=== block 1 ===
**Block 1: gate-type map**

The bar under the picture is 20 um long.
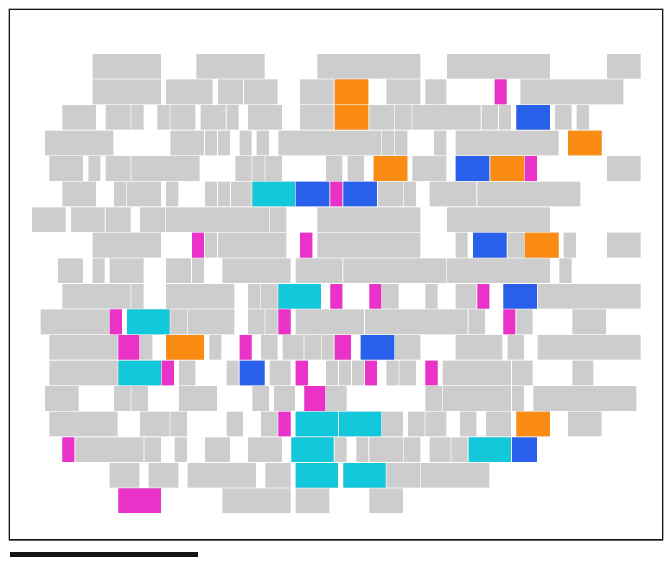
[config.mk]
export PLATFORM = sky130hd
export DESIGN_NAME = sd_spi_sequencer_flat
export DESIGN_NICKNAME = d
export VERILOG_FILES = /design/src/rtl/sd_spi_sequencer_if.sv /design/src/rtl/sd_spi_sequencer.sv /design/src/flat_wrapper.sv
export SDC_FILE = /design/constraint.sdc
export NUM_CORES = 1
export LEC_CHECK = 0
export CAP_MARGIN = 20
export CORE_ASPECT_RATIO = 0.8
export CORE_MARGIN = 2
export CORE_UTILIZATION = 54
export CTS_CLUSTER_SIZE = 10
export DETAILED_ROUTE_END_ITERATION = 6
export PLACE_DENSITY_LB_ADDON = 0.3
export SLEW_MARGIN = 10
export SYNTH_ARGS = -nofsm -noshare
export SYNTH_HDL_FRONTEND = slang
export SYNTH_SLANG_ARGS = --single-unit
export TNS_END_PERCENT = 1
[constraint.sdc]
create_clock -name fclk -period 2.8 [get_ports fclk]
set_clock_uncertainty 0.15 [all_clocks]
set_input_delay 0.28 -clock fclk [delete_from_list [all_inputs] [get_ports fclk]]
set_output_delay 0.28 -clock fclk [all_outputs]
set_load 0.005 [all_outputs]
[src/rtl/sd_spi_sequencer_if.sv]
// Request/response and SPI pin bundle for the SD-card byte sequencer.
// The host side drives requests and the card's MISO line; the sequencer
// side returns the received byte, status flags and the SPI clock/MOSI.
interface sd_spi_sequencer_if;
  logic       start;
  logic [7:0] din;
  logic [7:0] dout;
  logic       busy;
  logic       done;
  logic       overrun;
  logic       ovr_clr;
  logic       sdclk;
  logic       sddo;
  logic       sddi;

  modport master (
    output start, din, ovr_clr, sddi,
    input  dout, busy, done, overrun, sdclk, sddo
  );

  modport slave (
    input  start, din, ovr_clr, sddi,
    output dout, busy, done, overrun, sdclk, sddo
  );
endinterface

[src/rtl/sd_spi_sequencer.sv]
// Byte-level SPI mode-0 master for the SD-card datapath (ports #57/#77).
// Shifts one byte out MSB first while capturing one byte in, and keeps a
// single pending request so back-to-back CPU accesses chain without a gap.
module sd_spi_sequencer #(
  parameter int DIV = 2
) (
  input logic               fclk,
  input logic               rst,
  sd_spi_sequencer_if.slave bus
);

  typedef enum logic [1:0] {IDLE, LOW, HIGH, FIN} state_t;

  localparam logic [3:0] DIV_LAST = 4'(DIV - 1);

  state_t     state;
  logic [3:0] divcnt;
  logic [2:0] bitcnt;
  logic [7:0] shreg;
  logic [7:0] pend_data;
  logic       inbit;
  logic       pending;
  logic       phase_end;
  logic       ovr_set;

  assign phase_end = (divcnt == DIV_LAST);
  // A request arriving while one is already queued is the only drop case;
  // pending can only be set while the engine is active.
  assign ovr_set   = bus.start & pending;
  assign bus.busy  = (state != IDLE) | pending;

  // Transfer engine: phase timing, shifting, result capture and request queueing.
  always_ff @(posedge fclk) begin
    if (rst) begin
      state     <= IDLE;
      bus.sdclk <= 1'b0;
      bus.sddo  <= 1'b1;
      bus.done  <= 1'b0;
      bus.dout  <= 8'hFF;
      pending   <= 1'b0;
      divcnt    <= 4'd0;
      bitcnt    <= 3'd0;
    end else begin
      bus.done <= 1'b0;
      case (state)
        IDLE: begin
          if (bus.start) begin
            shreg    <= bus.din;
            bus.sddo <= bus.din[7];
            bitcnt   <= 3'd0;
            divcnt   <= 4'd0;
            state    <= LOW;
          end
        end
        LOW: begin
          if (bus.start && !pending) begin
            pending   <= 1'b1;
            pend_data <= bus.din;
          end
          if (phase_end) begin
            divcnt    <= 4'd0;
            bus.sdclk <= 1'b1;
            inbit     <= bus.sddi;
            state     <= HIGH;
          end else begin
            divcnt <= divcnt + 4'd1;
          end
        end
        HIGH: begin
          if (bus.start && !pending) begin
            pending   <= 1'b1;
            pend_data <= bus.din;
          end
          if (phase_end) begin
            divcnt    <= 4'd0;
            bus.sdclk <= 1'b0;
            shreg     <= {shreg[6:0], inbit};
            if (bitcnt == 3'd7) begin
              // Result and done go out together so the FIN cycle shows both.
              bus.dout <= {shreg[6:0], inbit};
              bus.done <= 1'b1;
              bus.sddo <= 1'b1;
              state    <= FIN;
            end else begin
              bus.sddo <= shreg[6];
              bitcnt   <= bitcnt + 3'd1;
              state    <= LOW;
            end
          end else begin
            divcnt <= divcnt + 4'd1;
          end
        end
        FIN: begin
          // A queued request (or one arriving right now) launches with no idle gap.
          bitcnt <= 3'd0;
          divcnt <= 4'd0;
          if (pending) begin
            pending  <= 1'b0;
            shreg    <= pend_data;
            bus.sddo <= pend_data[7];
            state    <= LOW;
          end else if (bus.start) begin
            shreg    <= bus.din;
            bus.sddo <= bus.din[7];
            state    <= LOW;
          end else begin
            bus.sddo <= 1'b1;
            state    <= IDLE;
          end
        end
        default: state <= IDLE;
      endcase
    end
  end

  // Sticky drop flag; a new drop outranks a simultaneous clear.
  always_ff @(posedge fclk) begin
    if (rst) begin
      bus.overrun <= 1'b0;
    end else begin
      bus.overrun <= ovr_set | (bus.overrun & ~bus.ovr_clr);
    end
  end

endmodule

[src/flat_wrapper.sv]
// flat-port wrapper written by rule: the top's interface ports become plain ports
module sd_spi_sequencer_flat 
#(
  parameter int DIV = 2
)
  (fclk, rst, bus_start, bus_din, bus_ovr_clr, bus_sddi, bus_dout, bus_busy, bus_done, bus_overrun, bus_sdclk, bus_sddo);
  sd_spi_sequencer_if bus_i ();
  input logic fclk;
  input logic rst;
  input wire logic [$bits(bus_i.start)-1:0] bus_start;
  input wire logic [$bits(bus_i.din)-1:0] bus_din;
  input wire logic [$bits(bus_i.ovr_clr)-1:0] bus_ovr_clr;
  input wire logic [$bits(bus_i.sddi)-1:0] bus_sddi;
  output wire logic [$bits(bus_i.dout)-1:0] bus_dout;
  output wire logic [$bits(bus_i.busy)-1:0] bus_busy;
  output wire logic [$bits(bus_i.done)-1:0] bus_done;
  output wire logic [$bits(bus_i.overrun)-1:0] bus_overrun;
  output wire logic [$bits(bus_i.sdclk)-1:0] bus_sdclk;
  output wire logic [$bits(bus_i.sddo)-1:0] bus_sddo;
  assign bus_i.start = bus_start;
  assign bus_i.din = bus_din;
  assign bus_i.ovr_clr = bus_ovr_clr;
  assign bus_i.sddi = bus_sddi;
  assign bus_dout = bus_i.dout;
  assign bus_busy = bus_i.busy;
  assign bus_done = bus_i.done;
  assign bus_overrun = bus_i.overrun;
  assign bus_sdclk = bus_i.sdclk;
  assign bus_sddo = bus_i.sddo;
  sd_spi_sequencer #(.DIV(DIV)) u_core (.fclk(fclk), .rst(rst), .bus(bus_i));
endmodule
==> out/metrics.yaml <==
power_and_ir_drop:
  p_switching_mw: 0.560
  p_per_area_mw_per_mm2: 746
  ir_drop_mv: 0.440
  p_leak_nw: 0.876
  seq_power_mw: 0.777
  top_power_group: "sequential cells"
job:
  cap_violations: 0
routing:
  vias_per_cell: 5.80
  drc: 0
  dr.pass1.iters: 4
  wl_met3_um: 331
final_timing:
  hold_viol: 0
  setup_viol: 0
  worstMarginPinSlew_ns: 0.643
cells_and_area:
  synthToLayoutAreaGrowth_pct: 20.1
  comb_area_um2: 865
  reg.largest.list: "u_core.bus.dout: 8 flops, u_core.pend_data: 8 flops, u_core.shreg: 7 flops"
  fin_area_mm2: 0.00222
  clock_area_share_pct: 3.61
  ff_count: 38
  fillerInstances: 242
place:
  gp_congestion: 0.903
  placed_cell_area_mm2: 0.00214
setup_path:
  slowest_stage: "dfxtp_1"
  worstReg2RegStart: "u_core.state[0]"
  critPathLaunch: "u_core.state[0]"
  cpMostUsedCell: "a31oi_1"
global_route:
  antenna_found_initial: 0
  grt_pass1_vias: 1468
  gr-usage-all-layers_pct: 23.2
  use_met2_pct: 35.7
die:
  rows: 18
  die_y_um: 56.3
  core_mm2: 0.00318
min_path:
  hp-class: "flip-flop to flip-flop"
yosys:
  ys_types: 30
  ys.flops: 38
  topCellsByArea: "edfxtp_1 (26%), dfxtp_1 (24%), ha_1 (6.8%)"
cts:
  cts_setup_buffers: 0
  clkTransAtPathRegs_ns: 0.07
run_status:
  status: "finished clean"
Notes on 'gate-type map' of block 1 above:
[adder and majority cells] cyan | cells: 10 | most used: ha_1 | where: south
[NOR gates] magenta | cells: 22 | most used: nor2_1
[AND-OR and OR-AND gates] blue | cells: 9 | most used: a221o_1
[multiplexers] orange | cells: 8 | most used: mux2i_1

[worst paths after layout]
path / cells after the start / endpoint
worst max-delay path: 7 / u_core.bus.sddo
worst min-delay path: 2 / u_core.bus.dout[7]
worst max register to register: 7 / u_core.bus.sddo
worst min register to register: 2 / u_core.bus.dout[7]
[worst max-delay path: cells and delay by family (launching register included)]
family | cells | cell delay, ns
AND-OR/OR-AND | 3 | 0.46
flip-flops | 1 | 0.42
buffers and inverters | 2 | 0.36
AND/OR/NAND/NOR | 1 | 0.36
adder cells (fa/ha/maj) | 1 | 0.35

=== block 2 ===
File: src/rtl/vadd_hls_system.sv
// ---------------------------------------------------------------------------
// vadd_hls_system
//   System wrapper for an element-wise vector adder, C[i] = A[i] + B[i].
//   Three single-port block RAMs (A, B, C) feed a small sequencing kernel
//   that runs once after reset release and then raises a sticky done flag.
//
//   Build option:
//     ADD_SAT_EN  - when defined, the adder saturates to all-ones instead of
//                   wrapping modulo 2^DATA_W. Timing is identical either way.
//
//   Ports (top):
//     sys_clk  in   system clock, rising edge
//     sys_rst  in   asynchronous active-low reset
//     done     out  completion flag (same net as ctrl_intf_1_done)
//
//   Ports (vadd_hls_bram):
//     clk_i    in   clock
//     en_i     in   port enable (read and/or write)
//     we_i     in   write enable
//     addr_i   in   word address
//     wdata_i  in   write data
//     rdata_o  out  registered read data, one cycle latency
// ---------------------------------------------------------------------------

// Single-port RAM; contents are deliberately not reset so preloaded data survives.
module vadd_hls_bram #(
    parameter int unsigned DATA_W = 32,
    parameter int unsigned DEPTH  = 8,
    parameter int unsigned ADDR_W = $clog2(DEPTH)
) (
    input  logic              clk_i,
    input  logic              en_i,
    input  logic              we_i,
    input  logic [ADDR_W-1:0] addr_i,
    input  logic [DATA_W-1:0] wdata_i,
    output logic [DATA_W-1:0] rdata_o
);

    logic [DATA_W-1:0] bram [DEPTH];
    logic [DATA_W-1:0] rdata_q;

    // Read-before-write single port access
    always_ff @(posedge clk_i) begin
        if (en_i) begin
            if (we_i) begin
                bram[addr_i] <= wdata_i;
            end
            rdata_q <= bram[addr_i];
        end
    end

    assign rdata_o = rdata_q;

endmodule

module vadd_hls_system #(
    parameter int unsigned DATA_W = 32,
    parameter int unsigned DEPTH  = 8,
    parameter int unsigned ADDR_W = $clog2(DEPTH)
) (
    input  logic sys_clk,
    input  logic sys_rst,
    output logic done
);

    localparam logic [ADDR_W-1:0] LAST_IDX = ADDR_W'(DEPTH - 1);

    typedef enum logic [1:0] {
        ST_IDLE = 2'd0,
        ST_RD   = 2'd1,
        ST_WR   = 2'd2,
        ST_DONE = 2'd3
    } state_e;

    state_e            state_q;
    logic [ADDR_W-1:0] index_q;
    logic              ap_start_q;
    logic              done_q;
    logic              ctrl_intf_1_done;

    logic              ab_en;
    logic              c_we;
    logic [DATA_W-1:0] a_rdata;
    logic [DATA_W-1:0] b_rdata;
    logic [DATA_W-1:0] c_rdata_unused;
    logic [DATA_W-1:0] sum_c;

    // Kernel sequencer: IDLE -> (RD -> WR) x DEPTH -> DONE
    always_ff @(posedge sys_clk or negedge sys_rst) begin
        if (!sys_rst) begin
            state_q    <= ST_IDLE;
            index_q    <= '0;
            ap_start_q <= 1'b0;
            done_q     <= 1'b0;
        end else begin
            ap_start_q <= 1'b0;
            unique case (state_q)
                ST_IDLE: begin
                    ap_start_q <= 1'b1;
                    state_q    <= ST_RD;
                end
                ST_RD: begin
                    // A fresh start always begins at element 0
                    if (ap_start_q) begin
                        index_q <= '0;
                    end
                    state_q <= ST_WR;
                end
                ST_WR: begin
                    if (index_q == LAST_IDX) begin
                        state_q <= ST_DONE;
                    end else begin
                        index_q <= index_q + ADDR_W'(1);
                        state_q <= ST_RD;
                    end
                end
                ST_DONE: begin
                    // Flag lands one edge after the last write, then sticks
                    done_q <= 1'b1;
                end
                default: begin
                    state_q <= ST_IDLE;
                end
            endcase
        end
    end

    // RAM strobes decode directly from the registered state
    assign ab_en = (state_q == ST_RD);
    assign c_we  = (state_q == ST_WR);

    // Element adder
`ifdef ADD_SAT_EN
    logic [DATA_W:0] sum_wide;
    assign sum_wide = {1'b0, a_rdata} + {1'b0, b_rdata};
    assign sum_c    = sum_wide[DATA_W] ? {DATA_W{1'b1}} : sum_wide[DATA_W-1:0];
`else
    assign sum_c = a_rdata + b_rdata;
`endif

    vadd_hls_bram #(
        .DATA_W (DATA_W),
        .DEPTH  (DEPTH),
        .ADDR_W (ADDR_W)
    ) Block_Memory (
        .clk_i   (sys_clk),
        .en_i    (ab_en),
        .we_i    (1'b0),
        .addr_i  (index_q),
        .wdata_i ({DATA_W{1'b0}}),
        .rdata_o (a_rdata)
    );

    vadd_hls_bram #(
        .DATA_W (DATA_W),
        .DEPTH  (DEPTH),
        .ADDR_W (ADDR_W)
    ) Block_Memory_1 (
        .clk_i   (sys_clk),
        .en_i    (ab_en),
        .we_i    (1'b0),
        .addr_i  (index_q),
        .wdata_i ({DATA_W{1'b0}}),
        .rdata_o (b_rdata)
    );

    vadd_hls_bram #(
        .DATA_W (DATA_W),
        .DEPTH  (DEPTH),
        .ADDR_W (ADDR_W)
    ) Block_Memory_2 (
        .clk_i   (sys_clk),
        .en_i    (c_we),
        .we_i    (c_we),
        .addr_i  (index_q),
        .wdata_i (sum_c),
        .rdata_o (c_rdata_unused)
    );

    assign ctrl_intf_1_done = done_q;
    assign done             = ctrl_intf_1_done;

endmodule

File: config.mk
export PLATFORM = sky130hd
export DESIGN_NAME = vadd_hls_system
export DESIGN_NICKNAME = d
export VERILOG_FILES = /design/src/rtl/vadd_hls_system.sv
export SDC_FILE = /design/constraint.sdc
export NUM_CORES = 1
export LEC_CHECK = 0
export CORE_AREA = 2 2 39 41
export DETAILED_ROUTE_END_ITERATION = 8
export DIE_AREA = 0 0 41 43
export GPL_TIMING_DRIVEN = 0
export PLACE_DENSITY = 0.5
export SLEW_MARGIN = 40
export SYNTH_ARGS = -nofsm -noshare
export SYNTH_HDL_FRONTEND = slang
export SYNTH_SLANG_ARGS = --single-unit
File: constraint.sdc
create_clock -name sys_clk -period 2.05 [get_ports sys_clk]
set_input_delay 0.41 -clock sys_clk [delete_from_list [all_inputs] [get_ports sys_clk]]
set_output_delay 0.41 -clock sys_clk [all_outputs]
set_load 0.1 [all_outputs]
==> out/metrics.yaml <==
run_status:
  status: "finished clean"
cts:
  cts_max_path_buffers: 2
  cts_tree: "built"
  root_buffer: "clkbuf_4"
  cts_hold_buf: 0
yosys:
  synthCells: 37
  yosys_cells: 37
  netlist_area_um2: 399
  ys_types: 14
setup_path:
  worst_r2r_path_depth: 5
cells_and_area:
  buf_share_pct: 3.26
  final_cells: 59
  comb_area_um2: 216
  clkbuf_count: 4
routing:
  post_drt_wl_per_cell_um: 10.9
==> power by group <==
part | internal (mW) | total (mW) | switching (mW)
logic | 0.00169 | 0.00444 | 0.00275
clock network | 0.0744 | 0.127 | 0.0525
registers | 0.138 | 0.138 | 0
==> through the flow <==
stage	setup slack (ns)	instance area [um^2]	util, %	total power [mW]	hold slack (ns)
after floorplan	0.714	399	-	0.141	0.114
after global routing	0.508	460	33.3	0.280	0.456
after CTS	0.585	460	33.3	0.275	0.429
after detailed placement	0.604	434	31.4	0.145	0.448
final	0.593	460	33.3	0.270	0.424
after global placement	0.192	439	31.7	0.145	0.451
**Block 2: gate-type map**

The bar under the picture is 10 um long.
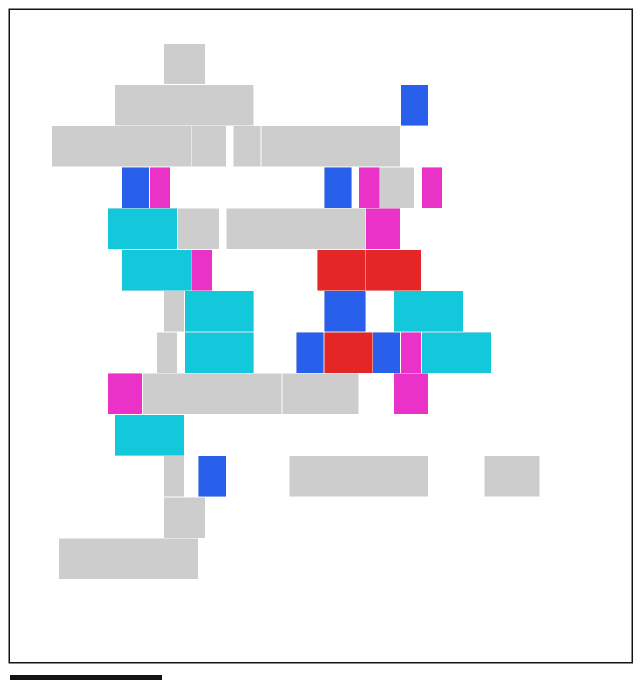
[adder and majority cells] cyan | cells: 7 | most used: ha_1
[inverting AOI/OAI gates] blue | cells: 7 | most used: o21ai_0 | where: centre
[NAND gates] magenta | cells: 8 | most used: nand2_1
[AND-OR and OR-AND gates] red | cells: 3 | most used: a22o_1

**Block 2: PDN straps and rails**

Pins as bars on the die edge.
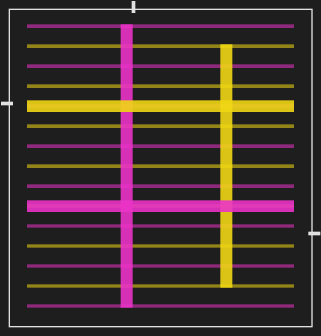
[VSS] magenta
[VDD] yellow
rows: 14
signal pins: 3
met4 straps: 2
met1 rails: 15
met5 straps: 2


=== block 3 ===
**Block 3: signal wires on met1**

The bar under the picture is 20 um long. Supply wires on this layer in grey.
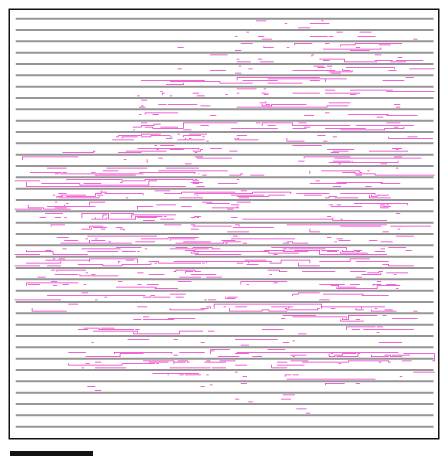
**Block 3: gate-type map**

The bar under the picture is 20 um long.
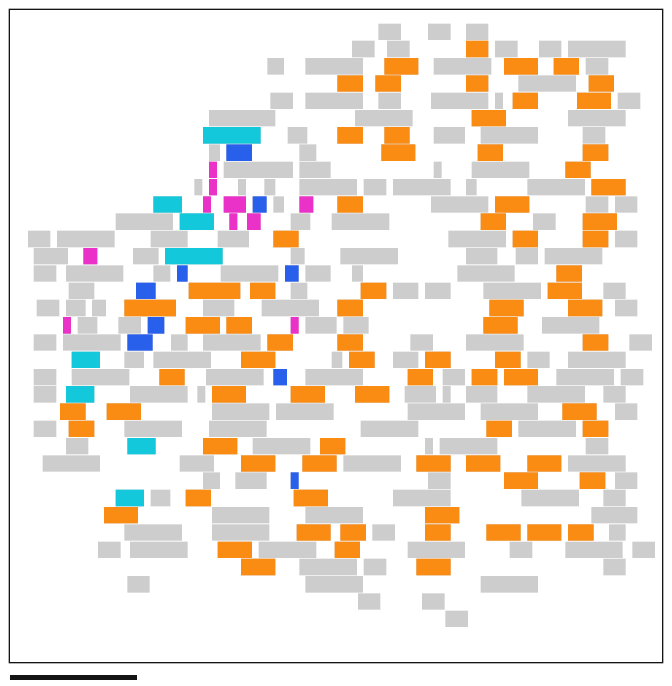
**Block 3: signal wires on met3**

The bar under the picture is 20 um long. Cells faint in the background.
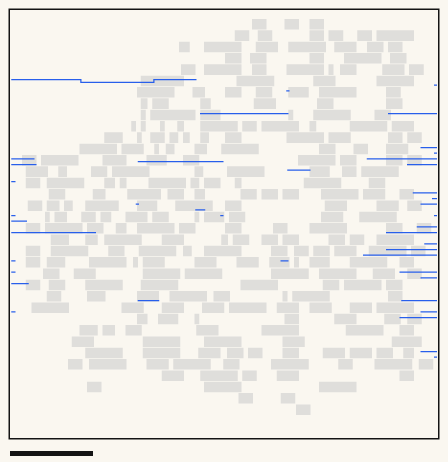
===== src/rtl/fmap_out_reader.sv =====
// Streams a DIM x DIM feature map out of a 1-cycle-latency buffer in row-major
// order (i fastest), through a 2-entry first-word-fall-through output buffer.
module fmap_out_reader #(
  parameter int DATA_W = 16,
  parameter int IDX_W  = 3
) (
  input  logic                 clk,
  input  logic                 rst,
  input  logic                 start,
  output logic                 rd_en,
  output logic [2*IDX_W-1:0]   rd_addr,
  input  logic [DATA_W-1:0]    rd_data,
  output logic [DATA_W-1:0]    m_data,
  output logic [IDX_W-1:0]     m_i,
  output logic [IDX_W-1:0]     m_j,
  output logic                 m_valid,
  input  logic                 m_ready,
  output logic                 m_last,
  output logic                 busy,
  output logic                 done
);

  localparam logic [1:0]       S_IDLE  = 2'd0;
  localparam logic [1:0]       S_RUN   = 2'd1;
  localparam logic [1:0]       S_DRAIN = 2'd2;
  localparam logic [IDX_W-1:0] IDX_MAX = {IDX_W{1'b1}};
  localparam logic [IDX_W-1:0] IDX_ONE = IDX_W'(1);

  logic [1:0]        r_state;
  logic [IDX_W-1:0]  r_i;
  logic [IDX_W-1:0]  r_j;
  logic              r_inflight;
  logic [IDX_W-1:0]  r_tag_i;
  logic [IDX_W-1:0]  r_tag_j;
  logic              r_done;

  logic [DATA_W-1:0] r_hd_data;
  logic [IDX_W-1:0]  r_hd_i;
  logic [IDX_W-1:0]  r_hd_j;
  logic              r_hd_last;
  logic              r_hd_valid;
  logic [DATA_W-1:0] r_sk_data;
  logic [IDX_W-1:0]  r_sk_i;
  logic [IDX_W-1:0]  r_sk_j;
  logic              r_sk_last;
  logic              r_sk_valid;

  logic              w_pop;
  logic              w_push;
  logic              w_rd_en;
  logic              w_final_rd;
  logic              w_in_last;
  logic [2:0]        w_pending;

  function automatic logic is_corner(input logic [IDX_W-1:0] i, input logic [IDX_W-1:0] j);
    return (i == IDX_MAX) && (j == IDX_MAX);
  endfunction

  assign w_pop      = r_hd_valid & m_ready;
  assign w_push     = r_inflight;
  assign w_pending  = {2'b00, r_hd_valid} + {2'b00, r_sk_valid} + {2'b00, r_inflight} - {2'b00, w_pop};
  assign w_in_last  = is_corner(r_tag_i, r_tag_j);
  assign w_final_rd = w_rd_en & is_corner(r_i, r_j);

  // Issue a read only while running and only if every outstanding element still has a slot.
  always_comb begin
    w_rd_en = 1'b0;
    if ((r_state == S_RUN) && (w_pending < 3'd2)) begin
      w_rd_en = 1'b1;
    end else begin
      w_rd_en = 1'b0;
    end
  end

  // Frame sequencing: state, read address counters, in-flight tag and done pulse.
  always_ff @(posedge clk or negedge rst) begin
    if (!rst) begin
      r_state    <= S_IDLE;
      r_i        <= '0;
      r_j        <= '0;
      r_inflight <= 1'b0;
      r_tag_i    <= '0;
      r_tag_j    <= '0;
      r_done     <= 1'b0;
    end else begin
      r_inflight <= w_rd_en;
      r_done     <= 1'b0;
      if (w_rd_en) begin
        r_tag_i <= r_i;
        r_tag_j <= r_j;
        r_i     <= r_i + IDX_ONE;
        if (r_i == IDX_MAX) begin
          r_j <= r_j + IDX_ONE;
        end
      end
      case (r_state)
        S_IDLE: begin
          if (start) begin
            r_state <= S_RUN;
          end
        end
        S_RUN: begin
          // Counters wrap to (0,0) on the final read, ready for the next frame.
          if (w_final_rd) begin
            r_state <= S_DRAIN;
          end
        end
        S_DRAIN: begin
          if (w_pop && r_hd_last) begin
            r_state <= S_IDLE;
            r_done  <= 1'b1;
          end
        end
        default: begin
          r_state <= S_IDLE;
        end
      endcase
    end
  end

  // Output buffer: head register drives the stream, skid register holds the second entry.
  always_ff @(posedge clk or negedge rst) begin
    if (!rst) begin
      r_hd_data  <= '0;
      r_hd_i     <= '0;
      r_hd_j     <= '0;
      r_hd_last  <= 1'b0;
      r_hd_valid <= 1'b0;
      r_sk_data  <= '0;
      r_sk_i     <= '0;
      r_sk_j     <= '0;
      r_sk_last  <= 1'b0;
      r_sk_valid <= 1'b0;
    end else if (w_pop) begin
      if (r_sk_valid) begin
        r_hd_data <= r_sk_data;
        r_hd_i    <= r_sk_i;
        r_hd_j    <= r_sk_j;
        r_hd_last <= r_sk_last;
        if (w_push) begin
          r_sk_data <= rd_data;
          r_sk_i    <= r_tag_i;
          r_sk_j    <= r_tag_j;
          r_sk_last <= w_in_last;
        end else begin
          r_sk_valid <= 1'b0;
        end
      end else if (w_push) begin
        r_hd_data <= rd_data;
        r_hd_i    <= r_tag_i;
        r_hd_j    <= r_tag_j;
        r_hd_last <= w_in_last;
      end else begin
        r_hd_valid <= 1'b0;
      end
    end else if (w_push) begin
      if (r_hd_valid) begin
        r_sk_data  <= rd_data;
        r_sk_i     <= r_tag_i;
        r_sk_j     <= r_tag_j;
        r_sk_last  <= w_in_last;
        r_sk_valid <= 1'b1;
      end else begin
        r_hd_data  <= rd_data;
        r_hd_i     <= r_tag_i;
        r_hd_j     <= r_tag_j;
        r_hd_last  <= w_in_last;
        r_hd_valid <= 1'b1;
      end
    end
  end

  assign rd_en   = w_rd_en;
  assign rd_addr = {r_j, r_i};
  assign m_data  = r_hd_data;
  assign m_i     = r_hd_i;
  assign m_j     = r_hd_j;
  assign m_last  = r_hd_last;
  assign m_valid = r_hd_valid;
  assign busy    = (r_state != S_IDLE);
  assign done    = r_done;

endmodule


===== config.mk =====
export PLATFORM = sky130hd
export DESIGN_NAME = fmap_out_reader
export DESIGN_NICKNAME = d
export VERILOG_FILES = /design/src/rtl/fmap_out_reader.sv
export SDC_FILE = /design/constraint.sdc
export NUM_CORES = 1
export LEC_CHECK = 0
export CELL_PAD_IN_SITES_DETAIL_PLACEMENT = 1
export CELL_PAD_IN_SITES_GLOBAL_PLACEMENT = 2
export CORE_UTILIZATION = 30
export CTS_CLUSTER_SIZE = 25
export DETAILED_ROUTE_END_ITERATION = 7
export GPL_TIMING_DRIVEN = 0
export PLACE_DENSITY = 0.79
export SLEW_MARGIN = 20
export SYNTH_ARGS = -nofsm -noshare
export SYNTH_HDL_FRONTEND = slang
export SYNTH_SLANG_ARGS = --single-unit

===== constraint.sdc =====
create_clock -name clk -period 2.3 [get_ports clk]
set_clock_uncertainty 0.2 [all_clocks]
set_input_delay 0.23 -clock clk [delete_from_list [all_inputs] [get_ports clk]]
set_output_delay 0.23 -clock clk [all_outputs]
set_load 0.05 [all_outputs]

==> out/metrics.yaml <==
cells_and_area:
  comb_area_mm2: 0.00142
  n_antenna_cell: 0
  fillerInstances: 1033
  comb_cells: 121
  ff_count: 64
final_timing:
  fin_tns_setup_ns: -0.838
  hold_viol: 0
  period_used_pct: 108
  setup_viol: 7
  worstMarginPinSlew_ns: 0.549
  fin_ws_ns: -0.176
  fmax_ghz: 0.404
  slew_viol_final: 0
  rsz0062_at_grt: "true"
  period_needed_ns: 2.48
yosys:
  yosys.area_share.aoi_pct: 1.97
  synthCells: 196
  logic_family: "multiplexers"
  synth-seq-area-share_pct: 52.6
  topCellsByArea: "dfrtp_1 (53%), mux2_4 (18%), mux2_2 (11%)"
  ys_warn_count: 0
  synth.avg_cell_area_um2: 15.5
setup_path:
  slowest_stage: "dfrtp_4"
  worst_r2r_path_depth: 8
  cp_top_family: "flip-flops"
  r2r_end: "r_tag_j[0]"
  end_kind: "primary output"
place:
  placed_cell_area_mm2: 0.00379
run_status:
  status: "finished, violations left"
  violations: "negative setup slack"
global_route:
  grt_pass1_wl_um: 10200
  gr-total-overflow: 0
die:
  die_x_um: 103
  num_io_pins: 53
  rows: 36
routing:
  routed.top_layer: "met4"
  post_drt_wl_per_cell_um: 15.7
  m1WireLength_um: 2920
  dr.first_iter.drc_count: 33
  wl_met3_um: 278
cts:
  clkTransAtPathRegs_ns: 0.08
  cts_hold_buf: 1
  clock_latency_ns: 0.34
## Picture notes: 'signal wires on met1' of block 3
nets with wire on the layer: 254
wire length on this layer: 2,920 um
share of all routed wire: 46%
longest straight run: 38.6 um

## Picture notes: 'gate-type map' of block 3
[multiplexers] orange | cells: 80 | most used: mux2_4
[adder and majority cells] cyan | cells: 8 | most used: ha_1
[NOR gates] magenta | cells: 10 | most used: nor2_1
[NAND gates] blue | cells: 9 | most used: nand4_1

## Picture notes: 'signal wires on met3' of block 3
wire length on this layer: 278 um
longest straight run: 20.9 um
nets with wire on the layer: 34

-- per-stage QoR --
| stage | instances | util [%] | hold WS (ns) |
|---|---|---|---|
| after detailed placement | 382 | 38.6 | -0.0114 |
| after floorplan | 196 | - | -0.266 |
| final | 403 | 41.2 | 0.157 |
| after global placement | 381 | 38.4 | 0.283 |
| after CTS | 403 | 41.2 | 0.158 |
| after global routing | 403 | 41.2 | 0.172 |

=== block 4 ===
## config.mk

```make
export PLATFORM = sky130hd
export DESIGN_NAME = arbitro_2a1
export DESIGN_NICKNAME = d
export VERILOG_FILES = /design/src/rtl/arbitro_2a1.sv
export SDC_FILE = /design/constraint.sdc
export NUM_CORES = 1
export LEC_CHECK = 0
export CORE_AREA = 2 2 39 41
export DETAILED_ROUTE_END_ITERATION = 10
export DIE_AREA = 0 0 41 43
export PLACE_DENSITY_LB_ADDON = 0.3
export SYNTH_ARGS = -nofsm -noshare
export SYNTH_HDL_FRONTEND = slang
export SYNTH_SLANG_ARGS = --single-unit
```

## constraint.sdc

```tcl
create_clock -name Reloj -period 2.66 [get_ports Reloj]
set_input_delay 0.266 -clock Reloj [delete_from_list [all_inputs] [get_ports Reloj]]
set_output_delay 0.266 -clock Reloj [all_outputs]
set_load 0.03 [all_outputs]
```

## src/rtl/arbitro_2a1.sv

```systemverilog
// arbitro_2a1: round-robin arbiter driving the select of a 2:1 multiplexer.
//
// Two requesters (X, Y) compete for the mux. Idle selects nothing (00), X is
// selected with 01, Y with 10; 11 is never produced. A grant is held while its
// request stays high and moves directly to the other requester on release.
// Ties from idle go to the requester not served last.
//
// Optional feature, macro ARBITRO_LIMITE_RAFAGA_EN: a burst counter forces the
// grant over to a waiting requester after MAX_RAFAGA consecutive cycles.
// Without the macro the counter is absent and MAX_RAFAGA is ignored.
//
// Parameters:
//   MAX_RAFAGA  max consecutive grant cycles while the other side waits (2..255)
// Ports:
//   Reloj       clock, rising edge
//   Reset       synchronous active-high reset
//   SolicitudX  request from X
//   SolicitudY  request from Y
//   Selector    mux select (01 = X, 10 = Y, 00 = idle)
//   ConcesionX  grant to X (Selector[0])
//   ConcesionY  grant to Y (Selector[1])

module arbitro_2a1 #(
  parameter int unsigned MAX_RAFAGA = 8
) (
  input  logic       Reloj,
  input  logic       Reset,
  input  logic       SolicitudX,
  input  logic       SolicitudY,
  output logic [1:0] Selector,
  output logic       ConcesionX,
  output logic       ConcesionY
);

  // Encodings equal the select code, so outputs decode straight from the state register.
  typedef enum logic [1:0] {
    StLibre     = 2'b00,
    StConcedeX  = 2'b01,
    StConcedeY  = 2'b10
  } estado_e;

  estado_e estado_q, estado_d;

  // Last served requester: 0 = X, 1 = Y.
  logic ultimo_q, ultimo_d;

`ifdef ARBITRO_LIMITE_RAFAGA_EN
  localparam logic [7:0] CntMax = 8'(MAX_RAFAGA - 1);

  logic [7:0] rafaga_q, rafaga_d;
  logic       limite;

  assign limite = (rafaga_q == CntMax);
`else
  logic limite;
  logic unused_max_rafaga;

  assign limite            = 1'b0;
  assign unused_max_rafaga = ^MAX_RAFAGA;
`endif

  always_comb begin
    estado_d = estado_q;
    unique case (estado_q)
      StLibre: begin
        if (SolicitudX && SolicitudY) begin
          estado_d = ultimo_q ? StConcedeX : StConcedeY;
        end else if (SolicitudX) begin
          estado_d = StConcedeX;
        end else if (SolicitudY) begin
          estado_d = StConcedeY;
        end
      end
      StConcedeX: begin
        if (!SolicitudX) begin
          estado_d = SolicitudY ? StConcedeY : StLibre;
        end else if (limite && SolicitudY) begin
          estado_d = StConcedeY;
        end
      end
      StConcedeY: begin
        if (!SolicitudY) begin
          estado_d = SolicitudX ? StConcedeX : StLibre;
        end else if (limite && SolicitudX) begin
          estado_d = StConcedeX;
        end
      end
      default: estado_d = StLibre;
    endcase
  end

  always_comb begin
    ultimo_d = ultimo_q;
    if (estado_d == StConcedeX) begin
      ultimo_d = 1'b0;
    end else if (estado_d == StConcedeY) begin
      ultimo_d = 1'b1;
    end
  end

`ifdef ARBITRO_LIMITE_RAFAGA_EN
  // Clears on any grant change (including to/from idle), saturates while held.
  always_comb begin
    rafaga_d = 8'd0;
    if (estado_d == estado_q && estado_q != StLibre) begin
      rafaga_d = limite ? rafaga_q : rafaga_q + 8'd1;
    end
  end

  always_ff @(posedge Reloj) begin
    if (Reset) begin
      rafaga_q <= 8'd0;
    end else begin
      rafaga_q <= rafaga_d;
    end
  end
`endif

  always_ff @(posedge Reloj) begin
    if (Reset) begin
      estado_q <= StLibre;
      ultimo_q <= 1'b1;
    end else begin
      estado_q <= estado_d;
      ultimo_q <= ultimo_d;
    end
  end

  assign Selector   = estado_q;
  assign ConcesionX = estado_q[0];
  assign ConcesionY = estado_q[1];

endmodule

```

==> out/metrics.yaml <==
cells_and_area:
  dominant_cells: "logic gates"
  buffers: 7
  comb_share_pct: 29.7
  comb_cells: 11
  seq-cell-share_pct: 23.0
die:
  die_x_um: 41
  dieArea_mm2: 0.00176
  core_mm2: 0.00138
  nWellTaps: 16
final_timing:
  maxSlewHeadroom_pct: 79.8
  rsz0062_at_grt: "false"
  period_needed_ns: 1.58
power_and_ir_drop:
  p_sw_share_pct: 26.7
  seq_power_share_pct: 31.1
  p_switching_mw: 0.0457
  top_power_group: "clock"
  combPwrFrac_pct: 22.6
routing:
  dr.pass1.iters: 2
  post_drt_wl_per_cell_um: 7.28
  drc: 0
global_route:
  grt_pass1_vias: 164
  grt_util_met1_pct: 6.05
cts:
  cts.repair.resized: 0
  cts_hold_buf: 0
yosys:
  mux_share_pct: 6.25
  topCellsByArea: "dfxtp_1 (38%), buf_4 (9.4%), ha_1 (7.8%)"
  ys.flops: 3
  ys_chip_area_um2: 160
min_path:
  whs_endpoint: "ultimo_q"
run_status:
  status: "finished clean"
setup_path:
  cp_num_cells: 1
  path_max_fanout: 5
  path_buffers: 1
  crit_chain: "clkdlybuf4s50_1"
[worst min-delay path, delay by kind of cell (launching register included)]
kind,cells,cell delay (ns)
AND/OR/NAND/NOR,1,0.06
multiplexers,1,0.08
flip-flops,1,0.35
[cells by family (layout without fill, tap and decap cells)]
kind of cell               after synthesis  after routing
AOI/OAI and AO/OA                        2              2
adders and majority gates                1              1
buffers and inverters                    4             13
DFF                                      3              3
muxes                                    1              1
and+or+nand+nor                          7              7
[flip-flops by register name (all words and copies together), names as in the netlist]
register  count
Selector      2
ultimo_q      1
**Block 4: signal wires on met3**

The bar under the picture is 10 um long. Cells faint in the background.
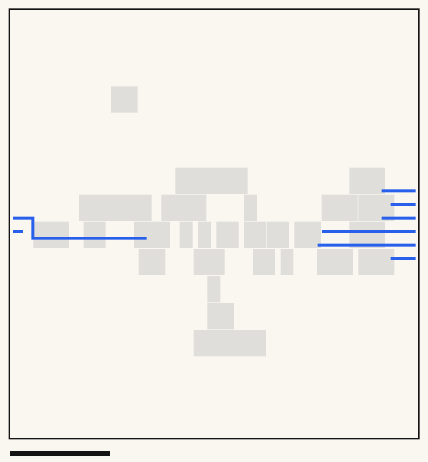
longest straight run: 11.3 um
nets with wire on the layer: 8
wire length on this layer: 45.1 um
main direction: horizontal
share of all routed wire: 14%

**Block 4: PDN straps and rails**

Pins as bars on the die edge.
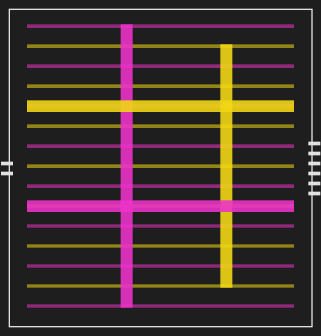
[VDD] yellow
[VSS] magenta
met4 straps: 2
rows: 14
signal pins: 8
met5 straps: 2


=== block 5 ===
**Block 5: congestion heat map**

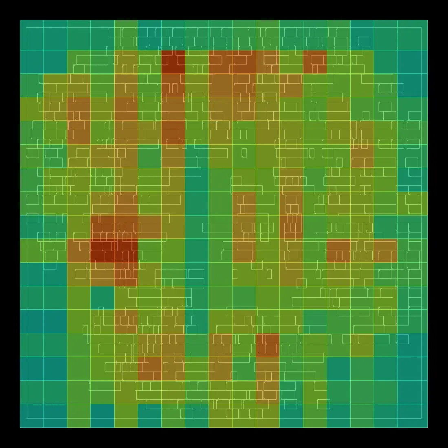
===== src/rtl/pd_pkg.sv =====
// Shared constants, header layout and FSM state type for the pulse record arbiter.
package pd_pkg;

  localparam int ADDR_W_DEF    = 11;
  localparam int REC_WORDS_DEF = 64;

  localparam int HDR_CH_BIT  = 31;
  localparam int HDR_SEQ_MSB = 15;

  localparam logic CH_I = 1'b0;
  localparam logic CH_Q = 1'b1;

  typedef enum logic [1:0] {
    ST_IDLE   = 2'd0,
    ST_HDR    = 2'd1,
    ST_BURST  = 2'd2,
    ST_COMMIT = 2'd3
  } pd_state_e;

  function automatic logic [31:0] make_header(input logic ch, input logic [15:0] seq);
    logic [31:0] h;
    h                  = 32'd0;
    h[HDR_CH_BIT]      = ch;
    h[HDR_SEQ_MSB:0]   = seq;
    return h;
  endfunction

endpackage


===== src/rtl/pd_rr_arb.sv =====
// Two-way round-robin picker: on a tie the channel not served last wins; I wins first after reset.
module pd_rr_arb
  import pd_pkg::*;
(
  input  logic clk,
  input  logic rst_n,
  input  logic req_i,
  input  logic req_q,
  input  logic last_served,
  input  logic upd,
  output logic gnt_idx
);

  logic last_r;

  // Remember which channel completed the most recent record.
  always_ff @(posedge clk or negedge rst_n) begin
    if (!rst_n) begin
      last_r <= CH_Q;
    end else if (upd) begin
      last_r <= last_served;
    end else begin
      last_r <= last_r;
    end
  end

  // Pick a winner from the current requests.
  always_comb begin
    gnt_idx = CH_I;
    if (req_i && req_q) begin
      gnt_idx = ~last_r;
    end else if (req_q) begin
      gnt_idx = CH_Q;
    end else begin
      gnt_idx = CH_I;
    end
  end

endmodule


===== src/rtl/pulse_record_arbiter.sv =====
// Arbitrates the I/Q pulse detectors onto one record RAM, writing header plus payload into
// a ring of fixed-size slots and tracking occupancy against ARM acknowledgements.
module pulse_record_arbiter
  import pd_pkg::*;
#(
  parameter int  ADDR_W    = ADDR_W_DEF,
  parameter int  REC_WORDS = REC_WORDS_DEF,
  localparam int SLOT_W    = ADDR_W - $clog2(REC_WORDS)
) (
  input  logic              adc_clk,
  input  logic              adc_rst_n,
  input  logic              en,
  input  logic              req_i,
  input  logic              req_q,
  output logic              gnt_i,
  output logic              gnt_q,
  input  logic              dvld_i,
  input  logic              dvld_q,
  input  logic [31:0]       dat_i,
  input  logic [31:0]       dat_q,
  output logic [ADDR_W-1:0] ram_addra,
  output logic              ram_wea,
  output logic [31:0]       ram_dina,
  input  logic              arm_ack,
  output logic              rec_pending,
  output logic [SLOT_W:0]   rec_count,
  output logic              full,
  output logic [SLOT_W-1:0] rd_slot
);

  localparam int                OFF_W    = $clog2(REC_WORDS);
  localparam logic [OFF_W-1:0]  OFF_LAST = OFF_W'(REC_WORDS - 1);
  localparam logic [SLOT_W:0]   NSLOT    = {1'b1, {SLOT_W{1'b0}}};

  pd_state_e         state_r, state_nxt_s;
  logic              owner_r, owner_nxt_s;
  logic [OFF_W-1:0]  off_r, off_nxt_s;
  logic [SLOT_W-1:0] wr_slot_r, wr_slot_nxt_s, rd_slot_nxt_s;
  logic [15:0]       seq_r, seq_nxt_s;
  logic [SLOT_W:0]   count_nxt_s;
  logic              gnt_i_nxt_s, gnt_q_nxt_s, wea_nxt_s;
  logic [ADDR_W-1:0] addr_nxt_s;
  logic [31:0]       din_nxt_s;
  logic              commit_s, ack_ok_s, pick_s, own_vld_s;
  logic [31:0]       own_dat_s;

  pd_rr_arb u_arb (
    .clk         (adc_clk),
    .rst_n       (adc_rst_n),
    .req_i       (req_i),
    .req_q       (req_q),
    .last_served (owner_r),
    .upd         (commit_s),
    .gnt_idx     (pick_s)
  );

  assign own_vld_s = (owner_r == CH_Q) ? dvld_q : dvld_i;
  assign own_dat_s = (owner_r == CH_Q) ? dat_q  : dat_i;

  // Record FSM: decides the next state and the next RAM write / grant pulse.
  always_comb begin
    state_nxt_s = state_r;
    owner_nxt_s = owner_r;
    off_nxt_s   = off_r;
    gnt_i_nxt_s = 1'b0;
    gnt_q_nxt_s = 1'b0;
    wea_nxt_s   = 1'b0;
    addr_nxt_s  = {ADDR_W{1'b0}};
    din_nxt_s   = 32'd0;
    commit_s    = 1'b0;
    case (state_r)
      ST_IDLE: begin
        if (en && !full && (req_i || req_q)) begin
          state_nxt_s = ST_HDR;
          owner_nxt_s = pick_s;
          gnt_i_nxt_s = (pick_s == CH_I);
          gnt_q_nxt_s = (pick_s == CH_Q);
          wea_nxt_s   = 1'b1;
          addr_nxt_s  = {wr_slot_r, {OFF_W{1'b0}}};
          din_nxt_s   = make_header(pick_s, seq_r);
          off_nxt_s   = OFF_W'(1);
        end else begin
          state_nxt_s = ST_IDLE;
        end
      end
      ST_HDR: begin
        state_nxt_s = ST_BURST;
      end
      ST_BURST: begin
        if (own_vld_s) begin
          wea_nxt_s  = 1'b1;
          addr_nxt_s = {wr_slot_r, off_r};
          din_nxt_s  = own_dat_s;
          off_nxt_s  = off_r + OFF_W'(1);
          if (off_r == OFF_LAST) begin
            state_nxt_s = ST_COMMIT;
          end else begin
            state_nxt_s = ST_BURST;
          end
        end else begin
          state_nxt_s = ST_BURST;
        end
      end
      ST_COMMIT: begin
        commit_s    = 1'b1;
        state_nxt_s = ST_IDLE;
      end
      default: begin
        state_nxt_s = ST_IDLE;
      end
    endcase
  end

  // Ring pointers and occupancy; a commit and a valid ack together leave the count unchanged.
  always_comb begin
    ack_ok_s      = arm_ack && (rec_count != {(SLOT_W+1){1'b0}});
    wr_slot_nxt_s = commit_s ? (wr_slot_r + SLOT_W'(1)) : wr_slot_r;
    seq_nxt_s     = commit_s ? (seq_r + 16'd1) : seq_r;
    rd_slot_nxt_s = ack_ok_s ? (rd_slot + SLOT_W'(1)) : rd_slot;
    case ({commit_s, ack_ok_s})
      2'b10:   count_nxt_s = rec_count + (SLOT_W+1)'(1);
      2'b01:   count_nxt_s = rec_count - (SLOT_W+1)'(1);
      default: count_nxt_s = rec_count;
    endcase
  end

  // State and registered outputs.
  always_ff @(posedge adc_clk or negedge adc_rst_n) begin
    if (!adc_rst_n) begin
      state_r     <= ST_IDLE;
      owner_r     <= CH_I;
      off_r       <= {OFF_W{1'b0}};
      wr_slot_r   <= {SLOT_W{1'b0}};
      seq_r       <= 16'd0;
      gnt_i       <= 1'b0;
      gnt_q       <= 1'b0;
      ram_wea     <= 1'b0;
      ram_addra   <= {ADDR_W{1'b0}};
      ram_dina    <= 32'd0;
      rec_count   <= {(SLOT_W+1){1'b0}};
      rec_pending <= 1'b0;
      full        <= 1'b0;
      rd_slot     <= {SLOT_W{1'b0}};
    end else begin
      state_r     <= state_nxt_s;
      owner_r     <= owner_nxt_s;
      off_r       <= off_nxt_s;
      wr_slot_r   <= wr_slot_nxt_s;
      seq_r       <= seq_nxt_s;
      gnt_i       <= gnt_i_nxt_s;
      gnt_q       <= gnt_q_nxt_s;
      ram_wea     <= wea_nxt_s;
      ram_addra   <= addr_nxt_s;
      ram_dina    <= din_nxt_s;
      rec_count   <= count_nxt_s;
      rec_pending <= (count_nxt_s != {(SLOT_W+1){1'b0}});
      full        <= (count_nxt_s == NSLOT);
      rd_slot     <= rd_slot_nxt_s;
    end
  end

endmodule

===== config.mk =====
export PLATFORM = sky130hd
export DESIGN_NAME = pulse_record_arbiter
export DESIGN_NICKNAME = d
export VERILOG_FILES = /design/src/rtl/pd_pkg.sv /design/src/rtl/pd_rr_arb.sv /design/src/rtl/pulse_record_arbiter.sv
export SDC_FILE = /design/constraint.sdc
export NUM_CORES = 1
export LEC_CHECK = 0
export CORE_MARGIN = 1.5
export CORE_UTILIZATION = 30
export CTS_CLUSTER_SIZE = 28
export DETAILED_ROUTE_END_ITERATION = 10
export SYNTH_ARGS = -nofsm -noshare
export SYNTH_HDL_FRONTEND = slang
export SYNTH_HIERARCHICAL = 1
export SYNTH_SLANG_ARGS = --single-unit

===== constraint.sdc =====
create_clock -name adc_clk -period 9.65 [get_ports adc_clk]
set_input_delay 2.4125 -clock adc_clk [delete_from_list [all_inputs] [get_ports adc_clk]]
set_output_delay 2.4125 -clock adc_clk [all_outputs]
set_load 0.03 [all_outputs]

==> out/metrics.yaml <==
cells_and_area:
  drive_gt1_share_pct: 6.04
  nNetsFinal: 577
  comb_area_mm2: 0.00171
  fin_area_mm2: 0.00588
  comb_share_pct: 29.1
  final_cells: 673
  ff_count: 90
  regMostFlops: "ram_dina"
  comb_cells: 247
setup_path:
  cp_num_cells: 9
  critPathKind: "input pin to flip-flop"
  path_buffers: 1
  timing.critical_path.to: "rec_pending"
  worstSetupStartpointType: "input pin"
  r2r_end: "rec_pending"
  worstPathRequired_ns: 9.88
routing:
  final_antenna_net_count: 0
  dr.first_iter.drc_count: 118
  m1WireLength_um: 4160
  vias: 3047
  vias_per_cell: 4.53
yosys:
  edf_count: 0
  yosys.area_share.aoi_pct: 6.83
  netlist_area_mm2: 0.00405
  yosys_most_used_dff: "dfrtp_1"
  synth-xor-area-share_pct: 5.41
  synthArstFlopShare_pct: 100
cts:
  cts.sinks: 90
  numCtsBuffers: 9
  cts_hold_buf: 0
  clkTransAtPathRegs_ns: 0.06
run_status:
  status: "finished clean"
final_timing:
  setup_viol: 0
  fin_ws_ns: 4.89
  period_used_pct: 49.3
die:
  nWellTaps: 176
global_route:
  grtUsageMet3_pct: 3.02
  gr-usage-all-layers_pct: 14.3
power_and_ir_drop:
  power_combinational_mw: 0.758
  p_per_area_mw_per_mm2: 294
  combPwrFrac_pct: 43.8
Notes on 'congestion heat map' of block 5 above:
met2 Use GR: 24.0%
final core occ: 44.6%

[cells in the final DEF, fill, tap and decap left out, types with 3 or more instances in the layout]
cell type	netlist	routed
clkdlybuf4s50_1	0	129
o21ai_0	23	23
nand2b_1	3	3
ha_1	12	12
dfrtp_1	89	88
nand3_1	13	13
a21o_1	3	3
nor3b_1	4	4
xnor2_1	19	19
nand4_1	6	6
nor2_1	29	29
and3_1	4	4
clkbuf_16	0	9
mux2i_1	34	34
nand2_1	40	40
xor2_1	6	6
bufinv_16	0	3
mux2_2	3	3
or4_1	3	3
o211ai_1	3	3
buf_4	0	4
and2_1	7	7
nor2b_1	7	7
inv_1	11	11

=== block 6 ===
**Block 6: gate-type map**

The bar under the picture is 50 um long.
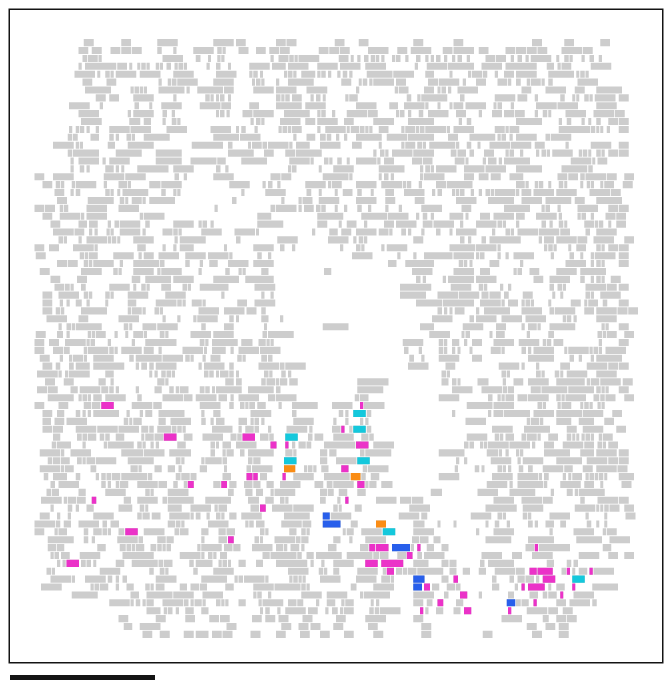
**Block 6: signal wires on met3**

The bar under the picture is 50 um long. Cells faint in the background.
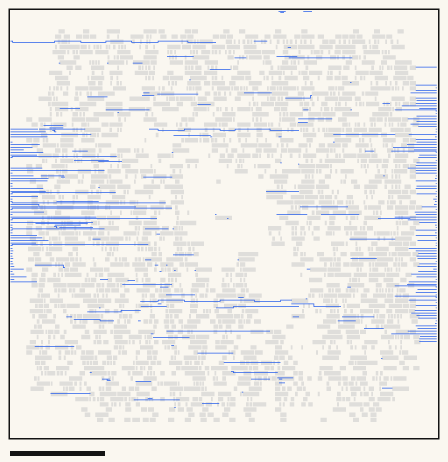
### src/rtl/trng_seed_collector.sv
// trng_seed_collector: pops words from the TRNG, runs the repetition-count
// and adaptive-proportion health tests on every popped word, packs passing
// words into SEED_WIDTH-bit seeds and offers each seed to the DRBG.
//
// Seed handshake: seed_valid is high exactly in PRESENT. seed_data and
// seed_valid hold steady until a clock edge that samples seed_valid &&
// seed_ready; that edge is the transfer. The source side uses a pop-style
// handshake: src_data is consumed on any edge where src_pop is high.
module trng_seed_collector #(
  parameter int WIDTH         = 32,
  parameter int SEED_WIDTH    = 256,
  parameter int STARTUP_WORDS = 4,
  parameter int RCT_CUTOFF    = 4,
  parameter int APT_WINDOW    = 16,
  parameter int APT_CUTOFF    = 8
) (
  input  logic                  clk,
  input  logic                  rst,
  input  logic                  enable,
  input  logic                  src_ready,
  input  logic [WIDTH-1:0]      src_data,
  output logic                  src_pop,
  output logic                  seed_valid,
  input  logic                  seed_ready,
  output logic [SEED_WIDTH-1:0] seed_data,
  output logic                  health_fail,
  input  logic                  clear_fail,
  output logic [7:0]            fail_count,
  output logic                  busy,
  output logic [2:0]            state_dbg
);

  localparam int WORDS      = SEED_WIDTH / WIDTH;
  localparam int MAX_CNT    = (WORDS > STARTUP_WORDS) ? WORDS : STARTUP_WORDS;
  localparam int CNT_W      = $clog2(MAX_CNT + 1);
  localparam int RCT_W      = $clog2(RCT_CUTOFF + 1);
  localparam int APT_CNT_W  = $clog2(APT_CUTOFF + 1);
  localparam int APT_IDX_W  = (APT_WINDOW > 1) ? $clog2(APT_WINDOW) : 1;

  localparam logic [CNT_W-1:0]     WORDS_LAST   = CNT_W'(WORDS - 1);
  localparam logic [CNT_W-1:0]     STARTUP_LAST = CNT_W'(STARTUP_WORDS - 1);
  localparam logic [RCT_W-1:0]     RCT_LIMIT    = RCT_W'(RCT_CUTOFF);
  localparam logic [APT_CNT_W-1:0] APT_LIMIT    = APT_CNT_W'(APT_CUTOFF);
  localparam logic [APT_IDX_W-1:0] APT_LAST     = APT_IDX_W'(APT_WINDOW - 1);

  typedef enum logic [2:0] {
    S_IDLE    = 3'd0,
    S_STARTUP = 3'd1,
    S_COLLECT = 3'd2,
    S_PRESENT = 3'd3,
    S_FAIL    = 3'd4
  } state_t;

  state_t                 state, state_next;
  logic [CNT_W-1:0]       word_cnt;
  logic [RCT_W-1:0]       rct_cnt;
  logic [WIDTH-1:0]       last_word;
  logic [WIDTH-1:0]       apt_ref;
  logic [APT_CNT_W-1:0]   apt_cnt;
  logic [APT_IDX_W-1:0]   apt_idx;

  logic [RCT_W-1:0]       rct_next;
  logic [APT_CNT_W-1:0]   apt_next;
  logic                   health_hit;
  logic                   enter_startup;
  logic                   pack_word;

  // rct_cnt == 0 marks "no previous word since STARTUP entry".
  assign rct_next = (rct_cnt != '0 && src_data == last_word) ? rct_cnt + RCT_W'(1) : RCT_W'(1);
  assign apt_next = (apt_idx == '0) ? APT_CNT_W'(1)
                  : (src_data == apt_ref) ? apt_cnt + APT_CNT_W'(1) : apt_cnt;
  // A word tripping both tests is still a single failure event.
  assign health_hit    = src_pop && ((rct_next >= RCT_LIMIT) || (apt_next >= APT_LIMIT));
  assign enter_startup = (state != S_STARTUP) && (state_next == S_STARTUP);
  assign pack_word     = src_pop && (state == S_COLLECT) &&
                         (state_next == S_COLLECT || state_next == S_PRESENT);

  // State register.
  always_ff @(posedge clk) begin
    if (rst) state <= S_IDLE;
    else     state <= state_next;
  end

  // Next-state logic; a health failure outranks an enable drop on the same word.
  always_comb begin
    state_next = state;
    case (state)
      S_IDLE:    if (enable) state_next = S_STARTUP;
      S_STARTUP: begin
        if (health_hit)                                    state_next = S_FAIL;
        else if (!enable)                                  state_next = S_IDLE;
        else if (src_pop && word_cnt == STARTUP_LAST)      state_next = S_COLLECT;
      end
      S_COLLECT: begin
        if (health_hit)                                    state_next = S_FAIL;
        else if (!enable)                                  state_next = S_IDLE;
        else if (src_pop && word_cnt == WORDS_LAST)        state_next = S_PRESENT;
      end
      S_PRESENT: if (seed_ready) state_next = enable ? S_COLLECT : S_IDLE;
      S_FAIL:    if (clear_fail) state_next = S_STARTUP;
      default:   state_next = S_IDLE;
    endcase
  end

  // Moore outputs plus the pop strobe decoded from state.
  always_comb begin
    src_pop    = src_ready && (state == S_STARTUP || state == S_COLLECT);
    seed_valid = (state == S_PRESENT);
    busy       = (state != S_IDLE);
    state_dbg  = state;
  end

  // Word counter, health-test state and seed shift register.
  always_ff @(posedge clk) begin
    if (rst) begin
      word_cnt  <= '0;
      rct_cnt   <= '0;
      last_word <= '0;
      apt_ref   <= '0;
      apt_cnt   <= '0;
      apt_idx   <= '0;
      seed_data <= '0;
    end else if (enter_startup) begin
      word_cnt  <= '0;
      rct_cnt   <= '0;
      last_word <= '0;
      apt_ref   <= '0;
      apt_cnt   <= '0;
      apt_idx   <= '0;
    end else if (src_pop) begin
      // Counter restarts whenever the pop moves us to another state.
      word_cnt  <= (state_next != state) ? '0 : word_cnt + CNT_W'(1);
      last_word <= src_data;
      rct_cnt   <= rct_next;
      apt_cnt   <= apt_next;
      if (apt_idx == '0) apt_ref <= src_data;
      apt_idx   <= (apt_idx == APT_LAST) ? '0 : apt_idx + APT_IDX_W'(1);
      if (pack_word) seed_data <= {seed_data[SEED_WIDTH-WIDTH-1:0], src_data};
    end
  end

  // Sticky alarm and saturating failure counter.
  always_ff @(posedge clk) begin
    if (rst) begin
      health_fail <= 1'b0;
      fail_count  <= 8'd0;
    end else if (health_hit) begin
      health_fail <= 1'b1;
      if (fail_count != 8'hFF) fail_count <= fail_count + 8'd1;
    end else if (state == S_FAIL && clear_fail) begin
      health_fail <= 1'b0;
    end
  end

endmodule

### config.mk
export PLATFORM = sky130hd
export DESIGN_NAME = trng_seed_collector
export DESIGN_NICKNAME = d
export VERILOG_FILES = /design/src/rtl/trng_seed_collector.sv
export SDC_FILE = /design/constraint.sdc
export NUM_CORES = 1
export LEC_CHECK = 0
export CAP_MARGIN = 10
export CORE_MARGIN = 8
export CORE_UTILIZATION = 30
export CTS_CLUSTER_DIAMETER = 30
export DETAILED_ROUTE_END_ITERATION = 7
export PLACE_DENSITY_LB_ADDON = 0.1
export SYNTH_ARGS = -nofsm -noshare
export SYNTH_HDL_FRONTEND = slang
export SYNTH_SLANG_ARGS = --single-unit
### constraint.sdc
create_clock -name clk -period 2.8 [get_ports clk]
set_clock_uncertainty 0.15 [all_clocks]
set_input_delay 0.42 -clock clk [delete_from_list [all_inputs] [get_ports clk]]
set_output_delay 0.42 -clock clk [all_outputs]
set_load 0.02 [all_outputs]
==> out/metrics.yaml <==
cells_and_area:
  comb_share_pct: 27.2
  comb_area_mm2: 0.00587
  final_cells: 2724
die:
  num_io_pins: 309
  nWellTaps: 585
  die_x_um: 225
final_timing:
  setup_viol: 224
  fin_ws_ns: -0.0887
  hold_viol: 0
yosys:
  synthCells: 1644
  yosys_most_used_dff: "dfxtp_1"
  topCellsByArea: "dfxtp_1 (53%), nand2_1 (18%), a21oi_1 (13%)"
  synth_top_cell_by_count: "nand2_1"
power_and_ir_drop:
  p_clk_mw: 11.3
  combPwrFrac_pct: 2.8
run_status:
  violations: "negative setup slack"
  status: "finished, violations left"
cts:
  htreeDepth: 3
  clkTransAtPathRegs_ns: 0.04
  cts_hold_buf: 0
routing:
  post_drt_wl_per_cell_um: 17.8
global_route:
  grt_pass1_wl_um: 70600
  grt_pass1_vias: 11921
setup_path:
  cp_num_cells: 13
About 'gate-type map' of block 6:
[AND-OR and OR-AND gates] blue | cells: 6 | where: south
[adder and majority cells] cyan | cells: 7 | most used: ha_1
[multiplexers] orange | cells: 3 | most used: mux2i_1
[NOR gates] magenta | cells: 46 | most used: nor2_1

About 'signal wires on met3' of block 6:
main direction: horizontal
share of all routed wire: 7.1%
longest straight run: 83.7 um

-- logic make-up after synthesis --
logic type | synth area share [%]
adder cells (fa/ha/maj) | 0.670
buffers and inverters | 4.11
AND/OR/NAND/NOR | 22.8
multiplexers | 0.239
AND-OR/OR-AND | 14.0
flip-flops | 53.1
XOR/XNOR | 5.09
-- sequential cells by signal, summed over array words and instances (netlist names) --
register / flops
fail_count: 8
word_cnt: 4
seed_data: 256
apt_cnt: 4
apt_ref: 32
rct_cnt: 3
apt_idx: 4
health_fail: 1
state_dbg: 3
last_word: 32

=== block 7 ===
**Block 7: signal wires on met3**

The bar under the picture is 20 um long. Cells faint in the background.
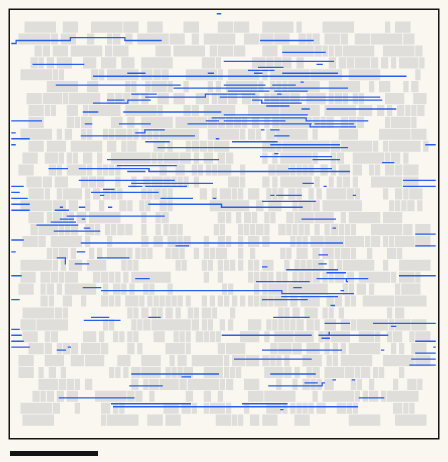
**Block 7: a small window of the routed layout**

The bar under the picture is 10 um long. Window x 53 to 93, y 4 to 44 um. Cells in grey, sequential cells in the stronger grey; small squares are vias.
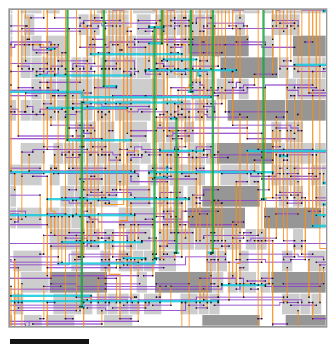
<file path="src/rtl/alu_seq.sv">
// Handshaked XM23 ALU: single-cycle ops plus iterative BCD DADD, registered result and {V,N,Z,C} flags.
// Optional macro ALU_SHIFT_EN adds SRA (op 12) and RRC (op 13).
module alu_seq #(
  parameter int WIDTH    = 16,
  parameter int DADD_DPC = 1
) (
  input  logic             clk,
  input  logic             rst,
  input  logic             in_valid,
  output logic             in_ready,
  input  logic [3:0]       op,
  input  logic [WIDTH-1:0] a,
  input  logic [WIDTH-1:0] b,
  input  logic             carry_in,
  output logic             out_valid,
  input  logic             out_ready,
  output logic [WIDTH-1:0] result,
  output logic [3:0]       flags
);

  localparam int DIG_BITS = 4 * DADD_DPC;
  localparam int N_STEPS  = WIDTH / DIG_BITS;
  localparam int CNT_W    = (N_STEPS > 1) ? $clog2(N_STEPS) : 1;

  localparam logic [3:0] OP_ADD  = 4'd0,  OP_ADDC = 4'd1,  OP_SUB = 4'd2, OP_SUBC = 4'd3;
  localparam logic [3:0] OP_DADD = 4'd4,  OP_CMP  = 4'd5,  OP_XOR = 4'd6, OP_AND  = 4'd7;
  localparam logic [3:0] OP_OR   = 4'd8,  OP_BIT  = 4'd9,  OP_BIC = 4'd10, OP_BIS = 4'd11;
`ifdef ALU_SHIFT_EN
  localparam logic [3:0] OP_SRA  = 4'd12, OP_RRC  = 4'd13;
`endif

  typedef enum logic {S_IDLE, S_DADD_RUN} state_t;

  state_t               r_state, w_state_nxt;
  logic                 r_out_valid;
  logic [WIDTH-1:0]     r_result;
  logic [3:0]           r_flags;
  logic [WIDTH-1:0]     r_a, r_b, r_acc;
  logic                 r_dc;
  logic [CNT_W-1:0]     r_cnt;

  logic                 w_accept, w_is_dadd, w_last;
  logic [WIDTH-1:0]     w_bop, w_res;
  logic                 w_cin, w_vf, w_cf, w_nz_en;
  logic [WIDTH:0]       w_sum;
  logic [3:0]           w_flg;
  logic [4:0]           w_s;
  logic                 w_c;
  logic [DIG_BITS-1:0]  w_digits;
  logic [WIDTH-1:0]     w_acc_nxt;

  assign in_ready  = (r_state == S_IDLE) && (!r_out_valid || out_ready) && !rst;
  assign w_accept  = in_valid && in_ready;
  assign w_is_dadd = (op == OP_DADD);
  assign w_last    = (r_cnt == CNT_W'(N_STEPS - 1));

  assign out_valid = r_out_valid;
  assign result    = r_result;
  assign flags     = r_flags;

  // Shared adder: subtraction is a + ~b + cin, so V/C fall out of one carry chain.
  always_comb begin
    w_bop = b;
    w_cin = 1'b0;
    case (op)
      OP_ADDC:        w_cin = carry_in;
      OP_SUB, OP_CMP: begin w_bop = ~b; w_cin = 1'b1; end
      OP_SUBC:        begin w_bop = ~b; w_cin = carry_in; end
      default:        ;
    endcase
  end

  assign w_sum = {1'b0, a} + {1'b0, w_bop} + {{WIDTH{1'b0}}, w_cin};

  // NOTE: every combinational output gets a default before the case so no path leaves it unassigned (no latch).
  always_comb begin
    w_res   = '0;
    w_vf    = 1'b0;
    w_cf    = 1'b0;
    w_nz_en = 1'b1;
    case (op)
      OP_ADD, OP_ADDC, OP_SUB, OP_SUBC, OP_CMP: begin
        w_res = w_sum[WIDTH-1:0];
        w_cf  = w_sum[WIDTH];
        w_vf  = (a[WIDTH-1] == w_bop[WIDTH-1]) && (w_sum[WIDTH-1] != a[WIDTH-1]);
      end
      OP_XOR:         w_res = a ^ b;
      OP_AND, OP_BIT: w_res = a & b;
      OP_OR,  OP_BIS: w_res = a | b;
      OP_BIC:         w_res = a & ~b;
`ifdef ALU_SHIFT_EN
      OP_SRA: begin w_res = {a[WIDTH-1], a[WIDTH-1:1]}; w_cf = a[0]; end
      OP_RRC: begin w_res = {carry_in,   a[WIDTH-1:1]}; w_cf = a[0]; end
`endif
      default:        w_nz_en = 1'b0;
    endcase
    w_flg = {w_vf, w_nz_en & w_res[WIDTH-1], w_nz_en & (w_res == '0), w_cf};
  end

  // BCD digits for this step, least significant first, rippling the decimal carry.
  always_comb begin
    w_c      = r_dc;
    w_s      = '0;
    w_digits = '0;
    for (int k = 0; k < DADD_DPC; k++) begin
      w_s = {1'b0, r_a[4*k +: 4]} + {1'b0, r_b[4*k +: 4]} + {4'b0, w_c};
      if (w_s > 5'd9) begin
        w_digits[4*k +: 4] = w_s[3:0] + 4'd6;
        w_c                = 1'b1;
      end else begin
        w_digits[4*k +: 4] = w_s[3:0];
        w_c                = 1'b0;
      end
    end
  end

  // Partial result fills from the top so it is aligned after the final step.
  assign w_acc_nxt = (r_acc >> DIG_BITS) | (WIDTH'(w_digits) << (WIDTH - DIG_BITS));

  always_comb begin
    w_state_nxt = r_state;
    case (r_state)
      S_IDLE:     if (w_accept && w_is_dadd) w_state_nxt = S_DADD_RUN;
      S_DADD_RUN: if (w_last)                w_state_nxt = S_IDLE;
      default:                               w_state_nxt = S_IDLE;
    endcase
  end

  // NOTE: sequential state uses non-blocking assignments so every register samples pre-edge values.
  always_ff @(posedge clk) begin
    if (rst) begin
      r_state     <= S_IDLE;
      r_out_valid <= 1'b0;
      r_result    <= '0;
      r_flags     <= '0;
      r_a         <= '0;
      r_b         <= '0;
      r_acc       <= '0;
      r_dc        <= 1'b0;
      r_cnt       <= '0;
    end else begin
      r_state <= w_state_nxt;
      if (r_out_valid && out_ready) r_out_valid <= 1'b0;
      if (w_accept && !w_is_dadd) begin
        r_result    <= w_res;
        r_flags     <= w_flg;
        r_out_valid <= 1'b1;
      end
      if (w_accept && w_is_dadd) begin
        r_a   <= a;
        r_b   <= b;
        r_dc  <= carry_in;
        r_acc <= '0;
        r_cnt <= '0;
      end
      if (r_state == S_DADD_RUN) begin
        r_a   <= r_a >> DIG_BITS;
        r_b   <= r_b >> DIG_BITS;
        r_acc <= w_acc_nxt;
        r_dc  <= w_c;
        r_cnt <= r_cnt + CNT_W'(1);
        if (w_last) begin
          r_result    <= w_acc_nxt;
          r_flags     <= {1'b0, w_acc_nxt[WIDTH-1], w_acc_nxt == '0, w_c};
          r_out_valid <= 1'b1;
        end
      end
    end
  end

endmodule

</file>
<file path="config.mk">
export PLATFORM = sky130hd
export DESIGN_NAME = alu_seq
export DESIGN_NICKNAME = d
export VERILOG_FILES = /design/src/rtl/alu_seq.sv
export SDC_FILE = /design/constraint.sdc
export NUM_CORES = 1
export LEC_CHECK = 0
export ABC_AREA = 1
export ABC_CLOCK_PERIOD_IN_PS = 5500
export CORE_MARGIN = 1.5
export CORE_UTILIZATION = 57
export CTS_BUF_LIST = sky130_fd_sc_hd__clkbuf_16
export DETAILED_ROUTE_END_ITERATION = 8
export HOLD_SLACK_MARGIN = 0.02
export PLACE_DENSITY = 0.79
export REMOVE_ABC_BUFFERS = 1
export SLEW_MARGIN = 20
export SYNTH_ARGS = -nofsm -noshare
export SYNTH_HDL_FRONTEND = slang
export SYNTH_SLANG_ARGS = --single-unit
export TNS_END_PERCENT = 10
</file>
<file path="constraint.sdc">
create_clock -name clk -period 5.5 [get_ports clk]
set_clock_uncertainty 0.15 [all_clocks]
set_input_delay 1.65 -clock clk [delete_from_list [all_inputs] [get_ports clk]]
set_output_delay 1.65 -clock clk [all_outputs]
set_load 0.02 [all_outputs]
</file>
==> out/metrics.yaml <==
setup_path:
  path_max_fanout: 4
  critPathLaunch: "op[2]"
  slowest_stage: "clkdlybuf4s50_1"
cells_and_area:
  fin_area_mm2: 0.00610
  comb_area_mm2: 0.00316
  nNonClkInverters: 112
power_and_ir_drop:
  p_sw_share_pct: 32.2
  ir_drop_mv: 0.142
  power_report.internal_total_mw: 1.00
  p_per_area_mw_per_mm2: 242
  seq_power_share_pct: 34.9
yosys:
  yosys_most_used_dff: "dfxtp_1"
  synthArstFlopShare_pct: 0
  synth-simple-area-share_pct: 30.0
  ys_types: 38
  top_cells_by_count: "nand2_1 (248), inv_1 (108), dfxtp_1 (69)"
  synth.avg_cell_area_um2: 6.36
  topCellsByArea: "dfxtp_1 (27%), nand2_1 (18%), ha_1 (9.0%)"
  synth-seq-area-share_pct: 27.0
place:
  pre_cts_slack_ns: 0.354
  gp_congestion: 1.02
routing:
  drc: 0
  dr.pass1.iters: 5
  final_antenna_net_count: 0
global_route:
  grt_pass1_wl_um: 26700
  grt_most_used_layer: "met2"
  grt_max_degree: 43
die:
  die_x_um: 97.8
  nWellTaps: 108
final_timing:
  slew_viol_final: 0
  period_needed_ns: 4.83
run_status:
  status: "finished clean"
cts:
  numCtsBuffers: 9
  htreeDepth: 3
Notes on 'signal wires on met3' of block 7 above:
wire length on this layer: 1,640 um
share of all routed wire: 9.9%

Notes on 'a small window of the routed layout' of block 7 above:
[metal 2] orange
[metal 4] green
[metal 1] purple
[metal 3] cyan
netlist names of flops here include: `r_a` (7), `r_b` (7)
sequential cells in the window: 14
cells with their middle in the window: 174
most frequent: nand2_1 (70), inv_1 (19)

[path summary, 6_finish.rpt]
kind	to
setup / recovery	flags[1]
hold / removal	r_cnt[1]
setup reg to reg	flags[1]
hold reg to reg	r_cnt[1]
[power by group through the flow]
stage	registers [mW]	clock network, mW	logic, mW
floorplan	0.536	0	0.221
global placement	0.526	0	0.356
detailed placement	0.527	0	0.364
CTS	0.515	0.586	0.369
global route	0.516	0.607	0.418
finish	0.516	0.587	0.374

=== block 8 ===
**Block 8: gate-type map**

The bar under the picture is 20 um long.
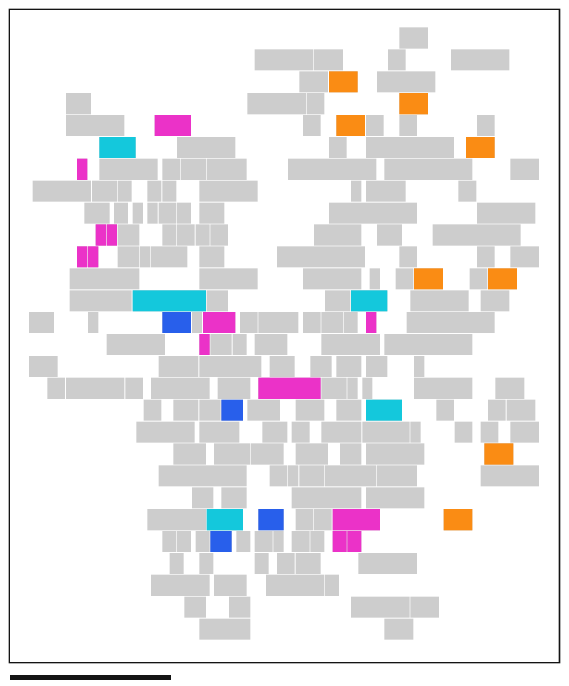
==> src/rtl/uart_pkg.sv <==
// Shared UART definitions: FSM state encoding and oversampling constants.
// Used by both the receive and transmit sides of the AHB UART.
package uart_pkg;

    typedef enum logic [1:0] {
        IDLE  = 2'd0,
        START = 2'd1,
        DATA  = 2'd2,
        STOP  = 2'd3
    } uart_state_e;

    // Oversample ticks per bit period.
    localparam int OVERSAMPLE = 16;

    // Tick index (within the current bit) at which the start bit is checked.
    localparam logic [3:0] MID_START = 4'd7;

    // Tick index at which data and stop bits are sampled. The count restarts
    // at mid start bit, so index 15 lands one full bit period later, at mid-bit.
    localparam logic [3:0] MID_BIT = 4'd15;

endpackage

==> src/rtl/uart_baud_tick.sv <==
// Oversample tick generator: one-cycle tick every TICK_DIV clocks.
// clr holds the divider at zero so ticks restart in phase with an event.
module uart_baud_tick #(
    parameter int TICK_DIV = 163
) (
    input  logic HCLK,
    input  logic HRESET,
    input  logic clr,
    output logic tick
);

    localparam int CW = (TICK_DIV > 1) ? $clog2(TICK_DIV) : 1;
    localparam logic [CW-1:0] TERM = CW'(TICK_DIV - 1);

    logic [CW-1:0] cnt_q;
    logic [CW-1:0] cnt_d;

    // Next divider value: wrap on terminal count, hold at zero while cleared.
    always_comb begin
        cnt_d = cnt_q + 1'b1;
        if (clr || (cnt_q == TERM)) begin
            cnt_d = '0;
        end
    end

    // Divider register.
    always_ff @(posedge HCLK) begin
        if (HRESET) begin
            cnt_q <= '0;
        end else begin
            cnt_q <= cnt_d;
        end
    end

    assign tick = (cnt_q == TERM) && !clr;

endmodule

==> src/rtl/uart_rx_deserialiser.sv <==
// UART receive front-end: synchronises serialRx, detects start edges with
// 16x oversampling, samples 8N1 frames LSB-first at mid-bit and emits each
// byte as a one-cycle rxValid strobe (or a frameErr strobe on a low stop bit).
module uart_rx_deserialiser
    import uart_pkg::*;
#(
    parameter int TICK_DIV = 163
) (
    input  logic       HCLK,
    input  logic       HRESET,
    input  logic       serialRx,
    output logic [7:0] rxData,
    output logic       rxValid,
    output logic       frameErr,
    output logic       busy
);

    logic        sync1_q;
    logic        rxS_q;
    logic        rxPrev_q;
    uart_state_e state_q,    state_d;
    logic [3:0]  sampCnt_q,  sampCnt_d;
    logic [2:0]  bitCnt_q,   bitCnt_d;
    logic [7:0]  shift_q,    shift_d;
    logic [7:0]  rxData_q,   rxData_d;
    logic        rxValid_q,  rxValid_d;
    logic        frameErr_q, frameErr_d;
    logic        tick;
    logic        tickClr;
    logic        fallEdge;

    // Divider sits at zero throughout IDLE, so the first tick after leaving
    // IDLE is exactly TICK_DIV cycles after the start edge was seen.
    assign tickClr = (state_q == IDLE);

    uart_baud_tick #(
        .TICK_DIV(TICK_DIV)
    ) u_baud_tick (
        .HCLK  (HCLK),
        .HRESET(HRESET),
        .clr   (tickClr),
        .tick  (tick)
    );

    // Edge detect on the synchronised line; a held-low line never retriggers.
    assign fallEdge = rxPrev_q && !rxS_q;

    // Two-flop synchroniser plus one delayed copy for edge detection; idle high.
    always_ff @(posedge HCLK) begin
        if (HRESET) begin
            sync1_q  <= 1'b1;
            rxS_q    <= 1'b1;
            rxPrev_q <= 1'b1;
        end else begin
            sync1_q  <= serialRx;
            rxS_q    <= sync1_q;
            rxPrev_q <= rxS_q;
        end
    end

    // Receive FSM next-state, counters, shift register and output strobes.
    always_comb begin
        state_d    = state_q;
        sampCnt_d  = sampCnt_q;
        bitCnt_d   = bitCnt_q;
        shift_d    = shift_q;
        rxData_d   = rxData_q;
        rxValid_d  = 1'b0;
        frameErr_d = 1'b0;
        case (state_q)
            IDLE: begin
                if (fallEdge) begin
                    state_d   = START;
                    sampCnt_d = '0;
                end
            end
            START: begin
                if (tick) begin
                    sampCnt_d = sampCnt_q + 4'd1;
                    if (sampCnt_q == MID_START) begin
                        // Restart bit timing at mid start bit; a high line here
                        // means the edge was a glitch.
                        sampCnt_d = '0;
                        if (!rxS_q) begin
                            state_d  = DATA;
                            bitCnt_d = '0;
                        end else begin
                            state_d = IDLE;
                        end
                    end
                end
            end
            DATA: begin
                if (tick) begin
                    sampCnt_d = sampCnt_q + 4'd1;
                    if (sampCnt_q == MID_BIT) begin
                        shift_d  = {rxS_q, shift_q[7:1]};
                        bitCnt_d = bitCnt_q + 3'd1;
                        if (bitCnt_q == 3'd7) begin
                            state_d = STOP;
                        end
                    end
                end
            end
            STOP: begin
                if (tick) begin
                    sampCnt_d = sampCnt_q + 4'd1;
                    if (sampCnt_q == MID_BIT) begin
                        // Back to IDLE half a bit early so a following start
                        // edge right after a 1-bit stop is not missed.
                        state_d = IDLE;
                        if (rxS_q) begin
                            rxData_d  = shift_q;
                            rxValid_d = 1'b1;
                        end else begin
                            frameErr_d = 1'b1;
                        end
                    end
                end
            end
            default: begin
                state_d = IDLE;
            end
        endcase
    end

    // Control state, counters and output registers.
    always_ff @(posedge HCLK) begin
        if (HRESET) begin
            state_q    <= IDLE;
            sampCnt_q  <= '0;
            bitCnt_q   <= '0;
            rxData_q   <= '0;
            rxValid_q  <= 1'b0;
            frameErr_q <= 1'b0;
        end else begin
            state_q    <= state_d;
            sampCnt_q  <= sampCnt_d;
            bitCnt_q   <= bitCnt_d;
            rxData_q   <= rxData_d;
            rxValid_q  <= rxValid_d;
            frameErr_q <= frameErr_d;
        end
    end

    // Shift register holds only in-flight data; it is fully overwritten by
    // eight samples before it is ever copied to rxData.
    always_ff @(posedge HCLK) begin
        shift_q <= shift_d;
    end

    assign rxData   = rxData_q;
    assign rxValid  = rxValid_q;
    assign frameErr = frameErr_q;
    assign busy     = (state_q != IDLE);

endmodule

==> config.mk <==
export PLATFORM = sky130hd
export DESIGN_NAME = uart_rx_deserialiser
export DESIGN_NICKNAME = d
export VERILOG_FILES = /design/src/rtl/uart_pkg.sv /design/src/rtl/uart_baud_tick.sv /design/src/rtl/uart_rx_deserialiser.sv
export SDC_FILE = /design/constraint.sdc
export NUM_CORES = 1
export LEC_CHECK = 0
export CAP_MARGIN = 20
export CORE_ASPECT_RATIO = 1.2
export CORE_MARGIN = 2
export CORE_UTILIZATION = 35
export CTS_CLUSTER_DIAMETER = 60
export DETAILED_ROUTE_END_ITERATION = 8
export GPL_TIMING_DRIVEN = 0
export PLACE_DENSITY = 0.57
export RECOVER_POWER = 25
export SLEW_MARGIN = 20
export SYNTH_ARGS = -nofsm -noshare
export SYNTH_HDL_FRONTEND = slang
export SYNTH_HIERARCHICAL = 1
export SYNTH_SLANG_ARGS = --single-unit
==> constraint.sdc <==
create_clock -name HCLK -period 1.7 [get_ports HCLK]
set_clock_uncertainty 0.1 [all_clocks]
set_input_delay 0.255 -clock HCLK [delete_from_list [all_inputs] [get_ports HCLK]]
set_output_delay 0.255 -clock HCLK [all_outputs]
set_load 0.005 [all_outputs]
==> out/metrics.yaml <==
final_timing:
  setup_viol: 22
  slew_viol_final: 0
  fin_ws_ns: -0.109
power_and_ir_drop:
  power_report.internal_total_mw: 1.42
  seq_power_mw: 0.923
  power_combinational_mw: 0.0577
yosys:
  synth-simple-area-share_pct: 25.5
  yosys_cells: 164
  ys_types: 45
  synth_top_cell_by_area: "dfxtp_1"
  yosys_most_used_dff: "dfxtp_1"
  synth.avg_cell_area_um2: 10.5
  logic_family: "simple AND/OR/NAND/NOR gates"
  fa_ha_area_share_pct: 3.62
  top_cells_by_count: "dfxtp_1 (30), nand2b_1 (20), nand3_1 (10)"
run_status:
  violations: "negative setup slack"
  status: "finished, violations left"
global_route:
  grt_pass1_wl_um: 5860
cells_and_area:
  clkbuf_count: 7
  lay_top_count: "dfxtp_1"
setup_path:
  path_buffers: 3
  end_kind: "flip-flop"
  worstPathRequired_ns: 1.82
cts:
  clock_latency_ns: 0.29
  cts_tree: "built"
die:
  dieArea_mm2: 0.00552
  nWellTaps: 60
routing:
  vias_per_cell: 5.05
## Picture notes: 'gate-type map' of block 8
[NOR gates] magenta | cells: 13 | most used: nor2_1
[multiplexers] orange | cells: 8 | most used: mux2i_1
[adder and majority cells] cyan | cells: 5 | most used: ha_1
[AND-OR and OR-AND gates] blue | cells: 4 | most used: o21a_1

[how the worst max path moves through the flow]
stage / from / to / slack (ns) / cells after the start
finish: u_baud_tick/cnt_q[0] / sampCnt_q[2] / -0.11 / 10
global route: u_baud_tick/cnt_q[0] / sampCnt_q[2] / -0.22 / 10
floorplan: u_baud_tick/cnt_q[0] / rxData[0] / -0.07 / 9
global placement: u_baud_tick/cnt_q[0] / rxData[6] / -0.31 / 9
detailed placement: u_baud_tick/cnt_q[0] / rxData[1] / -0.37 / 9
CTS: u_baud_tick/cnt_q[0] / rxData[1] / -0.16 / 10

=== block 9 ===
**Block 9: a small window of the routed layout**

The bar under the picture is 10 um long. Window x 62 to 102, y 7 to 47 um. Cells in grey, sequential cells in the stronger grey; small squares are vias.
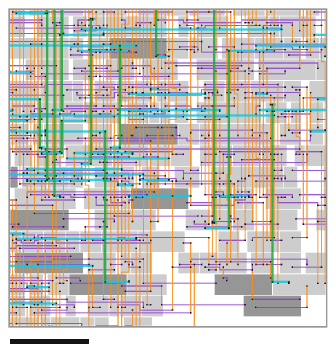
**Block 9: signal wires on met1**

The bar under the picture is 20 um long. Supply wires on this layer in grey.
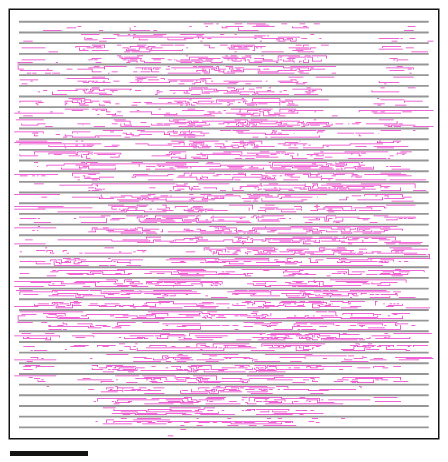
## src/rtl/fetch_stage.sv

```systemverilog
// Instruction-fetch stage: owns the PC, drives a synchronous-read instruction memory and hands
// {inst, pc, valid} to decode. Redirects arrive from execute and are ignored while stalled.
module fetch_stage #(
  parameter logic [31:0] RESET_PC = 32'h4000_0000,
  parameter logic [31:0] NOP_INST = 32'h0000_0013
) (
  input  logic        clk,
  input  logic        rst,
  input  logic        stall,
  input  logic        pc_sel,
  input  logic [31:0] branch_target,
  output logic [31:0] imem_addr,
  input  logic [31:0] imem_dout,
  output logic [31:0] decode_inst,
  output logic [31:0] decode_pc,
  output logic        decode_valid,
  output logic        fetch_misaligned,
  output logic [31:0] fetch_count
);

  logic [31:0] pc_q, pc_d;
  logic        valid_q, valid_d;
  logic        misaligned_q, misaligned_d;
  logic [31:0] count_q, count_d;
  logic [31:0] next_pc;
  logic        redirect;

  assign redirect = pc_sel & ~stall;

  always_comb begin
    next_pc = pc_q + 32'd4;
    if (rst) begin
      next_pc = RESET_PC;
    end else if (redirect) begin
      next_pc = {branch_target[31:2], 2'b00};
    end else if (stall) begin
      // Re-present the held address so imem_dout stays stable without a skid buffer.
      next_pc = pc_q;
    end
  end

  always_comb begin
    pc_d         = next_pc;
    valid_d      = 1'b1;
    misaligned_d = misaligned_q | (redirect & (|branch_target[1:0]));
    count_d      = count_q;
    if (valid_q && !stall) begin
      count_d = count_q + 32'd1;
    end
  end

  always_ff @(posedge clk) begin
    if (rst) begin
      // One word before RESET_PC so the first post-reset next_pc is RESET_PC itself.
      pc_q         <= RESET_PC - 32'd4;
      valid_q      <= 1'b0;
      misaligned_q <= 1'b0;
      count_q      <= 32'd0;
    end else begin
      pc_q         <= pc_d;
      valid_q      <= valid_d;
      misaligned_q <= misaligned_d;
      count_q      <= count_d;
    end
  end

  assign imem_addr        = next_pc;
  assign decode_pc        = pc_q;
  assign decode_valid     = valid_q;
  assign decode_inst      = valid_q ? imem_dout : NOP_INST;
  assign fetch_misaligned = misaligned_q;
  assign fetch_count      = count_q;

endmodule

```

## config.mk

```make
export PLATFORM = sky130hd
export DESIGN_NAME = fetch_stage
export DESIGN_NICKNAME = d
export VERILOG_FILES = /design/src/rtl/fetch_stage.sv
export SDC_FILE = /design/constraint.sdc
export NUM_CORES = 1
export LEC_CHECK = 0
export CAP_MARGIN = 20
export CORE_MARGIN = 2
export CORE_UTILIZATION = 37
export DETAILED_ROUTE_END_ITERATION = 8
export PLACE_DENSITY = 0.83
export SYNTH_ARGS = -nofsm -noshare
export SYNTH_HDL_FRONTEND = slang
export SYNTH_SLANG_ARGS = --single-unit
```

## constraint.sdc

```tcl
create_clock -name clk -period 1.9 [get_ports clk]
set_input_delay 0.19 -clock clk [delete_from_list [all_inputs] [get_ports clk]]
set_output_delay 0.19 -clock clk [all_outputs]
set_load 0.005 [all_outputs]
```

==> out/metrics.yaml <==
cts:
  cts.sinks: 66
  cts_tree: "built"
run_status:
  status: "finished, violations left"
  violations: "negative setup slack"
power_and_ir_drop:
  p_total_mw: 5.19
  power_report.internal_total_mw: 3.52
final_timing:
  hold_viol: 0
  fin_ws_ns: -0.620
  setup_viol: 37
die:
  rows: 38
setup_path:
  cp_top_family: "buffers and inverters"
  critPathKind: "flip-flop to primary output"
place:
  dp_cells: 969
yosys:
  synth_top_cell_by_count: "dfxtp_1"
  mux_share_pct: 3.43
cells_and_area:
  fillerInstances: 665
Notes on 'a small window of the routed layout' of block 9 above:
[metal 2] orange
[metal 4] green
[metal 3] cyan
[metal 1] purple
sequential cells in the window: 8
cells with their middle in the window: 135
netlist names of flops here include: `decode_pc` (8)
most frequent: buf_4 (32), nand2_1 (10), buf_6 (10)

Notes on 'signal wires on met1' of block 9 above:
nets with wire on the layer: 834
wire length on this layer: 7,490 um
share of all routed wire: 38%
main direction: horizontal

## final timing paths
| path | start | to | slack, ns | cells after the start |
|---|---|---|---|---|
| setup / recovery | decode_pc[15] | imem_addr[20] | -0.62 | 9 |
| hold / removal | rst | decode_valid | 0.29 | 3 |
| setup reg to reg | decode_pc[15] | decode_pc[22] | -0.17 | 11 |
| hold reg to reg | fetch_misaligned | fetch_misaligned | 0.47 | 2 |
## state kept, by name, indices dropped and copies added (netlist names)
register and count:
fetch_misaligned 1, decode_valid 1, decode_pc 32, fetch_count 32

=== block 10 ===
**Block 10: PDN straps and rails**

Pins as bars on the die edge.
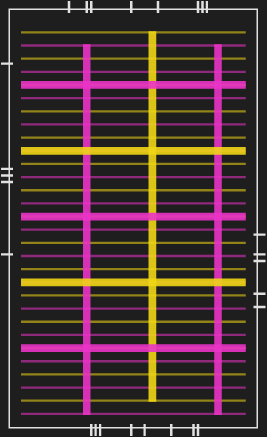
**Block 10: gate-type map**

The bar under the picture is 20 um long.
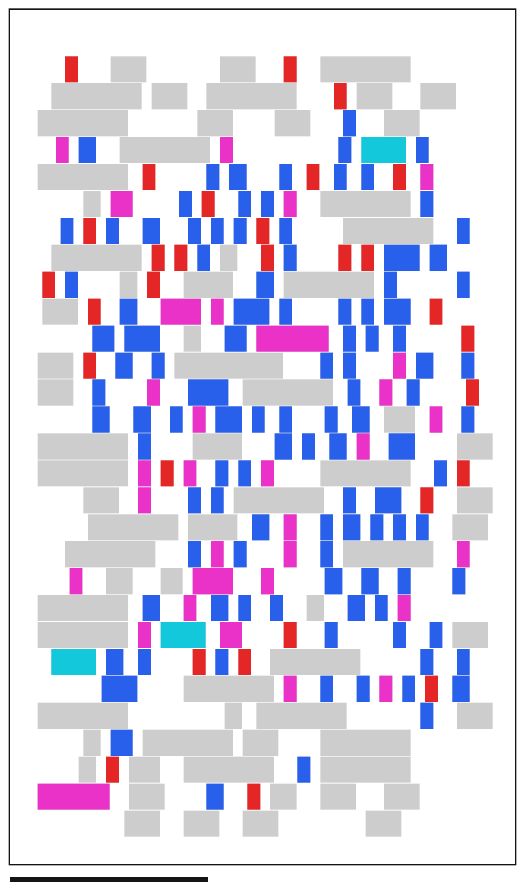
## src/rtl/digdug_video_timing_if.sv

```systemverilog
// Video timing bundle between digdug_video_timing (master) and the core/video path (slave).
// DIGDUG_HVOFFSET_EN adds the H_OFS/V_OFS sync offset inputs.
interface digdug_video_timing_if;
  logic       PCLK_EN;
  logic [8:0] PH;
  logic [8:0] PV;
  logic       HSYNC;
  logic       VSYNC;
  logic       HBLANK;
  logic       VBLANK;
  logic       FRAME;
`ifdef DIGDUG_HVOFFSET_EN
  logic [3:0] H_OFS;
  logic [3:0] V_OFS;

  modport master (output PCLK_EN, PH, PV, HSYNC, VSYNC, HBLANK, VBLANK, FRAME,
                  input  H_OFS, V_OFS);
  modport slave  (input  PCLK_EN, PH, PV, HSYNC, VSYNC, HBLANK, VBLANK, FRAME,
                  output H_OFS, V_OFS);
`else
  modport master (output PCLK_EN, PH, PV, HSYNC, VSYNC, HBLANK, VBLANK, FRAME);
  modport slave  (input  PCLK_EN, PH, PV, HSYNC, VSYNC, HBLANK, VBLANK, FRAME);
`endif
endinterface

```

## src/rtl/digdug_video_timing.sv

```systemverilog
// DigDug raster timing: MCLK divider, PH/PV counters, sync/blank/frame strobes.
// Optional DIGDUG_HVOFFSET_EN: per-frame signed shift of the sync windows.
module digdug_video_timing #(
  parameter int CLK_DIV  = 8,
  parameter int H_TOTAL  = 384,
  parameter int V_TOTAL  = 264,
  parameter int H_ACTIVE = 288,
  parameter int V_ACTIVE = 224,
  parameter int HS_START = 304,
  parameter int HS_WIDTH = 32,
  parameter int VS_START = 240,
  parameter int VS_WIDTH = 8
) (
  input  logic                          MCLK,
  input  logic                          RESET,
  digdug_video_timing_if.master         vid
);

  logic [3:0] div_r;
  logic [8:0] ph_r;
  logic [8:0] pv_r;
  logic       pclk_en_r;
  logic       hsync_r;
  logic       vsync_r;
  logic       hblank_r;
  logic       vblank_r;
  logic       frame_r;

  logic       tick_s;
  logic [8:0] ph_nxt_s;
  logic [8:0] pv_nxt_s;
  logic [3:0] h_ofs_s;
  logic [3:0] v_ofs_s;
  logic [9:0] hs_lo_s;
  logic [9:0] vs_lo_s;
  logic       hsync_nxt_s;
  logic       vsync_nxt_s;

`ifdef DIGDUG_HVOFFSET_EN
  logic [3:0] h_ofs_r;
  logic [3:0] v_ofs_r;

  // Offsets are latched only while FRAME is high so a whole frame uses one value.
  always_ff @(posedge MCLK or posedge RESET) begin
    if (RESET) begin
      h_ofs_r <= 4'd0;
      v_ofs_r <= 4'd0;
    end else if (frame_r) begin
      h_ofs_r <= vid.H_OFS;
      v_ofs_r <= vid.V_OFS;
    end else begin
      h_ofs_r <= h_ofs_r;
      v_ofs_r <= v_ofs_r;
    end
  end

  assign h_ofs_s = h_ofs_r;
  assign v_ofs_s = v_ofs_r;
`else
  assign h_ofs_s = 4'd0;
  assign v_ofs_s = 4'd0;
`endif

  // Next raster position plus sync decode on that next position.
  always_comb begin
    tick_s   = (div_r == 4'(CLK_DIV - 1));
    ph_nxt_s = ph_r;
    pv_nxt_s = pv_r;
    if (tick_s) begin
      if (ph_r == 9'(H_TOTAL - 1)) begin
        ph_nxt_s = 9'd0;
        if (pv_r == 9'(V_TOTAL - 1)) begin
          pv_nxt_s = 9'd0;
        end else begin
          pv_nxt_s = pv_r + 9'd1;
        end
      end else begin
        ph_nxt_s = ph_r + 9'd1;
      end
    end else begin
      ph_nxt_s = ph_r;
      pv_nxt_s = pv_r;
    end
    // Sign-extend the 4-bit offsets; legal parameter sets never wrap.
    hs_lo_s     = 10'(HS_START) + {{6{h_ofs_s[3]}}, h_ofs_s};
    vs_lo_s     = 10'(VS_START) + {{6{v_ofs_s[3]}}, v_ofs_s};
    hsync_nxt_s = ({1'b0, ph_nxt_s} >= hs_lo_s) &&
                  ({1'b0, ph_nxt_s} < (hs_lo_s + 10'(HS_WIDTH)));
    vsync_nxt_s = ({1'b0, pv_nxt_s} >= vs_lo_s) &&
                  ({1'b0, pv_nxt_s} < (vs_lo_s + 10'(VS_WIDTH)));
  end

  // All timing state and outputs.
  always_ff @(posedge MCLK or posedge RESET) begin
    if (RESET) begin
      div_r     <= 4'd0;
      ph_r      <= 9'd0;
      pv_r      <= 9'd0;
      pclk_en_r <= 1'b0;
      hsync_r   <= 1'b0;
      vsync_r   <= 1'b0;
      hblank_r  <= 1'b0;
      vblank_r  <= 1'b0;
      frame_r   <= 1'b0;
    end else begin
      div_r     <= tick_s ? 4'd0 : (div_r + 4'd1);
      pclk_en_r <= tick_s;
      ph_r      <= ph_nxt_s;
      pv_r      <= pv_nxt_s;
      hsync_r   <= hsync_nxt_s;
      vsync_r   <= vsync_nxt_s;
      hblank_r  <= (ph_nxt_s >= 9'(H_ACTIVE));
      vblank_r  <= (pv_nxt_s >= 9'(V_ACTIVE));
      frame_r   <= tick_s && (ph_nxt_s == 9'd0) && (pv_nxt_s == 9'd0);
    end
  end

  assign vid.PCLK_EN = pclk_en_r;
  assign vid.PH      = ph_r;
  assign vid.PV      = pv_r;
  assign vid.HSYNC   = hsync_r;
  assign vid.VSYNC   = vsync_r;
  assign vid.HBLANK  = hblank_r;
  assign vid.VBLANK  = vblank_r;
  assign vid.FRAME   = frame_r;

endmodule

```

## src/flat_wrapper.sv

```systemverilog
// flat-port wrapper written by rule: the top's interface ports become plain ports
module digdug_video_timing_flat 
#(
  parameter int CLK_DIV  = 8,
  parameter int H_TOTAL  = 384,
  parameter int V_TOTAL  = 264,
  parameter int H_ACTIVE = 288,
  parameter int V_ACTIVE = 224,
  parameter int HS_START = 304,
  parameter int HS_WIDTH = 32,
  parameter int VS_START = 240,
  parameter int VS_WIDTH = 8
)
  (MCLK, RESET, vid_PCLK_EN, vid_PH, vid_PV, vid_HSYNC, vid_VSYNC, vid_HBLANK, vid_VBLANK, vid_FRAME);
  digdug_video_timing_if vid_i ();
  input  logic MCLK;
  input  logic RESET;
  output wire logic [$bits(vid_i.PCLK_EN)-1:0] vid_PCLK_EN;
  output wire logic [$bits(vid_i.PH)-1:0] vid_PH;
  output wire logic [$bits(vid_i.PV)-1:0] vid_PV;
  output wire logic [$bits(vid_i.HSYNC)-1:0] vid_HSYNC;
  output wire logic [$bits(vid_i.VSYNC)-1:0] vid_VSYNC;
  output wire logic [$bits(vid_i.HBLANK)-1:0] vid_HBLANK;
  output wire logic [$bits(vid_i.VBLANK)-1:0] vid_VBLANK;
  output wire logic [$bits(vid_i.FRAME)-1:0] vid_FRAME;
  assign vid_PCLK_EN = vid_i.PCLK_EN;
  assign vid_PH = vid_i.PH;
  assign vid_PV = vid_i.PV;
  assign vid_HSYNC = vid_i.HSYNC;
  assign vid_VSYNC = vid_i.VSYNC;
  assign vid_HBLANK = vid_i.HBLANK;
  assign vid_VBLANK = vid_i.VBLANK;
  assign vid_FRAME = vid_i.FRAME;
  digdug_video_timing #(.CLK_DIV(CLK_DIV), .H_TOTAL(H_TOTAL), .V_TOTAL(V_TOTAL), .H_ACTIVE(H_ACTIVE), .V_ACTIVE(V_ACTIVE), .HS_START(HS_START), .HS_WIDTH(HS_WIDTH), .VS_START(VS_START), .VS_WIDTH(VS_WIDTH)) u_core (.MCLK(MCLK), .RESET(RESET), .vid(vid_i));
endmodule
```

## config.mk

```make
export PLATFORM = sky130hd
export DESIGN_NAME = digdug_video_timing_flat
export DESIGN_NICKNAME = d
export VERILOG_FILES = /design/src/rtl/digdug_video_timing_if.sv /design/src/rtl/digdug_video_timing.sv /design/src/flat_wrapper.sv
export SDC_FILE = /design/constraint.sdc
export NUM_CORES = 1
export LEC_CHECK = 0
export ABC_AREA = 1
export CELL_PAD_IN_SITES_DETAIL_PLACEMENT = 1
export CELL_PAD_IN_SITES_GLOBAL_PLACEMENT = 1
export CORE_ASPECT_RATIO = 1.75
export CORE_MARGIN = 2
export CORE_UTILIZATION = 41
export DETAILED_ROUTE_END_ITERATION = 8
export PLACE_DENSITY = 0.82
export SLEW_MARGIN = 20
export SYNTH_ARGS = -nofsm -noshare
export SYNTH_HDL_FRONTEND = slang
export SYNTH_SLANG_ARGS = --single-unit
```

## constraint.sdc

```tcl
create_clock -name MCLK -period 2.8 [get_ports MCLK]
set_input_delay 0.28 -clock MCLK [delete_from_list [all_inputs] [get_ports MCLK]]
set_output_delay 0.28 -clock MCLK [all_outputs]
set_load 0.05 [all_outputs]
```

==> out/metrics.yaml <==
cells_and_area:
  comb_area_um2: 771
  final_util_pct: 53.8
power_and_ir_drop:
  power_combinational_mw: 0.0102
  pwr-share-clk_pct: 43.6
  p_switching_mw: 0.137
die:
  num_io_pins: 26
  initial_core_util_pct: 43.2
run_status:
  status: "finished clean"
routing:
  final_antenna_net_count: 0
  wl_met3_um: 57
  vias: 1438
setup_path:
  slowest_stage: "clkdlybuf4s50_1"
  critPathLaunch: "u_core.vid.PV[4]"
  worst_r2r_path_depth: 12
yosys:
  netlist_area_mm2: 0.00158
  topCellsByArea: "dfrtp_1 (44%), nand2_1 (17%), nand3_1 (7.3%)"
  synthCells: 213
  ys_types: 21
global_route:
  grt_util_met1_pct: 22.4
  grt_most_used_layer: "met2"
  grt_pass1_vias: 1525
About 'PDN straps and rails' of block 10:
[VSS] magenta
[VDD] yellow
met4 straps: 3
met1 rails: 30
met5 straps: 5
rows: 29
signal pins: 26

About 'gate-type map' of block 10:
[inverters] red | cells: 30 | most used: inv_1
[adder and majority cells] cyan | cells: 3 | most used: ha_1
[NOR gates] magenta | cells: 32 | most used: nor2_1
[NAND gates] blue | cells: 108 | most used: nand2_1

[cell families (layout without fill, tap and decap cells)]
| group | after synthesis | in the layout |
|---|---|---|
| buf+inv | 30 | 60 |
| simple gates | 141 | 141 |
| fa+ha+maj | 3 | 3 |
| xor+xnor | 2 | 2 |
| compound gates | 9 | 9 |
| flops | 28 | 28 |
[sequential cells by signal (all words and copies together) (netlist names)]
register and flops:
u_core.vid.PH 9, u_core.vid.PV 9, u_core.vid.FRAME 1, u_core.vid.VSYNC 1, u_core.vid.HSYNC 1, u_core.vid.VBLANK 1, u_core.vid.HBLANK 1, u_core.div_r 4
u_core.vid.PCLK_EN 1

=== block 11 ===
**Block 11: a small window of the routed layout**

The bar under the picture is 10 um long. Window x 50 to 90, y 3 to 43 um. Cells in grey, sequential cells in the stronger grey; small squares are vias.
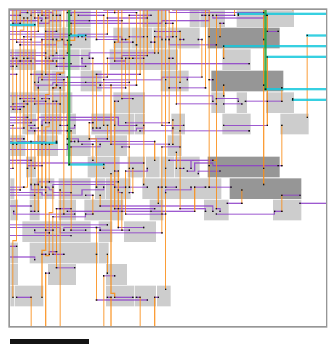
$ cat src/rtl/alu_exec_unit_if.sv
// Operation/result bundle between register-read and writeback for alu_exec_unit.
// Issue side uses valid/ready; the result side holds until out_ready.
interface alu_exec_unit_if #(
    parameter int WIDTH = 8
);
    logic             in_valid;
    logic             in_ready;
    logic [3:0]       mode;
    logic [WIDTH-1:0] s1;
    logic [WIDTH-1:0] s2;
    logic [WIDTH-1:0] imm;
    logic [WIDTH-1:0] ex_in;
    logic             out_valid;
    logic             out_ready;
    logic [WIDTH-1:0] result;
    logic [2:0]       flags;
    logic             busy;

    modport master (
        output in_valid, mode, s1, s2, imm, ex_in, out_ready,
        input  in_ready, out_valid, result, flags, busy
    );

    modport slave (
        input  in_valid, mode, s1, s2, imm, ex_in, out_ready,
        output in_ready, out_valid, result, flags, busy
    );
endinterface

$ cat src/rtl/alu_exec_unit.sv
// Registered execute ALU with persistent {Z,N,C} flags; one op in flight, result 1 cycle after accept
// (amt+1 for iterative shifts when ALU_SHIFT_MULTI_EN is defined); result held until out_ready.
module alu_exec_unit #(
    parameter int WIDTH = 8,
    parameter int SHW   = 3
) (
    input logic            clk,
    input logic            rst,
    alu_exec_unit_if.slave bus
);

    localparam logic [3:0] OP_ADD  = 4'h1;
    localparam logic [3:0] OP_SUB  = 4'h2;
    localparam logic [3:0] OP_NAND = 4'h3;
    localparam logic [3:0] OP_SHL  = 4'h4;
    localparam logic [3:0] OP_SHR  = 4'h5;
    localparam logic [3:0] OP_IN   = 4'h7;
    localparam logic [3:0] OP_MOVE = 4'h8;
    localparam logic [3:0] OP_STOR = 4'hE;
    localparam logic [3:0] OP_LDI  = 4'hF;

    if (2**SHW < WIDTH) begin : g_shw_check
        $error("SHW too narrow to express a full-width shift");
    end

    typedef enum logic [1:0] {
        S_IDLE  = 2'd0,
        S_SHIFT = 2'd1,
        S_DONE  = 2'd2
    } state_t;

    state_t           state_q, state_d;
    logic [WIDTH-1:0] result_q, result_d;
    logic [2:0]       flags_q, flags_d;
    logic             accept;
    logic [WIDTH:0]   sum;
    logic [WIDTH:0]   diff;
    logic [WIDTH-1:0] nand_res;

    function automatic logic [2:0] mk_flags(input logic [WIDTH-1:0] r, input logic c);
        return {r == '0, r[WIDTH-1], c};
    endfunction

    assign accept   = bus.in_valid && bus.in_ready;
    assign sum      = {1'b0, bus.s1} + {1'b0, bus.s2};
    // top bit of the widened difference is the unsigned borrow
    assign diff     = {1'b0, bus.s1} - {1'b0, bus.s2};
    assign nand_res = ~(bus.s1 & bus.s2);

`ifdef ALU_SHIFT_MULTI_EN
    logic [SHW-1:0]   cnt_q, cnt_d;
    logic             dir_q, dir_d;
    logic [SHW-1:0]   amt;
    logic [WIDTH-1:0] sh_res;
    logic             sh_c;

    assign amt    = bus.imm[SHW-1:0];
    assign sh_res = dir_q ? (result_q >> 1) : (result_q << 1);
    assign sh_c   = dir_q ? result_q[0] : result_q[WIDTH-1];
`endif

    always_comb begin
        state_d  = state_q;
        result_d = result_q;
        flags_d  = flags_q;
`ifdef ALU_SHIFT_MULTI_EN
        cnt_d    = cnt_q;
        dir_d    = dir_q;
`endif
        case (state_q)
            S_IDLE: begin
                if (accept) begin
                    state_d = S_DONE;
                    case (bus.mode)
                        OP_IN:   result_d = bus.ex_in;
                        OP_STOR: result_d = bus.s1;
                        OP_LDI:  result_d = bus.imm;
                        OP_MOVE: result_d = bus.s2;
                        OP_ADD: begin
                            result_d = sum[WIDTH-1:0];
                            flags_d  = mk_flags(sum[WIDTH-1:0], sum[WIDTH]);
                        end
                        OP_SUB: begin
                            result_d = diff[WIDTH-1:0];
                            flags_d  = mk_flags(diff[WIDTH-1:0], diff[WIDTH]);
                        end
                        OP_NAND: begin
                            result_d = nand_res;
                            flags_d  = mk_flags(nand_res, 1'b0);
                        end
                        OP_SHL, OP_SHR: begin
`ifdef ALU_SHIFT_MULTI_EN
                            // the result register doubles as the shift working register
                            result_d = bus.s1;
                            if (amt == '0) begin
                                flags_d = mk_flags(bus.s1, 1'b0);
                            end else begin
                                state_d = S_SHIFT;
                                cnt_d   = amt;
                                dir_d   = (bus.mode == OP_SHR);
                            end
`else
                            if (bus.mode == OP_SHL) begin
                                result_d = bus.s1 << 1;
                                flags_d  = mk_flags(bus.s1 << 1, bus.s1[WIDTH-1]);
                            end else begin
                                result_d = bus.s1 >> 1;
                                flags_d  = mk_flags(bus.s1 >> 1, bus.s1[0]);
                            end
`endif
                        end
                        default: result_d = '0;
                    endcase
                end
            end
`ifdef ALU_SHIFT_MULTI_EN
            S_SHIFT: begin
                result_d = sh_res;
                cnt_d    = cnt_q - SHW'(1);
                if (cnt_q == SHW'(1)) begin
                    state_d = S_DONE;
                    flags_d = mk_flags(sh_res, sh_c);
                end
            end
`endif
            S_DONE: begin
                if (bus.out_ready) begin
                    state_d = S_IDLE;
                end
            end
            default: state_d = S_IDLE;
        endcase
    end

    always_ff @(posedge clk or posedge rst) begin
        if (rst) begin
            state_q  <= S_IDLE;
            result_q <= '0;
            flags_q  <= '0;
        end else begin
            state_q  <= state_d;
            result_q <= result_d;
            flags_q  <= flags_d;
        end
    end

`ifdef ALU_SHIFT_MULTI_EN
    always_ff @(posedge clk or posedge rst) begin
        if (rst) begin
            cnt_q <= '0;
            dir_q <= 1'b0;
        end else begin
            cnt_q <= cnt_d;
            dir_q <= dir_d;
        end
    end

    assign bus.busy = (state_q == S_SHIFT);
`else
    assign bus.busy = 1'b0;
`endif

    assign bus.in_ready  = (state_q == S_IDLE) && !rst;
    assign bus.out_valid = (state_q == S_DONE);
    assign bus.result    = result_q;
    assign bus.flags     = flags_q;

endmodule

$ cat src/flat_wrapper.sv
// flat-port wrapper written by rule: the top's interface ports become plain ports
module alu_exec_unit_flat 
#(
    parameter int WIDTH = 8,
    parameter int SHW   = 3
)
  (clk, rst, bus_in_valid, bus_mode, bus_s1, bus_s2, bus_imm, bus_ex_in, bus_out_ready, bus_in_ready, bus_out_valid, bus_result, bus_flags, bus_busy);
  alu_exec_unit_if #(.WIDTH(WIDTH)) bus_i ();
  input logic clk;
  input logic rst;
  input wire logic [$bits(bus_i.in_valid)-1:0] bus_in_valid;
  input wire logic [$bits(bus_i.mode)-1:0] bus_mode;
  input wire logic [$bits(bus_i.s1)-1:0] bus_s1;
  input wire logic [$bits(bus_i.s2)-1:0] bus_s2;
  input wire logic [$bits(bus_i.imm)-1:0] bus_imm;
  input wire logic [$bits(bus_i.ex_in)-1:0] bus_ex_in;
  input wire logic [$bits(bus_i.out_ready)-1:0] bus_out_ready;
  output wire logic [$bits(bus_i.in_ready)-1:0] bus_in_ready;
  output wire logic [$bits(bus_i.out_valid)-1:0] bus_out_valid;
  output wire logic [$bits(bus_i.result)-1:0] bus_result;
  output wire logic [$bits(bus_i.flags)-1:0] bus_flags;
  output wire logic [$bits(bus_i.busy)-1:0] bus_busy;
  assign bus_i.in_valid = bus_in_valid;
  assign bus_i.mode = bus_mode;
  assign bus_i.s1 = bus_s1;
  assign bus_i.s2 = bus_s2;
  assign bus_i.imm = bus_imm;
  assign bus_i.ex_in = bus_ex_in;
  assign bus_i.out_ready = bus_out_ready;
  assign bus_in_ready = bus_i.in_ready;
  assign bus_out_valid = bus_i.out_valid;
  assign bus_result = bus_i.result;
  assign bus_flags = bus_i.flags;
  assign bus_busy = bus_i.busy;
  alu_exec_unit #(.WIDTH(WIDTH), .SHW(SHW)) u_core (.clk(clk), .rst(rst), .bus(bus_i));
endmodule
$ cat config.mk
export PLATFORM = sky130hd
export DESIGN_NAME = alu_exec_unit_flat
export DESIGN_NICKNAME = d
export VERILOG_FILES = /design/src/rtl/alu_exec_unit_if.sv /design/src/rtl/alu_exec_unit.sv /design/src/flat_wrapper.sv
export SDC_FILE = /design/constraint.sdc
export NUM_CORES = 1
export LEC_CHECK = 0
export CORE_MARGIN = 5
export CORE_UTILIZATION = 30
export CTS_BUF_LIST = sky130_fd_sc_hd__clkbuf_16
export DETAILED_ROUTE_END_ITERATION = 10
export GPL_TIMING_DRIVEN = 0
export PLACE_DENSITY = 0.52
export SYNTH_ARGS = -nofsm -noshare
export SYNTH_HDL_FRONTEND = slang
export SYNTH_SLANG_ARGS = --single-unit
$ cat constraint.sdc
create_clock -name clk -period 1.6 [get_ports clk]
set_input_delay 0.32 -clock clk [delete_from_list [all_inputs] [get_ports clk]]
set_output_delay 0.32 -clock clk [all_outputs]
set_load 0.02 [all_outputs]
==> out/metrics.yaml <==
final_timing:
  skew_ns: 0.000603
  rsz0062_at_grt: "true"
  setup_viol: 11
  fin_ws_ns: -0.549
cts:
  clkTransAtPathRegs_ns: 0.04
  cts_max_path_buffers: 2
  cts.repair.resized: 133
setup_path:
  timing.critical_path.to: "u_core.bus.flags[2]"
  r2r_end: "u_core.bus.flags[2]"
  crit_chain: "buf_12 > inv_12 > ha_4 > inv_2 > fa_2 > a21o_1 > a21oi_2 > xor2_2 > o211ai_1 > or4_1 > a31oi_1"
yosys:
  synth-xor-area-share_pct: 4.66
  synth.avg_cell_area_um2: 7.69
global_route:
  grt_max_degree: 13
  grt_pass1_vias: 2400
run_status:
  status: "finished, violations left"
  violations: "negative setup slack"
power_and_ir_drop:
  pwr-share-clk_pct: 22.0
  seq_power_share_pct: 18.8
min_path:
  hp-class: "input pin to async pin"
## Picture notes: 'a small window of the routed layout' of block 11
[metal 2] orange
[metal 4] green
[metal 1] purple
[metal 3] cyan
netlist names of flops here include: `u_core.bus.result` (4)
sequential cells in the window: 4
most frequent: clkdlybuf4s50_1 (9), buf_4 (5)
cells with their middle in the window: 77

[per-layer routing]
metal	vias to the layer above	track usage [%]	part of all wire [%]
met4	0	4.40	1.9
met2	61	33.7	51
met3	15	1.61	3.7
li1	1174	-	-
met1	1153	24.3	43
met5	-	0	0
[area by class of cell]
cell class,count,area [um^2],area share (%)
Clock buffer,3,75.1,2.18
Timing Repair Buffer,78,716,20.8
Inverter,13,80.1,2.33
Buffer,18,149,4.33
Clock inverter,1,3.75,0.109
Sequential cell,12,300,8.73
Multi-Input combinational cell,225,2020,58.6
Tap cell,80,100,2.91

=== block 12 ===
**Block 12: gate-type map**

The bar under the picture is 50 um long.
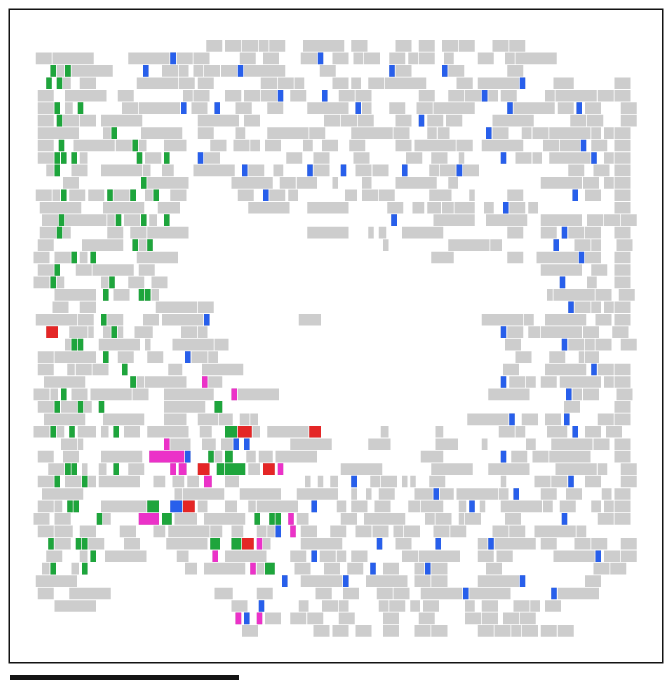
**Block 12: congestion heat map**

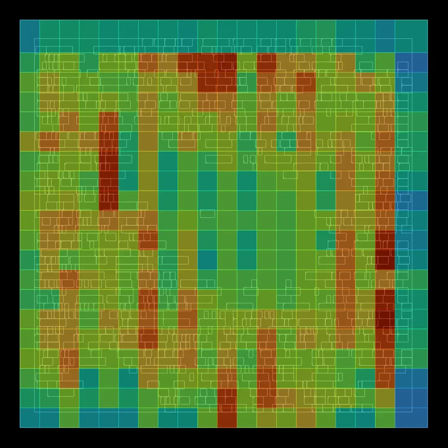
<file path="src/rtl/bus_arbiter.sv">
// Round-robin arbiter that shares one bus_controller port between NUM_MASTERS requesters.
// One transaction in flight, request fields latched at grant, timeout completes with error.
module bus_arbiter #(
    parameter int NUM_MASTERS    = 2,
    parameter int TIMEOUT_CYCLES = 255
) (
    input  logic                      i_clock,
    input  logic                      i_reset_n,
    input  logic [NUM_MASTERS-1:0]    i_req_valid,
    input  logic [NUM_MASTERS-1:0]    i_req_write_enable,
    input  logic [32*NUM_MASTERS-1:0] i_req_address,
    input  logic [32*NUM_MASTERS-1:0] i_req_data_write,
    output logic [NUM_MASTERS-1:0]    o_req_ready,
    output logic                      o_req_error,
    output logic [31:0]               o_req_data_read,
    output logic [NUM_MASTERS-1:0]    o_grant,
    output logic                      o_bus_vaild,
    input  logic                      i_bus_ready,
    input  logic                      i_bus_busy,
    output logic                      o_bus_write_enable,
    output logic [31:0]               o_bus_address,
    input  logic [31:0]               i_bus_data_read,
    output logic [31:0]               o_bus_data_write,
    output logic                      o_arb_busy
);

    localparam int IW = $clog2(NUM_MASTERS);
    localparam int CW = $clog2(TIMEOUT_CYCLES + 1);

    typedef enum logic [1:0] {
        IDLE = 2'd0,
        REQ  = 2'd1,
        RESP = 2'd2
    } state_t;

    state_t                 r_state;
    state_t                 w_stateNext;

    logic [IW-1:0]          r_ptr;
    logic [IW-1:0]          r_index;
    logic [NUM_MASTERS-1:0] r_grant;
    logic                   r_write;
    logic [31:0]            r_address;
    logic [31:0]            r_dataWrite;
    logic [CW-1:0]          r_count;
    logic [31:0]            r_dataRead;
    logic                   r_error;

    logic                   w_anyValid;
    logic [NUM_MASTERS-1:0] w_rotated;
    logic [IW-1:0]          w_offset;
    logic [IW:0]            w_sum;
    logic [IW-1:0]          w_pickIndex;
    logic                   w_pickWrite;
    logic [31:0]            w_pickAddress;
    logic [31:0]            w_pickData;
    logic [IW:0]            w_ptrInc;
    logic [IW-1:0]          w_ptrNext;
    logic [CW:0]            w_countInc;
    logic                   w_timeout;
    logic                   w_busAccept;

    assign w_anyValid  = |i_req_valid;
    assign w_busAccept = i_bus_ready & ~i_bus_busy;
    assign w_countInc  = {1'b0, r_count} + (CW + 1)'(1);
    assign w_timeout   = (w_countInc == (CW + 1)'(TIMEOUT_CYCLES));
    assign w_ptrInc    = {1'b0, r_index} + (IW + 1)'(1);
    assign w_ptrNext   = (w_ptrInc == (IW + 1)'(NUM_MASTERS)) ? '0 : w_ptrInc[IW-1:0];

    // Rotate the request vector so bit 0 is the master at the pointer, then take the lowest set bit.
    always_comb begin
        w_rotated = NUM_MASTERS'({i_req_valid, i_req_valid} >> r_ptr);
        w_offset  = '0;
        for (int k = NUM_MASTERS - 1; k >= 0; k--) begin
            if (w_rotated[k]) begin
                w_offset = IW'(k);
            end
        end
        w_sum = {1'b0, r_ptr} + {1'b0, w_offset};
        if (w_sum >= (IW + 1)'(NUM_MASTERS)) begin
            w_pickIndex = IW'(w_sum - (IW + 1)'(NUM_MASTERS));
        end else begin
            w_pickIndex = w_sum[IW-1:0];
        end
    end

    always_comb begin
        w_pickWrite   = 1'b0;
        w_pickAddress = '0;
        w_pickData    = '0;
        for (int m = 0; m < NUM_MASTERS; m++) begin
            if (w_pickIndex == IW'(m)) begin
                w_pickWrite   = i_req_write_enable[m];
                w_pickAddress = i_req_address[32*m +: 32];
                w_pickData    = i_req_data_write[32*m +: 32];
            end
        end
    end

    always_ff @(posedge i_clock or negedge i_reset_n) begin
        if (!i_reset_n) begin
            r_state <= IDLE;
        end else begin
            r_state <= w_stateNext;
        end
    end

    always_comb begin
        w_stateNext = r_state;
        case (r_state)
            IDLE:    if (w_anyValid) w_stateNext = REQ;
            REQ:     if (w_busAccept || w_timeout) w_stateNext = RESP;
            RESP:    w_stateNext = IDLE;
            default: w_stateNext = IDLE;
        endcase
    end

    // A bus acceptance on the final timeout cycle still counts as a normal completion.
    always_ff @(posedge i_clock or negedge i_reset_n) begin
        if (!i_reset_n) begin
            r_ptr       <= '0;
            r_index     <= '0;
            r_grant     <= '0;
            r_write     <= 1'b0;
            r_address   <= '0;
            r_dataWrite <= '0;
            r_count     <= '0;
            r_dataRead  <= '0;
            r_error     <= 1'b0;
        end else begin
            case (r_state)
                IDLE: begin
                    r_count <= '0;
                    if (w_anyValid) begin
                        r_index     <= w_pickIndex;
                        r_grant     <= {{(NUM_MASTERS-1){1'b0}}, 1'b1} << w_pickIndex;
                        r_write     <= w_pickWrite;
                        r_address   <= w_pickAddress;
                        r_dataWrite <= w_pickData;
                    end
                end
                REQ: begin
                    r_count <= w_countInc[CW-1:0];
                    if (w_busAccept) begin
                        r_dataRead <= i_bus_data_read;
                        r_error    <= 1'b0;
                    end else if (w_timeout) begin
                        r_dataRead <= '0;
                        r_error    <= 1'b1;
                    end
                end
                RESP: begin
                    r_ptr   <= w_ptrNext;
                    r_count <= '0;
                    r_grant <= '0;
                end
                default: begin
                    r_count <= '0;
                    r_grant <= '0;
                end
            endcase
        end
    end

    always_comb begin
        o_bus_vaild        = (r_state == REQ);
        o_bus_write_enable = (r_state == REQ) ? r_write : 1'b0;
        o_bus_address      = (r_state == REQ) ? r_address : '0;
        o_bus_data_write   = (r_state == REQ) ? r_dataWrite : '0;
        o_req_ready        = (r_state == RESP) ? r_grant : '0;
        o_grant            = r_grant;
        o_arb_busy         = (r_state != IDLE);
        o_req_error        = r_error;
        o_req_data_read    = r_dataRead;
    end

endmodule

</file>
<file path="config.mk">
export PLATFORM = sky130hd
export DESIGN_NAME = bus_arbiter
export DESIGN_NICKNAME = d
export VERILOG_FILES = /design/src/rtl/bus_arbiter.sv
export SDC_FILE = /design/constraint.sdc
export NUM_CORES = 1
export LEC_CHECK = 0
export CELL_PAD_IN_SITES_DETAIL_PLACEMENT = 0
export CELL_PAD_IN_SITES_GLOBAL_PLACEMENT = 1
export CORE_MARGIN = 5
export CORE_UTILIZATION = 29
export CTS_BUF_LIST = sky130_fd_sc_hd__clkbuf_4 sky130_fd_sc_hd__clkbuf_8
export DETAILED_ROUTE_END_ITERATION = 6
export GPL_TIMING_DRIVEN = 0
export PLACE_DENSITY = 0.81
export SLEW_MARGIN = 20
export SYNTH_ARGS = -nofsm -noshare
export SYNTH_HDL_FRONTEND = slang
export SYNTH_SLANG_ARGS = --single-unit
</file>
<file path="constraint.sdc">
create_clock -name i_clock -period 2.5 [get_ports i_clock]
set_input_delay 0.25 -clock i_clock [delete_from_list [all_inputs] [get_ports i_clock]]
set_output_delay 0.25 -clock i_clock [all_outputs]
set_load 0.005 [all_outputs]
</file>
==> out/metrics.yaml <==
setup_path:
  cp_num_cells: 7
  path_buffers: 5
  r2r_setup_slack_ns: 0.26
  max_stage_delay_ns: 0.49
  worstReg2RegStart: "r_state[1]"
cells_and_area:
  lay_top_count: "clkdlybuf4s50_1"
  final_cells: 1032
  buffers: 320
final_timing:
  hold_viol: 0
  period_needed_ns: 2.40
min_path:
  hp-class: "input pin to flip-flop"
  whs_endpoint: "o_req_data_read[8]"
  hp-start: "i_bus_data_read[8]"
global_route:
  grt_util_met1_pct: 22.1
cts:
  cts_setup_buffers: 6
  numCtsBuffers: 9
yosys:
  fa_ha_area_share_pct: 0.492
  logic_family: "AND-OR/OR-AND gates"
routing:
  vias_per_cell: 4.79
power_and_ir_drop:
  ir_drop_mv: 0.496
  p_total_mw: 8.49
run_status:
  status: "finished clean"
## Picture notes: 'gate-type map' of block 12
[NAND gates] green | cells: 78 | most used: nand2_1
[NOR gates] magenta | cells: 16 | most used: nor2_1
[AND-OR and OR-AND gates] red | cells: 7 | most used: o21a_1
[inverters] blue | cells: 72 | most used: inv_1

## Picture notes: 'congestion heat map' of block 12
final core occ: 49.2%
Total GRT Usage: 17.8%
GRT met3 Usage: 5.95%
most crowded layer after global routing: met2

==> report_power, final <==
part           internal (mW)  leakage [nW]  switching, mW
registers               2.63          1.40          0.431
clock network          0.502         0.103          0.633
logic                   2.48          2.42           1.82
total                   5.60          3.92           2.88
==> flip-flops by register name, summed over array words and instances, names as in the netlist <==
| register | count |
|---|---|
| o_grant | 2 |
| o_req_data_read | 32 |
| o_req_error | 1 |
| r_address | 32 |
| r_count | 8 |
| r_dataWrite | 32 |
| r_index | 1 |
| r_ptr | 1 |
| r_state | 2 |
| r_write | 1 |

=== block 13 ===
==> src/rtl/led_status_pkg.sv <==
// Shared definitions for the LED status engine: mode encoding and the
// power-on channel configuration (legacy 1 Hz / 50 % blink).
package led_status_pkg;

  typedef enum logic [2:0] {
    MODE_OFF     = 3'd0,
    MODE_ON      = 3'd1,
    MODE_BLINK   = 3'd2,
    MODE_PULSE   = 3'd3,
    MODE_ONESHOT = 3'd4
  } mode_e;

  localparam int PULSE_MS_DEF = 150;
  localparam int RST_PERIOD   = 1000;
  localparam int RST_DUTY     = 500;

  // Unused codes 5..7 collapse to OFF when latched.
  function automatic mode_e decode_mode(input logic [2:0] code);
    mode_e m;
    m = (code > 3'd4) ? MODE_OFF : mode_e'(code);
    return m;
  endfunction

endpackage

==> src/rtl/led_channel.sv <==
// One LED channel: config registers, ms counters and mode FSM.
// o_led is computed from the registered state, so it trails that state by one edge.
module led_channel
  import led_status_pkg::*;
#(
  parameter int T_W      = 16,
  parameter int PULSE_MS = PULSE_MS_DEF
) (
  input  logic           i_clk,
  input  logic           i_n_reset,
  input  logic           i_tick,
  input  logic           i_we,
  input  logic [2:0]     i_mode,
  input  logic [T_W-1:0] i_period,
  input  logic [T_W-1:0] i_duty,
  input  logic           i_event,
  output logic           o_led
);

  localparam logic [T_W-1:0] ONE      = T_W'(1);
  localparam logic [T_W-1:0] PULSE_ON = T_W'(PULSE_MS);
  localparam logic [T_W-1:0] PAIR_END = T_W'(2 * PULSE_MS - 1);

  mode_e          mode_q, mode_d;
  logic [T_W-1:0] period_q, period_d;
  logic [T_W-1:0] duty_q, duty_d;
  logic [T_W-1:0] cnt_q, cnt_d;
  logic [T_W-1:0] pcnt_q, pcnt_d;
  logic           gap_q, gap_d;
  logic           led_q, led_d;

  always_ff @(posedge i_clk or negedge i_n_reset) begin
    if (!i_n_reset) begin
      mode_q   <= MODE_BLINK;
      period_q <= T_W'(RST_PERIOD);
      duty_q   <= T_W'(RST_DUTY);
      cnt_q    <= '0;
      pcnt_q   <= '0;
      gap_q    <= 1'b0;
      led_q    <= 1'b0;
    end else begin
      mode_q   <= mode_d;
      period_q <= period_d;
      duty_q   <= duty_d;
      cnt_q    <= cnt_d;
      pcnt_q   <= pcnt_d;
      gap_q    <= gap_d;
      led_q    <= led_d;
    end
  end

  always_comb begin
    mode_d   = mode_q;
    period_d = period_q;
    duty_d   = duty_q;
    cnt_d    = cnt_q;
    pcnt_d   = pcnt_q;
    gap_d    = gap_q;
    led_d    = 1'b0;

    case (mode_q)
      MODE_ON:      led_d = 1'b1;
      MODE_BLINK:   led_d = (period_q == '0) ? (duty_q != '0) : (cnt_q < duty_q);
      MODE_PULSE:   led_d = (duty_q != '0) && !gap_q && (cnt_q < PULSE_ON);
      MODE_ONESHOT: led_d = (cnt_q != '0);
      default:      led_d = 1'b0;
    endcase

    // A write restarts the channel and swallows a coincident tick.
    if (i_we) begin
      mode_d   = decode_mode(i_mode);
      period_d = i_period;
      duty_d   = i_duty;
      cnt_d    = '0;
      pcnt_d   = '0;
      gap_d    = 1'b0;
    end else if (i_tick) begin
      case (mode_q)
        MODE_BLINK: begin
          if (period_q != '0) cnt_d = (cnt_q == period_q - ONE) ? '0 : cnt_q + ONE;
        end
        MODE_PULSE: begin
          if (duty_q != '0) begin
            if (gap_q) begin
              if (cnt_q == period_q - ONE) begin
                cnt_d = '0;
                gap_d = 1'b0;
              end else begin
                cnt_d = cnt_q + ONE;
              end
            end else if (cnt_q == PAIR_END) begin
              cnt_d = '0;
              if (pcnt_q == duty_q - ONE) begin
                pcnt_d = '0;
                gap_d  = (period_q != '0);
              end else begin
                pcnt_d = pcnt_q + ONE;
              end
            end else begin
              cnt_d = cnt_q + ONE;
            end
          end
        end
        MODE_ONESHOT: begin
          if (cnt_q != '0) cnt_d = cnt_q - ONE;
        end
        default: ;
      endcase
    end

    // Event is evaluated against the post-write config so a ONESHOT write can fire at once.
    if (i_event && (mode_d == MODE_ONESHOT) && (period_d != '0)) cnt_d = period_d;
  end

  assign o_led = led_q;

endmodule

==> src/rtl/led_status_ctrl.sv <==
// Multi-channel LED indicator engine: shared 1 ms prescaler, config write
// decode, and N_LEDS independent led_channel instances.
module led_status_ctrl
  import led_status_pkg::*;
#(
  parameter int CLK_HZ   = 100000000,
  parameter int N_LEDS   = 4,
  parameter int T_W      = 16,
  parameter int PULSE_MS = PULSE_MS_DEF
) (
  input  logic              i_clk,
  input  logic              i_n_reset,
  input  logic              i_cfg_we,
  input  logic [3:0]        i_cfg_ch,
  input  logic [2:0]        i_cfg_mode,
  input  logic [T_W-1:0]    i_cfg_period,
  input  logic [T_W-1:0]    i_cfg_duty,
  input  logic [N_LEDS-1:0] i_event,
  output logic [N_LEDS-1:0] o_led,
  output logic              o_tick
);

  localparam int TICK_DIV = CLK_HZ / 1000;
  localparam int PS_W     = (TICK_DIV > 1) ? $clog2(TICK_DIV) : 1;

  logic [PS_W-1:0]   presc_q, presc_d;
  logic              tick;
  logic [N_LEDS-1:0] we_vec;

  assign tick = (presc_q == PS_W'(TICK_DIV - 1));

  always_comb begin
    presc_d = tick ? '0 : presc_q + PS_W'(1);
  end

  always_ff @(posedge i_clk or negedge i_n_reset) begin
    if (!i_n_reset) presc_q <= '0;
    else            presc_q <= presc_d;
  end

  // Channels at or above N_LEDS never match, so such writes fall on the floor.
  always_comb begin
    we_vec = '0;
    for (int i = 0; i < N_LEDS; i++) we_vec[i] = i_cfg_we && (i_cfg_ch == 4'(i));
  end

  for (genvar gi = 0; gi < N_LEDS; gi++) begin : g_ch
    led_channel #(
      .T_W      (T_W),
      .PULSE_MS (PULSE_MS)
    ) u_ch (
      .i_clk    (i_clk),
      .i_n_reset(i_n_reset),
      .i_tick   (tick),
      .i_we     (we_vec[gi]),
      .i_mode   (i_cfg_mode),
      .i_period (i_cfg_period),
      .i_duty   (i_cfg_duty),
      .i_event  (i_event[gi]),
      .o_led    (o_led[gi])
    );
  end

  assign o_tick = tick;

endmodule

==> config.mk <==
export PLATFORM = sky130hd
export DESIGN_NAME = led_status_ctrl
export DESIGN_NICKNAME = d
export VERILOG_FILES = /design/src/rtl/led_status_pkg.sv /design/src/rtl/led_channel.sv /design/src/rtl/led_status_ctrl.sv
export SDC_FILE = /design/constraint.sdc
export NUM_CORES = 1
export LEC_CHECK = 0
export ABC_AREA = 1
export CAP_MARGIN = 20
export CORE_ASPECT_RATIO = 1.4
export CORE_MARGIN = 3
export CORE_UTILIZATION = 30
export DETAILED_ROUTE_END_ITERATION = 12
export PLACE_DENSITY = 0.53
export SLEW_MARGIN = 20
export SYNTH_ARGS = -nofsm -noshare
export SYNTH_HDL_FRONTEND = slang
export SYNTH_SLANG_ARGS = --single-unit
==> constraint.sdc <==
create_clock -name i_clk -period 3.95 [get_ports i_clk]
set_input_delay 0.79 -clock i_clk [delete_from_list [all_inputs] [get_ports i_clk]]
set_output_delay 0.79 -clock i_clk [all_outputs]
set_load 0.01 [all_outputs]
**Block 13: signal wires on met1**

The bar under the picture is 100 um long. Supply wires on this layer in grey.
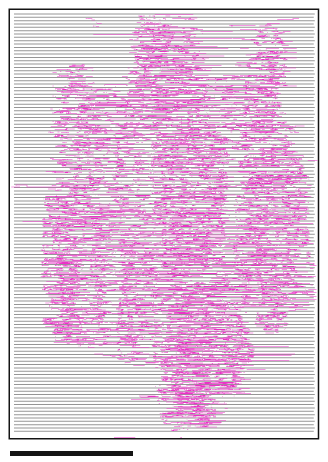
longest straight run: 63.5 um
share of all routed wire: 40%
wire length on this layer: 35.3 mm
nets with wire on the layer: 3,863
main direction: horizontal

**Block 13: a small window of the routed layout**

The bar under the picture is 10 um long. Window x 168 to 208, y 67 to 107 um. Cells in grey, sequential cells in the stronger grey; small squares are vias.
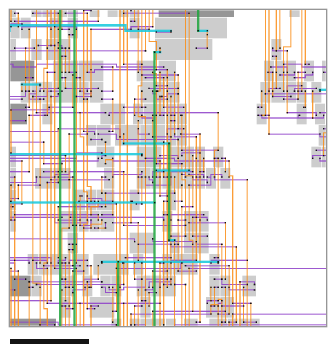
[metal 1] purple
[metal 2] orange
[metal 4] green
[metal 3] cyan
sequential cells in the window: 0
cells with their middle in the window: 112
most frequent: nand2_1 (35), nor2_1 (24), inv_1 (12)

==> out/metrics.yaml <==
run_status:
  status: "finished clean"
place:
  pre_cts_slack_ns: 0.347
setup_path:
  timing.critical_path.to: "o_tick"
  max_stage_delay_ns: 0.57
  worstSetupStartpointType: "flip-flop"
  critPathKind: "flip-flop to primary output"
min_path:
  hp-class: "input pin to async pin"
cts:
  cts_setup_buffers: 0
  htreeDepth: 2
die:
  num_io_pins: 51
  core_mm2: 0.0830
  initial_core_util_pct: 30.3
cells_and_area:
  synthToLayoutAreaGrowth_pct: 11.7
final_timing:
  maxSlewHeadroom_pct: 40.1
  hold_viol: 0
  fin_ws_ns: 0.519
job:
  tool_warnings: 38
yosys:
  edf_count: 0
global_route:
  gr-total-overflow: 0
power_and_ir_drop:
  seq_power_mw: 5.15
[per-layer routing]
| layer | vias up | track usage, % | routed length (um) |
|---|---|---|---|
| li1 | 12572 | - | - |
| met1 | 11548 | 22.8 | 35300 |
| met2 | 522 | 38.2 | 46300 |
| met3 | 184 | 2.12 | 3210 |
| met4 | 0 | 8.97 | 4130 |
| met5 | - | 0 | 0 |
[cell families after synthesis]
group	share of synthesized area (%)
simple gates	34.5
xor+xnor	9.54
fa+ha+maj	4.42
compound gates	11.0
flops	29.4
buf+inv	11.1

=== block 14 ===
<file path="src/rtl/multicycle_ctrl.sv">
// Control FSM for the multicycle core: sequences fetch/decode/execute/memory/writeback
// and drives the ALU control, operand-mux selects and all architectural write enables.
`ifndef WORD
`define WORD 32
`endif
`ifndef ALU_CONTROL_SIZE
`define ALU_CONTROL_SIZE 3
`endif
`ifndef ALU_ADD
`define ALU_ADD 3'b000
`endif
`ifndef ALU_SLT
`define ALU_SLT 3'b101
`endif

module multicycle_ctrl (
  input  logic                           clk,
  input  logic                           rst,
  input  logic [6:0]                     op,
  input  logic [2:0]                     funct3,
  input  logic                           funct7b5,
  input  logic                           mem_ready,
  output logic                           mem_req,
  output logic                           mem_write,
  output logic                           adr_src,
  output logic                           ir_write,
  output logic                           pc_write,
  output logic                           reg_write,
  output logic [1:0]                     alu_src_a,
  output logic [1:0]                     alu_src_b,
  output logic [1:0]                     result_src,
  output logic [`ALU_CONTROL_SIZE-1:0]   ALUControl,
  output logic                           instr_done,
  output logic                           halt
);

  localparam logic [6:0] OP_LW  = 7'b0000011;
  localparam logic [6:0] OP_SW  = 7'b0100011;
  localparam logic [6:0] OP_R   = 7'b0110011;
  localparam logic [6:0] OP_I   = 7'b0010011;
  localparam logic [6:0] OP_JAL = 7'b1101111;

  typedef enum logic [3:0] {
    S_FETCH, S_DECODE, S_MEMADR, S_MEMREAD, S_MEMWRITE, S_MEMWB,
    S_EXECR, S_EXECI, S_JAL, S_ALUWB, S_ILLEGAL
  } state_t;

  state_t state, state_next;

  logic r_add, r_slt, i_add, i_slt;
  assign r_add = (funct3 == 3'b000) && !funct7b5;
  assign r_slt = (funct3 == 3'b010) && !funct7b5;
  assign i_add = (funct3 == 3'b000);
  assign i_slt = (funct3 == 3'b010);

  always_ff @(posedge clk) begin
    if (rst) state <= S_FETCH;
    else     state <= state_next;
  end

  always_comb begin
    state_next = state;
    case (state)
      S_FETCH:    if (mem_ready) state_next = S_DECODE;
      S_DECODE: begin
        if (op == OP_LW || op == OP_SW) state_next = S_MEMADR;
        else if (op == OP_R)            state_next = S_EXECR;
        else if (op == OP_I)            state_next = S_EXECI;
        else if (op == OP_JAL)          state_next = S_JAL;
        else                            state_next = S_ILLEGAL;
      end
      S_MEMADR:   state_next = (op == OP_SW) ? S_MEMWRITE : S_MEMREAD;
      S_MEMREAD:  if (mem_ready) state_next = S_MEMWB;
      S_MEMWRITE: if (mem_ready) state_next = S_FETCH;
      S_MEMWB:    state_next = S_FETCH;
      S_EXECR:    state_next = (r_add || r_slt) ? S_ALUWB : S_ILLEGAL;
      S_EXECI:    state_next = (i_add || i_slt) ? S_ALUWB : S_ILLEGAL;
      S_JAL:      state_next = S_ALUWB;
      S_ALUWB:    state_next = S_FETCH;
      S_ILLEGAL:  state_next = S_ILLEGAL;
      default:    state_next = S_FETCH;
    endcase
  end

  // Everything is forced low while rst is high so a mid-instruction reset writes nothing.
  always_comb begin
    mem_req    = 1'b0;
    mem_write  = 1'b0;
    adr_src    = 1'b0;
    ir_write   = 1'b0;
    pc_write   = 1'b0;
    reg_write  = 1'b0;
    alu_src_a  = 2'b00;
    alu_src_b  = 2'b00;
    result_src = 2'b00;
    ALUControl = `ALU_ADD;
    instr_done = 1'b0;
    halt       = 1'b0;
    if (!rst) begin
      case (state)
        S_FETCH: begin
          mem_req    = 1'b1;
          alu_src_b  = 2'b10;
          result_src = 2'b10;
          ir_write   = mem_ready;
          pc_write   = mem_ready;
        end
        S_DECODE: begin
          alu_src_a = 2'b01;
          alu_src_b = 2'b01;
        end
        S_MEMADR: begin
          alu_src_a = 2'b10;
          alu_src_b = 2'b01;
        end
        S_MEMREAD: begin
          mem_req = 1'b1;
          adr_src = 1'b1;
        end
        S_MEMWRITE: begin
          mem_req    = 1'b1;
          mem_write  = 1'b1;
          adr_src    = 1'b1;
          instr_done = mem_ready;
        end
        S_MEMWB: begin
          result_src = 2'b01;
          reg_write  = 1'b1;
          instr_done = 1'b1;
        end
        S_EXECR: begin
          alu_src_a = 2'b10;
          if (r_slt) ALUControl = `ALU_SLT;
        end
        S_EXECI: begin
          alu_src_a = 2'b10;
          alu_src_b = 2'b01;
          if (i_slt) ALUControl = `ALU_SLT;
        end
        S_JAL: begin
          alu_src_a = 2'b01;
          alu_src_b = 2'b10;
          pc_write  = 1'b1;
        end
        S_ALUWB: begin
          reg_write  = 1'b1;
          instr_done = 1'b1;
        end
        S_ILLEGAL: halt = 1'b1;
        default: ;
      endcase
    end
  end

endmodule

</file>
<file path="config.mk">
export PLATFORM = sky130hd
export DESIGN_NAME = multicycle_ctrl
export DESIGN_NICKNAME = d
export VERILOG_FILES = /design/src/rtl/multicycle_ctrl.sv
export SDC_FILE = /design/constraint.sdc
export NUM_CORES = 1
export LEC_CHECK = 0
export CELL_PAD_IN_SITES_DETAIL_PLACEMENT = 1
export CELL_PAD_IN_SITES_GLOBAL_PLACEMENT = 2
export CORE_MARGIN = 1.5
export CORE_UTILIZATION = 17
export CTS_CLUSTER_SIZE = 24
export DETAILED_ROUTE_END_ITERATION = 8
export PLACE_DENSITY_LB_ADDON = 0.1
export REMOVE_ABC_BUFFERS = 1
export SLEW_MARGIN = 20
export SYNTH_ARGS = -nofsm -noshare
export SYNTH_HDL_FRONTEND = slang
export SYNTH_SLANG_ARGS = --single-unit
</file>
<file path="constraint.sdc">
create_clock -name clk -period 1.3 [get_ports clk]
set_input_delay 0.13 -clock clk [delete_from_list [all_inputs] [get_ports clk]]
set_output_delay 0.13 -clock clk [all_outputs]
set_load 0.01 [all_outputs]
</file>
**Block 14: signal wires on met3**

The bar under the picture is 20 um long. Cells faint in the background.
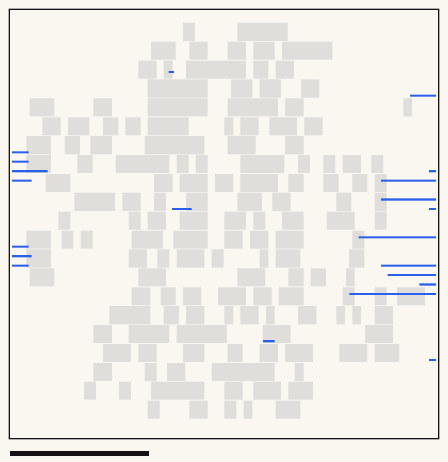
wire length on this layer: 82.3 um
nets with wire on the layer: 20
main direction: horizontal
longest straight run: 12.2 um

**Block 14: signal wires on met1**

The bar under the picture is 20 um long. Supply wires on this layer in grey.
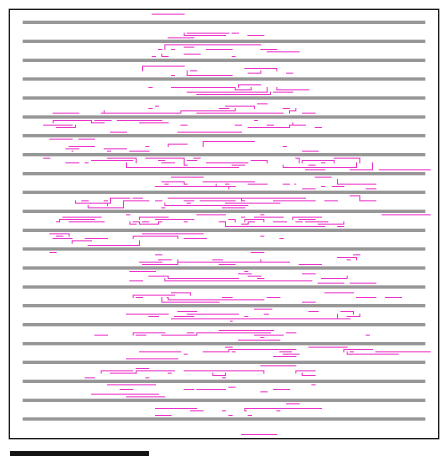
wire length on this layer: 1,040 um
main direction: horizontal
nets with wire on the layer: 138

**Block 14: a small window of the routed layout**

The bar under the picture is 10 um long. Window x 22 to 62, y 0 to 40 um. Cells in grey, sequential cells in the stronger grey; small squares are vias.
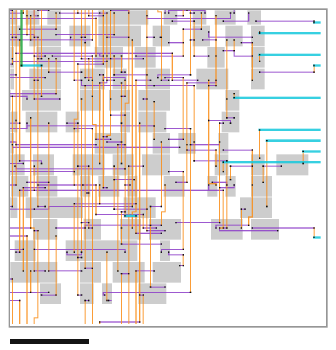
[metal 1] purple
[metal 4] green
[metal 2] orange
[metal 3] cyan
sequential cells in the window: 0
most frequent: buf_4 (14), buf_2 (9), buf_6 (7)
cells with their middle in the window: 78

==> out/metrics.yaml <==
power_and_ir_drop:
  power_combinational_mw: 1.92
  ir_drop_mv: 0.402
cells_and_area:
  final_util_pct: 40.8
  buffers: 63
  largest_reg_flops: 4
  final_cells: 190
  seq-cell-share_pct: 6.77
run_status:
  violations: "negative setup slack"
  status: "finished, violations left"
place:
  placed_cell_area_mm2: 0.00113
  gp_congestion: 0.823
cts:
  clkTransAtPathRegs_ns: 0.04
global_route:
  antenna_found_initial: 0
  grt_max_degree: 16
setup_path:
  slowest_stage: "or4_4"
  worst_r2r_path_depth: 6
  cp_top_family: "simple AND/OR/NAND/NOR gates"
final_timing:
  fin_ws_ns: -0.322
  setup_viol: 18
  timing.hold.ws_ns: 0.586
  hold_viol: 0
yosys:
  top_cells_by_count: "nor2_1 (8), nor3_1 (6), nand3_1 (5), o21ai_0 (5)"
  edf_count: 0
  yosys_cells: 86
  ys.flops: 4
  mux_share_pct: 0
job:
  tool_warnings: 27
min_path:
  whs_endpoint: "state[3]"
## layout by cell type, fill, tap and decap left out, types with 3 or more instances in the layout
| master | instances |
|---|---|
| inv_1 | 3 |
| o21ai_0 | 3 |
| buf_4 | 25 |
| clkbuf_4 | 3 |
| nand3_1 | 4 |
| nor3_1 | 5 |
| dfxtp_4 | 3 |
| nor2_2 | 3 |
| buf_6 | 9 |
| clkdlybuf4s50_1 | 12 |
| and3_1 | 3 |
| buf_2 | 12 |
| nor2_1 | 4 |

=== block 15 ===
### src/rtl/seq_booth_mult.sv
// Iterative radix-2 Booth multiplier, signed/unsigned selectable, fixed WA+1 step latency.
// Define SEQ_BOOTH_MULT_ACC_EN to add the acc input (multiply-accumulate onto the held p).
`timescale 1ns/1ps

module seq_booth_mult #(
  parameter  int WA = 8,
  parameter  int WB = 8,
  localparam int W  = WA + WB
) (
  input  logic          clk,
  input  logic          rst,
  input  logic          start,
  input  logic          tc,
`ifdef SEQ_BOOTH_MULT_ACC_EN
  input  logic          acc,
`endif
  input  logic [WA-1:0] a,
  input  logic [WB-1:0] b,
  output logic          busy,
  output logic          done,
  output logic [W-1:0]  p
);

  localparam int            CW   = $clog2(WA + 1);
  localparam logic [CW-1:0] LAST = CW'(WA);

  typedef enum logic {IDLE, RUN} state_t;

  state_t        state;
  logic [WA:0]   mr;
  logic          q_m1;
  logic [W:0]    md;
  logic [W:0]    pp;
  logic [CW-1:0] cnt;

  logic [W:0]    md_sh;
  logic [W:0]    pp_next;
  logic [W:0]    pp_init;

  // One Booth step: the pair {current multiplier bit, previous bit} selects +b, -b or nothing.
  always_comb begin
    md_sh   = md << cnt;
    pp_next = pp;
    unique case ({mr[0], q_m1})
      2'b01:   pp_next = pp + md_sh;
      2'b10:   pp_next = pp - md_sh;
      default: pp_next = pp;
    endcase
  end

`ifdef SEQ_BOOTH_MULT_ACC_EN
  assign pp_init = acc ? {tc & p[W-1], p} : '0;
`else
  assign pp_init = '0;
`endif

  // NOTE: all state here is registered with <= so every register sees pre-edge values,
  // and every register, including the operand and partial-product registers, is reset.
  always_ff @(posedge clk or negedge rst) begin
    if (!rst) begin
      state <= IDLE;
      busy  <= 1'b0;
      done  <= 1'b0;
      p     <= '0;
      mr    <= '0;
      q_m1  <= 1'b0;
      md    <= '0;
      pp    <= '0;
      cnt   <= '0;
    end else begin
      done <= 1'b0;
      unique case (state)
        IDLE: begin
          if (start) begin
            mr    <= {tc & a[WA-1], a};
            md    <= {{(W + 1 - WB){tc & b[WB-1]}}, b};
            pp    <= pp_init;
            q_m1  <= 1'b0;
            cnt   <= '0;
            busy  <= 1'b1;
            state <= RUN;
          end
        end
        RUN: begin
          pp   <= pp_next;
          mr   <= {mr[WA], mr[WA:1]};
          q_m1 <= mr[0];
          cnt  <= cnt + 1'b1;
          if (cnt == LAST) begin
            p     <= pp_next[W-1:0];
            done  <= 1'b1;
            busy  <= 1'b0;
            state <= IDLE;
          end
        end
        default: state <= IDLE;
      endcase
    end
  end

endmodule

### config.mk
export PLATFORM = sky130hd
export DESIGN_NAME = seq_booth_mult
export DESIGN_NICKNAME = d
export VERILOG_FILES = /design/src/rtl/seq_booth_mult.sv
export SDC_FILE = /design/constraint.sdc
export NUM_CORES = 1
export LEC_CHECK = 0
export ABC_CLOCK_PERIOD_IN_PS = 4100
export CAP_MARGIN = 20
export CORE_ASPECT_RATIO = 1.2
export CORE_MARGIN = 2
export CORE_UTILIZATION = 31
export DETAILED_ROUTE_END_ITERATION = 8
export GPL_TIMING_DRIVEN = 0
export PLACE_DENSITY = 0.62
export SLEW_MARGIN = 20
export SYNTH_ARGS = -nofsm -noshare
export SYNTH_HDL_FRONTEND = slang
export SYNTH_SLANG_ARGS = --single-unit
### constraint.sdc
create_clock -name clk -period 4.1 [get_ports clk]
set_clock_uncertainty 0.15 [all_clocks]
set_input_delay 0.82 -clock clk [delete_from_list [all_inputs] [get_ports clk]]
set_output_delay 0.82 -clock clk [all_outputs]
set_load 0.05 [all_outputs]
**Block 15: congestion heat map**

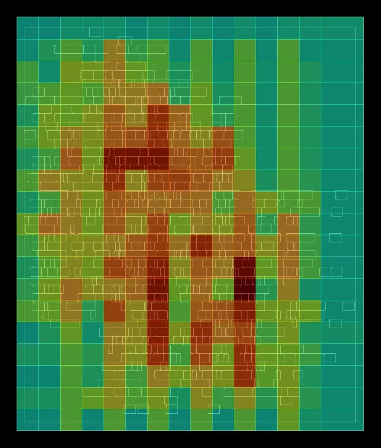
Total GRT Usage: 16.5%
final core occ: 42.6%
met1 Track Usage GR: 21.1%
met2 Use GR: 27.1%

**Block 15: signal wires on met1**

The bar under the picture is 20 um long. Supply wires on this layer in grey.
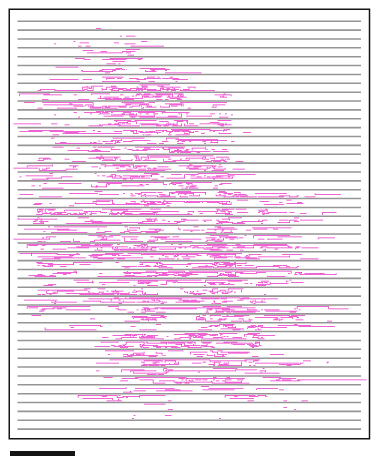
longest straight run: 34.0 um
wire length on this layer: 5,090 um

==> out/metrics.yaml <==
run_status:
  status: "finished, violations left"
  violations: "negative setup slack"
setup_path:
  end_kind: "flip-flop"
  timing.critical_path.to: "pp[15]"
  path_buffers: 1
  r2r_end: "pp[15]"
cts:
  htreeDepth: 3
  cts_max_path_buffers: 2
  numCtsBuffers: 9
yosys:
  yosys.area_share.aoi_pct: 16.6
  synth.avg_cell_area_um2: 8.90
  ys_warn_count: 0
  edf_count: 0
  netlist_area_mm2: 0.00419
routing:
  routed-wl-met2_um: 6150
  wl_met3_um: 402
job:
  cap_violations: 0
  tool_warnings: 29
die:
  core_mm2: 0.0132
cells_and_area:
  fin_area_mm2: 0.00561
  n_antenna_cell: 0
  nNonClkInverters: 14
  drive_gt1_share_pct: 22.5
  comb_cells: 369
  comb_area_mm2: 0.00295
  nNetsFinal: 580
place:
  numPortBuffers: 36
  dp_hpwl_um: 8100
final_timing:
  fin_ws_ns: -0.0881
  setup_viol: 7
**Block 15: gate-type map**

The bar under the picture is 20 um long.
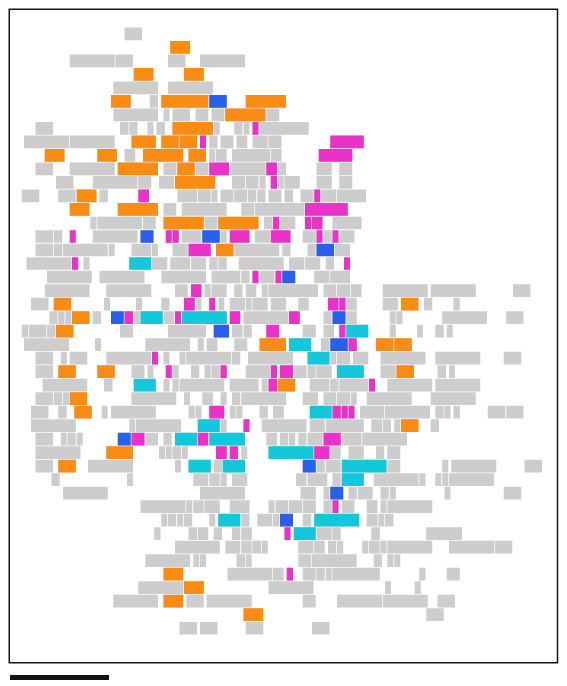
[AND-OR and OR-AND gates] blue | cells: 13 | where: centre
[adder and majority cells] cyan | cells: 20 | most used: ha_1
[multiplexers] orange | cells: 44 | most used: mux2i_1
[NOR gates] magenta | cells: 58 | most used: nor2_1

## timing repair
action / CTS / global route
gates resized: 33 / 56
setup buffers: 11 / 13
pin swaps: 22 / 39
setup endpoints to repair: 14 / 15
## sequential cells by signal (all words and copies together), names as in the netlist
signal,cells
busy,1
cnt,4
done,1
md,9
mr,9
p,16
pp,16
q_m1,1
state,1

=== block 16 ===
## config.mk

```make
export PLATFORM = sky130hd
export DESIGN_NAME = csa_seq_multiplier
export DESIGN_NICKNAME = d
export VERILOG_FILES = /design/src/rtl/csa_seq_multiplier.sv
export SDC_FILE = /design/constraint.sdc
export NUM_CORES = 1
export LEC_CHECK = 0
export CAP_MARGIN = 20
export CORE_UTILIZATION = 55
export DETAILED_ROUTE_END_ITERATION = 6
export GPL_ROUTABILITY_DRIVEN = 0
export HOLD_SLACK_MARGIN = 0.03
export PLACE_DENSITY = 0.81
export SETUP_SLACK_MARGIN = 0.2
export SYNTH_ARGS = -nofsm -noshare
export SYNTH_HDL_FRONTEND = slang
export SYNTH_SLANG_ARGS = --single-unit
```

## constraint.sdc

```tcl
create_clock -name clk -period 5 [get_ports clk]
set_clock_uncertainty 0.15 [all_clocks]
set_input_delay 1 -clock clk [delete_from_list [all_inputs] [get_ports clk]]
set_output_delay 1 -clock clk [all_outputs]
set_load 0.02 [all_outputs]
```

## src/rtl/csa_seq_multiplier.sv

```systemverilog
// Shift-and-add unsigned multiplier built on one 16-bit carry-select adder; CSA_MUL_EARLY_TERM_EN enables early completion.
// Latency: N cycles from accept to done (early-term build: highest set bit of b plus 1, min 1), one product per N+1 cycles.
// Backpressure: none; start is ignored while an operation runs, and done is a one-cycle pulse.

module CarrySelectAdder (
    input  logic [15:0] a,
    input  logic [15:0] b,
    input  logic        cin,
    output logic [15:0] sum,
    output logic        cout
);
    logic [4:0] carry;

    assign carry[0] = cin;

    // Each nibble precomputes both carry-in cases; the incoming carry only drives a mux.
    for (genvar g = 0; g < 4; g++) begin : g_blk
        logic [4:0] res0;
        logic [4:0] res1;
        assign res0 = {1'b0, a[4*g+3:4*g]} + {1'b0, b[4*g+3:4*g]};
        assign res1 = {1'b0, a[4*g+3:4*g]} + {1'b0, b[4*g+3:4*g]} + 5'd1;
        assign sum[4*g+3:4*g] = carry[g] ? res1[3:0] : res0[3:0];
        assign carry[g+1]     = carry[g] ? res1[4]   : res0[4];
    end

    assign cout = carry[4];
endmodule

module csa_seq_multiplier #(
    parameter int N = 8
) (
    input  logic           clk,
    input  logic           rst_n,
    input  logic           start,
    input  logic [N-1:0]   a,
    input  logic [N-1:0]   b,
    output logic           busy,
    output logic           done,
    output logic [2*N-1:0] product
);
    if (N < 2 || N > 8) begin : g_bad_n
        $error("csa_seq_multiplier: N must be in 2..8");
    end

    typedef enum logic [1:0] {IDLE, RUN, DONE} state_t;

    state_t         state;
    state_t         state_next;
    logic [2*N-1:0] acc;
    logic [2*N-1:0] mcand;
    logic [N-1:0]   mplier;
    logic [3:0]     count;

    logic [15:0]    add_sum;
    logic           add_cout;
    logic [2*N-1:0] acc_upd;
    logic [N-1:0]   mplier_shift;
    logic           last;
    logic           accept;
    logic           unused_add;

    CarrySelectAdder u_add (
        .a    (16'(acc)),
        .b    (16'(mcand)),
        .cin  (1'b0),
        .sum  (add_sum),
        .cout (add_cout)
    );

    // The accumulator never exceeds (2^N-1)^2, so the carry and upper sum bits carry no information.
    assign unused_add = ^{add_cout, add_sum};

    assign acc_upd      = mplier[0] ? add_sum[2*N-1:0] : acc;
    assign mplier_shift = mplier >> 1;

`ifdef CSA_MUL_EARLY_TERM_EN
    assign last = (count == 4'(N - 1)) || (mplier_shift == '0);
`else
    assign last = (count == 4'(N - 1));
`endif

    // The edge leaving DONE doubles as an accept edge so back-to-back operations run at N+1 spacing.
    assign accept = start && (state == IDLE || state == DONE);
    assign busy   = (state != IDLE);

    always_comb begin
        state_next = state;
        case (state)
            IDLE:    if (start) state_next = RUN;
            RUN:     if (last)  state_next = DONE;
            DONE:    state_next = start ? RUN : IDLE;
            default: state_next = IDLE;
        endcase
    end

    always_ff @(posedge clk or negedge rst_n) begin
        if (!rst_n) begin
            state <= IDLE;
        end else begin
            state <= state_next;
        end
    end

    always_ff @(posedge clk or negedge rst_n) begin
        if (!rst_n) begin
            acc     <= '0;
            mcand   <= '0;
            mplier  <= '0;
            count   <= '0;
            product <= '0;
            done    <= 1'b0;
        end else begin
            done <= 1'b0;
            if (accept) begin
                acc    <= '0;
                mcand  <= {{N{1'b0}}, a};
                mplier <= b;
                count  <= '0;
            end else if (state == RUN) begin
                acc    <= acc_upd;
                mcand  <= mcand << 1;
                mplier <= mplier_shift;
                count  <= count + 4'd1;
                if (last) begin
                    product <= acc_upd;
                    done    <= 1'b1;
                end
            end
        end
    end
endmodule
```

**Block 16: gate-type map**

The bar under the picture is 20 um long.
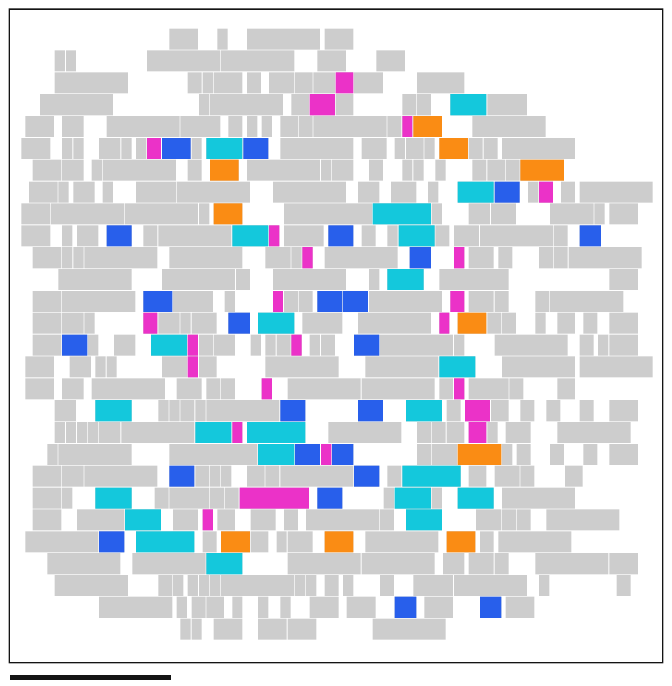
[AND-OR and OR-AND gates] blue | cells: 23 | most used: a22o_1
[multiplexers] orange | cells: 10 | most used: mux2i_1
[adder and majority cells] cyan | cells: 23 | most used: ha_1
[NOR gates] magenta | cells: 23 | most used: nor2_1

==> out/metrics.yaml <==
setup_path:
  cp_num_cells: 10
  worstSetupStartpointType: "flip-flop"
  crit_chain: "ha_1 > inv_1 > fa_1 > nand2b_1 > a21oi_2 > nor4b_4 > mux2_4 > xnor2_2 > mux2_4 > o221ai_2"
  critPathKind: "flip-flop to flip-flop"
yosys:
  synth.avg_cell_area_um2: 9.87
  synthArstFlopShare_pct: 100
  yosys_most_used_dff: "dfrtp_1"
  ys_warn_count: 0
  yosys_cells: 349
cells_and_area:
  final_cells: 463
  reg.largest.list: "acc: 16 flops, mcand: 16 flops, product: 16 flops"
  final_util_pct: 67.7
  comb_cells: 257
  synthToLayoutAreaGrowth_pct: 17.7
die:
  initial_core_util_pct: 57.5
  die_x_um: 81.1
  die_y_um: 81.1
run_status:
  status: "finished clean"
routing:
  routed-wl-met2_um: 3690
  dr.pass1.iters: 5
  m1WireLength_um: 3280
final_timing:
  period_used_pct: 66.6
  fin_tns_setup_ns: 0
  timing.hold.ws_ns: 0.327
min_path:
  hp-class: "flip-flop to flip-flop"
global_route:
  gr-usage-all-layers_pct: 25.8
## path summary, 6_finish.rpt
kind / startpoint / end
worst max-delay path: mcand[0] / product[14]
worst max register to register: mcand[0] / product[14]
min in group asynchronous: rst_n / done
worst min-delay path: product[4] / product[4]
max in group asynchronous: rst_n / acc[3]
worst min register to register: product[4] / product[4]
## cells by family after synthesis
family | count (synthesis) | share of synthesized area [%]
compound gates | 92 | 17.2
xor+xnor | 18 | 5.45
simple gates | 114 | 15.4
buf+inv | 29 | 3.74
fa+ha+maj | 23 | 9.23
mux | 10 | 3.20
flops | 63 | 45.8

=== block 17 ===
**Block 17: a small window of the routed layout**

The bar under the picture is 10 um long. Window x 74 to 114, y 11 to 51 um. Cells in grey, sequential cells in the stronger grey; small squares are vias.
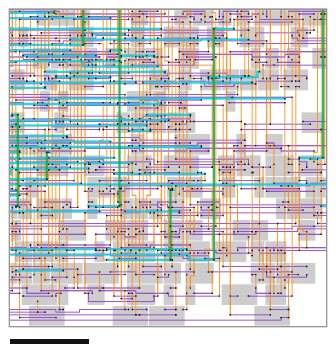
$ cat src/rtl/ula_pkg.sv
// Shared types and opcode helpers for the sequential ALU (ula_seq / ula_comb).
package ula_pkg;

  typedef enum logic [4:0] {
    OP_ADD       = 5'b00000,
    OP_ADD1      = 5'b00001,
    OP_ADC       = 5'b00010,
    OP_INC       = 5'b00011,
    OP_SUBM1     = 5'b00100,
    OP_SUB       = 5'b00101,
    OP_DEC       = 5'b00110,
    OP_SBC       = 5'b00111,
    OP_LSL       = 5'b01000,
    OP_ASR       = 5'b01001,
    OP_ZERO      = 5'b10000,
    OP_AND       = 5'b10001,
    OP_NA_AND_B  = 5'b10010,
    OP_B         = 5'b10011,
    OP_A_AND_NB  = 5'b10100,
    OP_A         = 5'b10101,
    OP_XOR       = 5'b10110,
    OP_OR        = 5'b10111,
    OP_NOR       = 5'b11000,
    OP_XNOR      = 5'b11001,
    OP_NA        = 5'b11010,
    OP_NA_OR_B   = 5'b11011,
    OP_NB        = 5'b11100,
    OP_A_OR_NB   = 5'b11101,
    OP_NAND      = 5'b11110,
    OP_ONES      = 5'b11111
  } op_e;

  typedef enum logic {IDLE, SHIFT} state_e;

  typedef struct packed {
    logic o;
    logic c;
    logic s;
    logic z;
  } flags_t;

  function automatic logic is_shift(input logic [4:0] op);
    return (op == OP_LSL) || (op == OP_ASR);
  endfunction

  function automatic logic is_arith(input logic [4:0] op);
    return op[4:3] == 2'b00;
  endfunction

endpackage

$ cat src/rtl/ula_comb.sv
// Combinational result and flags for every single-cycle opcode of the ALU.
// ULA_SAT_EN: saturate overflowing arithmetic results instead of wrapping.
module ula_comb
  import ula_pkg::*;
#(
  parameter int W = 16
) (
  input  logic [4:0]   op_i,
  input  logic [W-1:0] a_i,
  input  logic [W-1:0] b_i,
  input  logic         carry_i,
  output logic [W-1:0] resu_o,
  output flags_t       flags_o,
  output logic         illegal_o
);

  logic [W-1:0] y;
  logic [W-1:0] res;
  logic [W:0]   sum;
  logic         ci;
  logic         ill;
  flags_t       fl;

  always_comb begin
    y   = '0;
    ci  = 1'b0;
    ill = 1'b0;
    res = '0;
    sum = '0;
    fl  = '0;
    case (op_i)
      OP_ADD:      y = b_i;
      OP_ADD1:     begin y = b_i;  ci = 1'b1;    end
      OP_ADC:      begin y = b_i;  ci = carry_i; end
      OP_INC:      begin y = '0;   ci = 1'b1;    end
      OP_SUBM1:    y = ~b_i;
      OP_SUB:      begin y = ~b_i; ci = 1'b1;    end
      OP_DEC:      y = '1;
      OP_SBC:      begin y = ~b_i; ci = carry_i; end
      // Zero-distance shifts complete here; longer ones iterate in ula_seq.
      OP_LSL,
      OP_ASR:      res = a_i;
      OP_ZERO:     res = '0;
      OP_AND:      res = a_i & b_i;
      OP_NA_AND_B: res = ~a_i & b_i;
      OP_B:        res = b_i;
      OP_A_AND_NB: res = a_i & ~b_i;
      OP_A:        res = a_i;
      OP_XOR:      res = a_i ^ b_i;
      OP_OR:       res = a_i | b_i;
      OP_NOR:      res = ~(a_i | b_i);
      OP_XNOR:     res = ~(a_i ^ b_i);
      OP_NA:       res = ~a_i;
      OP_NA_OR_B:  res = ~a_i | b_i;
      OP_NB:       res = ~b_i;
      OP_A_OR_NB:  res = a_i | ~b_i;
      OP_NAND:     res = ~(a_i & b_i);
      OP_ONES:     res = '1;
      default:     ill = 1'b1;
    endcase

    if (is_arith(op_i)) begin
      sum  = {1'b0, a_i} + {1'b0, y} + {{W{1'b0}}, ci};
      fl.c = sum[W];
      fl.o = (a_i[W-1] == y[W-1]) && (sum[W-1] != a_i[W-1]);
`ifdef ULA_SAT_EN
      if (fl.o)
        res = a_i[W-1] ? {1'b1, {(W-1){1'b0}}} : {1'b0, {(W-1){1'b1}}};
      else
        res = sum[W-1:0];
`else
      res = sum[W-1:0];
`endif
    end

    if (!ill) begin
      fl.s = res[W-1];
      fl.z = (res == '0);
    end
  end

  assign resu_o    = res;
  assign flags_o   = fl;
  assign illegal_o = ill;

endmodule

$ cat src/rtl/ula_seq.sv
// Sequential ALU: valid/ready handshake, persistent O/C/S/Z flags, one op in flight,
// iterative one-bit-per-cycle shifter. ULA_SAT_EN enables saturating arithmetic.
module ula_seq
  import ula_pkg::*;
#(
  parameter int W  = 16,
  parameter int SW = $clog2(W)
) (
  input  logic         clk,
  input  logic         rst,
  input  logic         in_valid,
  output logic         in_ready,
  input  logic [4:0]   op,
  input  logic [W-1:0] a,
  input  logic [W-1:0] b,
  output logic         out_valid,
  input  logic         out_ready,
  output logic [W-1:0] resu,
  output logic         flag_o,
  output logic         flag_c,
  output logic         flag_s,
  output logic         flag_z,
  output logic         illegal
);

  state_e        state_q, state_d;
  logic [W-1:0]  resu_q, resu_d;
  flags_t        flags_q, flags_d;
  logic          illegal_q, illegal_d;
  logic          out_valid_q, out_valid_d;
  logic [W-1:0]  sh_val_q, sh_val_d;
  logic [SW-1:0] sh_cnt_q, sh_cnt_d;
  logic          sh_asr_q, sh_asr_d;

  logic [W-1:0]  c_resu;
  flags_t        c_flags;
  logic          c_ill;
  logic [SW-1:0] shamt;
  logic          accept;
  logic [W-1:0]  sh_next;
  logic          sh_out;

  ula_comb #(.W(W)) u_comb (
    .op_i      (op),
    .a_i       (a),
    .b_i       (b),
    .carry_i   (flags_q.c),
    .resu_o    (c_resu),
    .flags_o   (c_flags),
    .illegal_o (c_ill)
  );

  assign shamt    = b[SW-1:0];
  assign in_ready = !rst && (state_q == IDLE) && (!out_valid_q || out_ready);
  assign accept   = in_valid && in_ready;

  always_comb begin
    state_d     = state_q;
    resu_d      = resu_q;
    flags_d     = flags_q;
    illegal_d   = illegal_q;
    out_valid_d = out_valid_q && !out_ready;
    sh_val_d    = sh_val_q;
    sh_cnt_d    = sh_cnt_q;
    sh_asr_d    = sh_asr_q;
    sh_next     = sh_asr_q ? {sh_val_q[W-1], sh_val_q[W-1:1]} : {sh_val_q[W-2:0], 1'b0};
    sh_out      = sh_asr_q ? sh_val_q[0] : sh_val_q[W-1];

    case (state_q)
      IDLE: begin
        if (accept) begin
          if (is_shift(op) && (shamt != '0)) begin
            sh_val_d = a;
            sh_cnt_d = shamt;
            sh_asr_d = (op == OP_ASR);
            state_d  = SHIFT;
          end else begin
            resu_d      = c_resu;
            flags_d     = c_flags;
            illegal_d   = c_ill;
            out_valid_d = 1'b1;
          end
        end
      end
      SHIFT: begin
        sh_val_d = sh_next;
        sh_cnt_d = sh_cnt_q - SW'(1);
        // The final shift writes the result directly, giving latency 1+shamt.
        if (sh_cnt_q == SW'(1)) begin
          resu_d      = sh_next;
          flags_d     = '{o: 1'b0, c: sh_out, s: sh_next[W-1], z: (sh_next == '0)};
          illegal_d   = 1'b0;
          out_valid_d = 1'b1;
          state_d     = IDLE;
        end
      end
      default: state_d = IDLE;
    endcase
  end

  always_ff @(posedge clk) begin
    if (rst) begin
      state_q     <= IDLE;
      resu_q      <= '0;
      flags_q     <= '0;
      illegal_q   <= 1'b0;
      out_valid_q <= 1'b0;
      sh_val_q    <= '0;
      sh_cnt_q    <= '0;
      sh_asr_q    <= 1'b0;
    end else begin
      state_q     <= state_d;
      resu_q      <= resu_d;
      flags_q     <= flags_d;
      illegal_q   <= illegal_d;
      out_valid_q <= out_valid_d;
      sh_val_q    <= sh_val_d;
      sh_cnt_q    <= sh_cnt_d;
      sh_asr_q    <= sh_asr_d;
    end
  end

  assign resu      = resu_q;
  assign flag_o    = flags_q.o;
  assign flag_c    = flags_q.c;
  assign flag_s    = flags_q.s;
  assign flag_z    = flags_q.z;
  assign illegal   = illegal_q;
  assign out_valid = out_valid_q;

endmodule

$ cat config.mk
export PLATFORM = sky130hd
export DESIGN_NAME = ula_seq
export DESIGN_NICKNAME = d
export VERILOG_FILES = /design/src/rtl/ula_pkg.sv /design/src/rtl/ula_comb.sv /design/src/rtl/ula_seq.sv
export SDC_FILE = /design/constraint.sdc
export NUM_CORES = 1
export LEC_CHECK = 0
export ABC_CLOCK_PERIOD_IN_PS = 8300
export CORE_MARGIN = 3
export CORE_UTILIZATION = 45
export DETAILED_ROUTE_END_ITERATION = 8
export DONT_BUFFER_PORTS = 1
export GPL_ROUTABILITY_DRIVEN = 1
export PLACE_DENSITY = 0.63
export SKIP_CTS_REPAIR_TIMING = 1
export SLEW_MARGIN = 5
export SYNTH_ARGS = -nofsm -noshare
export SYNTH_HDL_FRONTEND = slang
export SYNTH_SLANG_ARGS = --single-unit
$ cat constraint.sdc
create_clock -name clk -period 8.3 [get_ports clk]
set_input_delay 1.66 -clock clk [delete_from_list [all_inputs] [get_ports clk]]
set_output_delay 1.66 -clock clk [all_outputs]
set_load 0.01 [all_outputs]
==> out/metrics.yaml <==
cells_and_area:
  lay_top_count: "nor2_1"
  seq-cell-share_pct: 13.5
  seq_area_um2: 881
  ff_count: 44
  final_cells: 1028
  drive_gt1_share_pct: 5.99
  synthToLayoutAreaGrowth_pct: 2.78
setup_path:
  worst_r2r_path_depth: 14
  slowest_stage: "o21ai_0"
  timing.critical_path.to: "flag_z"
  worstReg2RegStart: "flag_c"
  critPathArrivalTime_ns: 6.21
routing:
  vias_per_cell: 6.56
power_and_ir_drop:
  power_report.internal_total_mw: 0.423
  seq_power_mw: 0.229
  p_sw_share_pct: 33.8
  p_total_mw: 0.640
  p_per_area_mw_per_mm2: 98.0
cts:
  cts_tree: "built"
  htreeDepth: 2
die:
  die_x_um: 125
global_route:
  antenna_found_initial: 0
  gr-total-overflow: 0
  grt_max_degree: 58
  grtUsageMet3_pct: 7.29
job:
  cap_violations: 0
yosys:
  yosys_cells: 891
  top_area_share_pct: 16.0
  synth-xor-area-share_pct: 1.24
run_status:
  status: "finished clean"
final_timing:
  setup_viol: 0
  timing.hold.ws_ns: 0.488
  rsz0062_at_grt: "false"
place:
  dp_cells: 1020
  numPortBuffers: 0
About 'a small window of the routed layout' of block 17:
[metal 4] green
[metal 1] purple
[metal 2] orange
[metal 3] cyan
cells with their middle in the window: 131
sequential cells in the window: 0
most frequent: ha_1 (13), nor3_1 (11), a21oi_1 (11)

-- Yosys cell counts, drive strengths merged, types with 3 or more instances --
master   number
a211oi       27
nor4         13
dfxtp        44
buf          22
mux2i        32
mux2         15
ha           81
clkbuf       35
o21ai        42
and3          3
and2          4
o21bai        3
o21a          3
a22oi        10
nand3b        6
a221oi       10
a21oi        86
nand3        16
nor2        110
inv          51
nand4        12
nand2b       17
o31ai         4
nand2        68
nor2b        16
or3b          6
xor2          8
o22a          3
a31oi        10
o211ai       11
o2111ai       6
or3           6
o22ai         7
o41ai         4
nor3         36
a2111oi       6
or2           7
a311oi        4
a21o         12
a32o          3

=== block 18 ===
**Block 18: congestion heat map**

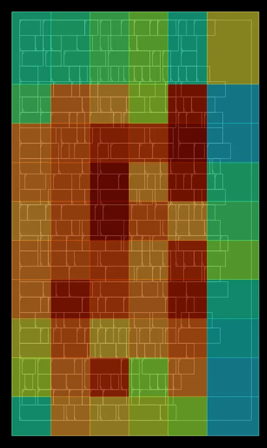
--- src/rtl/uart_tx_ctrl_if.sv ---
// rtl/uart_tx_ctrl_if.sv - host byte handshake, shift-register control and serial line of the UART TX sequencer
interface uart_tx_ctrl_if;
  logic [7:0] tx_data;
  logic       tx_valid;
  logic       tx_ready;
  logic       tx_busy;
  logic [7:0] piso_data;
  logic       piso_load;
  logic       piso_shift;
  logic       piso_bit;
  logic       tx;

  // master: host plus shift register side; slave: the sequencer
  modport master (
    output tx_data, tx_valid, piso_bit,
    input  tx_ready, tx_busy, piso_data, piso_load, piso_shift, tx
  );

  modport slave (
    input  tx_data, tx_valid, piso_bit,
    output tx_ready, tx_busy, piso_data, piso_load, piso_shift, tx
  );
endinterface

--- src/rtl/uart_tx_ctrl.sv ---
// rtl/uart_tx_ctrl.sv - UART TX sequencer: start/data/parity/stop framing over an external LSB-first PISO
module uart_tx_ctrl #(
  parameter int CLKS_PER_BIT = 868,
  parameter int PARITY_EN    = 0,
  parameter int PARITY_ODD   = 0,
  parameter int STOP_BITS    = 1
) (
  input  logic          clk_i,
  input  logic          reset_i,
  uart_tx_ctrl_if.slave bus
);

  localparam int CW = $clog2(CLKS_PER_BIT);
  localparam logic [CW-1:0] BAUD_MAX  = CW'(CLKS_PER_BIT - 1);
  localparam logic [2:0]    STOP_LAST = 3'(STOP_BITS - 1);
  localparam logic          ODD_BIT   = (PARITY_ODD != 0);

  typedef enum logic [2:0] {
    S_IDLE,
    S_START,
    S_DATA,
    S_PARITY,
    S_STOP
  } state_e;

  state_e        state_q;
  logic [CW-1:0] baud_cnt_q;
  logic [2:0]    bit_idx_q;
  logic          parity_q;
  logic          tx_ready_q;
  logic          tx_busy_q;

  logic accept;
  logic bit_end;

  assign bit_end = (baud_cnt_q == BAUD_MAX);
  assign accept  = bus.tx_valid & tx_ready_q;

  assign bus.tx_ready   = tx_ready_q;
  assign bus.tx_busy    = tx_busy_q;
  assign bus.piso_data  = bus.tx_data;
  assign bus.piso_load  = accept;
  assign bus.piso_shift = (state_q == S_DATA) && bit_end;

  // line level is a pure decode of registered state; DATA follows the shift register's bit 0
  assign bus.tx = (state_q == S_START)  ? 1'b0 :
                  (state_q == S_DATA)   ? bus.piso_bit :
                  (state_q == S_PARITY) ? parity_q : 1'b1;

  always_ff @(posedge clk_i) begin
    if (reset_i) begin
      state_q    <= S_IDLE;
      baud_cnt_q <= '0;
      bit_idx_q  <= '0;
      parity_q   <= 1'b0;
      tx_ready_q <= 1'b1;
      tx_busy_q  <= 1'b0;
    end else if (state_q == S_IDLE) begin
      if (accept) begin
        state_q    <= S_START;
        baud_cnt_q <= '0;
        bit_idx_q  <= '0;
        parity_q   <= (^bus.tx_data) ^ ODD_BIT;
        tx_ready_q <= 1'b0;
        tx_busy_q  <= 1'b1;
      end
    end else begin
      baud_cnt_q <= bit_end ? '0 : baud_cnt_q + 1'b1;
      if (bit_end) begin
        unique case (state_q)
          S_START: begin
            state_q   <= S_DATA;
            bit_idx_q <= '0;
          end
          S_DATA: begin
            if (bit_idx_q == 3'd7) begin
              state_q   <= (PARITY_EN != 0) ? S_PARITY : S_STOP;
              bit_idx_q <= '0;
            end else begin
              bit_idx_q <= bit_idx_q + 3'd1;
            end
          end
          S_PARITY: begin
            state_q   <= S_STOP;
            bit_idx_q <= '0;
          end
          S_STOP: begin
            // bit_idx doubles as the stop-bit index
            if (bit_idx_q == STOP_LAST) begin
              state_q    <= S_IDLE;
              bit_idx_q  <= '0;
              tx_ready_q <= 1'b1;
              tx_busy_q  <= 1'b0;
            end else begin
              bit_idx_q <= bit_idx_q + 3'd1;
            end
          end
          default: begin
            state_q    <= S_IDLE;
            bit_idx_q  <= '0;
            tx_ready_q <= 1'b1;
            tx_busy_q  <= 1'b0;
          end
        endcase
      end
    end
  end

endmodule
--- src/flat_wrapper.sv ---
// flat-port wrapper written by rule: the top's interface ports become plain ports
module uart_tx_ctrl_flat 
#(
  parameter int CLKS_PER_BIT = 868,
  parameter int PARITY_EN    = 0,
  parameter int PARITY_ODD   = 0,
  parameter int STOP_BITS    = 1
)
  (clk_i, reset_i, bus_tx_data, bus_tx_valid, bus_piso_bit, bus_tx_ready, bus_tx_busy, bus_piso_data, bus_piso_load, bus_piso_shift, bus_tx);
  uart_tx_ctrl_if bus_i ();
  input  logic clk_i;
  input  logic reset_i;
  input wire logic [$bits(bus_i.tx_data)-1:0] bus_tx_data;
  input wire logic [$bits(bus_i.tx_valid)-1:0] bus_tx_valid;
  input wire logic [$bits(bus_i.piso_bit)-1:0] bus_piso_bit;
  output wire logic [$bits(bus_i.tx_ready)-1:0] bus_tx_ready;
  output wire logic [$bits(bus_i.tx_busy)-1:0] bus_tx_busy;
  output wire logic [$bits(bus_i.piso_data)-1:0] bus_piso_data;
  output wire logic [$bits(bus_i.piso_load)-1:0] bus_piso_load;
  output wire logic [$bits(bus_i.piso_shift)-1:0] bus_piso_shift;
  output wire logic [$bits(bus_i.tx)-1:0] bus_tx;
  assign bus_i.tx_data = bus_tx_data;
  assign bus_i.tx_valid = bus_tx_valid;
  assign bus_i.piso_bit = bus_piso_bit;
  assign bus_tx_ready = bus_i.tx_ready;
  assign bus_tx_busy = bus_i.tx_busy;
  assign bus_piso_data = bus_i.piso_data;
  assign bus_piso_load = bus_i.piso_load;
  assign bus_piso_shift = bus_i.piso_shift;
  assign bus_tx = bus_i.tx;
  uart_tx_ctrl #(.CLKS_PER_BIT(CLKS_PER_BIT), .PARITY_EN(PARITY_EN), .PARITY_ODD(PARITY_ODD), .STOP_BITS(STOP_BITS)) u_core (.clk_i(clk_i), .reset_i(reset_i), .bus(bus_i));
endmodule
--- config.mk ---
export PLATFORM = sky130hd
export DESIGN_NAME = uart_tx_ctrl_flat
export DESIGN_NICKNAME = d
export VERILOG_FILES = /design/src/rtl/uart_tx_ctrl_if.sv /design/src/rtl/uart_tx_ctrl.sv /design/src/flat_wrapper.sv
export SDC_FILE = /design/constraint.sdc
export NUM_CORES = 1
export LEC_CHECK = 0
export ABC_AREA = 1
export ABC_CLOCK_PERIOD_IN_PS = 1350
export CORE_ASPECT_RATIO = 1.75
export CORE_MARGIN = 1
export CORE_UTILIZATION = 47
export DETAILED_ROUTE_END_ITERATION = 7
export PLACE_DENSITY = 0.77
export REMOVE_ABC_BUFFERS = 1
export SLEW_MARGIN = 5
export SYNTH_ARGS = -nofsm -noshare
export SYNTH_HDL_FRONTEND = slang
export SYNTH_SLANG_ARGS = --single-unit
--- constraint.sdc ---
create_clock -name clk_i -period 1.35 [get_ports clk_i]
set_clock_uncertainty 0.1 [all_clocks]
set_input_delay 0.2025 -clock clk_i [delete_from_list [all_inputs] [get_ports clk_i]]
set_output_delay 0.2025 -clock clk_i [all_outputs]
set_load 0.02 [all_outputs]
==> out/metrics.yaml <==
run_status:
  status: "finished, violations left"
  violations: "negative setup slack"
power_and_ir_drop:
  p_clk_mw: 0.401
  power_report.internal_total_mw: 2.13
  ir_drop_mv: 1.79
  seq_power_share_pct: 20.5
cts:
  cts_tree: "built"
  cts_setup_buffers: 3
yosys:
  synth-simple-area-share_pct: 40.9
  yosys.area_share.aoi_pct: 8.42
  yosys_most_used_dff: "dfxtp_1"
  edf_count: 0
  synth-xor-area-share_pct: 5.53
final_timing:
  period_needed_ns: 1.60
  fin_ws_ns: -0.247
  setup_viol: 19
  hold_viol: 0
  period_used_pct: 118
  fin_tns_setup_ns: -2.49
cells_and_area:
  final_util_pct: 75.8
  drive_gt1_share_pct: 43.2
  fin_area_mm2: 0.00219
  buffers: 75
  comb_cells: 143
routing:
  m1WireLength_um: 1550
global_route:
  grt_max_degree: 11
setup_path:
  timing.critical_path.to: "bus_piso_shift"
  r2r_end: "u_core.state_q[1]"
  critPathKind: "flip-flop to primary output"
  worstReg2RegStart: "u_core.baud_cnt_q[0]"
  path_max_fanout: 2
place:
  placed_cell_area_mm2: 0.00198
  gp_congestion: 0.869
min_path:
  hp-class: "flip-flop to flip-flop"
Notes on 'congestion heat map' of block 18 above:
most crowded layer after global routing: met2
met1 Track Usage GR: 26.1%
Total GRT Usage: 28.9%
met2 Use GR: 55.4%

==> synthesized netlist by cell type (5+ instances only) <==
master / number / share of area (%)
a21oi_1: 12 / 4.2
buf_4: 8 / 4.2
dfxtp_1: 19 / 27
inv_1: 22 / 5.8
inv_2: 8 / 2.1
nand2_1: 47 / 12
nand3_1: 9 / 3.2
nand4_1: 8 / 3.5
nor2_1: 17 / 4.5
nor2_2: 7 / 3.1
xor2_1: 5 / 3.1
==> critical path, stage by stage, from the launching register on <==
cell and delay [ns]:
dfxtp_2 0.36, ha_4 0.16, nand2_4 0.06, nor2_4 0.13
nand3_4 0.10, nor2_4 0.10, buf_6 0.13

=== block 19 ===
**Block 19: a small window of the routed layout**

The bar under the picture is 10 um long. Window x 40 to 80, y 0 to 40 um. Cells in grey, sequential cells in the stronger grey; small squares are vias.
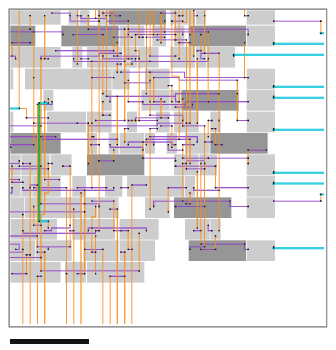
**Block 19: signal wires on met3**

The bar under the picture is 20 um long. Cells faint in the background.
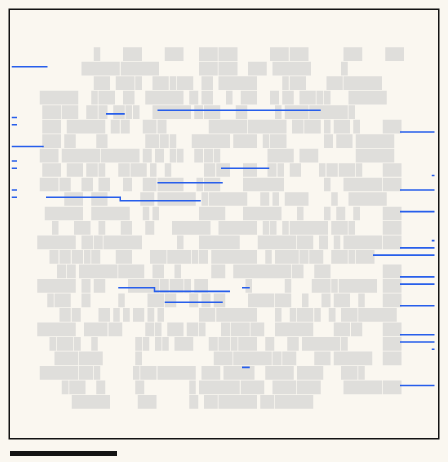
**Block 19: congestion heat map**

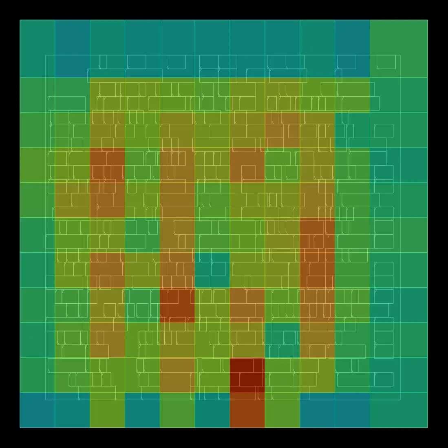
--- src/rtl/core_pkg.sv ---
// Shared rv32 core types: instruction classes, PC select codes, sequencer states, opcodes.
// Latency: n/a (declarations only).
// Backpressure: n/a.
package core_pkg;

    // Decoder instruction class; 3'd6 and 3'd7 are left unused and treated as illegal.
    typedef enum logic [2:0] {
        INST_R  = 3'd0,
        INST_I  = 3'd1,
        INST_S  = 3'd2,
        INST_SB = 3'd3,
        INST_UJ = 3'd4,
        INST_U  = 3'd5
    } inst_t;

    typedef enum logic [1:0] {
        PC_PLUS4  = 2'b00,
        PC_BRANCH = 2'b01,
        PC_JUMP   = 2'b10
    } pc_sel_t;

    typedef enum logic [2:0] {
        S_IDLE      = 3'd0,
        S_FETCH     = 3'd1,
        S_DECODE    = 3'd2,
        S_EXECUTE   = 3'd3,
        S_MEM       = 3'd4,
        S_WRITEBACK = 3'd5,
        S_HALT      = 3'd6,
        S_ERROR     = 3'd7
    } seq_state_t;

    localparam logic [6:0] OP_LOAD   = 7'b0000011;
    localparam logic [6:0] OP_STORE  = 7'b0100011;
    localparam logic [6:0] OP_BRANCH = 7'b1100011;
    localparam logic [6:0] OP_JAL    = 7'b1101111;

    // Any encoding above U has no instruction class behind it.
    function automatic logic inst_illegal(input logic [2:0] t);
        return t > 3'(INST_U);
    endfunction

endpackage

--- src/rtl/core_sequencer_if.sv ---
// Control bundle between the sequencer, decoder/ALU datapath and the memory port.
// Latency: n/a (wires only).
// Backpressure: memory stalls are expressed by withholding mem_ack while mem_req is high.
interface core_sequencer_if #(
    parameter int CNT_W = 32
);
    import core_pkg::*;

    logic             en;
    logic [2:0]       inst_type;
    logic             is_load;
    logic             branch_taken;
    logic             halt_req;
    logic             mem_ack;
    logic             mem_req;
    logic             mem_we;
    logic             mem_sel_data;
    logic             ir_en;
    logic             pc_en;
    pc_sel_t          pc_sel;
    logic             rf_we;
    logic             halted;
    logic             err;
    seq_state_t       state_out;
    logic [CNT_W-1:0] retired_cnt;

    modport master (
        input  en, inst_type, is_load, branch_taken, halt_req, mem_ack,
        output mem_req, mem_we, mem_sel_data, ir_en, pc_en, pc_sel, rf_we,
               halted, err, state_out, retired_cnt
    );

    modport slave (
        output en, inst_type, is_load, branch_taken, halt_req, mem_ack,
        input  mem_req, mem_we, mem_sel_data, ir_en, pc_en, pc_sel, rf_we,
               halted, err, state_out, retired_cnt
    );

endinterface

--- src/rtl/core_sequencer_mem_timeout_counter.sv ---
// Counts memory wait cycles and flags the cycle in which the count reaches MEM_TIMEOUT.
// Latency: hit is combinational from the registered count and count_en.
// Backpressure: none; clear has priority over count_en.
module mem_timeout_counter #(
    parameter int MEM_TIMEOUT = 255,
    parameter int TO_W        = 8
) (
    input  logic clk,
    input  logic nrst,
    input  logic clear,
    input  logic count_en,
    output logic hit
);

    logic [TO_W-1:0] cnt_q;

    // Wait-cycle counter, held at zero while no memory access is in progress.
    always_ff @(posedge clk) begin
        if (!nrst) begin
            cnt_q <= '0;
        end else if (clear) begin
            cnt_q <= '0;
        end else if (count_en) begin
            cnt_q <= cnt_q + TO_W'(1);
        end
    end

    // This wait cycle is the MEM_TIMEOUT-th one without an ack.
    assign hit = count_en && (cnt_q == TO_W'(MEM_TIMEOUT - 1));

endmodule

--- src/rtl/core_sequencer.sv ---
// Multi-cycle rv32 control FSM: fetch, decode, execute, memory, writeback.
// Latency: 4 cycles per non-memory instruction, 5 for load/store, +1 per memory wait cycle.
// Backpressure: stalls in FETCH/MEM until mem_ack; MEM_TIMEOUT wait cycles without ack -> ERROR.
module core_sequencer #(
    parameter int MEM_TIMEOUT = 255,
    parameter int TO_W        = 8,
    parameter int CNT_W       = 32
) (
    input  logic             clk,
    input  logic             nrst,
    core_sequencer_if.master bus
);
    import core_pkg::*;

    seq_state_t       state;
    seq_state_t       state_nxt;
    logic [CNT_W-1:0] retired_q;
    logic             mem_phase;
    logic             to_hit;
    logic             is_store;
    logic             is_mem_op;

    assign is_store  = (bus.inst_type == 3'(INST_S));
    assign is_mem_op = bus.is_load || is_store;
    assign mem_phase = (state == S_FETCH) || (state == S_MEM);

    // Outside FETCH/MEM the counter sits at zero, so every memory access starts from a clean count.
    mem_timeout_counter #(
        .MEM_TIMEOUT (MEM_TIMEOUT),
        .TO_W        (TO_W)
    ) u_timeout (
        .clk      (clk),
        .nrst     (nrst),
        .clear    (!mem_phase),
        .count_en (mem_phase && !bus.mem_ack),
        .hit      (to_hit)
    );

    // State register.
    always_ff @(posedge clk) begin
        if (!nrst) begin
            state <= S_IDLE;
        end else begin
            state <= state_nxt;
        end
    end

    // Retired-instruction counter, one step per writeback, wrapping naturally.
    always_ff @(posedge clk) begin
        if (!nrst) begin
            retired_q <= '0;
        end else if (state == S_WRITEBACK) begin
            retired_q <= retired_q + CNT_W'(1);
        end
    end

    // Next-state and strobe decode; only ir_en and the memory-completion transitions look at mem_ack.
    always_comb begin
        state_nxt        = state;
        bus.mem_req      = 1'b0;
        bus.mem_we       = 1'b0;
        bus.mem_sel_data = 1'b0;
        bus.ir_en        = 1'b0;
        bus.pc_en        = 1'b0;
        bus.pc_sel       = PC_PLUS4;
        bus.rf_we        = 1'b0;
        bus.halted       = 1'b0;
        bus.err          = 1'b0;
        case (state)
            S_IDLE: begin
                if (bus.en) state_nxt = S_FETCH;
            end
            S_FETCH: begin
                bus.mem_req = 1'b1;
                bus.ir_en   = bus.mem_ack;
                if (bus.mem_ack)   state_nxt = S_DECODE;
                else if (to_hit)   state_nxt = S_ERROR;
            end
            S_DECODE: begin
                if (inst_illegal(bus.inst_type)) state_nxt = S_ERROR;
                else if (bus.halt_req)           state_nxt = S_HALT;
                else                             state_nxt = S_EXECUTE;
            end
            S_EXECUTE: begin
                state_nxt = is_mem_op ? S_MEM : S_WRITEBACK;
            end
            S_MEM: begin
                bus.mem_req      = 1'b1;
                bus.mem_sel_data = 1'b1;
                bus.mem_we       = is_store;
                if (bus.mem_ack)   state_nxt = S_WRITEBACK;
                else if (to_hit)   state_nxt = S_ERROR;
            end
            S_WRITEBACK: begin
                bus.pc_en = 1'b1;
                if ((bus.inst_type == 3'(INST_SB)) && bus.branch_taken) bus.pc_sel = PC_BRANCH;
                else if (bus.inst_type == 3'(INST_UJ))                  bus.pc_sel = PC_JUMP;
                bus.rf_we = !(is_store || (bus.inst_type == 3'(INST_SB)));
                state_nxt = bus.en ? S_FETCH : S_IDLE;
            end
            S_HALT: begin
                bus.halted = 1'b1;
            end
            S_ERROR: begin
                bus.err = 1'b1;
            end
            default: begin
                state_nxt = S_ERROR;
            end
        endcase
    end

    assign bus.state_out   = state;
    assign bus.retired_cnt = retired_q;

endmodule

--- src/flat_wrapper.sv ---
// flat-port wrapper written by rule: the top's interface ports become plain ports
module core_sequencer_flat import core_pkg::*;
#(
    parameter int MEM_TIMEOUT = 255,
    parameter int TO_W        = 8,
    parameter int CNT_W       = 32
)
  (clk, nrst, bus_en, bus_inst_type, bus_is_load, bus_branch_taken, bus_halt_req, bus_mem_ack, bus_mem_req, bus_mem_we, bus_mem_sel_data, bus_ir_en, bus_pc_en, bus_pc_sel, bus_rf_we, bus_halted, bus_err, bus_state_out, bus_retired_cnt);
  core_sequencer_if #(.CNT_W(CNT_W)) bus_i ();
  input  logic clk;
  input  logic nrst;
  input wire logic [$bits(bus_i.en)-1:0] bus_en;
  input wire logic [$bits(bus_i.inst_type)-1:0] bus_inst_type;
  input wire logic [$bits(bus_i.is_load)-1:0] bus_is_load;
  input wire logic [$bits(bus_i.branch_taken)-1:0] bus_branch_taken;
  input wire logic [$bits(bus_i.halt_req)-1:0] bus_halt_req;
  input wire logic [$bits(bus_i.mem_ack)-1:0] bus_mem_ack;
  output wire logic [$bits(bus_i.mem_req)-1:0] bus_mem_req;
  output wire logic [$bits(bus_i.mem_we)-1:0] bus_mem_we;
  output wire logic [$bits(bus_i.mem_sel_data)-1:0] bus_mem_sel_data;
  output wire logic [$bits(bus_i.ir_en)-1:0] bus_ir_en;
  output wire logic [$bits(bus_i.pc_en)-1:0] bus_pc_en;
  output wire logic [$bits(bus_i.pc_sel)-1:0] bus_pc_sel;
  output wire logic [$bits(bus_i.rf_we)-1:0] bus_rf_we;
  output wire logic [$bits(bus_i.halted)-1:0] bus_halted;
  output wire logic [$bits(bus_i.err)-1:0] bus_err;
  output wire logic [$bits(bus_i.state_out)-1:0] bus_state_out;
  output wire logic [$bits(bus_i.retired_cnt)-1:0] bus_retired_cnt;
  assign bus_i.en = bus_en;
  assign bus_i.inst_type = bus_inst_type;
  assign bus_i.is_load = bus_is_load;
  assign bus_i.branch_taken = bus_branch_taken;
  assign bus_i.halt_req = bus_halt_req;
  assign bus_i.mem_ack = bus_mem_ack;
  assign bus_mem_req = bus_i.mem_req;
  assign bus_mem_we = bus_i.mem_we;
  assign bus_mem_sel_data = bus_i.mem_sel_data;
  assign bus_ir_en = bus_i.ir_en;
  assign bus_pc_en = bus_i.pc_en;
  assign bus_pc_sel = bus_i.pc_sel;
  assign bus_rf_we = bus_i.rf_we;
  assign bus_halted = bus_i.halted;
  assign bus_err = bus_i.err;
  assign bus_state_out = bus_i.state_out;
  assign bus_retired_cnt = bus_i.retired_cnt;
  core_sequencer #(.MEM_TIMEOUT(MEM_TIMEOUT), .TO_W(TO_W), .CNT_W(CNT_W)) u_core (.clk(clk), .nrst(nrst), .bus(bus_i));
endmodule
--- config.mk ---
export PLATFORM = sky130hd
export DESIGN_NAME = core_sequencer_flat
export DESIGN_NICKNAME = d
export VERILOG_FILES = /design/src/rtl/core_pkg.sv /design/src/rtl/core_sequencer_if.sv /design/src/rtl/core_sequencer_mem_timeout_counter.sv /design/src/rtl/core_sequencer.sv /design/src/flat_wrapper.sv
export SDC_FILE = /design/constraint.sdc
export NUM_CORES = 1
export LEC_CHECK = 0
export CAP_MARGIN = 20
export CORE_MARGIN = 5
export CORE_UTILIZATION = 45
export CTS_CLUSTER_DIAMETER = 100
export DETAILED_ROUTE_END_ITERATION = 12
export PLACE_DENSITY_LB_ADDON = 0.05
export RECOVER_POWER = 50
export SLEW_MARGIN = 20
export SYNTH_ARGS = -nofsm -noshare
export SYNTH_HDL_FRONTEND = slang
export SYNTH_HIERARCHICAL = 1
export SYNTH_SLANG_ARGS = --single-unit
export TNS_END_PERCENT = 100
--- constraint.sdc ---
create_clock -name clk -period 2.5 [get_ports clk]
set_clock_uncertainty 0.15 [all_clocks]
set_input_delay 0.625 -clock clk [delete_from_list [all_inputs] [get_ports clk]]
set_output_delay 0.625 -clock clk [all_outputs]
set_load 0.05 [all_outputs]
==> out/metrics.yaml <==
cells_and_area:
  drive_gt1_share_pct: 13.1
  n_antenna_cell: 0
  comb_area_mm2: 0.00131
  dominant_cells: "logic gates"
  seq-cell-share_pct: 28.4
  final_cell_mix: "nor2_1 (47), dfxtp_1 (41), clkdlybuf4s50_1 (38)"
global_route:
  use_met2_pct: 27.4
  grtUsageMet3_pct: 4.48
yosys:
  synth_top_cell_by_area: "dfxtp_1"
  ys_types: 40
  synthCells: 263
  synth-seq-area-share_pct: 38.6
  topCellsByArea: "dfxtp_1 (39%), xor2_1 (8.6%), nor2_1 (7.9%)"
setup_path:
  path_buffers: 1
  cp_num_cells: 1
  worstPathRequired_ns: 1.73
  critPathLaunch: "u_core/bus.state_out[2]"
final_timing:
  hold_viol: 0
  period_needed_ns: 2.40
place:
  numPortBuffers: 54
min_path:
  hp-start: "u_core/u_timeout/cnt_q[7]"
  hp-class: "flip-flop to flip-flop"
job:
  tool_warnings: 29
power_and_ir_drop:
  top_power_group: "sequential cells"
  seq_power_share_pct: 52.2
  power_report.internal_total_mw: 1.03
routing:
  dr.pass1.iters: 4
  dr.first_iter.drc_count: 81
  vias_per_cell: 5.11
die:
  core_mm2: 0.00475
run_status:
  status: "finished clean"
cts:
  cts_max_path_buffers: 2
  clkTransAtPathRegs_ns: 0.08
Notes on 'a small window of the routed layout' of block 19 above:
[metal 1] purple
[metal 4] green
[metal 3] cyan
[metal 2] orange
most frequent: clkdlybuf4s50_1 (13), nor2_1 (11), dfxtp_1 (8)
sequential cells in the window: 9
cells with their middle in the window: 82
netlist names of flops here include: `u_core/bus.retired_cnt` (8), `u_core/bus.state_out` (1)

Notes on 'signal wires on met3' of block 19 above:
share of all routed wire: 4.2%
main direction: horizontal
wire length on this layer: 208 um
longest straight run: 30.4 um

Notes on 'congestion heat map' of block 19 above:
met1 Track Usage GR: 19.9%
wire per inst: 12.6 um
Total GRT Usage: 16.1%
most crowded layer after global routing: met2

cells by family (layout without fill, tap and decap cells):
group / count (synthesis) / after routing / share of synthesized area (%)
compound gates: 29 / 29 / 7.81
xor+xnor: 32 / 32 / 12.6
fa+ha+maj: 4 / 4 / 2.25
buf+inv: 18 / 82 / 3.71
flops: 43 / 43 / 38.6
simple gates: 137 / 137 / 35.0
per-stage QoR:
step,std cells,power (mW),worst slack [ns]
after detailed placement,384,0.814,-0.0171
after global placement,384,0.814,0.0102
after global routing,394,1.40,0.0144
after CTS,392,1.37,-0.0120
after floorplan,263,0.772,-0.135
final,394,1.33,0.105

=== block 20 ===
**Block 20: gate-type map**

The bar under the picture is 10 um long.
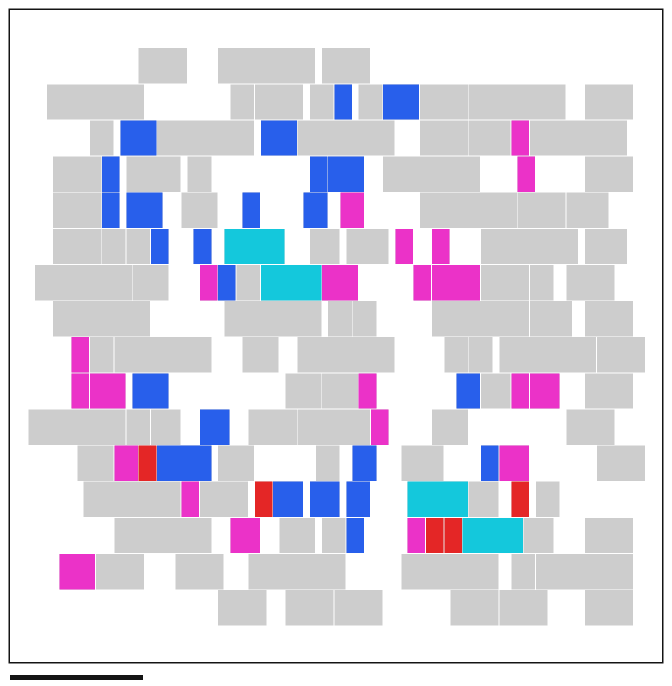
--- src/rtl/equiv_sweep_ctrl.sv ---
// ---------------------------------------------------------------------------
// equiv_sweep_ctrl
//
// Self-timed sequencer for a two-circuit equivalence checker. On start it
// walks every input vector 0 .. 2^N_IN-1 (vec[N_IN-1] is A, vec[0] is E). It
// holds each vector for SETTLE_CYCLES clocks and samples the checker on the
// last clock of each hold. It collects the mismatch count, the first failing
// vector and a sticky flag for an inconsistent eq output.
//
// Configuration macro: STOP_ON_FAIL_EN
//   defined   -> the first eq==0 sample ends the sweep on that edge, with vec
//                frozen at the failing vector.
//   undefined -> the full sweep always runs and every mismatch is counted.
//
// Ports:
//   clk             in   rising-edge clock
//   rst             in   synchronous active-high reset (aborts a sweep)
//   start           in   begin a sweep; only honoured in IDLE or DONE
//   out1, out2      in   outputs of circuit 1 / circuit 2
//   eq              in   checker equality output (1 = match)
//   vec             out  applied input vector {A,B,C,D,E}
//   busy            out  sweep in progress
//   done            out  sweep complete (level until next start or rst)
//   pass            out  done && no mismatches && no eq fault
//   mismatch_cnt    out  number of samples with eq==0 (N_IN+1 bits, no wrap)
//   first_fail_vec  out  vector of the first eq==0 sample
//   first_fail_vld  out  first_fail_vec is valid
//   eq_fault        out  sticky: eq disagreed with (out1==out2) at a sample
//   dbg_state       out  current FSM state (0 IDLE, 1 SETTLE, 2 DONE)
//
// Handshake: start is a level sampled at each rising edge; it acts only when
// busy is low. There is no ready/valid back-pressure on the outputs. Results
// are valid while done is high.
// ---------------------------------------------------------------------------
module equiv_sweep_ctrl #(
  parameter int N_IN          = 5,
  parameter int SETTLE_CYCLES = 3
) (
  input  logic            clk,
  input  logic            rst,
  input  logic            start,
  input  logic            out1,
  input  logic            out2,
  input  logic            eq,
  output logic [N_IN-1:0] vec,
  output logic            busy,
  output logic            done,
  output logic            pass,
  output logic [N_IN:0]   mismatch_cnt,
  output logic [N_IN-1:0] first_fail_vec,
  output logic            first_fail_vld,
  output logic            eq_fault,
  output logic [1:0]      dbg_state
);

  typedef enum logic [1:0] {
    ST_IDLE   = 2'd0,
    ST_SETTLE = 2'd1,
    ST_DONE   = 2'd2
  } state_t;

  // A one-clock dwell still needs a 1-bit counter to keep the code uniform.
  localparam int DW = (SETTLE_CYCLES > 1) ? $clog2(SETTLE_CYCLES) : 1;
  localparam logic [DW-1:0]   DWELL_LAST = DW'(SETTLE_CYCLES - 1);
  localparam logic [N_IN-1:0] VEC_LAST   = '1;

  state_t            state_q, state_d;
  logic [N_IN-1:0]   vec_q, vec_d;
  logic [DW-1:0]     dwell_q, dwell_d;
  logic [N_IN:0]     cnt_q, cnt_d;
  logic [N_IN-1:0]   ffv_q, ffv_d;
  logic              ffv_vld_q, ffv_vld_d;
  logic              fault_q, fault_d;

  always_comb begin
    state_d   = state_q;
    vec_d     = vec_q;
    dwell_d   = dwell_q;
    cnt_d     = cnt_q;
    ffv_d     = ffv_q;
    ffv_vld_d = ffv_vld_q;
    fault_d   = fault_q;

    case (state_q)
      ST_IDLE, ST_DONE: begin
        if (start) begin
          state_d   = ST_SETTLE;
          vec_d     = '0;
          dwell_d   = '0;
          cnt_d     = '0;
          ffv_d     = '0;
          ffv_vld_d = 1'b0;
          fault_d   = 1'b0;
        end
      end

      ST_SETTLE: begin
        if (dwell_q == DWELL_LAST) begin
          // Sample point: the vector has been stable for SETTLE_CYCLES clocks.
          if (!eq) begin
            cnt_d = cnt_q + (N_IN+1)'(1);
            if (!ffv_vld_q) begin
              ffv_d     = vec_q;
              ffv_vld_d = 1'b1;
            end
          end
          // The checker's eq must agree with its own two outputs.
          if (eq != (out1 == out2)) begin
            fault_d = 1'b1;
          end
`ifdef STOP_ON_FAIL_EN
          if (!eq || (vec_q == VEC_LAST)) begin
            state_d = ST_DONE;
          end else begin
            vec_d   = vec_q + N_IN'(1);
            dwell_d = '0;
          end
`else
          if (vec_q == VEC_LAST) begin
            state_d = ST_DONE;
          end else begin
            vec_d   = vec_q + N_IN'(1);
            dwell_d = '0;
          end
`endif
        end else begin
          dwell_d = dwell_q + DW'(1);
        end
      end

      default: begin
        state_d = ST_IDLE;
      end
    endcase
  end

  always_ff @(posedge clk) begin
    if (rst) begin
      state_q   <= ST_IDLE;
      vec_q     <= '0;
      dwell_q   <= '0;
      cnt_q     <= '0;
      ffv_q     <= '0;
      ffv_vld_q <= 1'b0;
      fault_q   <= 1'b0;
    end else begin
      state_q   <= state_d;
      vec_q     <= vec_d;
      dwell_q   <= dwell_d;
      cnt_q     <= cnt_d;
      ffv_q     <= ffv_d;
      ffv_vld_q <= ffv_vld_d;
      fault_q   <= fault_d;
    end
  end

  assign vec            = vec_q;
  assign busy           = (state_q == ST_SETTLE);
  assign done           = (state_q == ST_DONE);
  assign pass           = done && (cnt_q == '0) && !fault_q;
  assign mismatch_cnt   = cnt_q;
  assign first_fail_vec = ffv_q;
  assign first_fail_vld = ffv_vld_q;
  assign eq_fault       = fault_q;
  assign dbg_state      = state_q;

endmodule
--- config.mk ---
export PLATFORM = sky130hd
export DESIGN_NAME = equiv_sweep_ctrl
export DESIGN_NICKNAME = d
export VERILOG_FILES = /design/src/rtl/equiv_sweep_ctrl.sv
export SDC_FILE = /design/constraint.sdc
export NUM_CORES = 1
export LEC_CHECK = 0
export CAP_MARGIN = 25
export CORE_UTILIZATION = 46
export CTS_CLUSTER_DIAMETER = 120
export DETAILED_ROUTE_END_ITERATION = 8
export PLACE_DENSITY_LB_ADDON = 0.1
export SYNTH_ARGS = -nofsm -noshare
export SYNTH_HDL_FRONTEND = slang
export SYNTH_SLANG_ARGS = --single-unit
--- constraint.sdc ---
create_clock -name clk -period 2.2 [get_ports clk]
set_input_delay 0.33 -clock clk [delete_from_list [all_inputs] [get_ports clk]]
set_output_delay 0.33 -clock clk [all_outputs]
set_load 0.005 [all_outputs]
==> out/metrics.yaml <==
die:
  initial_core_util_pct: 50.4
  num_io_pins: 29
setup_path:
  critPathLaunch: "mismatch_cnt[3]"
  crit_chain: "nor4_1 > and4b_1 > clkdlybuf4s50_1"
place:
  gp_congestion: 0.793
  dp_cells: 171
power_and_ir_drop:
  p_leak_nw: 0.470
  pwr-share-clk_pct: 26.7
  power_report.internal_total_mw: 0.506
  combPwrFrac_pct: 11.3
min_path:
  hp-start: "first_fail_vec[1]"
cells_and_area:
  dominant_cells: "logic gates"
  final_cell_mix: "clkdlybuf4s50_1 (28), dfxtp_1 (22), a21oi_1 (14)"
  largest_reg_flops: 6
  lay_top_count: "clkdlybuf4s50_1"
  nNetsFinal: 159
  seq_area_um2: 440
cts:
  clkTransAtPathRegs_ns: 0.11
  cts_max_path_buffers: 2
  numCtsBuffers: 3
  cts.sinks: 22
yosys:
  synth_nets: 129
  ys.flops: 22
  synth-seq-area-share_pct: 43.2
  yosys_most_used_dff: "dfxtp_1"
  top_cells_by_count: "dfxtp_1 (22), a21oi_1 (14), nor2_1 (13)"
  edf_count: 0
global_route:
  gr-total-overflow: 0
  grtUsageMet3_pct: 5.61
final_timing:
  fin_ws_ns: 0.153
  setup_viol: 0
  worstMarginPinSlew_ns: 0.563
  skew_ns: 0.00264
job:
  cap_violations: 0
run_status:
  status: "finished clean"
routing:
  final_antenna_net_count: 0
About 'gate-type map' of block 20:
[adder and majority cells] cyan | cells: 4 | most used: ha_1
[NAND gates] blue | cells: 24 | most used: nand2_1
[inverters] red | cells: 5 | most used: inv_1
[NOR gates] magenta | cells: 22 | most used: nor2_1

==> cells by family after synthesis <==
kind of cell	Yosys count	synth area share (%)
and+or+nand+nor	52	27.9
AOI/OAI and AO/OA	24	13.7
adders and majority gates	4	4.91
xor gates and xnor gates	6	5.15
DFF	22	43.2
muxes	1	1.10
buffers and inverters	10	4.05
==> worst paths after layout <==
kind	slack, ns	end	depth (start not counted)
min	0.49	first_fail_vec[1]	2
max reg2reg	0.41	vec[0]	6
min reg2reg	0.49	first_fail_vec[1]	2
max	0.15	pass	3

=== block 21 ===
**Block 21: signal wires on met1**

The bar under the picture is 50 um long. Supply wires on this layer in grey.
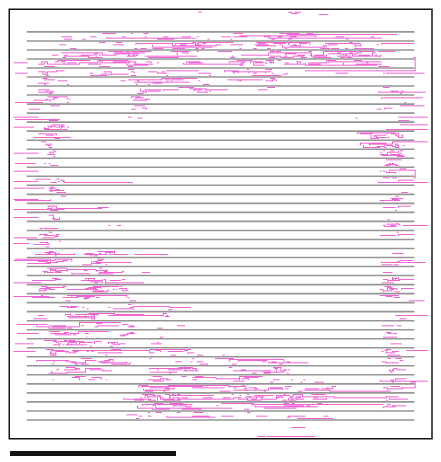
**Block 21: signal wires on met3**

The bar under the picture is 50 um long. Cells faint in the background.
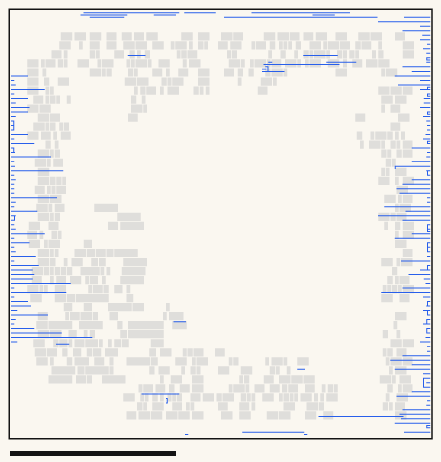
**Block 21: a small window of the routed layout**

The bar under the picture is 10 um long. Window x 75 to 115, y 12 to 52 um. Cells in grey, sequential cells in the stronger grey; small squares are vias.
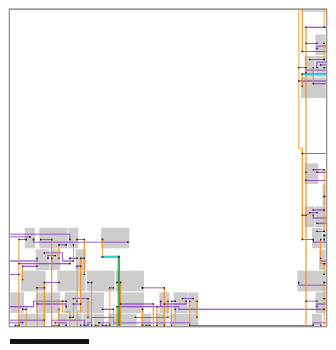
===== src/rtl/eros_arb_pkg.sv =====
// Shared types for the EROS OBI round-robin arbiter: lock FSM states, default
// OBI payload structs and the master-index width helper.
package eros_arb_pkg;

   localparam int unsigned OBI_ADDR_W = 32;
   localparam int unsigned OBI_DATA_W = 32;
   localparam int unsigned OBI_BE_W   = OBI_DATA_W / 8;

   typedef enum logic {
      ARB  = 1'b0,
      LOCK = 1'b1
   } arb_state_e;

   typedef struct packed {
      logic                  req;
      logic                  we;
      logic [OBI_BE_W-1:0]   be;
      logic [OBI_ADDR_W-1:0] addr;
      logic [OBI_DATA_W-1:0] wdata;
   } eros_obi_req_t;

   typedef struct packed {
      logic                  gnt;
      logic                  rvalid;
      logic [OBI_DATA_W-1:0] rdata;
   } eros_obi_resp_t;

   // Width of a master index; never zero so single-bit indices stay legal.
   function automatic int unsigned idx_width(input int unsigned n);
      return (n > 1) ? int'($clog2(n)) : 1;
   endfunction

endpackage


===== src/rtl/eros_idx_fifo.sv =====
// Synchronous FIFO of master indices for granted, not-yet-answered transactions.
// Registered full/empty/count, no fall-through; push+pop while full is accepted.
module eros_idx_fifo #(
   parameter int unsigned DEPTH = 2,
   parameter int unsigned WIDTH = 1
) (
   input  logic                         clk_i,
   input  logic                         rst_i,
   input  logic                         push_i,
   input  logic [WIDTH-1:0]             push_data_i,
   input  logic                         pop_i,
   output logic [WIDTH-1:0]             head_o,
   output logic                         full_o,
   output logic                         empty_o,
   output logic [$clog2(DEPTH+1)-1:0]   count_o
);

   localparam int unsigned PW = (DEPTH > 1) ? $clog2(DEPTH) : 1;
   localparam int unsigned CW = $clog2(DEPTH + 1);

   logic [WIDTH-1:0] r_mem [DEPTH];
   logic [PW-1:0]    r_wptr;
   logic [PW-1:0]    r_rptr;
   logic [CW-1:0]    r_count;
   logic             w_push;
   logic             w_pop;

   assign w_pop  = pop_i && (r_count != '0);
   assign w_push = push_i && ((r_count != CW'(DEPTH)) || w_pop);

   always_ff @(posedge clk_i) begin
      if (w_push) r_mem[r_wptr] <= push_data_i;
   end

   always_ff @(posedge clk_i) begin
      if (rst_i) begin
         r_wptr  <= '0;
         r_rptr  <= '0;
         r_count <= '0;
      end else begin
         if (w_push) r_wptr <= (r_wptr == PW'(DEPTH - 1)) ? '0 : r_wptr + PW'(1);
         if (w_pop)  r_rptr <= (r_rptr == PW'(DEPTH - 1)) ? '0 : r_rptr + PW'(1);
         if (w_push && !w_pop)      r_count <= r_count + CW'(1);
         else if (!w_push && w_pop) r_count <= r_count - CW'(1);
      end
   end

   assign head_o  = r_mem[r_rptr];
   assign full_o  = (r_count == CW'(DEPTH));
   assign empty_o = (r_count == '0);
   assign count_o = r_count;

endmodule


===== src/rtl/eros_obi_rr_arbiter.sv =====
// Round-robin N-to-1 OBI arbiter with request lock until grant and an index
// FIFO that steers each rvalid/rdata back to the master that issued it.
import eros_arb_pkg::*;

module eros_obi_rr_arbiter #(
   parameter int unsigned NUM_MASTERS     = 2,
   parameter int unsigned MAX_OUTSTANDING = 2,
   parameter type         obi_req_t       = eros_arb_pkg::eros_obi_req_t,
   parameter type         obi_resp_t      = eros_arb_pkg::eros_obi_resp_t
) (
   input  logic                                   clk_i,
   input  logic                                   rst_i,
   input  obi_req_t                               master_req_i  [NUM_MASTERS],
   output obi_resp_t                              master_resp_o [NUM_MASTERS],
   output obi_req_t                               slave_req_o,
   input  obi_resp_t                              slave_resp_i,
   output logic [$clog2(MAX_OUTSTANDING+1)-1:0]   outstanding_o,
   output logic                                   err_o
);

   localparam int unsigned IW = idx_width(NUM_MASTERS);
   localparam int unsigned CW = $clog2(MAX_OUTSTANDING + 1);

   arb_state_e    r_state;
   logic [IW-1:0] r_rr;
   logic [IW-1:0] r_lock_idx;
   logic          r_err;

   logic [IW-1:0] w_rr_idx;
   logic [IW-1:0] w_cand;
   logic [IW-1:0] w_winner;
   logic [IW-1:0] w_head;
   logic [CW-1:0] w_count;
   logic          w_found;
   logic          w_valid;
   logic          w_fwd;
   logic          w_hs;
   logic          w_drop;
   logic          w_pop;
   logic          w_stray;
   logic          w_full;
   logic          w_empty;

   // First requester at or after the round-robin pointer, wrapping to 0.
   always_comb begin
      w_found  = 1'b0;
      w_rr_idx = '0;
      w_cand   = '0;
      for (int i = 0; i < NUM_MASTERS; i++) begin
         w_cand = IW'((32'(r_rr) + 32'(i)) % NUM_MASTERS);
         if (!w_found && master_req_i[w_cand].req) begin
            w_found  = 1'b1;
            w_rr_idx = w_cand;
         end
      end
   end

   // Full gate uses the registered occupancy, so a pop never frees a slot in the same cycle.
   always_comb begin
      w_winner = (r_state == LOCK) ? r_lock_idx : w_rr_idx;
      w_valid  = (r_state == LOCK) ? master_req_i[r_lock_idx].req : w_found;
      w_drop   = (r_state == LOCK) && !master_req_i[r_lock_idx].req && !rst_i;
      w_fwd    = w_valid && !w_full && !rst_i;
      w_hs     = w_fwd && slave_resp_i.gnt;
      w_pop    = slave_resp_i.rvalid && !w_empty && !rst_i;
      w_stray  = slave_resp_i.rvalid && w_empty && !rst_i;
   end

   always_comb begin
      slave_req_o = '0;
      if (w_valid) begin
         slave_req_o     = master_req_i[w_winner];
         slave_req_o.req = w_fwd;
      end
   end

   always_comb begin
      for (int m = 0; m < NUM_MASTERS; m++) begin
         master_resp_o[m]        = '0;
         master_resp_o[m].rdata  = slave_resp_i.rdata;
         master_resp_o[m].gnt    = w_fwd && slave_resp_i.gnt && (w_winner == IW'(m));
         master_resp_o[m].rvalid = w_pop && (w_head == IW'(m));
      end
   end

   always_ff @(posedge clk_i) begin
      if (rst_i) begin
         r_state    <= ARB;
         r_rr       <= '0;
         r_lock_idx <= '0;
         r_err      <= 1'b0;
      end else begin
         if (w_hs) r_rr <= IW'((32'(w_winner) + 32'd1) % NUM_MASTERS);
         if (w_drop || w_stray) r_err <= 1'b1;
         case (r_state)
            ARB: begin
               if (w_fwd && !slave_resp_i.gnt) begin
                  r_state    <= LOCK;
                  r_lock_idx <= w_winner;
               end
            end
            LOCK: begin
               if (w_hs || w_drop) r_state <= ARB;
            end
            default: r_state <= ARB;
         endcase
      end
   end

   eros_idx_fifo #(
      .DEPTH (MAX_OUTSTANDING),
      .WIDTH (IW)
   ) u_idx_fifo (
      .clk_i       (clk_i),
      .rst_i       (rst_i),
      .push_i      (w_hs),
      .push_data_i (w_winner),
      .pop_i       (w_pop),
      .head_o      (w_head),
      .full_o      (w_full),
      .empty_o     (w_empty),
      .count_o     (w_count)
   );

   assign outstanding_o = w_count;
   assign err_o         = r_err;

endmodule

===== config.mk =====
export PLATFORM = sky130hd
export DESIGN_NAME = eros_obi_rr_arbiter
export DESIGN_NICKNAME = d
export VERILOG_FILES = /design/src/rtl/eros_arb_pkg.sv /design/src/rtl/eros_idx_fifo.sv /design/src/rtl/eros_obi_rr_arbiter.sv
export SDC_FILE = /design/constraint.sdc
export NUM_CORES = 1
export LEC_CHECK = 0
export CAP_MARGIN = 5
export CORE_AREA = 5 5 122 124
export CTS_BUF_LIST = sky130_fd_sc_hd__clkbuf_2
export DETAILED_ROUTE_END_ITERATION = 8
export DIE_AREA = 0 0 127 129
export HOLD_SLACK_MARGIN = 0.03
export SYNTH_ARGS = -nofsm -noshare
export SYNTH_HDL_FRONTEND = slang
export SYNTH_HIERARCHICAL = 1
export SYNTH_SLANG_ARGS = --single-unit

===== constraint.sdc =====
create_clock -name clk_i -period 2.85 [get_ports clk_i]
set_input_delay 0.4275 -clock clk_i [delete_from_list [all_inputs] [get_ports clk_i]]
set_output_delay 0.4275 -clock clk_i [all_outputs]
set_load 0.02 [all_outputs]

==> out/metrics.yaml <==
power_and_ir_drop:
  power_report.internal_total_mw: 0.651
  pwr-share-clk_pct: 7.4
cells_and_area:
  final_util_pct: 29.4
die:
  die_y_um: 129
  initial_core_util_pct: 15.4
  core_mm2: 0.0137
place:
  numPortBuffers: 220
  dp_hpwl_um: 7690
yosys:
  ys_types: 37
  yosys.area_share.aoi_pct: 22.0
  edf_count: 2
  synth_top_cell_by_count: "nand2_1"
global_route:
  grtUsageMet3_pct: 3.07
  grt_pass1_vias: 2809
final_timing:
  maxSlewHeadroom_pct: 73.4
routing:
  routed.top_layer: "met4"
run_status:
  status: "finished clean"
Notes on 'signal wires on met1' of block 21 above:
nets with wire on the layer: 554
main direction: horizontal

Notes on 'signal wires on met3' of block 21 above:
nets with wire on the layer: 137
wire length on this layer: 957 um
share of all routed wire: 10%
longest straight run: 46.0 um

Notes on 'a small window of the routed layout' of block 21 above:
[metal 4] green
[metal 1] purple
[metal 2] orange
[metal 3] cyan
cells with their middle in the window: 40
most frequent: nand2_1 (17), clkdlybuf4s50_1 (10), a21oi_1 (8)
sequential cells in the window: 0

==> final timing paths <==
check / start / end
worst max-delay path: master_req_i[69] / slave_req_o[69]
worst min-delay path: r_rr / r_rr
worst max register to register: u_idx_fifo/count_o[0] / u_idx_fifo/count_o[1]
worst min register to register: r_rr / r_rr
==> critical path, stage by stage <==
cell and delay (ns):
clkdlybuf4s50_1 0.53, a21boi_1 0.27, o21ai_4 0.10, buf_12 0.17
nor3_1 0.17, clkdlybuf4s50_1 0.65

=== block 22 ===
**Block 22: a small window of the routed layout**

The bar under the picture is 10 um long. Window x 50 to 90, y 3 to 43 um. Cells in grey, sequential cells in the stronger grey; small squares are vias.
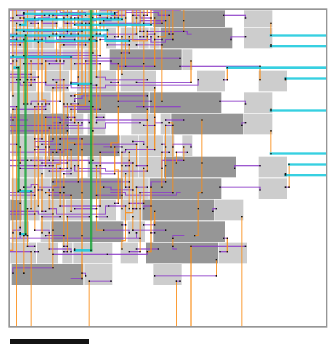
**Block 22: signal wires on met1**

The bar under the picture is 20 um long. Supply wires on this layer in grey.
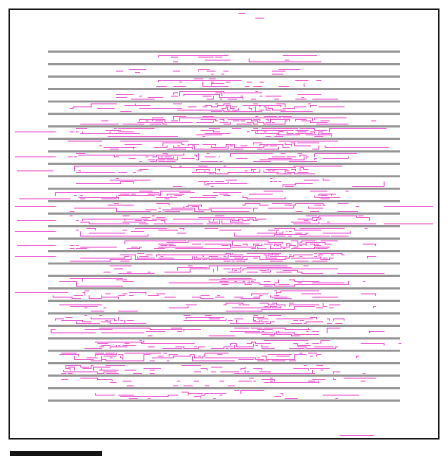
## config.mk

```make
export PLATFORM = sky130hd
export DESIGN_NAME = inst_mem_loader
export DESIGN_NICKNAME = d
export VERILOG_FILES = /design/src/rtl/inst_mem_loader.sv
export SDC_FILE = /design/constraint.sdc
export NUM_CORES = 1
export LEC_CHECK = 0
export CAP_MARGIN = 20
export CORE_MARGIN = 8
export CORE_UTILIZATION = 53
export DETAILED_ROUTE_END_ITERATION = 10
export PLACE_DENSITY = 0.9
export SYNTH_ARGS = -nofsm -noshare
export SYNTH_HDL_FRONTEND = slang
export SYNTH_SLANG_ARGS = --single-unit
```

## constraint.sdc

```tcl
create_clock -name clk -period 3.2 [get_ports clk]
set_input_delay 0.48 -clock clk [delete_from_list [all_inputs] [get_ports clk]]
set_output_delay 0.48 -clock clk [all_outputs]
set_load 0.01 [all_outputs]
```

## src/rtl/inst_mem_loader.sv

```systemverilog
// inst_mem_loader: packs decoded instruction fields into 32-bit words and
// streams them big-endian, one byte per cycle, into the instruction memory.
// Optional feature macro: INST_LOADER_OPCODE_CHECK_EN (illegal opcodes are
// written as NOP and flagged on err_illegal).
//
// Handshake: a word is accepted on a rising edge where in_valid && in_ready;
// the producer holds in_* stable until then, and in_ready never depends on
// in_valid.
module inst_mem_loader #(
  parameter int WORD_LEN      = 32,
  parameter int INST_MEM_SIZE = 1024,
  parameter int MEM_CELL_SIZE = 8,
  localparam int AW           = $clog2(INST_MEM_SIZE),
  localparam int CW           = $clog2(INST_MEM_SIZE/4) + 1
) (
  input  logic                     clk,
  input  logic                     rst_n,
  input  logic                     clear,
  input  logic                     in_valid,
  output logic                     in_ready,
  input  logic [5:0]               in_opcode,
  input  logic [4:0]               in_dest,
  input  logic [4:0]               in_src1,
  input  logic [4:0]               in_src2,
  input  logic [15:0]              in_imm,
  output logic                     mem_we,
  output logic [AW-1:0]            mem_addr,
  output logic [MEM_CELL_SIZE-1:0] mem_wdata,
  output logic [CW-1:0]            word_cnt,
  output logic                     full,
  output logic                     err_illegal,
  output logic [2:0]               fsm_state
);

  typedef enum logic [5:0] {
    OP_NOP  = 6'd0,  OP_ADD  = 6'd1,  OP_SUB  = 6'd3,  OP_AND  = 6'd5,
    OP_OR   = 6'd6,  OP_NOR  = 6'd7,  OP_XOR  = 6'd8,  OP_SLA  = 6'd9,
    OP_SLL  = 6'd10, OP_SRA  = 6'd11, OP_SRL  = 6'd12, OP_ADDI = 6'd32,
    OP_SUBI = 6'd33, OP_LD   = 6'd36, OP_ST   = 6'd37, OP_BEZ  = 6'd40,
    OP_BNE  = 6'd41, OP_JMP  = 6'd42
  } opcode_t;

  typedef enum logic [2:0] {IDLE, B0, B1, B2, B3} state_t;

  localparam int WORDS = INST_MEM_SIZE / 4;

  state_t                state_q, state_d;
  logic [WORD_LEN-1:0]   word_q, word_d, enc_word;
  logic [AW-1:0]         base_q;
  logic                  hs;
  logic                  we_d;
  logic [1:0]            idx_d;
  logic [AW-1:0]         addr_d;
  logic [MEM_CELL_SIZE-1:0] wdata_d;

  // Field layout per opcode class; anything unlisted falls into R-type form.
  function automatic logic [31:0] encode(input logic [5:0] op, input logic [4:0] d,
                                         input logic [4:0] s1, input logic [4:0] s2,
                                         input logic [15:0] imm);
    logic [31:0] w;
    case (op)
      OP_NOP:                  w = 32'd0;
      OP_ADDI, OP_SUBI, OP_LD: w = {op, d, s1, imm};
      OP_ST, OP_BNE:           w = {op, s2, s1, imm};
      OP_BEZ:                  w = {op, 5'd0, s1, imm};
      OP_JMP:                  w = {op, 10'd0, imm};
      default:                 w = {op, d, s1, s2, 11'd0};
    endcase
    return w;
  endfunction

`ifdef INST_LOADER_OPCODE_CHECK_EN
  function automatic logic is_legal(input logic [5:0] op);
    logic ok;
    case (op)
      OP_NOP, OP_ADD, OP_SUB, OP_AND, OP_OR, OP_NOR, OP_XOR, OP_SLA, OP_SLL,
      OP_SRA, OP_SRL, OP_ADDI, OP_SUBI, OP_LD, OP_ST, OP_BEZ, OP_BNE,
      OP_JMP:  ok = 1'b1;
      default: ok = 1'b0;
    endcase
    return ok;
  endfunction

  assign enc_word = is_legal(in_opcode) ?
                    WORD_LEN'(encode(in_opcode, in_dest, in_src1, in_src2, in_imm)) :
                    '0;
`else
  assign enc_word = WORD_LEN'(encode(in_opcode, in_dest, in_src1, in_src2, in_imm));
`endif

  // clear wins over a same-cycle handshake, so in_ready drops while it is high.
  assign in_ready  = rst_n && (state_q == IDLE) && !full && !clear;
  assign hs        = in_valid && in_ready;
  assign fsm_state = state_q;

  // State register.
  always_ff @(posedge clk or negedge rst_n) begin
    if (!rst_n) state_q <= IDLE;
    else        state_q <= state_d;
  end

  // Next state plus the byte that the next state will present.
  always_comb begin
    state_d = state_q;
    word_d  = word_q;
    we_d    = 1'b0;
    idx_d   = 2'd0;
    addr_d  = '0;
    wdata_d = '0;
    case (state_q)
      IDLE: if (hs) begin
        state_d = B0;
        word_d  = enc_word;
      end
      B0:      state_d = B1;
      B1:      state_d = B2;
      B2:      state_d = B3;
      B3:      state_d = IDLE;
      default: state_d = IDLE;
    endcase
    if (clear) state_d = IDLE;
    case (state_d)
      B0:      idx_d = 2'd0;
      B1:      idx_d = 2'd1;
      B2:      idx_d = 2'd2;
      B3:      idx_d = 2'd3;
      default: idx_d = 2'd0;
    endcase
    if (state_d != IDLE) begin
      we_d    = 1'b1;
      addr_d  = base_q + AW'(idx_d);
      wdata_d = word_d[WORD_LEN-1 - 32'(idx_d)*MEM_CELL_SIZE -: MEM_CELL_SIZE];
    end
  end

  // Word buffer, registered memory port, base address and fill accounting.
  always_ff @(posedge clk or negedge rst_n) begin
    if (!rst_n) begin
      word_q    <= '0;
      mem_we    <= 1'b0;
      mem_addr  <= '0;
      mem_wdata <= '0;
      base_q    <= '0;
      word_cnt  <= '0;
      full      <= 1'b0;
    end else if (clear) begin
      mem_we    <= 1'b0;
      mem_addr  <= '0;
      mem_wdata <= '0;
      base_q    <= '0;
      word_cnt  <= '0;
      full      <= 1'b0;
    end else begin
      word_q    <= word_d;
      mem_we    <= we_d;
      mem_addr  <= addr_d;
      mem_wdata <= wdata_d;
      if (state_q == B3) begin
        // base wraps to 0 on the last word, the same edge full rises.
        base_q   <= base_q + AW'(4);
        word_cnt <= word_cnt + CW'(1);
        if (word_cnt == CW'(WORDS - 1)) full <= 1'b1;
      end
    end
  end

`ifdef INST_LOADER_OPCODE_CHECK_EN
  // Sticky illegal-opcode flag, set on the accepting edge.
  always_ff @(posedge clk or negedge rst_n) begin
    if (!rst_n)                           err_illegal <= 1'b0;
    else if (clear)                       err_illegal <= 1'b0;
    else if (hs && !is_legal(in_opcode))  err_illegal <= 1'b1;
  end
`else
  assign err_illegal = 1'b0;
`endif

endmodule

```

==> out/metrics.yaml <==
run_status:
  status: "finished clean"
setup_path:
  max_stage_delay_ns: 0.57
  end_kind: "primary output"
  worstPathRequired_ns: 2.72
  critPathLaunch: "fsm_state[0]"
yosys:
  top_cells_by_count: "dfrtp_1 (68), nor2_1 (43), nand2_1 (23)"
  synth_top_cell_by_count: "dfrtp_1"
  yosys_most_used_dff: "dfrtp_1"
  top_area_share_pct: 53.6
  ys_warn_count: 0
  edf_count: 0
  synth-seq-area-share_pct: 53.6
cells_and_area:
  nNonClkInverters: 8
  fillerInstances: 421
  clkbuf_count: 11
  comb_share_pct: 32.5
  synthToLayoutAreaGrowth_pct: 30.3
  buffers: 80
  seq-cell-share_pct: 41.1
routing:
  m1WireLength_um: 3180
  dr.pass1.iters: 4
  final_antenna_net_count: 0
  routed.top_layer: "met4"
global_route:
  use_met2_pct: 29.3
  antenna_found_initial: 0
  gr-usage-all-layers_pct: 18.5
  grt_pass1_wl_um: 12800
cts:
  cts_setup_buffers: 0
  numCtsBuffers: 9
  clock_latency_ns: 0.34
final_timing:
  timing.hold.ws_ns: 0.332
  setup_viol: 0
  slew_viol_final: 0
power_and_ir_drop:
  power_report.internal_total_mw: 1.48
  top_power_group: "sequential cells"
  p_switching_mw: 0.516
place:
  dp_hpwl_um: 5580
die:
  num_io_pins: 75
  die_y_um: 93.4
About 'a small window of the routed layout' of block 22:
[metal 4] green
[metal 3] cyan
[metal 1] purple
[metal 2] orange
sequential cells in the window: 16
netlist names of flops here include: `mem_addr` (8), `base_q` (5)
cells with their middle in the window: 89
most frequent: dfrtp_1 (16), clkdlybuf4s50_1 (13), nor2_1 (10)

About 'signal wires on met1' of block 22:
wire length on this layer: 3,180 um
longest straight run: 27.1 um
share of all routed wire: 42%

layout by cell type (no fill, tap or decap), drive strengths merged, types with 4 or more instances in the layout:
cell           netlist  final
a2111oi              5      5
a21oi                7      7
a221oi              10     10
a22o                13     13
and3                 5      5
buf                 14      8
clkbuf               6     11
clkdlybuf4s50        0     72
dfrtp               68     68
ha                   4      4
inv                  8      8
mux2i                6      6
nand2               23     23
nand2b               4      4
nand3                9      9
nand4                6      6
nor2                44     44
nor2b                7      7
o21ai                7      7
xnor2                5      5
xor2                13     13

=== block 23 ===
**Block 23: congestion heat map**

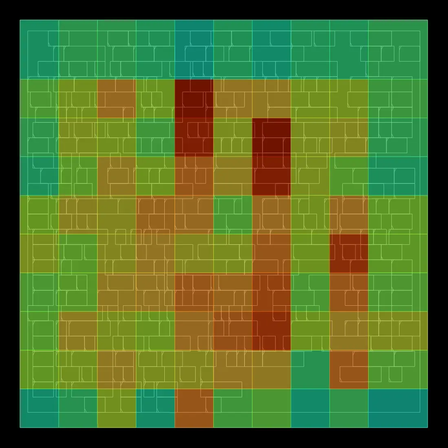
**Block 23: signal wires on met1**

The bar under the picture is 20 um long. Supply wires on this layer in grey.
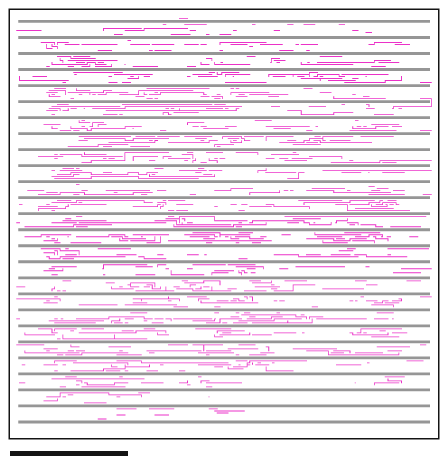
<file path="config.mk">
export PLATFORM = sky130hd
export DESIGN_NAME = alu_arbiter
export DESIGN_NICKNAME = d
export VERILOG_FILES = /design/src/rtl/alu_arbiter.sv
export SDC_FILE = /design/constraint.sdc
export NUM_CORES = 1
export LEC_CHECK = 0
export ABC_CLOCK_PERIOD_IN_PS = 2500
export CORE_UTILIZATION = 45
export DETAILED_ROUTE_END_ITERATION = 10
export PLACE_DENSITY = 0.84
export SLEW_MARGIN = 15
export SYNTH_ARGS = -nofsm -noshare
export SYNTH_HDL_FRONTEND = slang
export SYNTH_SLANG_ARGS = --single-unit
</file>
<file path="constraint.sdc">
create_clock -name clk -period 2.5 [get_ports clk]
set_input_delay 0.5 -clock clk [delete_from_list [all_inputs] [get_ports clk]]
set_output_delay 0.5 -clock clk [all_outputs]
set_load 0.05 [all_outputs]
</file>
<file path="src/rtl/alu_arbiter.sv">
// Round-robin front end that shares one combinational alu between two
// requesters, holding its inputs for EXEC_CYCLES and routing the result back.
module alu_arbiter #(
  parameter int WIDTH       = 8,
  parameter int SEL_W       = 4,
  parameter int EXEC_CYCLES = 1
) (
  input  logic             clk,
  input  logic             rst,
  input  logic             r0_valid,
  output logic             r0_ready,
  input  logic [WIDTH-1:0] r0_a,
  input  logic [WIDTH-1:0] r0_b,
  input  logic [SEL_W-1:0] r0_sel,
  output logic             r0_resp_valid,
  output logic [WIDTH-1:0] r0_result,
  output logic             r0_carry,
  input  logic             r1_valid,
  output logic             r1_ready,
  input  logic [WIDTH-1:0] r1_a,
  input  logic [WIDTH-1:0] r1_b,
  input  logic [SEL_W-1:0] r1_sel,
  output logic             r1_resp_valid,
  output logic [WIDTH-1:0] r1_result,
  output logic             r1_carry,
  output logic [WIDTH-1:0] alu_a,
  output logic [WIDTH-1:0] alu_b,
  output logic [SEL_W-1:0] alu_sel,
  input  logic [WIDTH-1:0] alu_result,
  input  logic             alu_carry,
  output logic             busy
);

  typedef enum logic [1:0] {
    S_IDLE,
    S_EXEC,
    S_DONE
  } state_t;

  typedef struct packed {
    logic [WIDTH-1:0] a;
    logic [WIDTH-1:0] b;
    logic [SEL_W-1:0] sel;
  } op_t;

  localparam logic [3:0] LP_LAST = 4'(EXEC_CYCLES - 1);

  state_t           r_state;
  logic             r_last;
  logic             r_owner;
  logic [3:0]       r_cnt;
  op_t              r_op;
  logic [WIDTH-1:0] r_res0;
  logic [WIDTH-1:0] r_res1;
  logic             r_car0;
  logic             r_car1;
  logic             r_rv0;
  logic             r_rv1;
  logic             r_busy;

  logic w_idle;
  logic w_gnt0;
  logic w_gnt1;
  logic w_acc0;
  logic w_acc1;
  op_t  w_op0;
  op_t  w_op1;
  op_t  w_op;

  assign w_idle = (r_state == S_IDLE);
  assign w_op0  = {r0_a, r0_b, r0_sel};
  assign w_op1  = {r1_a, r1_b, r1_sel};

  // On a tie the requester that did not win last time goes next.
  always_comb begin
    w_gnt0 = 1'b0;
    w_gnt1 = 1'b0;
    unique case (1'b1)
      (r0_valid && r1_valid): begin
        w_gnt0 = r_last;
        w_gnt1 = !r_last;
      end
      (r0_valid && !r1_valid): w_gnt0 = 1'b1;
      (!r0_valid && r1_valid): w_gnt1 = 1'b1;
      default: ;
    endcase
  end

  assign r0_ready = w_idle && w_gnt0 && !rst;
  assign r1_ready = w_idle && w_gnt1 && !rst;
  assign w_acc0   = r0_valid && r0_ready;
  assign w_acc1   = r1_valid && r1_ready;
  assign w_op     = w_acc1 ? w_op1 : w_op0;

  always_ff @(posedge clk) begin
    if (rst) begin
      r_state <= S_IDLE;
      r_last  <= 1'b1;
      r_owner <= 1'b0;
      r_cnt   <= '0;
      r_op    <= '0;
      r_res0  <= '0;
      r_res1  <= '0;
      r_car0  <= 1'b0;
      r_car1  <= 1'b0;
      r_rv0   <= 1'b0;
      r_rv1   <= 1'b0;
      r_busy  <= 1'b0;
    end else begin
      r_rv0 <= 1'b0;
      r_rv1 <= 1'b0;
      case (r_state)
        S_IDLE: begin
          if (w_acc0 || w_acc1) begin
            r_op    <= w_op;
            r_owner <= w_acc1;
            r_last  <= w_acc1;
            r_cnt   <= '0;
            r_busy  <= 1'b1;
            r_state <= S_EXEC;
          end
        end
        S_EXEC: begin
          if (r_cnt == LP_LAST) begin
            // Capture into the owner only; the other side keeps its value.
            if (r_owner) begin
              r_res1 <= alu_result;
              r_car1 <= alu_carry;
              r_rv1  <= 1'b1;
            end else begin
              r_res0 <= alu_result;
              r_car0 <= alu_carry;
              r_rv0  <= 1'b1;
            end
            r_state <= S_DONE;
          end else begin
            r_cnt <= r_cnt + 4'd1;
          end
        end
        S_DONE: begin
          r_busy  <= 1'b0;
          r_state <= S_IDLE;
        end
        default: begin
          r_busy  <= 1'b0;
          r_state <= S_IDLE;
        end
      endcase
    end
  end

  assign alu_a         = r_op.a;
  assign alu_b         = r_op.b;
  assign alu_sel       = r_op.sel;
  assign r0_result     = r_res0;
  assign r0_carry      = r_car0;
  assign r0_resp_valid = r_rv0;
  assign r1_result     = r_res1;
  assign r1_carry      = r_car1;
  assign r1_resp_valid = r_rv1;
  assign busy          = r_busy;

endmodule

</file>
==> out/metrics.yaml <==
cells_and_area:
  synthToLayoutAreaGrowth_pct: 47.9
  dominant_cells: "logic gates"
  comb_share_pct: 34.1
  final_cells: 401
  nNetsFinal: 388
  drive_gt1_share_pct: 7.49
final_timing:
  fin_tns_setup_ns: 0
  period_needed_ns: 2.19
  setup_viol: 0
  timing.hold.ws_ns: 0.473
power_and_ir_drop:
  p_total_mw: 1.81
cts:
  clkTransAtPathRegs_ns: 0.08
  cts.repair.resized: 0
setup_path:
  crit_chain: "or3_1 > a211oi_2 > buf_12"
  end_kind: "primary output"
  max_stage_delay_ns: 0.47
  path_buffers: 1
  slowest_stage: "or3_1"
yosys:
  synth_nets: 301
  topCellsByArea: "dfxtp_1 (44%), nand2b_1 (8.4%), mux2i_1 (8.0%)"
place:
  placed_cell_area_mm2: 0.00324
  dp_hpwl_um: 4040
die:
  core_mm2: 0.00475
  die_x_um: 72.7
  num_io_pins: 96
global_route:
  grt_pass1_wl_um: 9420
routing:
  vias: 2178
  final_antenna_net_count: 0
  wl_um: 5720
  dr.pass1.iters: 4
run_status:
  status: "finished clean"
min_path:
  hold_path_depth: 2
About 'congestion heat map' of block 23:
wire per inst: 14.3 um
met2 Use GR: 41.2%

About 'signal wires on met1' of block 23:
longest straight run: 23.9 um
share of all routed wire: 42%
nets with wire on the layer: 328
main direction: horizontal
wire length on this layer: 2,400 um

==> kinds of logic (layout without fill, tap and decap cells) <==
family | count (synthesis) | count (layout) | synth area share (%)
fa+ha+maj | 2 | 2 | 1.11
simple gates | 71 | 71 | 19.0
buf+inv | 30 | 118 | 6.51
mux | 18 | 18 | 8.02
flops | 49 | 49 | 43.7
compound gates | 76 | 76 | 21.7
==> where the power goes <==
| part | switching, mW | internal [mW] |
|---|---|---|
| sequential | 0.0272 | 0.826 |
| clock | 0.248 | 0.194 |
| combinational | 0.299 | 0.215 |
| total | 0.575 | 1.23 |

=== block 24 ===
**Block 24: signal wires on met3**

The bar under the picture is 200 um long. Cells faint in the background.
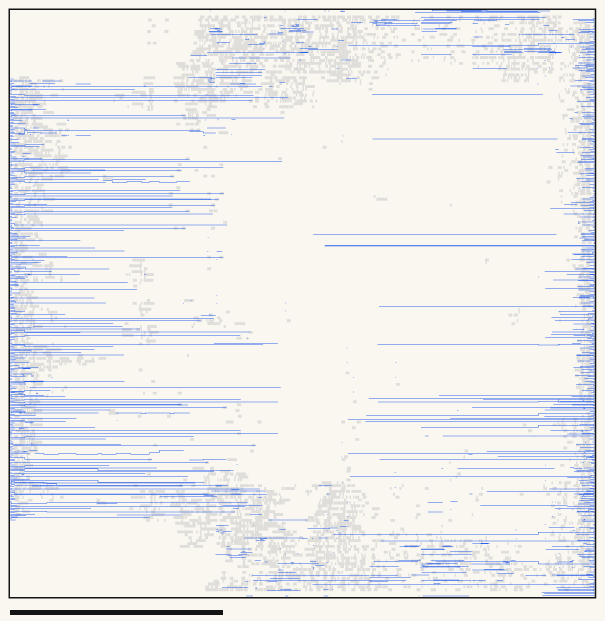
==> src/rtl/pmem_arbiter_pkg.sv <==
// rtl/pmem_arbiter_pkg.sv - shared types and constants for the physical-memory arbiter
package pmem_arb_pkg;

  // Arbiter ownership of the pmem port
  typedef enum logic [1:0] {
    IDLE     = 2'd0,
    DEMAND   = 2'd1,
    PREFETCH = 2'd2
  } arb_state_t;

  // Lines are 32 bytes, so the low five address bits never reach pmem
  localparam int LINE_OFFSET_BITS     = 5;
  localparam int DEFAULT_STARVE_LIMIT = 4;

endpackage

==> src/rtl/pmem_arbiter_if.sv <==
// rtl/pmem_arbiter_if.sv - requester and pmem signals seen by the arbiter
interface pmem_arbiter_if #(
  parameter int DATA_WIDTH = 256,
  parameter int ADDR_WIDTH = 32
);

  // Demand miss path
  logic                  dem_read;
  logic                  dem_write;
  logic [ADDR_WIDTH-1:0] dem_addr;
  logic [DATA_WIDTH-1:0] dem_wdata;
  logic                  dem_resp;
  logic [DATA_WIDTH-1:0] dem_rdata;

  // Stream-buffer prefetcher
  logic                  pf_read;
  logic [ADDR_WIDTH-1:0] pf_addr;
  logic                  pf_resp;
  logic [DATA_WIDTH-1:0] pf_rdata;

  // Physical memory port
  logic                  mem_read;
  logic                  mem_write;
  logic [ADDR_WIDTH-1:0] mem_addr;
  logic [DATA_WIDTH-1:0] mem_wdata;
  logic                  mem_resp;
  logic [DATA_WIDTH-1:0] mem_rdata;

  // Arbiter side
  modport slave (
    input  dem_read, dem_write, dem_addr, dem_wdata,
    output dem_resp, dem_rdata,
    input  pf_read, pf_addr,
    output pf_resp, pf_rdata,
    output mem_read, mem_write, mem_addr, mem_wdata,
    input  mem_resp, mem_rdata
  );

  // Requester / memory-model side
  modport master (
    output dem_read, dem_write, dem_addr, dem_wdata,
    input  dem_resp, dem_rdata,
    output pf_read, pf_addr,
    input  pf_resp, pf_rdata,
    input  mem_read, mem_write, mem_addr, mem_wdata,
    output mem_resp, mem_rdata
  );

endinterface

==> src/rtl/pmem_arbiter.sv <==
// rtl/pmem_arbiter.sv - demand-priority pmem arbiter with prefetch starvation guard
module pmem_arbiter
  import pmem_arb_pkg::*;
#(
  parameter int DATA_WIDTH   = 256,
  parameter int ADDR_WIDTH   = 32,
  parameter int STARVE_LIMIT = DEFAULT_STARVE_LIMIT
) (
  input  logic            clk,
  input  logic            rst,
  pmem_arbiter_if.slave   bus
);

  localparam int CNT_W = $clog2(STARVE_LIMIT + 1);
  localparam logic [CNT_W-1:0] LIMIT = CNT_W'(STARVE_LIMIT);

  arb_state_t            state_q, state_d;
  logic [CNT_W-1:0]      starve_cnt_q, starve_cnt_d;
  logic [ADDR_WIDTH-1:0] addr_q, addr_d;
  logic [DATA_WIDTH-1:0] wdata_q, wdata_d;
  logic                  write_q, write_d;

  logic                  busy;
  logic                  dem_req;

  assign dem_req = bus.dem_read | bus.dem_write;

  // Arbitration in IDLE, latch of the winning request, release on mem_resp
  always_comb begin
    state_d      = state_q;
    starve_cnt_d = starve_cnt_q;
    addr_d       = addr_q;
    wdata_d      = wdata_q;
    write_d      = write_q;
    case (state_q)
      IDLE: begin
        if (bus.pf_read && (starve_cnt_q == LIMIT || !dem_req)) begin
          state_d      = PREFETCH;
          starve_cnt_d = '0;
          addr_d       = {bus.pf_addr[ADDR_WIDTH-1:LINE_OFFSET_BITS], {LINE_OFFSET_BITS{1'b0}}};
          wdata_d      = '0;
          write_d      = 1'b0;
        end else if (dem_req) begin
          state_d = DEMAND;
          addr_d  = {bus.dem_addr[ADDR_WIDTH-1:LINE_OFFSET_BITS], {LINE_OFFSET_BITS{1'b0}}};
          // A simultaneous read+write is treated as a write-back
          write_d = bus.dem_write;
          wdata_d = bus.dem_write ? bus.dem_wdata : '0;
          if (!bus.pf_read) begin
            starve_cnt_d = '0;
          end else if (starve_cnt_q != LIMIT) begin
            starve_cnt_d = starve_cnt_q + 1'b1;
          end
        end else begin
          starve_cnt_d = '0;
        end
      end
      DEMAND, PREFETCH: begin
        if (bus.mem_resp) begin
          state_d = IDLE;
        end
      end
      default: state_d = IDLE;
    endcase
  end

  // State, starvation counter and latched request
  always_ff @(posedge clk or posedge rst) begin
    if (rst) begin
      state_q      <= IDLE;
      starve_cnt_q <= '0;
      addr_q       <= '0;
      wdata_q      <= '0;
      write_q      <= 1'b0;
    end else begin
      state_q      <= state_d;
      starve_cnt_q <= starve_cnt_d;
      addr_q       <= addr_d;
      wdata_q      <= wdata_d;
      write_q      <= write_d;
    end
  end

  // pmem strobes come only from latched state, so they are glitch-free and held until resp
  assign busy          = (state_q != IDLE);
  assign bus.mem_read  = busy & ~write_q;
  assign bus.mem_write = busy & write_q;
  assign bus.mem_addr  = busy ? addr_q : '0;
  assign bus.mem_wdata = (busy & write_q) ? wdata_q : '0;

  // Completion and read data routed to whichever requester owns the port
  assign bus.dem_resp  = bus.mem_resp & (state_q == DEMAND);
  assign bus.pf_resp   = bus.mem_resp & (state_q == PREFETCH);
  assign bus.dem_rdata = (state_q == DEMAND)   ? bus.mem_rdata : '0;
  assign bus.pf_rdata  = (state_q == PREFETCH) ? bus.mem_rdata : '0;

endmodule

==> src/flat_wrapper.sv <==
// flat-port wrapper written by rule: the top's interface ports become plain ports
module pmem_arbiter_flat import pmem_arb_pkg::*;
#(
  parameter int DATA_WIDTH   = 256,
  parameter int ADDR_WIDTH   = 32,
  parameter int STARVE_LIMIT = DEFAULT_STARVE_LIMIT
)
  (clk, rst, bus_dem_read, bus_dem_write, bus_dem_addr, bus_dem_wdata, bus_dem_resp, bus_dem_rdata, bus_pf_read, bus_pf_addr, bus_pf_resp, bus_pf_rdata, bus_mem_read, bus_mem_write, bus_mem_addr, bus_mem_wdata, bus_mem_resp, bus_mem_rdata);
  pmem_arbiter_if #(.DATA_WIDTH(DATA_WIDTH), .ADDR_WIDTH(ADDR_WIDTH)) bus_i ();
  input  logic clk;
  input  logic rst;
  input wire logic [$bits(bus_i.dem_read)-1:0] bus_dem_read;
  input wire logic [$bits(bus_i.dem_write)-1:0] bus_dem_write;
  input wire logic [$bits(bus_i.dem_addr)-1:0] bus_dem_addr;
  input wire logic [$bits(bus_i.dem_wdata)-1:0] bus_dem_wdata;
  output wire logic [$bits(bus_i.dem_resp)-1:0] bus_dem_resp;
  output wire logic [$bits(bus_i.dem_rdata)-1:0] bus_dem_rdata;
  input wire logic [$bits(bus_i.pf_read)-1:0] bus_pf_read;
  input wire logic [$bits(bus_i.pf_addr)-1:0] bus_pf_addr;
  output wire logic [$bits(bus_i.pf_resp)-1:0] bus_pf_resp;
  output wire logic [$bits(bus_i.pf_rdata)-1:0] bus_pf_rdata;
  output wire logic [$bits(bus_i.mem_read)-1:0] bus_mem_read;
  output wire logic [$bits(bus_i.mem_write)-1:0] bus_mem_write;
  output wire logic [$bits(bus_i.mem_addr)-1:0] bus_mem_addr;
  output wire logic [$bits(bus_i.mem_wdata)-1:0] bus_mem_wdata;
  input wire logic [$bits(bus_i.mem_resp)-1:0] bus_mem_resp;
  input wire logic [$bits(bus_i.mem_rdata)-1:0] bus_mem_rdata;
  assign bus_i.dem_read = bus_dem_read;
  assign bus_i.dem_write = bus_dem_write;
  assign bus_i.dem_addr = bus_dem_addr;
  assign bus_i.dem_wdata = bus_dem_wdata;
  assign bus_dem_resp = bus_i.dem_resp;
  assign bus_dem_rdata = bus_i.dem_rdata;
  assign bus_i.pf_read = bus_pf_read;
  assign bus_i.pf_addr = bus_pf_addr;
  assign bus_pf_resp = bus_i.pf_resp;
  assign bus_pf_rdata = bus_i.pf_rdata;
  assign bus_mem_read = bus_i.mem_read;
  assign bus_mem_write = bus_i.mem_write;
  assign bus_mem_addr = bus_i.mem_addr;
  assign bus_mem_wdata = bus_i.mem_wdata;
  assign bus_i.mem_resp = bus_mem_resp;
  assign bus_i.mem_rdata = bus_mem_rdata;
  pmem_arbiter #(.DATA_WIDTH(DATA_WIDTH), .ADDR_WIDTH(ADDR_WIDTH), .STARVE_LIMIT(STARVE_LIMIT)) u_core (.clk(clk), .rst(rst), .bus(bus_i));
endmodule
==> config.mk <==
export PLATFORM = sky130hd
export DESIGN_NAME = pmem_arbiter_flat
export DESIGN_NICKNAME = d
export VERILOG_FILES = /design/src/rtl/pmem_arbiter_pkg.sv /design/src/rtl/pmem_arbiter_if.sv /design/src/rtl/pmem_arbiter.sv /design/src/flat_wrapper.sv
export SDC_FILE = /design/constraint.sdc
export NUM_CORES = 1
export LEC_CHECK = 0
export ABC_AREA = 1
export CORE_AREA = 3 3 547 549
export DETAILED_ROUTE_END_ITERATION = 8
export DIE_AREA = 0 0 550 552
export GPL_TIMING_DRIVEN = 0
export SKIP_CTS_REPAIR_TIMING = 1
export SLEW_MARGIN = 20
export SYNTH_ARGS = -nofsm -noshare
export SYNTH_HDL_FRONTEND = slang
export SYNTH_SLANG_ARGS = --single-unit
==> constraint.sdc <==
create_clock -name clk -period 9.3 [get_ports clk]
set_input_delay 1.86 -clock clk [delete_from_list [all_inputs] [get_ports clk]]
set_output_delay 1.86 -clock clk [all_outputs]
set_load 0.005 [all_outputs]
==> out/metrics.yaml <==
min_path:
  hp-class: "flip-flop to flip-flop"
yosys:
  edf_count: 0
  ys_warn_count: 0
  fa_ha_area_share_pct: 0.332
  synth-seq-area-share_pct: 38.3
  synth_top_cell_by_count: "nand2_1"
  mux_share_pct: 0
  yosys_cells: 3108
place:
  gp_congestion: 1.03
die:
  rows: 199
  nWellTaps: 3919
run_status:
  status: "finished clean"
global_route:
  use_met2_pct: 24.7
  antenna_found_initial: 54
power_and_ir_drop:
  p_clk_mw: 1.61
  pwr-share-clk_pct: 17.4
setup_path:
  r2r_end: "u_core.wdata_q[40]"
About 'signal wires on met3' of block 24:
main direction: horizontal
wire length on this layer: 29.9 mm

-- worst max-delay path by stage --
stage | endpoint | slack (ns) | depth (start not counted)
detailed placement | bus_mem_wdata[165] | 3.50 | 10
global route | bus_mem_wdata[165] | 2.77 | 10
finish | bus_mem_wdata[165] | 3.10 | 10
floorplan | u_core.addr_q[10] | 3.61 | 1
global placement | u_core.wdata_q[214] | 0.79 | 2
CTS | bus_mem_wdata[165] | 2.79 | 10
-- flip-flops by register name (all words and copies together) (netlist names) --
name,flops
u_core.wdata_q,256
u_core.starve_cnt_q,3
u_core.addr_q,27
u_core.state_q,2
u_core.write_q,1

=== block 25 ===
`src/rtl/dong_ho_pkg.sv`:
```
// ---------------------------------------------------------------------------
// dong_ho_pkg
// Shared definitions for the BCD clock-counter family.
//   bcd_digit_t     : one packed BCD digit (4 bits)
//   BCD_MAX/BCD_MIN : legal digit range 0..9
//   MAX_DIGITS      : widest counter supported (6 digits)
//   bcd_to_bin()    : packed BCD (up to 6 digits) to binary, for range checks
//   bin_digit()     : decimal digit 'pos' of a binary constant
//   pow10()         : 10**n as an int, for parameter range checks
// ---------------------------------------------------------------------------
package dong_ho_pkg;

  typedef logic [3:0] bcd_digit_t;

  localparam bcd_digit_t BCD_MAX    = 4'd9;
  localparam bcd_digit_t BCD_MIN    = 4'd0;
  localparam int         MAX_DIGITS = 6;
  localparam int         MAX_BITS   = 4 * MAX_DIGITS;

  // Digits above 9 still contribute their raw weight here; callers that
  // care about malformed digits check them separately.
  function automatic int bcd_to_bin(input logic [MAX_BITS-1:0] v);
    int acc;
    acc = 0;
    for (int i = MAX_DIGITS - 1; i >= 0; i--) begin
      acc = acc * 10 + int'(v[4*i +: 4]);
    end
    return acc;
  endfunction

  function automatic bcd_digit_t bin_digit(input int val, input int pos);
    int p;
    p = val;
    for (int i = 0; i < pos; i++) begin
      p = p / 10;
    end
    return bcd_digit_t'(p % 10);
  endfunction

  function automatic int pow10(input int n);
    int r;
    r = 1;
    for (int i = 0; i < n; i++) begin
      r = r * 10;
    end
    return r;
  endfunction

endpackage

```
`src/rtl/bcd_digit.sv`:
```
// ---------------------------------------------------------------------------
// bcd_digit
// One decimal digit of the counter. Priority on each rising edge:
// load > wrap > inc > dec > hold.
//   clk, rs_n  : clock, asynchronous active-low reset (digit -> 0)
//   load       : take load_val (already validated by the parent)
//   load_val   : digit value to load
//   wrap       : jump to wrap_to (terminal-count wrap of the whole counter)
//   wrap_to    : digit value used on wrap
//   inc, dec   : step up / step down by one (carry/borrow-in)
//   q          : current digit, registered
//   carry      : inc requested while q==9 (ripples into next digit)
//   borrow     : dec requested while q==0 (ripples into next digit)
// ---------------------------------------------------------------------------
module bcd_digit
  import dong_ho_pkg::*;
(
  input  logic       clk,
  input  logic       rs_n,
  input  logic       load,
  input  logic [3:0] load_val,
  input  logic       wrap,
  input  logic [3:0] wrap_to,
  input  logic       inc,
  input  logic       dec,
  output logic [3:0] q,
  output logic       carry,
  output logic       borrow
);

  // Digit register: wrap beats stepping so that the terminal value of the
  // whole counter jumps in one edge instead of rippling digit by digit.
  always_ff @(posedge clk or negedge rs_n) begin
    if (!rs_n) begin
      q <= BCD_MIN;
    end else if (load) begin
      q <= load_val;
    end else if (wrap) begin
      q <= wrap_to;
    end else if (inc) begin
      q <= (q == BCD_MAX) ? BCD_MIN : q + 4'd1;
    end else if (dec) begin
      q <= (q == BCD_MIN) ? BCD_MAX : q - 4'd1;
    end
  end

  // Ripple signals are purely combinational so a multi-digit step settles
  // within the same cycle.
  assign carry  = inc & (q == BCD_MAX);
  assign borrow = dec & (q == BCD_MIN);

endmodule

```
`src/rtl/dem_bcd_mod.sv`:
```
// ---------------------------------------------------------------------------
// dem_bcd_mod
// Up/down BCD counter with programmable terminal count, synchronous load
// with range checking and a combinational terminal-count carry-out for
// cascading (e.g. seconds -> minutes -> hours).
// Parameters:
//   N_DIGIT  : number of BCD digits (1..6)
//   MAX_VAL  : terminal count in decimal (1 .. 10**N_DIGIT - 1)
// Ports:
//   clk      : clock, rising edge
//   rs_n     : asynchronous active-low reset (count -> 0, load_err -> 0)
//   en       : count enable / carry-in from a lower stage
//   up       : 1 = count up, 0 = count down
//   load     : synchronous load strobe (wins over en)
//   load_bcd : packed BCD load value, digit 0 in [3:0]
//   bcd      : current count, packed BCD, registered
//   tc       : en & (up ? count==MAX_VAL : count==0), combinational
//   load_err : one-cycle flag after a rejected load
// ---------------------------------------------------------------------------
module dem_bcd_mod
  import dong_ho_pkg::*;
#(
  parameter int N_DIGIT = 2,
  parameter int MAX_VAL = 23
) (
  input  logic                 clk,
  input  logic                 rs_n,
  input  logic                 en,
  input  logic                 up,
  input  logic                 load,
  input  logic [4*N_DIGIT-1:0] load_bcd,
  output logic [4*N_DIGIT-1:0] bcd,
  output logic                 tc,
  output logic                 load_err
);

  localparam int W = 4 * N_DIGIT;

  // Reject illegal parameterisations at elaboration time.
  if (N_DIGIT < 1 || N_DIGIT > MAX_DIGITS) begin : g_bad_ndigit
    $error("dem_bcd_mod: N_DIGIT must be in 1..6");
  end
  if (MAX_VAL < 1 || MAX_VAL >= pow10(N_DIGIT)) begin : g_bad_maxval
    $error("dem_bcd_mod: MAX_VAL must be in 1 .. 10**N_DIGIT-1");
  end

  function automatic logic [W-1:0] max_bcd_calc();
    logic [W-1:0] r;
    r = '0;
    for (int i = 0; i < N_DIGIT; i++) begin
      r[4*i +: 4] = bin_digit(MAX_VAL, i);
    end
    return r;
  endfunction

  localparam logic [W-1:0] MAX_BCD = max_bcd_calc();

  logic               at_max;
  logic               at_zero;
  logic               digits_ok;
  logic               load_ok;
  logic               do_load;
  logic               do_wrap;
  logic               step_up;
  logic               step_dn;
  logic [N_DIGIT:0]   inc_chain;
  logic [N_DIGIT:0]   dec_chain;
  logic [MAX_BITS-1:0] load_ext;
  logic               unused_top;

  assign at_max  = (bcd == MAX_BCD);
  assign at_zero = (bcd == '0);

  // Terminal count is a pure function of the present count and inputs so a
  // following stage sees it in the same cycle.
  assign tc = en & (up ? at_max : at_zero);

  // Load is accepted only when every digit is a real decimal digit and the
  // whole value does not exceed the terminal count.
  always_comb begin
    digits_ok = 1'b1;
    for (int i = 0; i < N_DIGIT; i++) begin
      if (load_bcd[4*i +: 4] > BCD_MAX) begin
        digits_ok = 1'b0;
      end
    end
  end

  assign load_ext = MAX_BITS'(load_bcd);
  assign load_ok  = digits_ok && (bcd_to_bin(load_ext) <= MAX_VAL);
  assign do_load  = load & load_ok;

  // Counting is suppressed by any load strobe, even a rejected one, so a
  // simultaneous en never leaks through.
  assign do_wrap = tc & ~load;
  assign step_up = en & ~load &  up & ~at_max;
  assign step_dn = en & ~load & ~up & ~at_zero;

  assign inc_chain[0] = step_up;
  assign dec_chain[0] = step_dn;

  for (genvar g = 0; g < N_DIGIT; g++) begin : g_digit
    bcd_digit u_digit (
      .clk      (clk),
      .rs_n     (rs_n),
      .load     (do_load),
      .load_val (load_bcd[4*g +: 4]),
      .wrap     (do_wrap),
      .wrap_to  (up ? BCD_MIN : MAX_BCD[4*g +: 4]),
      .inc      (inc_chain[g]),
      .dec      (dec_chain[g]),
      .q        (bcd[4*g +: 4]),
      .carry    (inc_chain[g+1]),
      .borrow   (dec_chain[g+1])
    );
  end

  // The top digit never overflows because stepping stops at the terminal
  // value, so its ripple outputs are intentionally left unconnected.
  assign unused_top = inc_chain[N_DIGIT] | dec_chain[N_DIGIT];

  // Rejected-load flag: high for exactly the cycle after the bad strobe.
  always_ff @(posedge clk or negedge rs_n) begin
    if (!rs_n) begin
      load_err <= 1'b0;
    end else begin
      load_err <= load & ~load_ok;
    end
  end

endmodule

```
`config.mk`:
```
export PLATFORM = sky130hd
export DESIGN_NAME = dem_bcd_mod
export DESIGN_NICKNAME = d
export VERILOG_FILES = /design/src/rtl/dong_ho_pkg.sv /design/src/rtl/bcd_digit.sv /design/src/rtl/dem_bcd_mod.sv
export SDC_FILE = /design/constraint.sdc
export NUM_CORES = 1
export LEC_CHECK = 0
export ABC_AREA = 1
export CAP_MARGIN = 20
export CORE_ASPECT_RATIO = 0.7
export CORE_MARGIN = 5
export CORE_UTILIZATION = 56
export CTS_CLUSTER_SIZE = 12
export DETAILED_ROUTE_END_ITERATION = 8
export PLACE_DENSITY = 0.82
export SLEW_MARGIN = 20
export SYNTH_ARGS = -nofsm -noshare
export SYNTH_HDL_FRONTEND = slang
export SYNTH_HIERARCHICAL = 1
export SYNTH_SLANG_ARGS = --single-unit
```
`constraint.sdc`:
```
create_clock -name clk -period 6 [get_ports clk]
set_clock_uncertainty 0.2 [all_clocks]
set_input_delay 1.2 -clock clk [delete_from_list [all_inputs] [get_ports clk]]
set_output_delay 1.2 -clock clk [all_outputs]
set_load 0.1 [all_outputs]
```
**Block 25: congestion heat map**

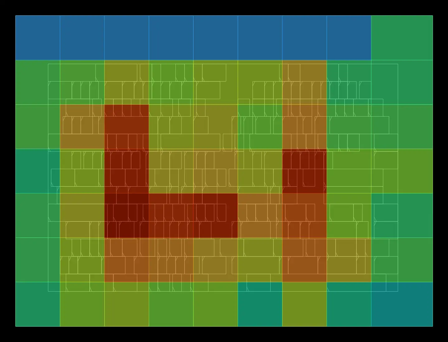
most crowded layer after global routing: met2
wire per inst: 14.1 um
met2 Use GR: 33.6%
met1 Track Usage GR: 32.2%

**Block 25: PDN straps and rails**

Pins as bars on the die edge.
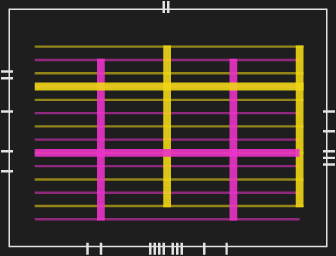
[VSS] magenta
[VDD] yellow
signal pins: 23
rows: 13
met1 rails: 14
met5 straps: 2
met4 straps: 4

==> out/metrics.yaml <==
run_status:
  status: "finished clean"
cells_and_area:
  lay_top_count: "nand2_1"
  nNetsFinal: 248
  n_antenna_cell: 0
  final_cells: 247
  final_cell_mix: "nand2_1 (52), nor2_1 (27), clkdlybuf4s50_1 (22)"
setup_path:
  cp_top_family: "buffers and inverters"
  r2r_end: "g_digit[1].u_digit/q[2]"
  critPathLaunch: "up"
  end_kind: "primary output"
  r2r_setup_slack_ns: 3.50
  slowest_stage: "clkdlybuf4s50_1"
  critPathArrivalTime_ns: 3.29
place:
  pre_cts_slack_ns: 1.30
  dp_cells: 243
  dp_hpwl_um: 2780
min_path:
  hp-class: "flip-flop to flip-flop"
  hp-start: "g_digit[1].u_digit/q[3]"
cts:
  root_buffer: "clkbuf_4"
  clock_latency_ns: 0.27
  cts_tree: "built"
  cts_max_path_buffers: 2
  clkTransAtPathRegs_ns: 0.06
power_and_ir_drop:
  power_report.internal_total_mw: 0.253
  top_power_group: "combinational cells"
  p_clk_mw: 0.0506
  seq_power_share_pct: 20.3
  p_per_area_mw_per_mm2: 482
final_timing:
  worstMarginPinSlew_ns: 1.02
  maxSlewHeadroom_pct: 32.1
  period_used_pct: 78.1
yosys:
  synthCells: 195
  synth.avg_cell_area_um2: 6.03
routing:
  m1WireLength_um: 1500
  final_antenna_net_count: 0
global_route:
  grtUsageMet3_pct: 6.22
  gr-total-overflow: 0
die:
  die_x_um: 64.7
  die_y_um: 48.3
[cell type report]
type                    count  area share [%]
multi-input cells         162            58.7
clock buffers               4            1.79
repair buffers             22            15.0
flip-flops and latches      9            15.3
well taps                  22            1.87
inverters                  28            7.33
[sequential cells by signal (all words and copies together) (netlist names)]
signal	flops
g_digit.u_digit/q	8
load_err	1
[worst min-delay path, cell delays in order (launching register included)]
cell and delay, ns:
dfrtp_1 0.46, nand2_1 0.08, nand2_1 0.06


==> layout pictures side by side <==
A small window of the routed layout.
Plate I
The bar under the picture is 10 um long. Window x 41 to 81, y 0 to 40 um. Cells in grey, sequential cells in the stronger grey; small squares are vias.
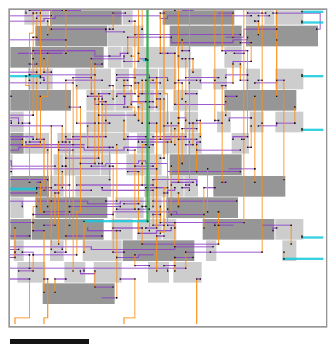
Plate II
The bar under the picture is 10 um long. Window x 33 to 73, y 0 to 40 um. Cells in grey, sequential cells in the stronger grey; small squares are vias.
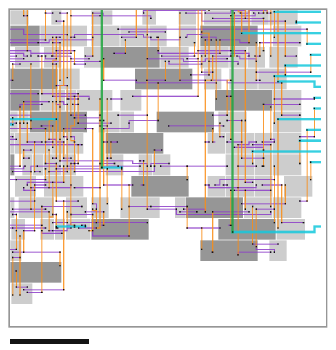
Plate III
The bar under the picture is 10 um long. Window x 63 to 103, y 13 to 53 um. Cells in grey, sequential cells in the stronger grey; small squares are vias.
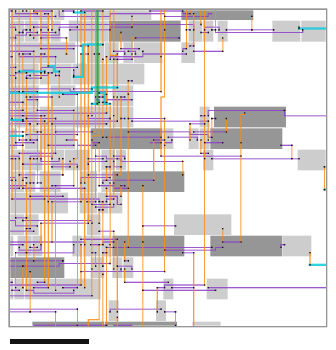
Plate IV
The bar under the picture is 10 um long. Window x 149 to 189, y 36 to 76 um. Cells in grey, sequential cells in the stronger grey; small squares are vias.
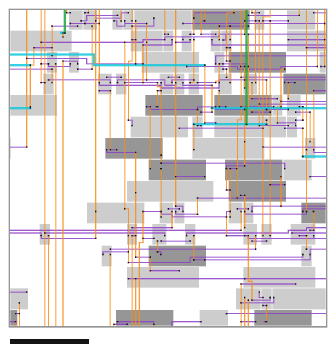
Plate V
The bar under the picture is 10 um long. Window x 69 to 109, y 10 to 50 um. Cells in grey, sequential cells in the stronger grey; small squares are vias.
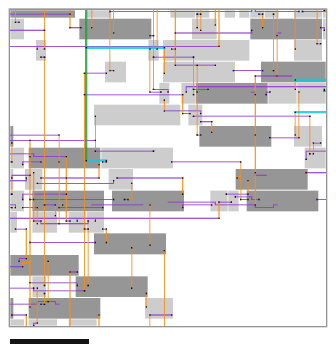
Plate VI
The bar under the picture is 10 um long. Window x 28 to 68, y 0 to 40 um. Cells in grey, sequential cells in the stronger grey; small squares are vias.
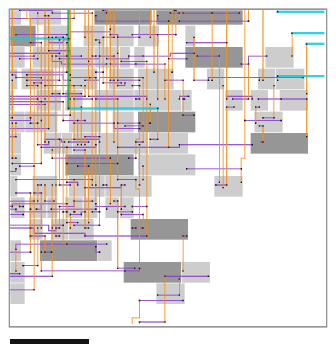
Block 23 is Plate II.
Block 6 is Plate IV.
Block 15 is Plate III.
Block 8 is Plate VI.
Block 16 is Plate I.
Block 5 is Plate V.
Of these, largest die: Plate IV

Key to Plate V:
[metal 4] green
[metal 3] cyan
[metal 1] purple
[metal 2] orange
netlist names of flops here include: `ram_dina` (5), `ram_addra` (4), `wr_slot_r` (3)
cells with their middle in the window: 42
most frequent: dfrtp_1 (14), xnor2_1 (5), clkdlybuf4s50_1 (5)
sequential cells in the window: 14


==> notes/layouts.md <==
Pictures saved along the way, in no particular order.

PDN straps and rails.
Pins as bars on the die edge.
image #1
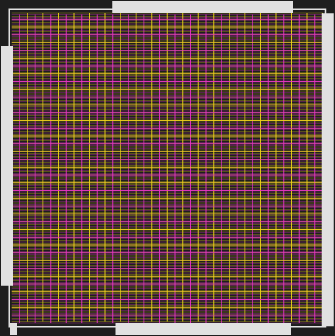
image #2
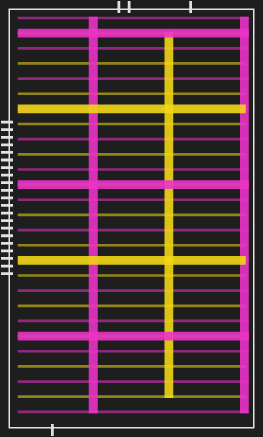
image #3
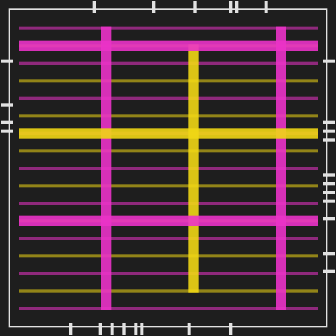
image #4
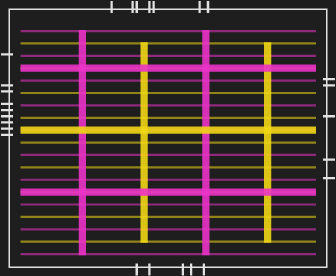
| picture | from |
|---|---|
| image #3 | block 20 |
| image #1 | block 24 |
| image #2 | block 18 |
| image #4 | block 1 |

Power and IR drop assume default switching activity.
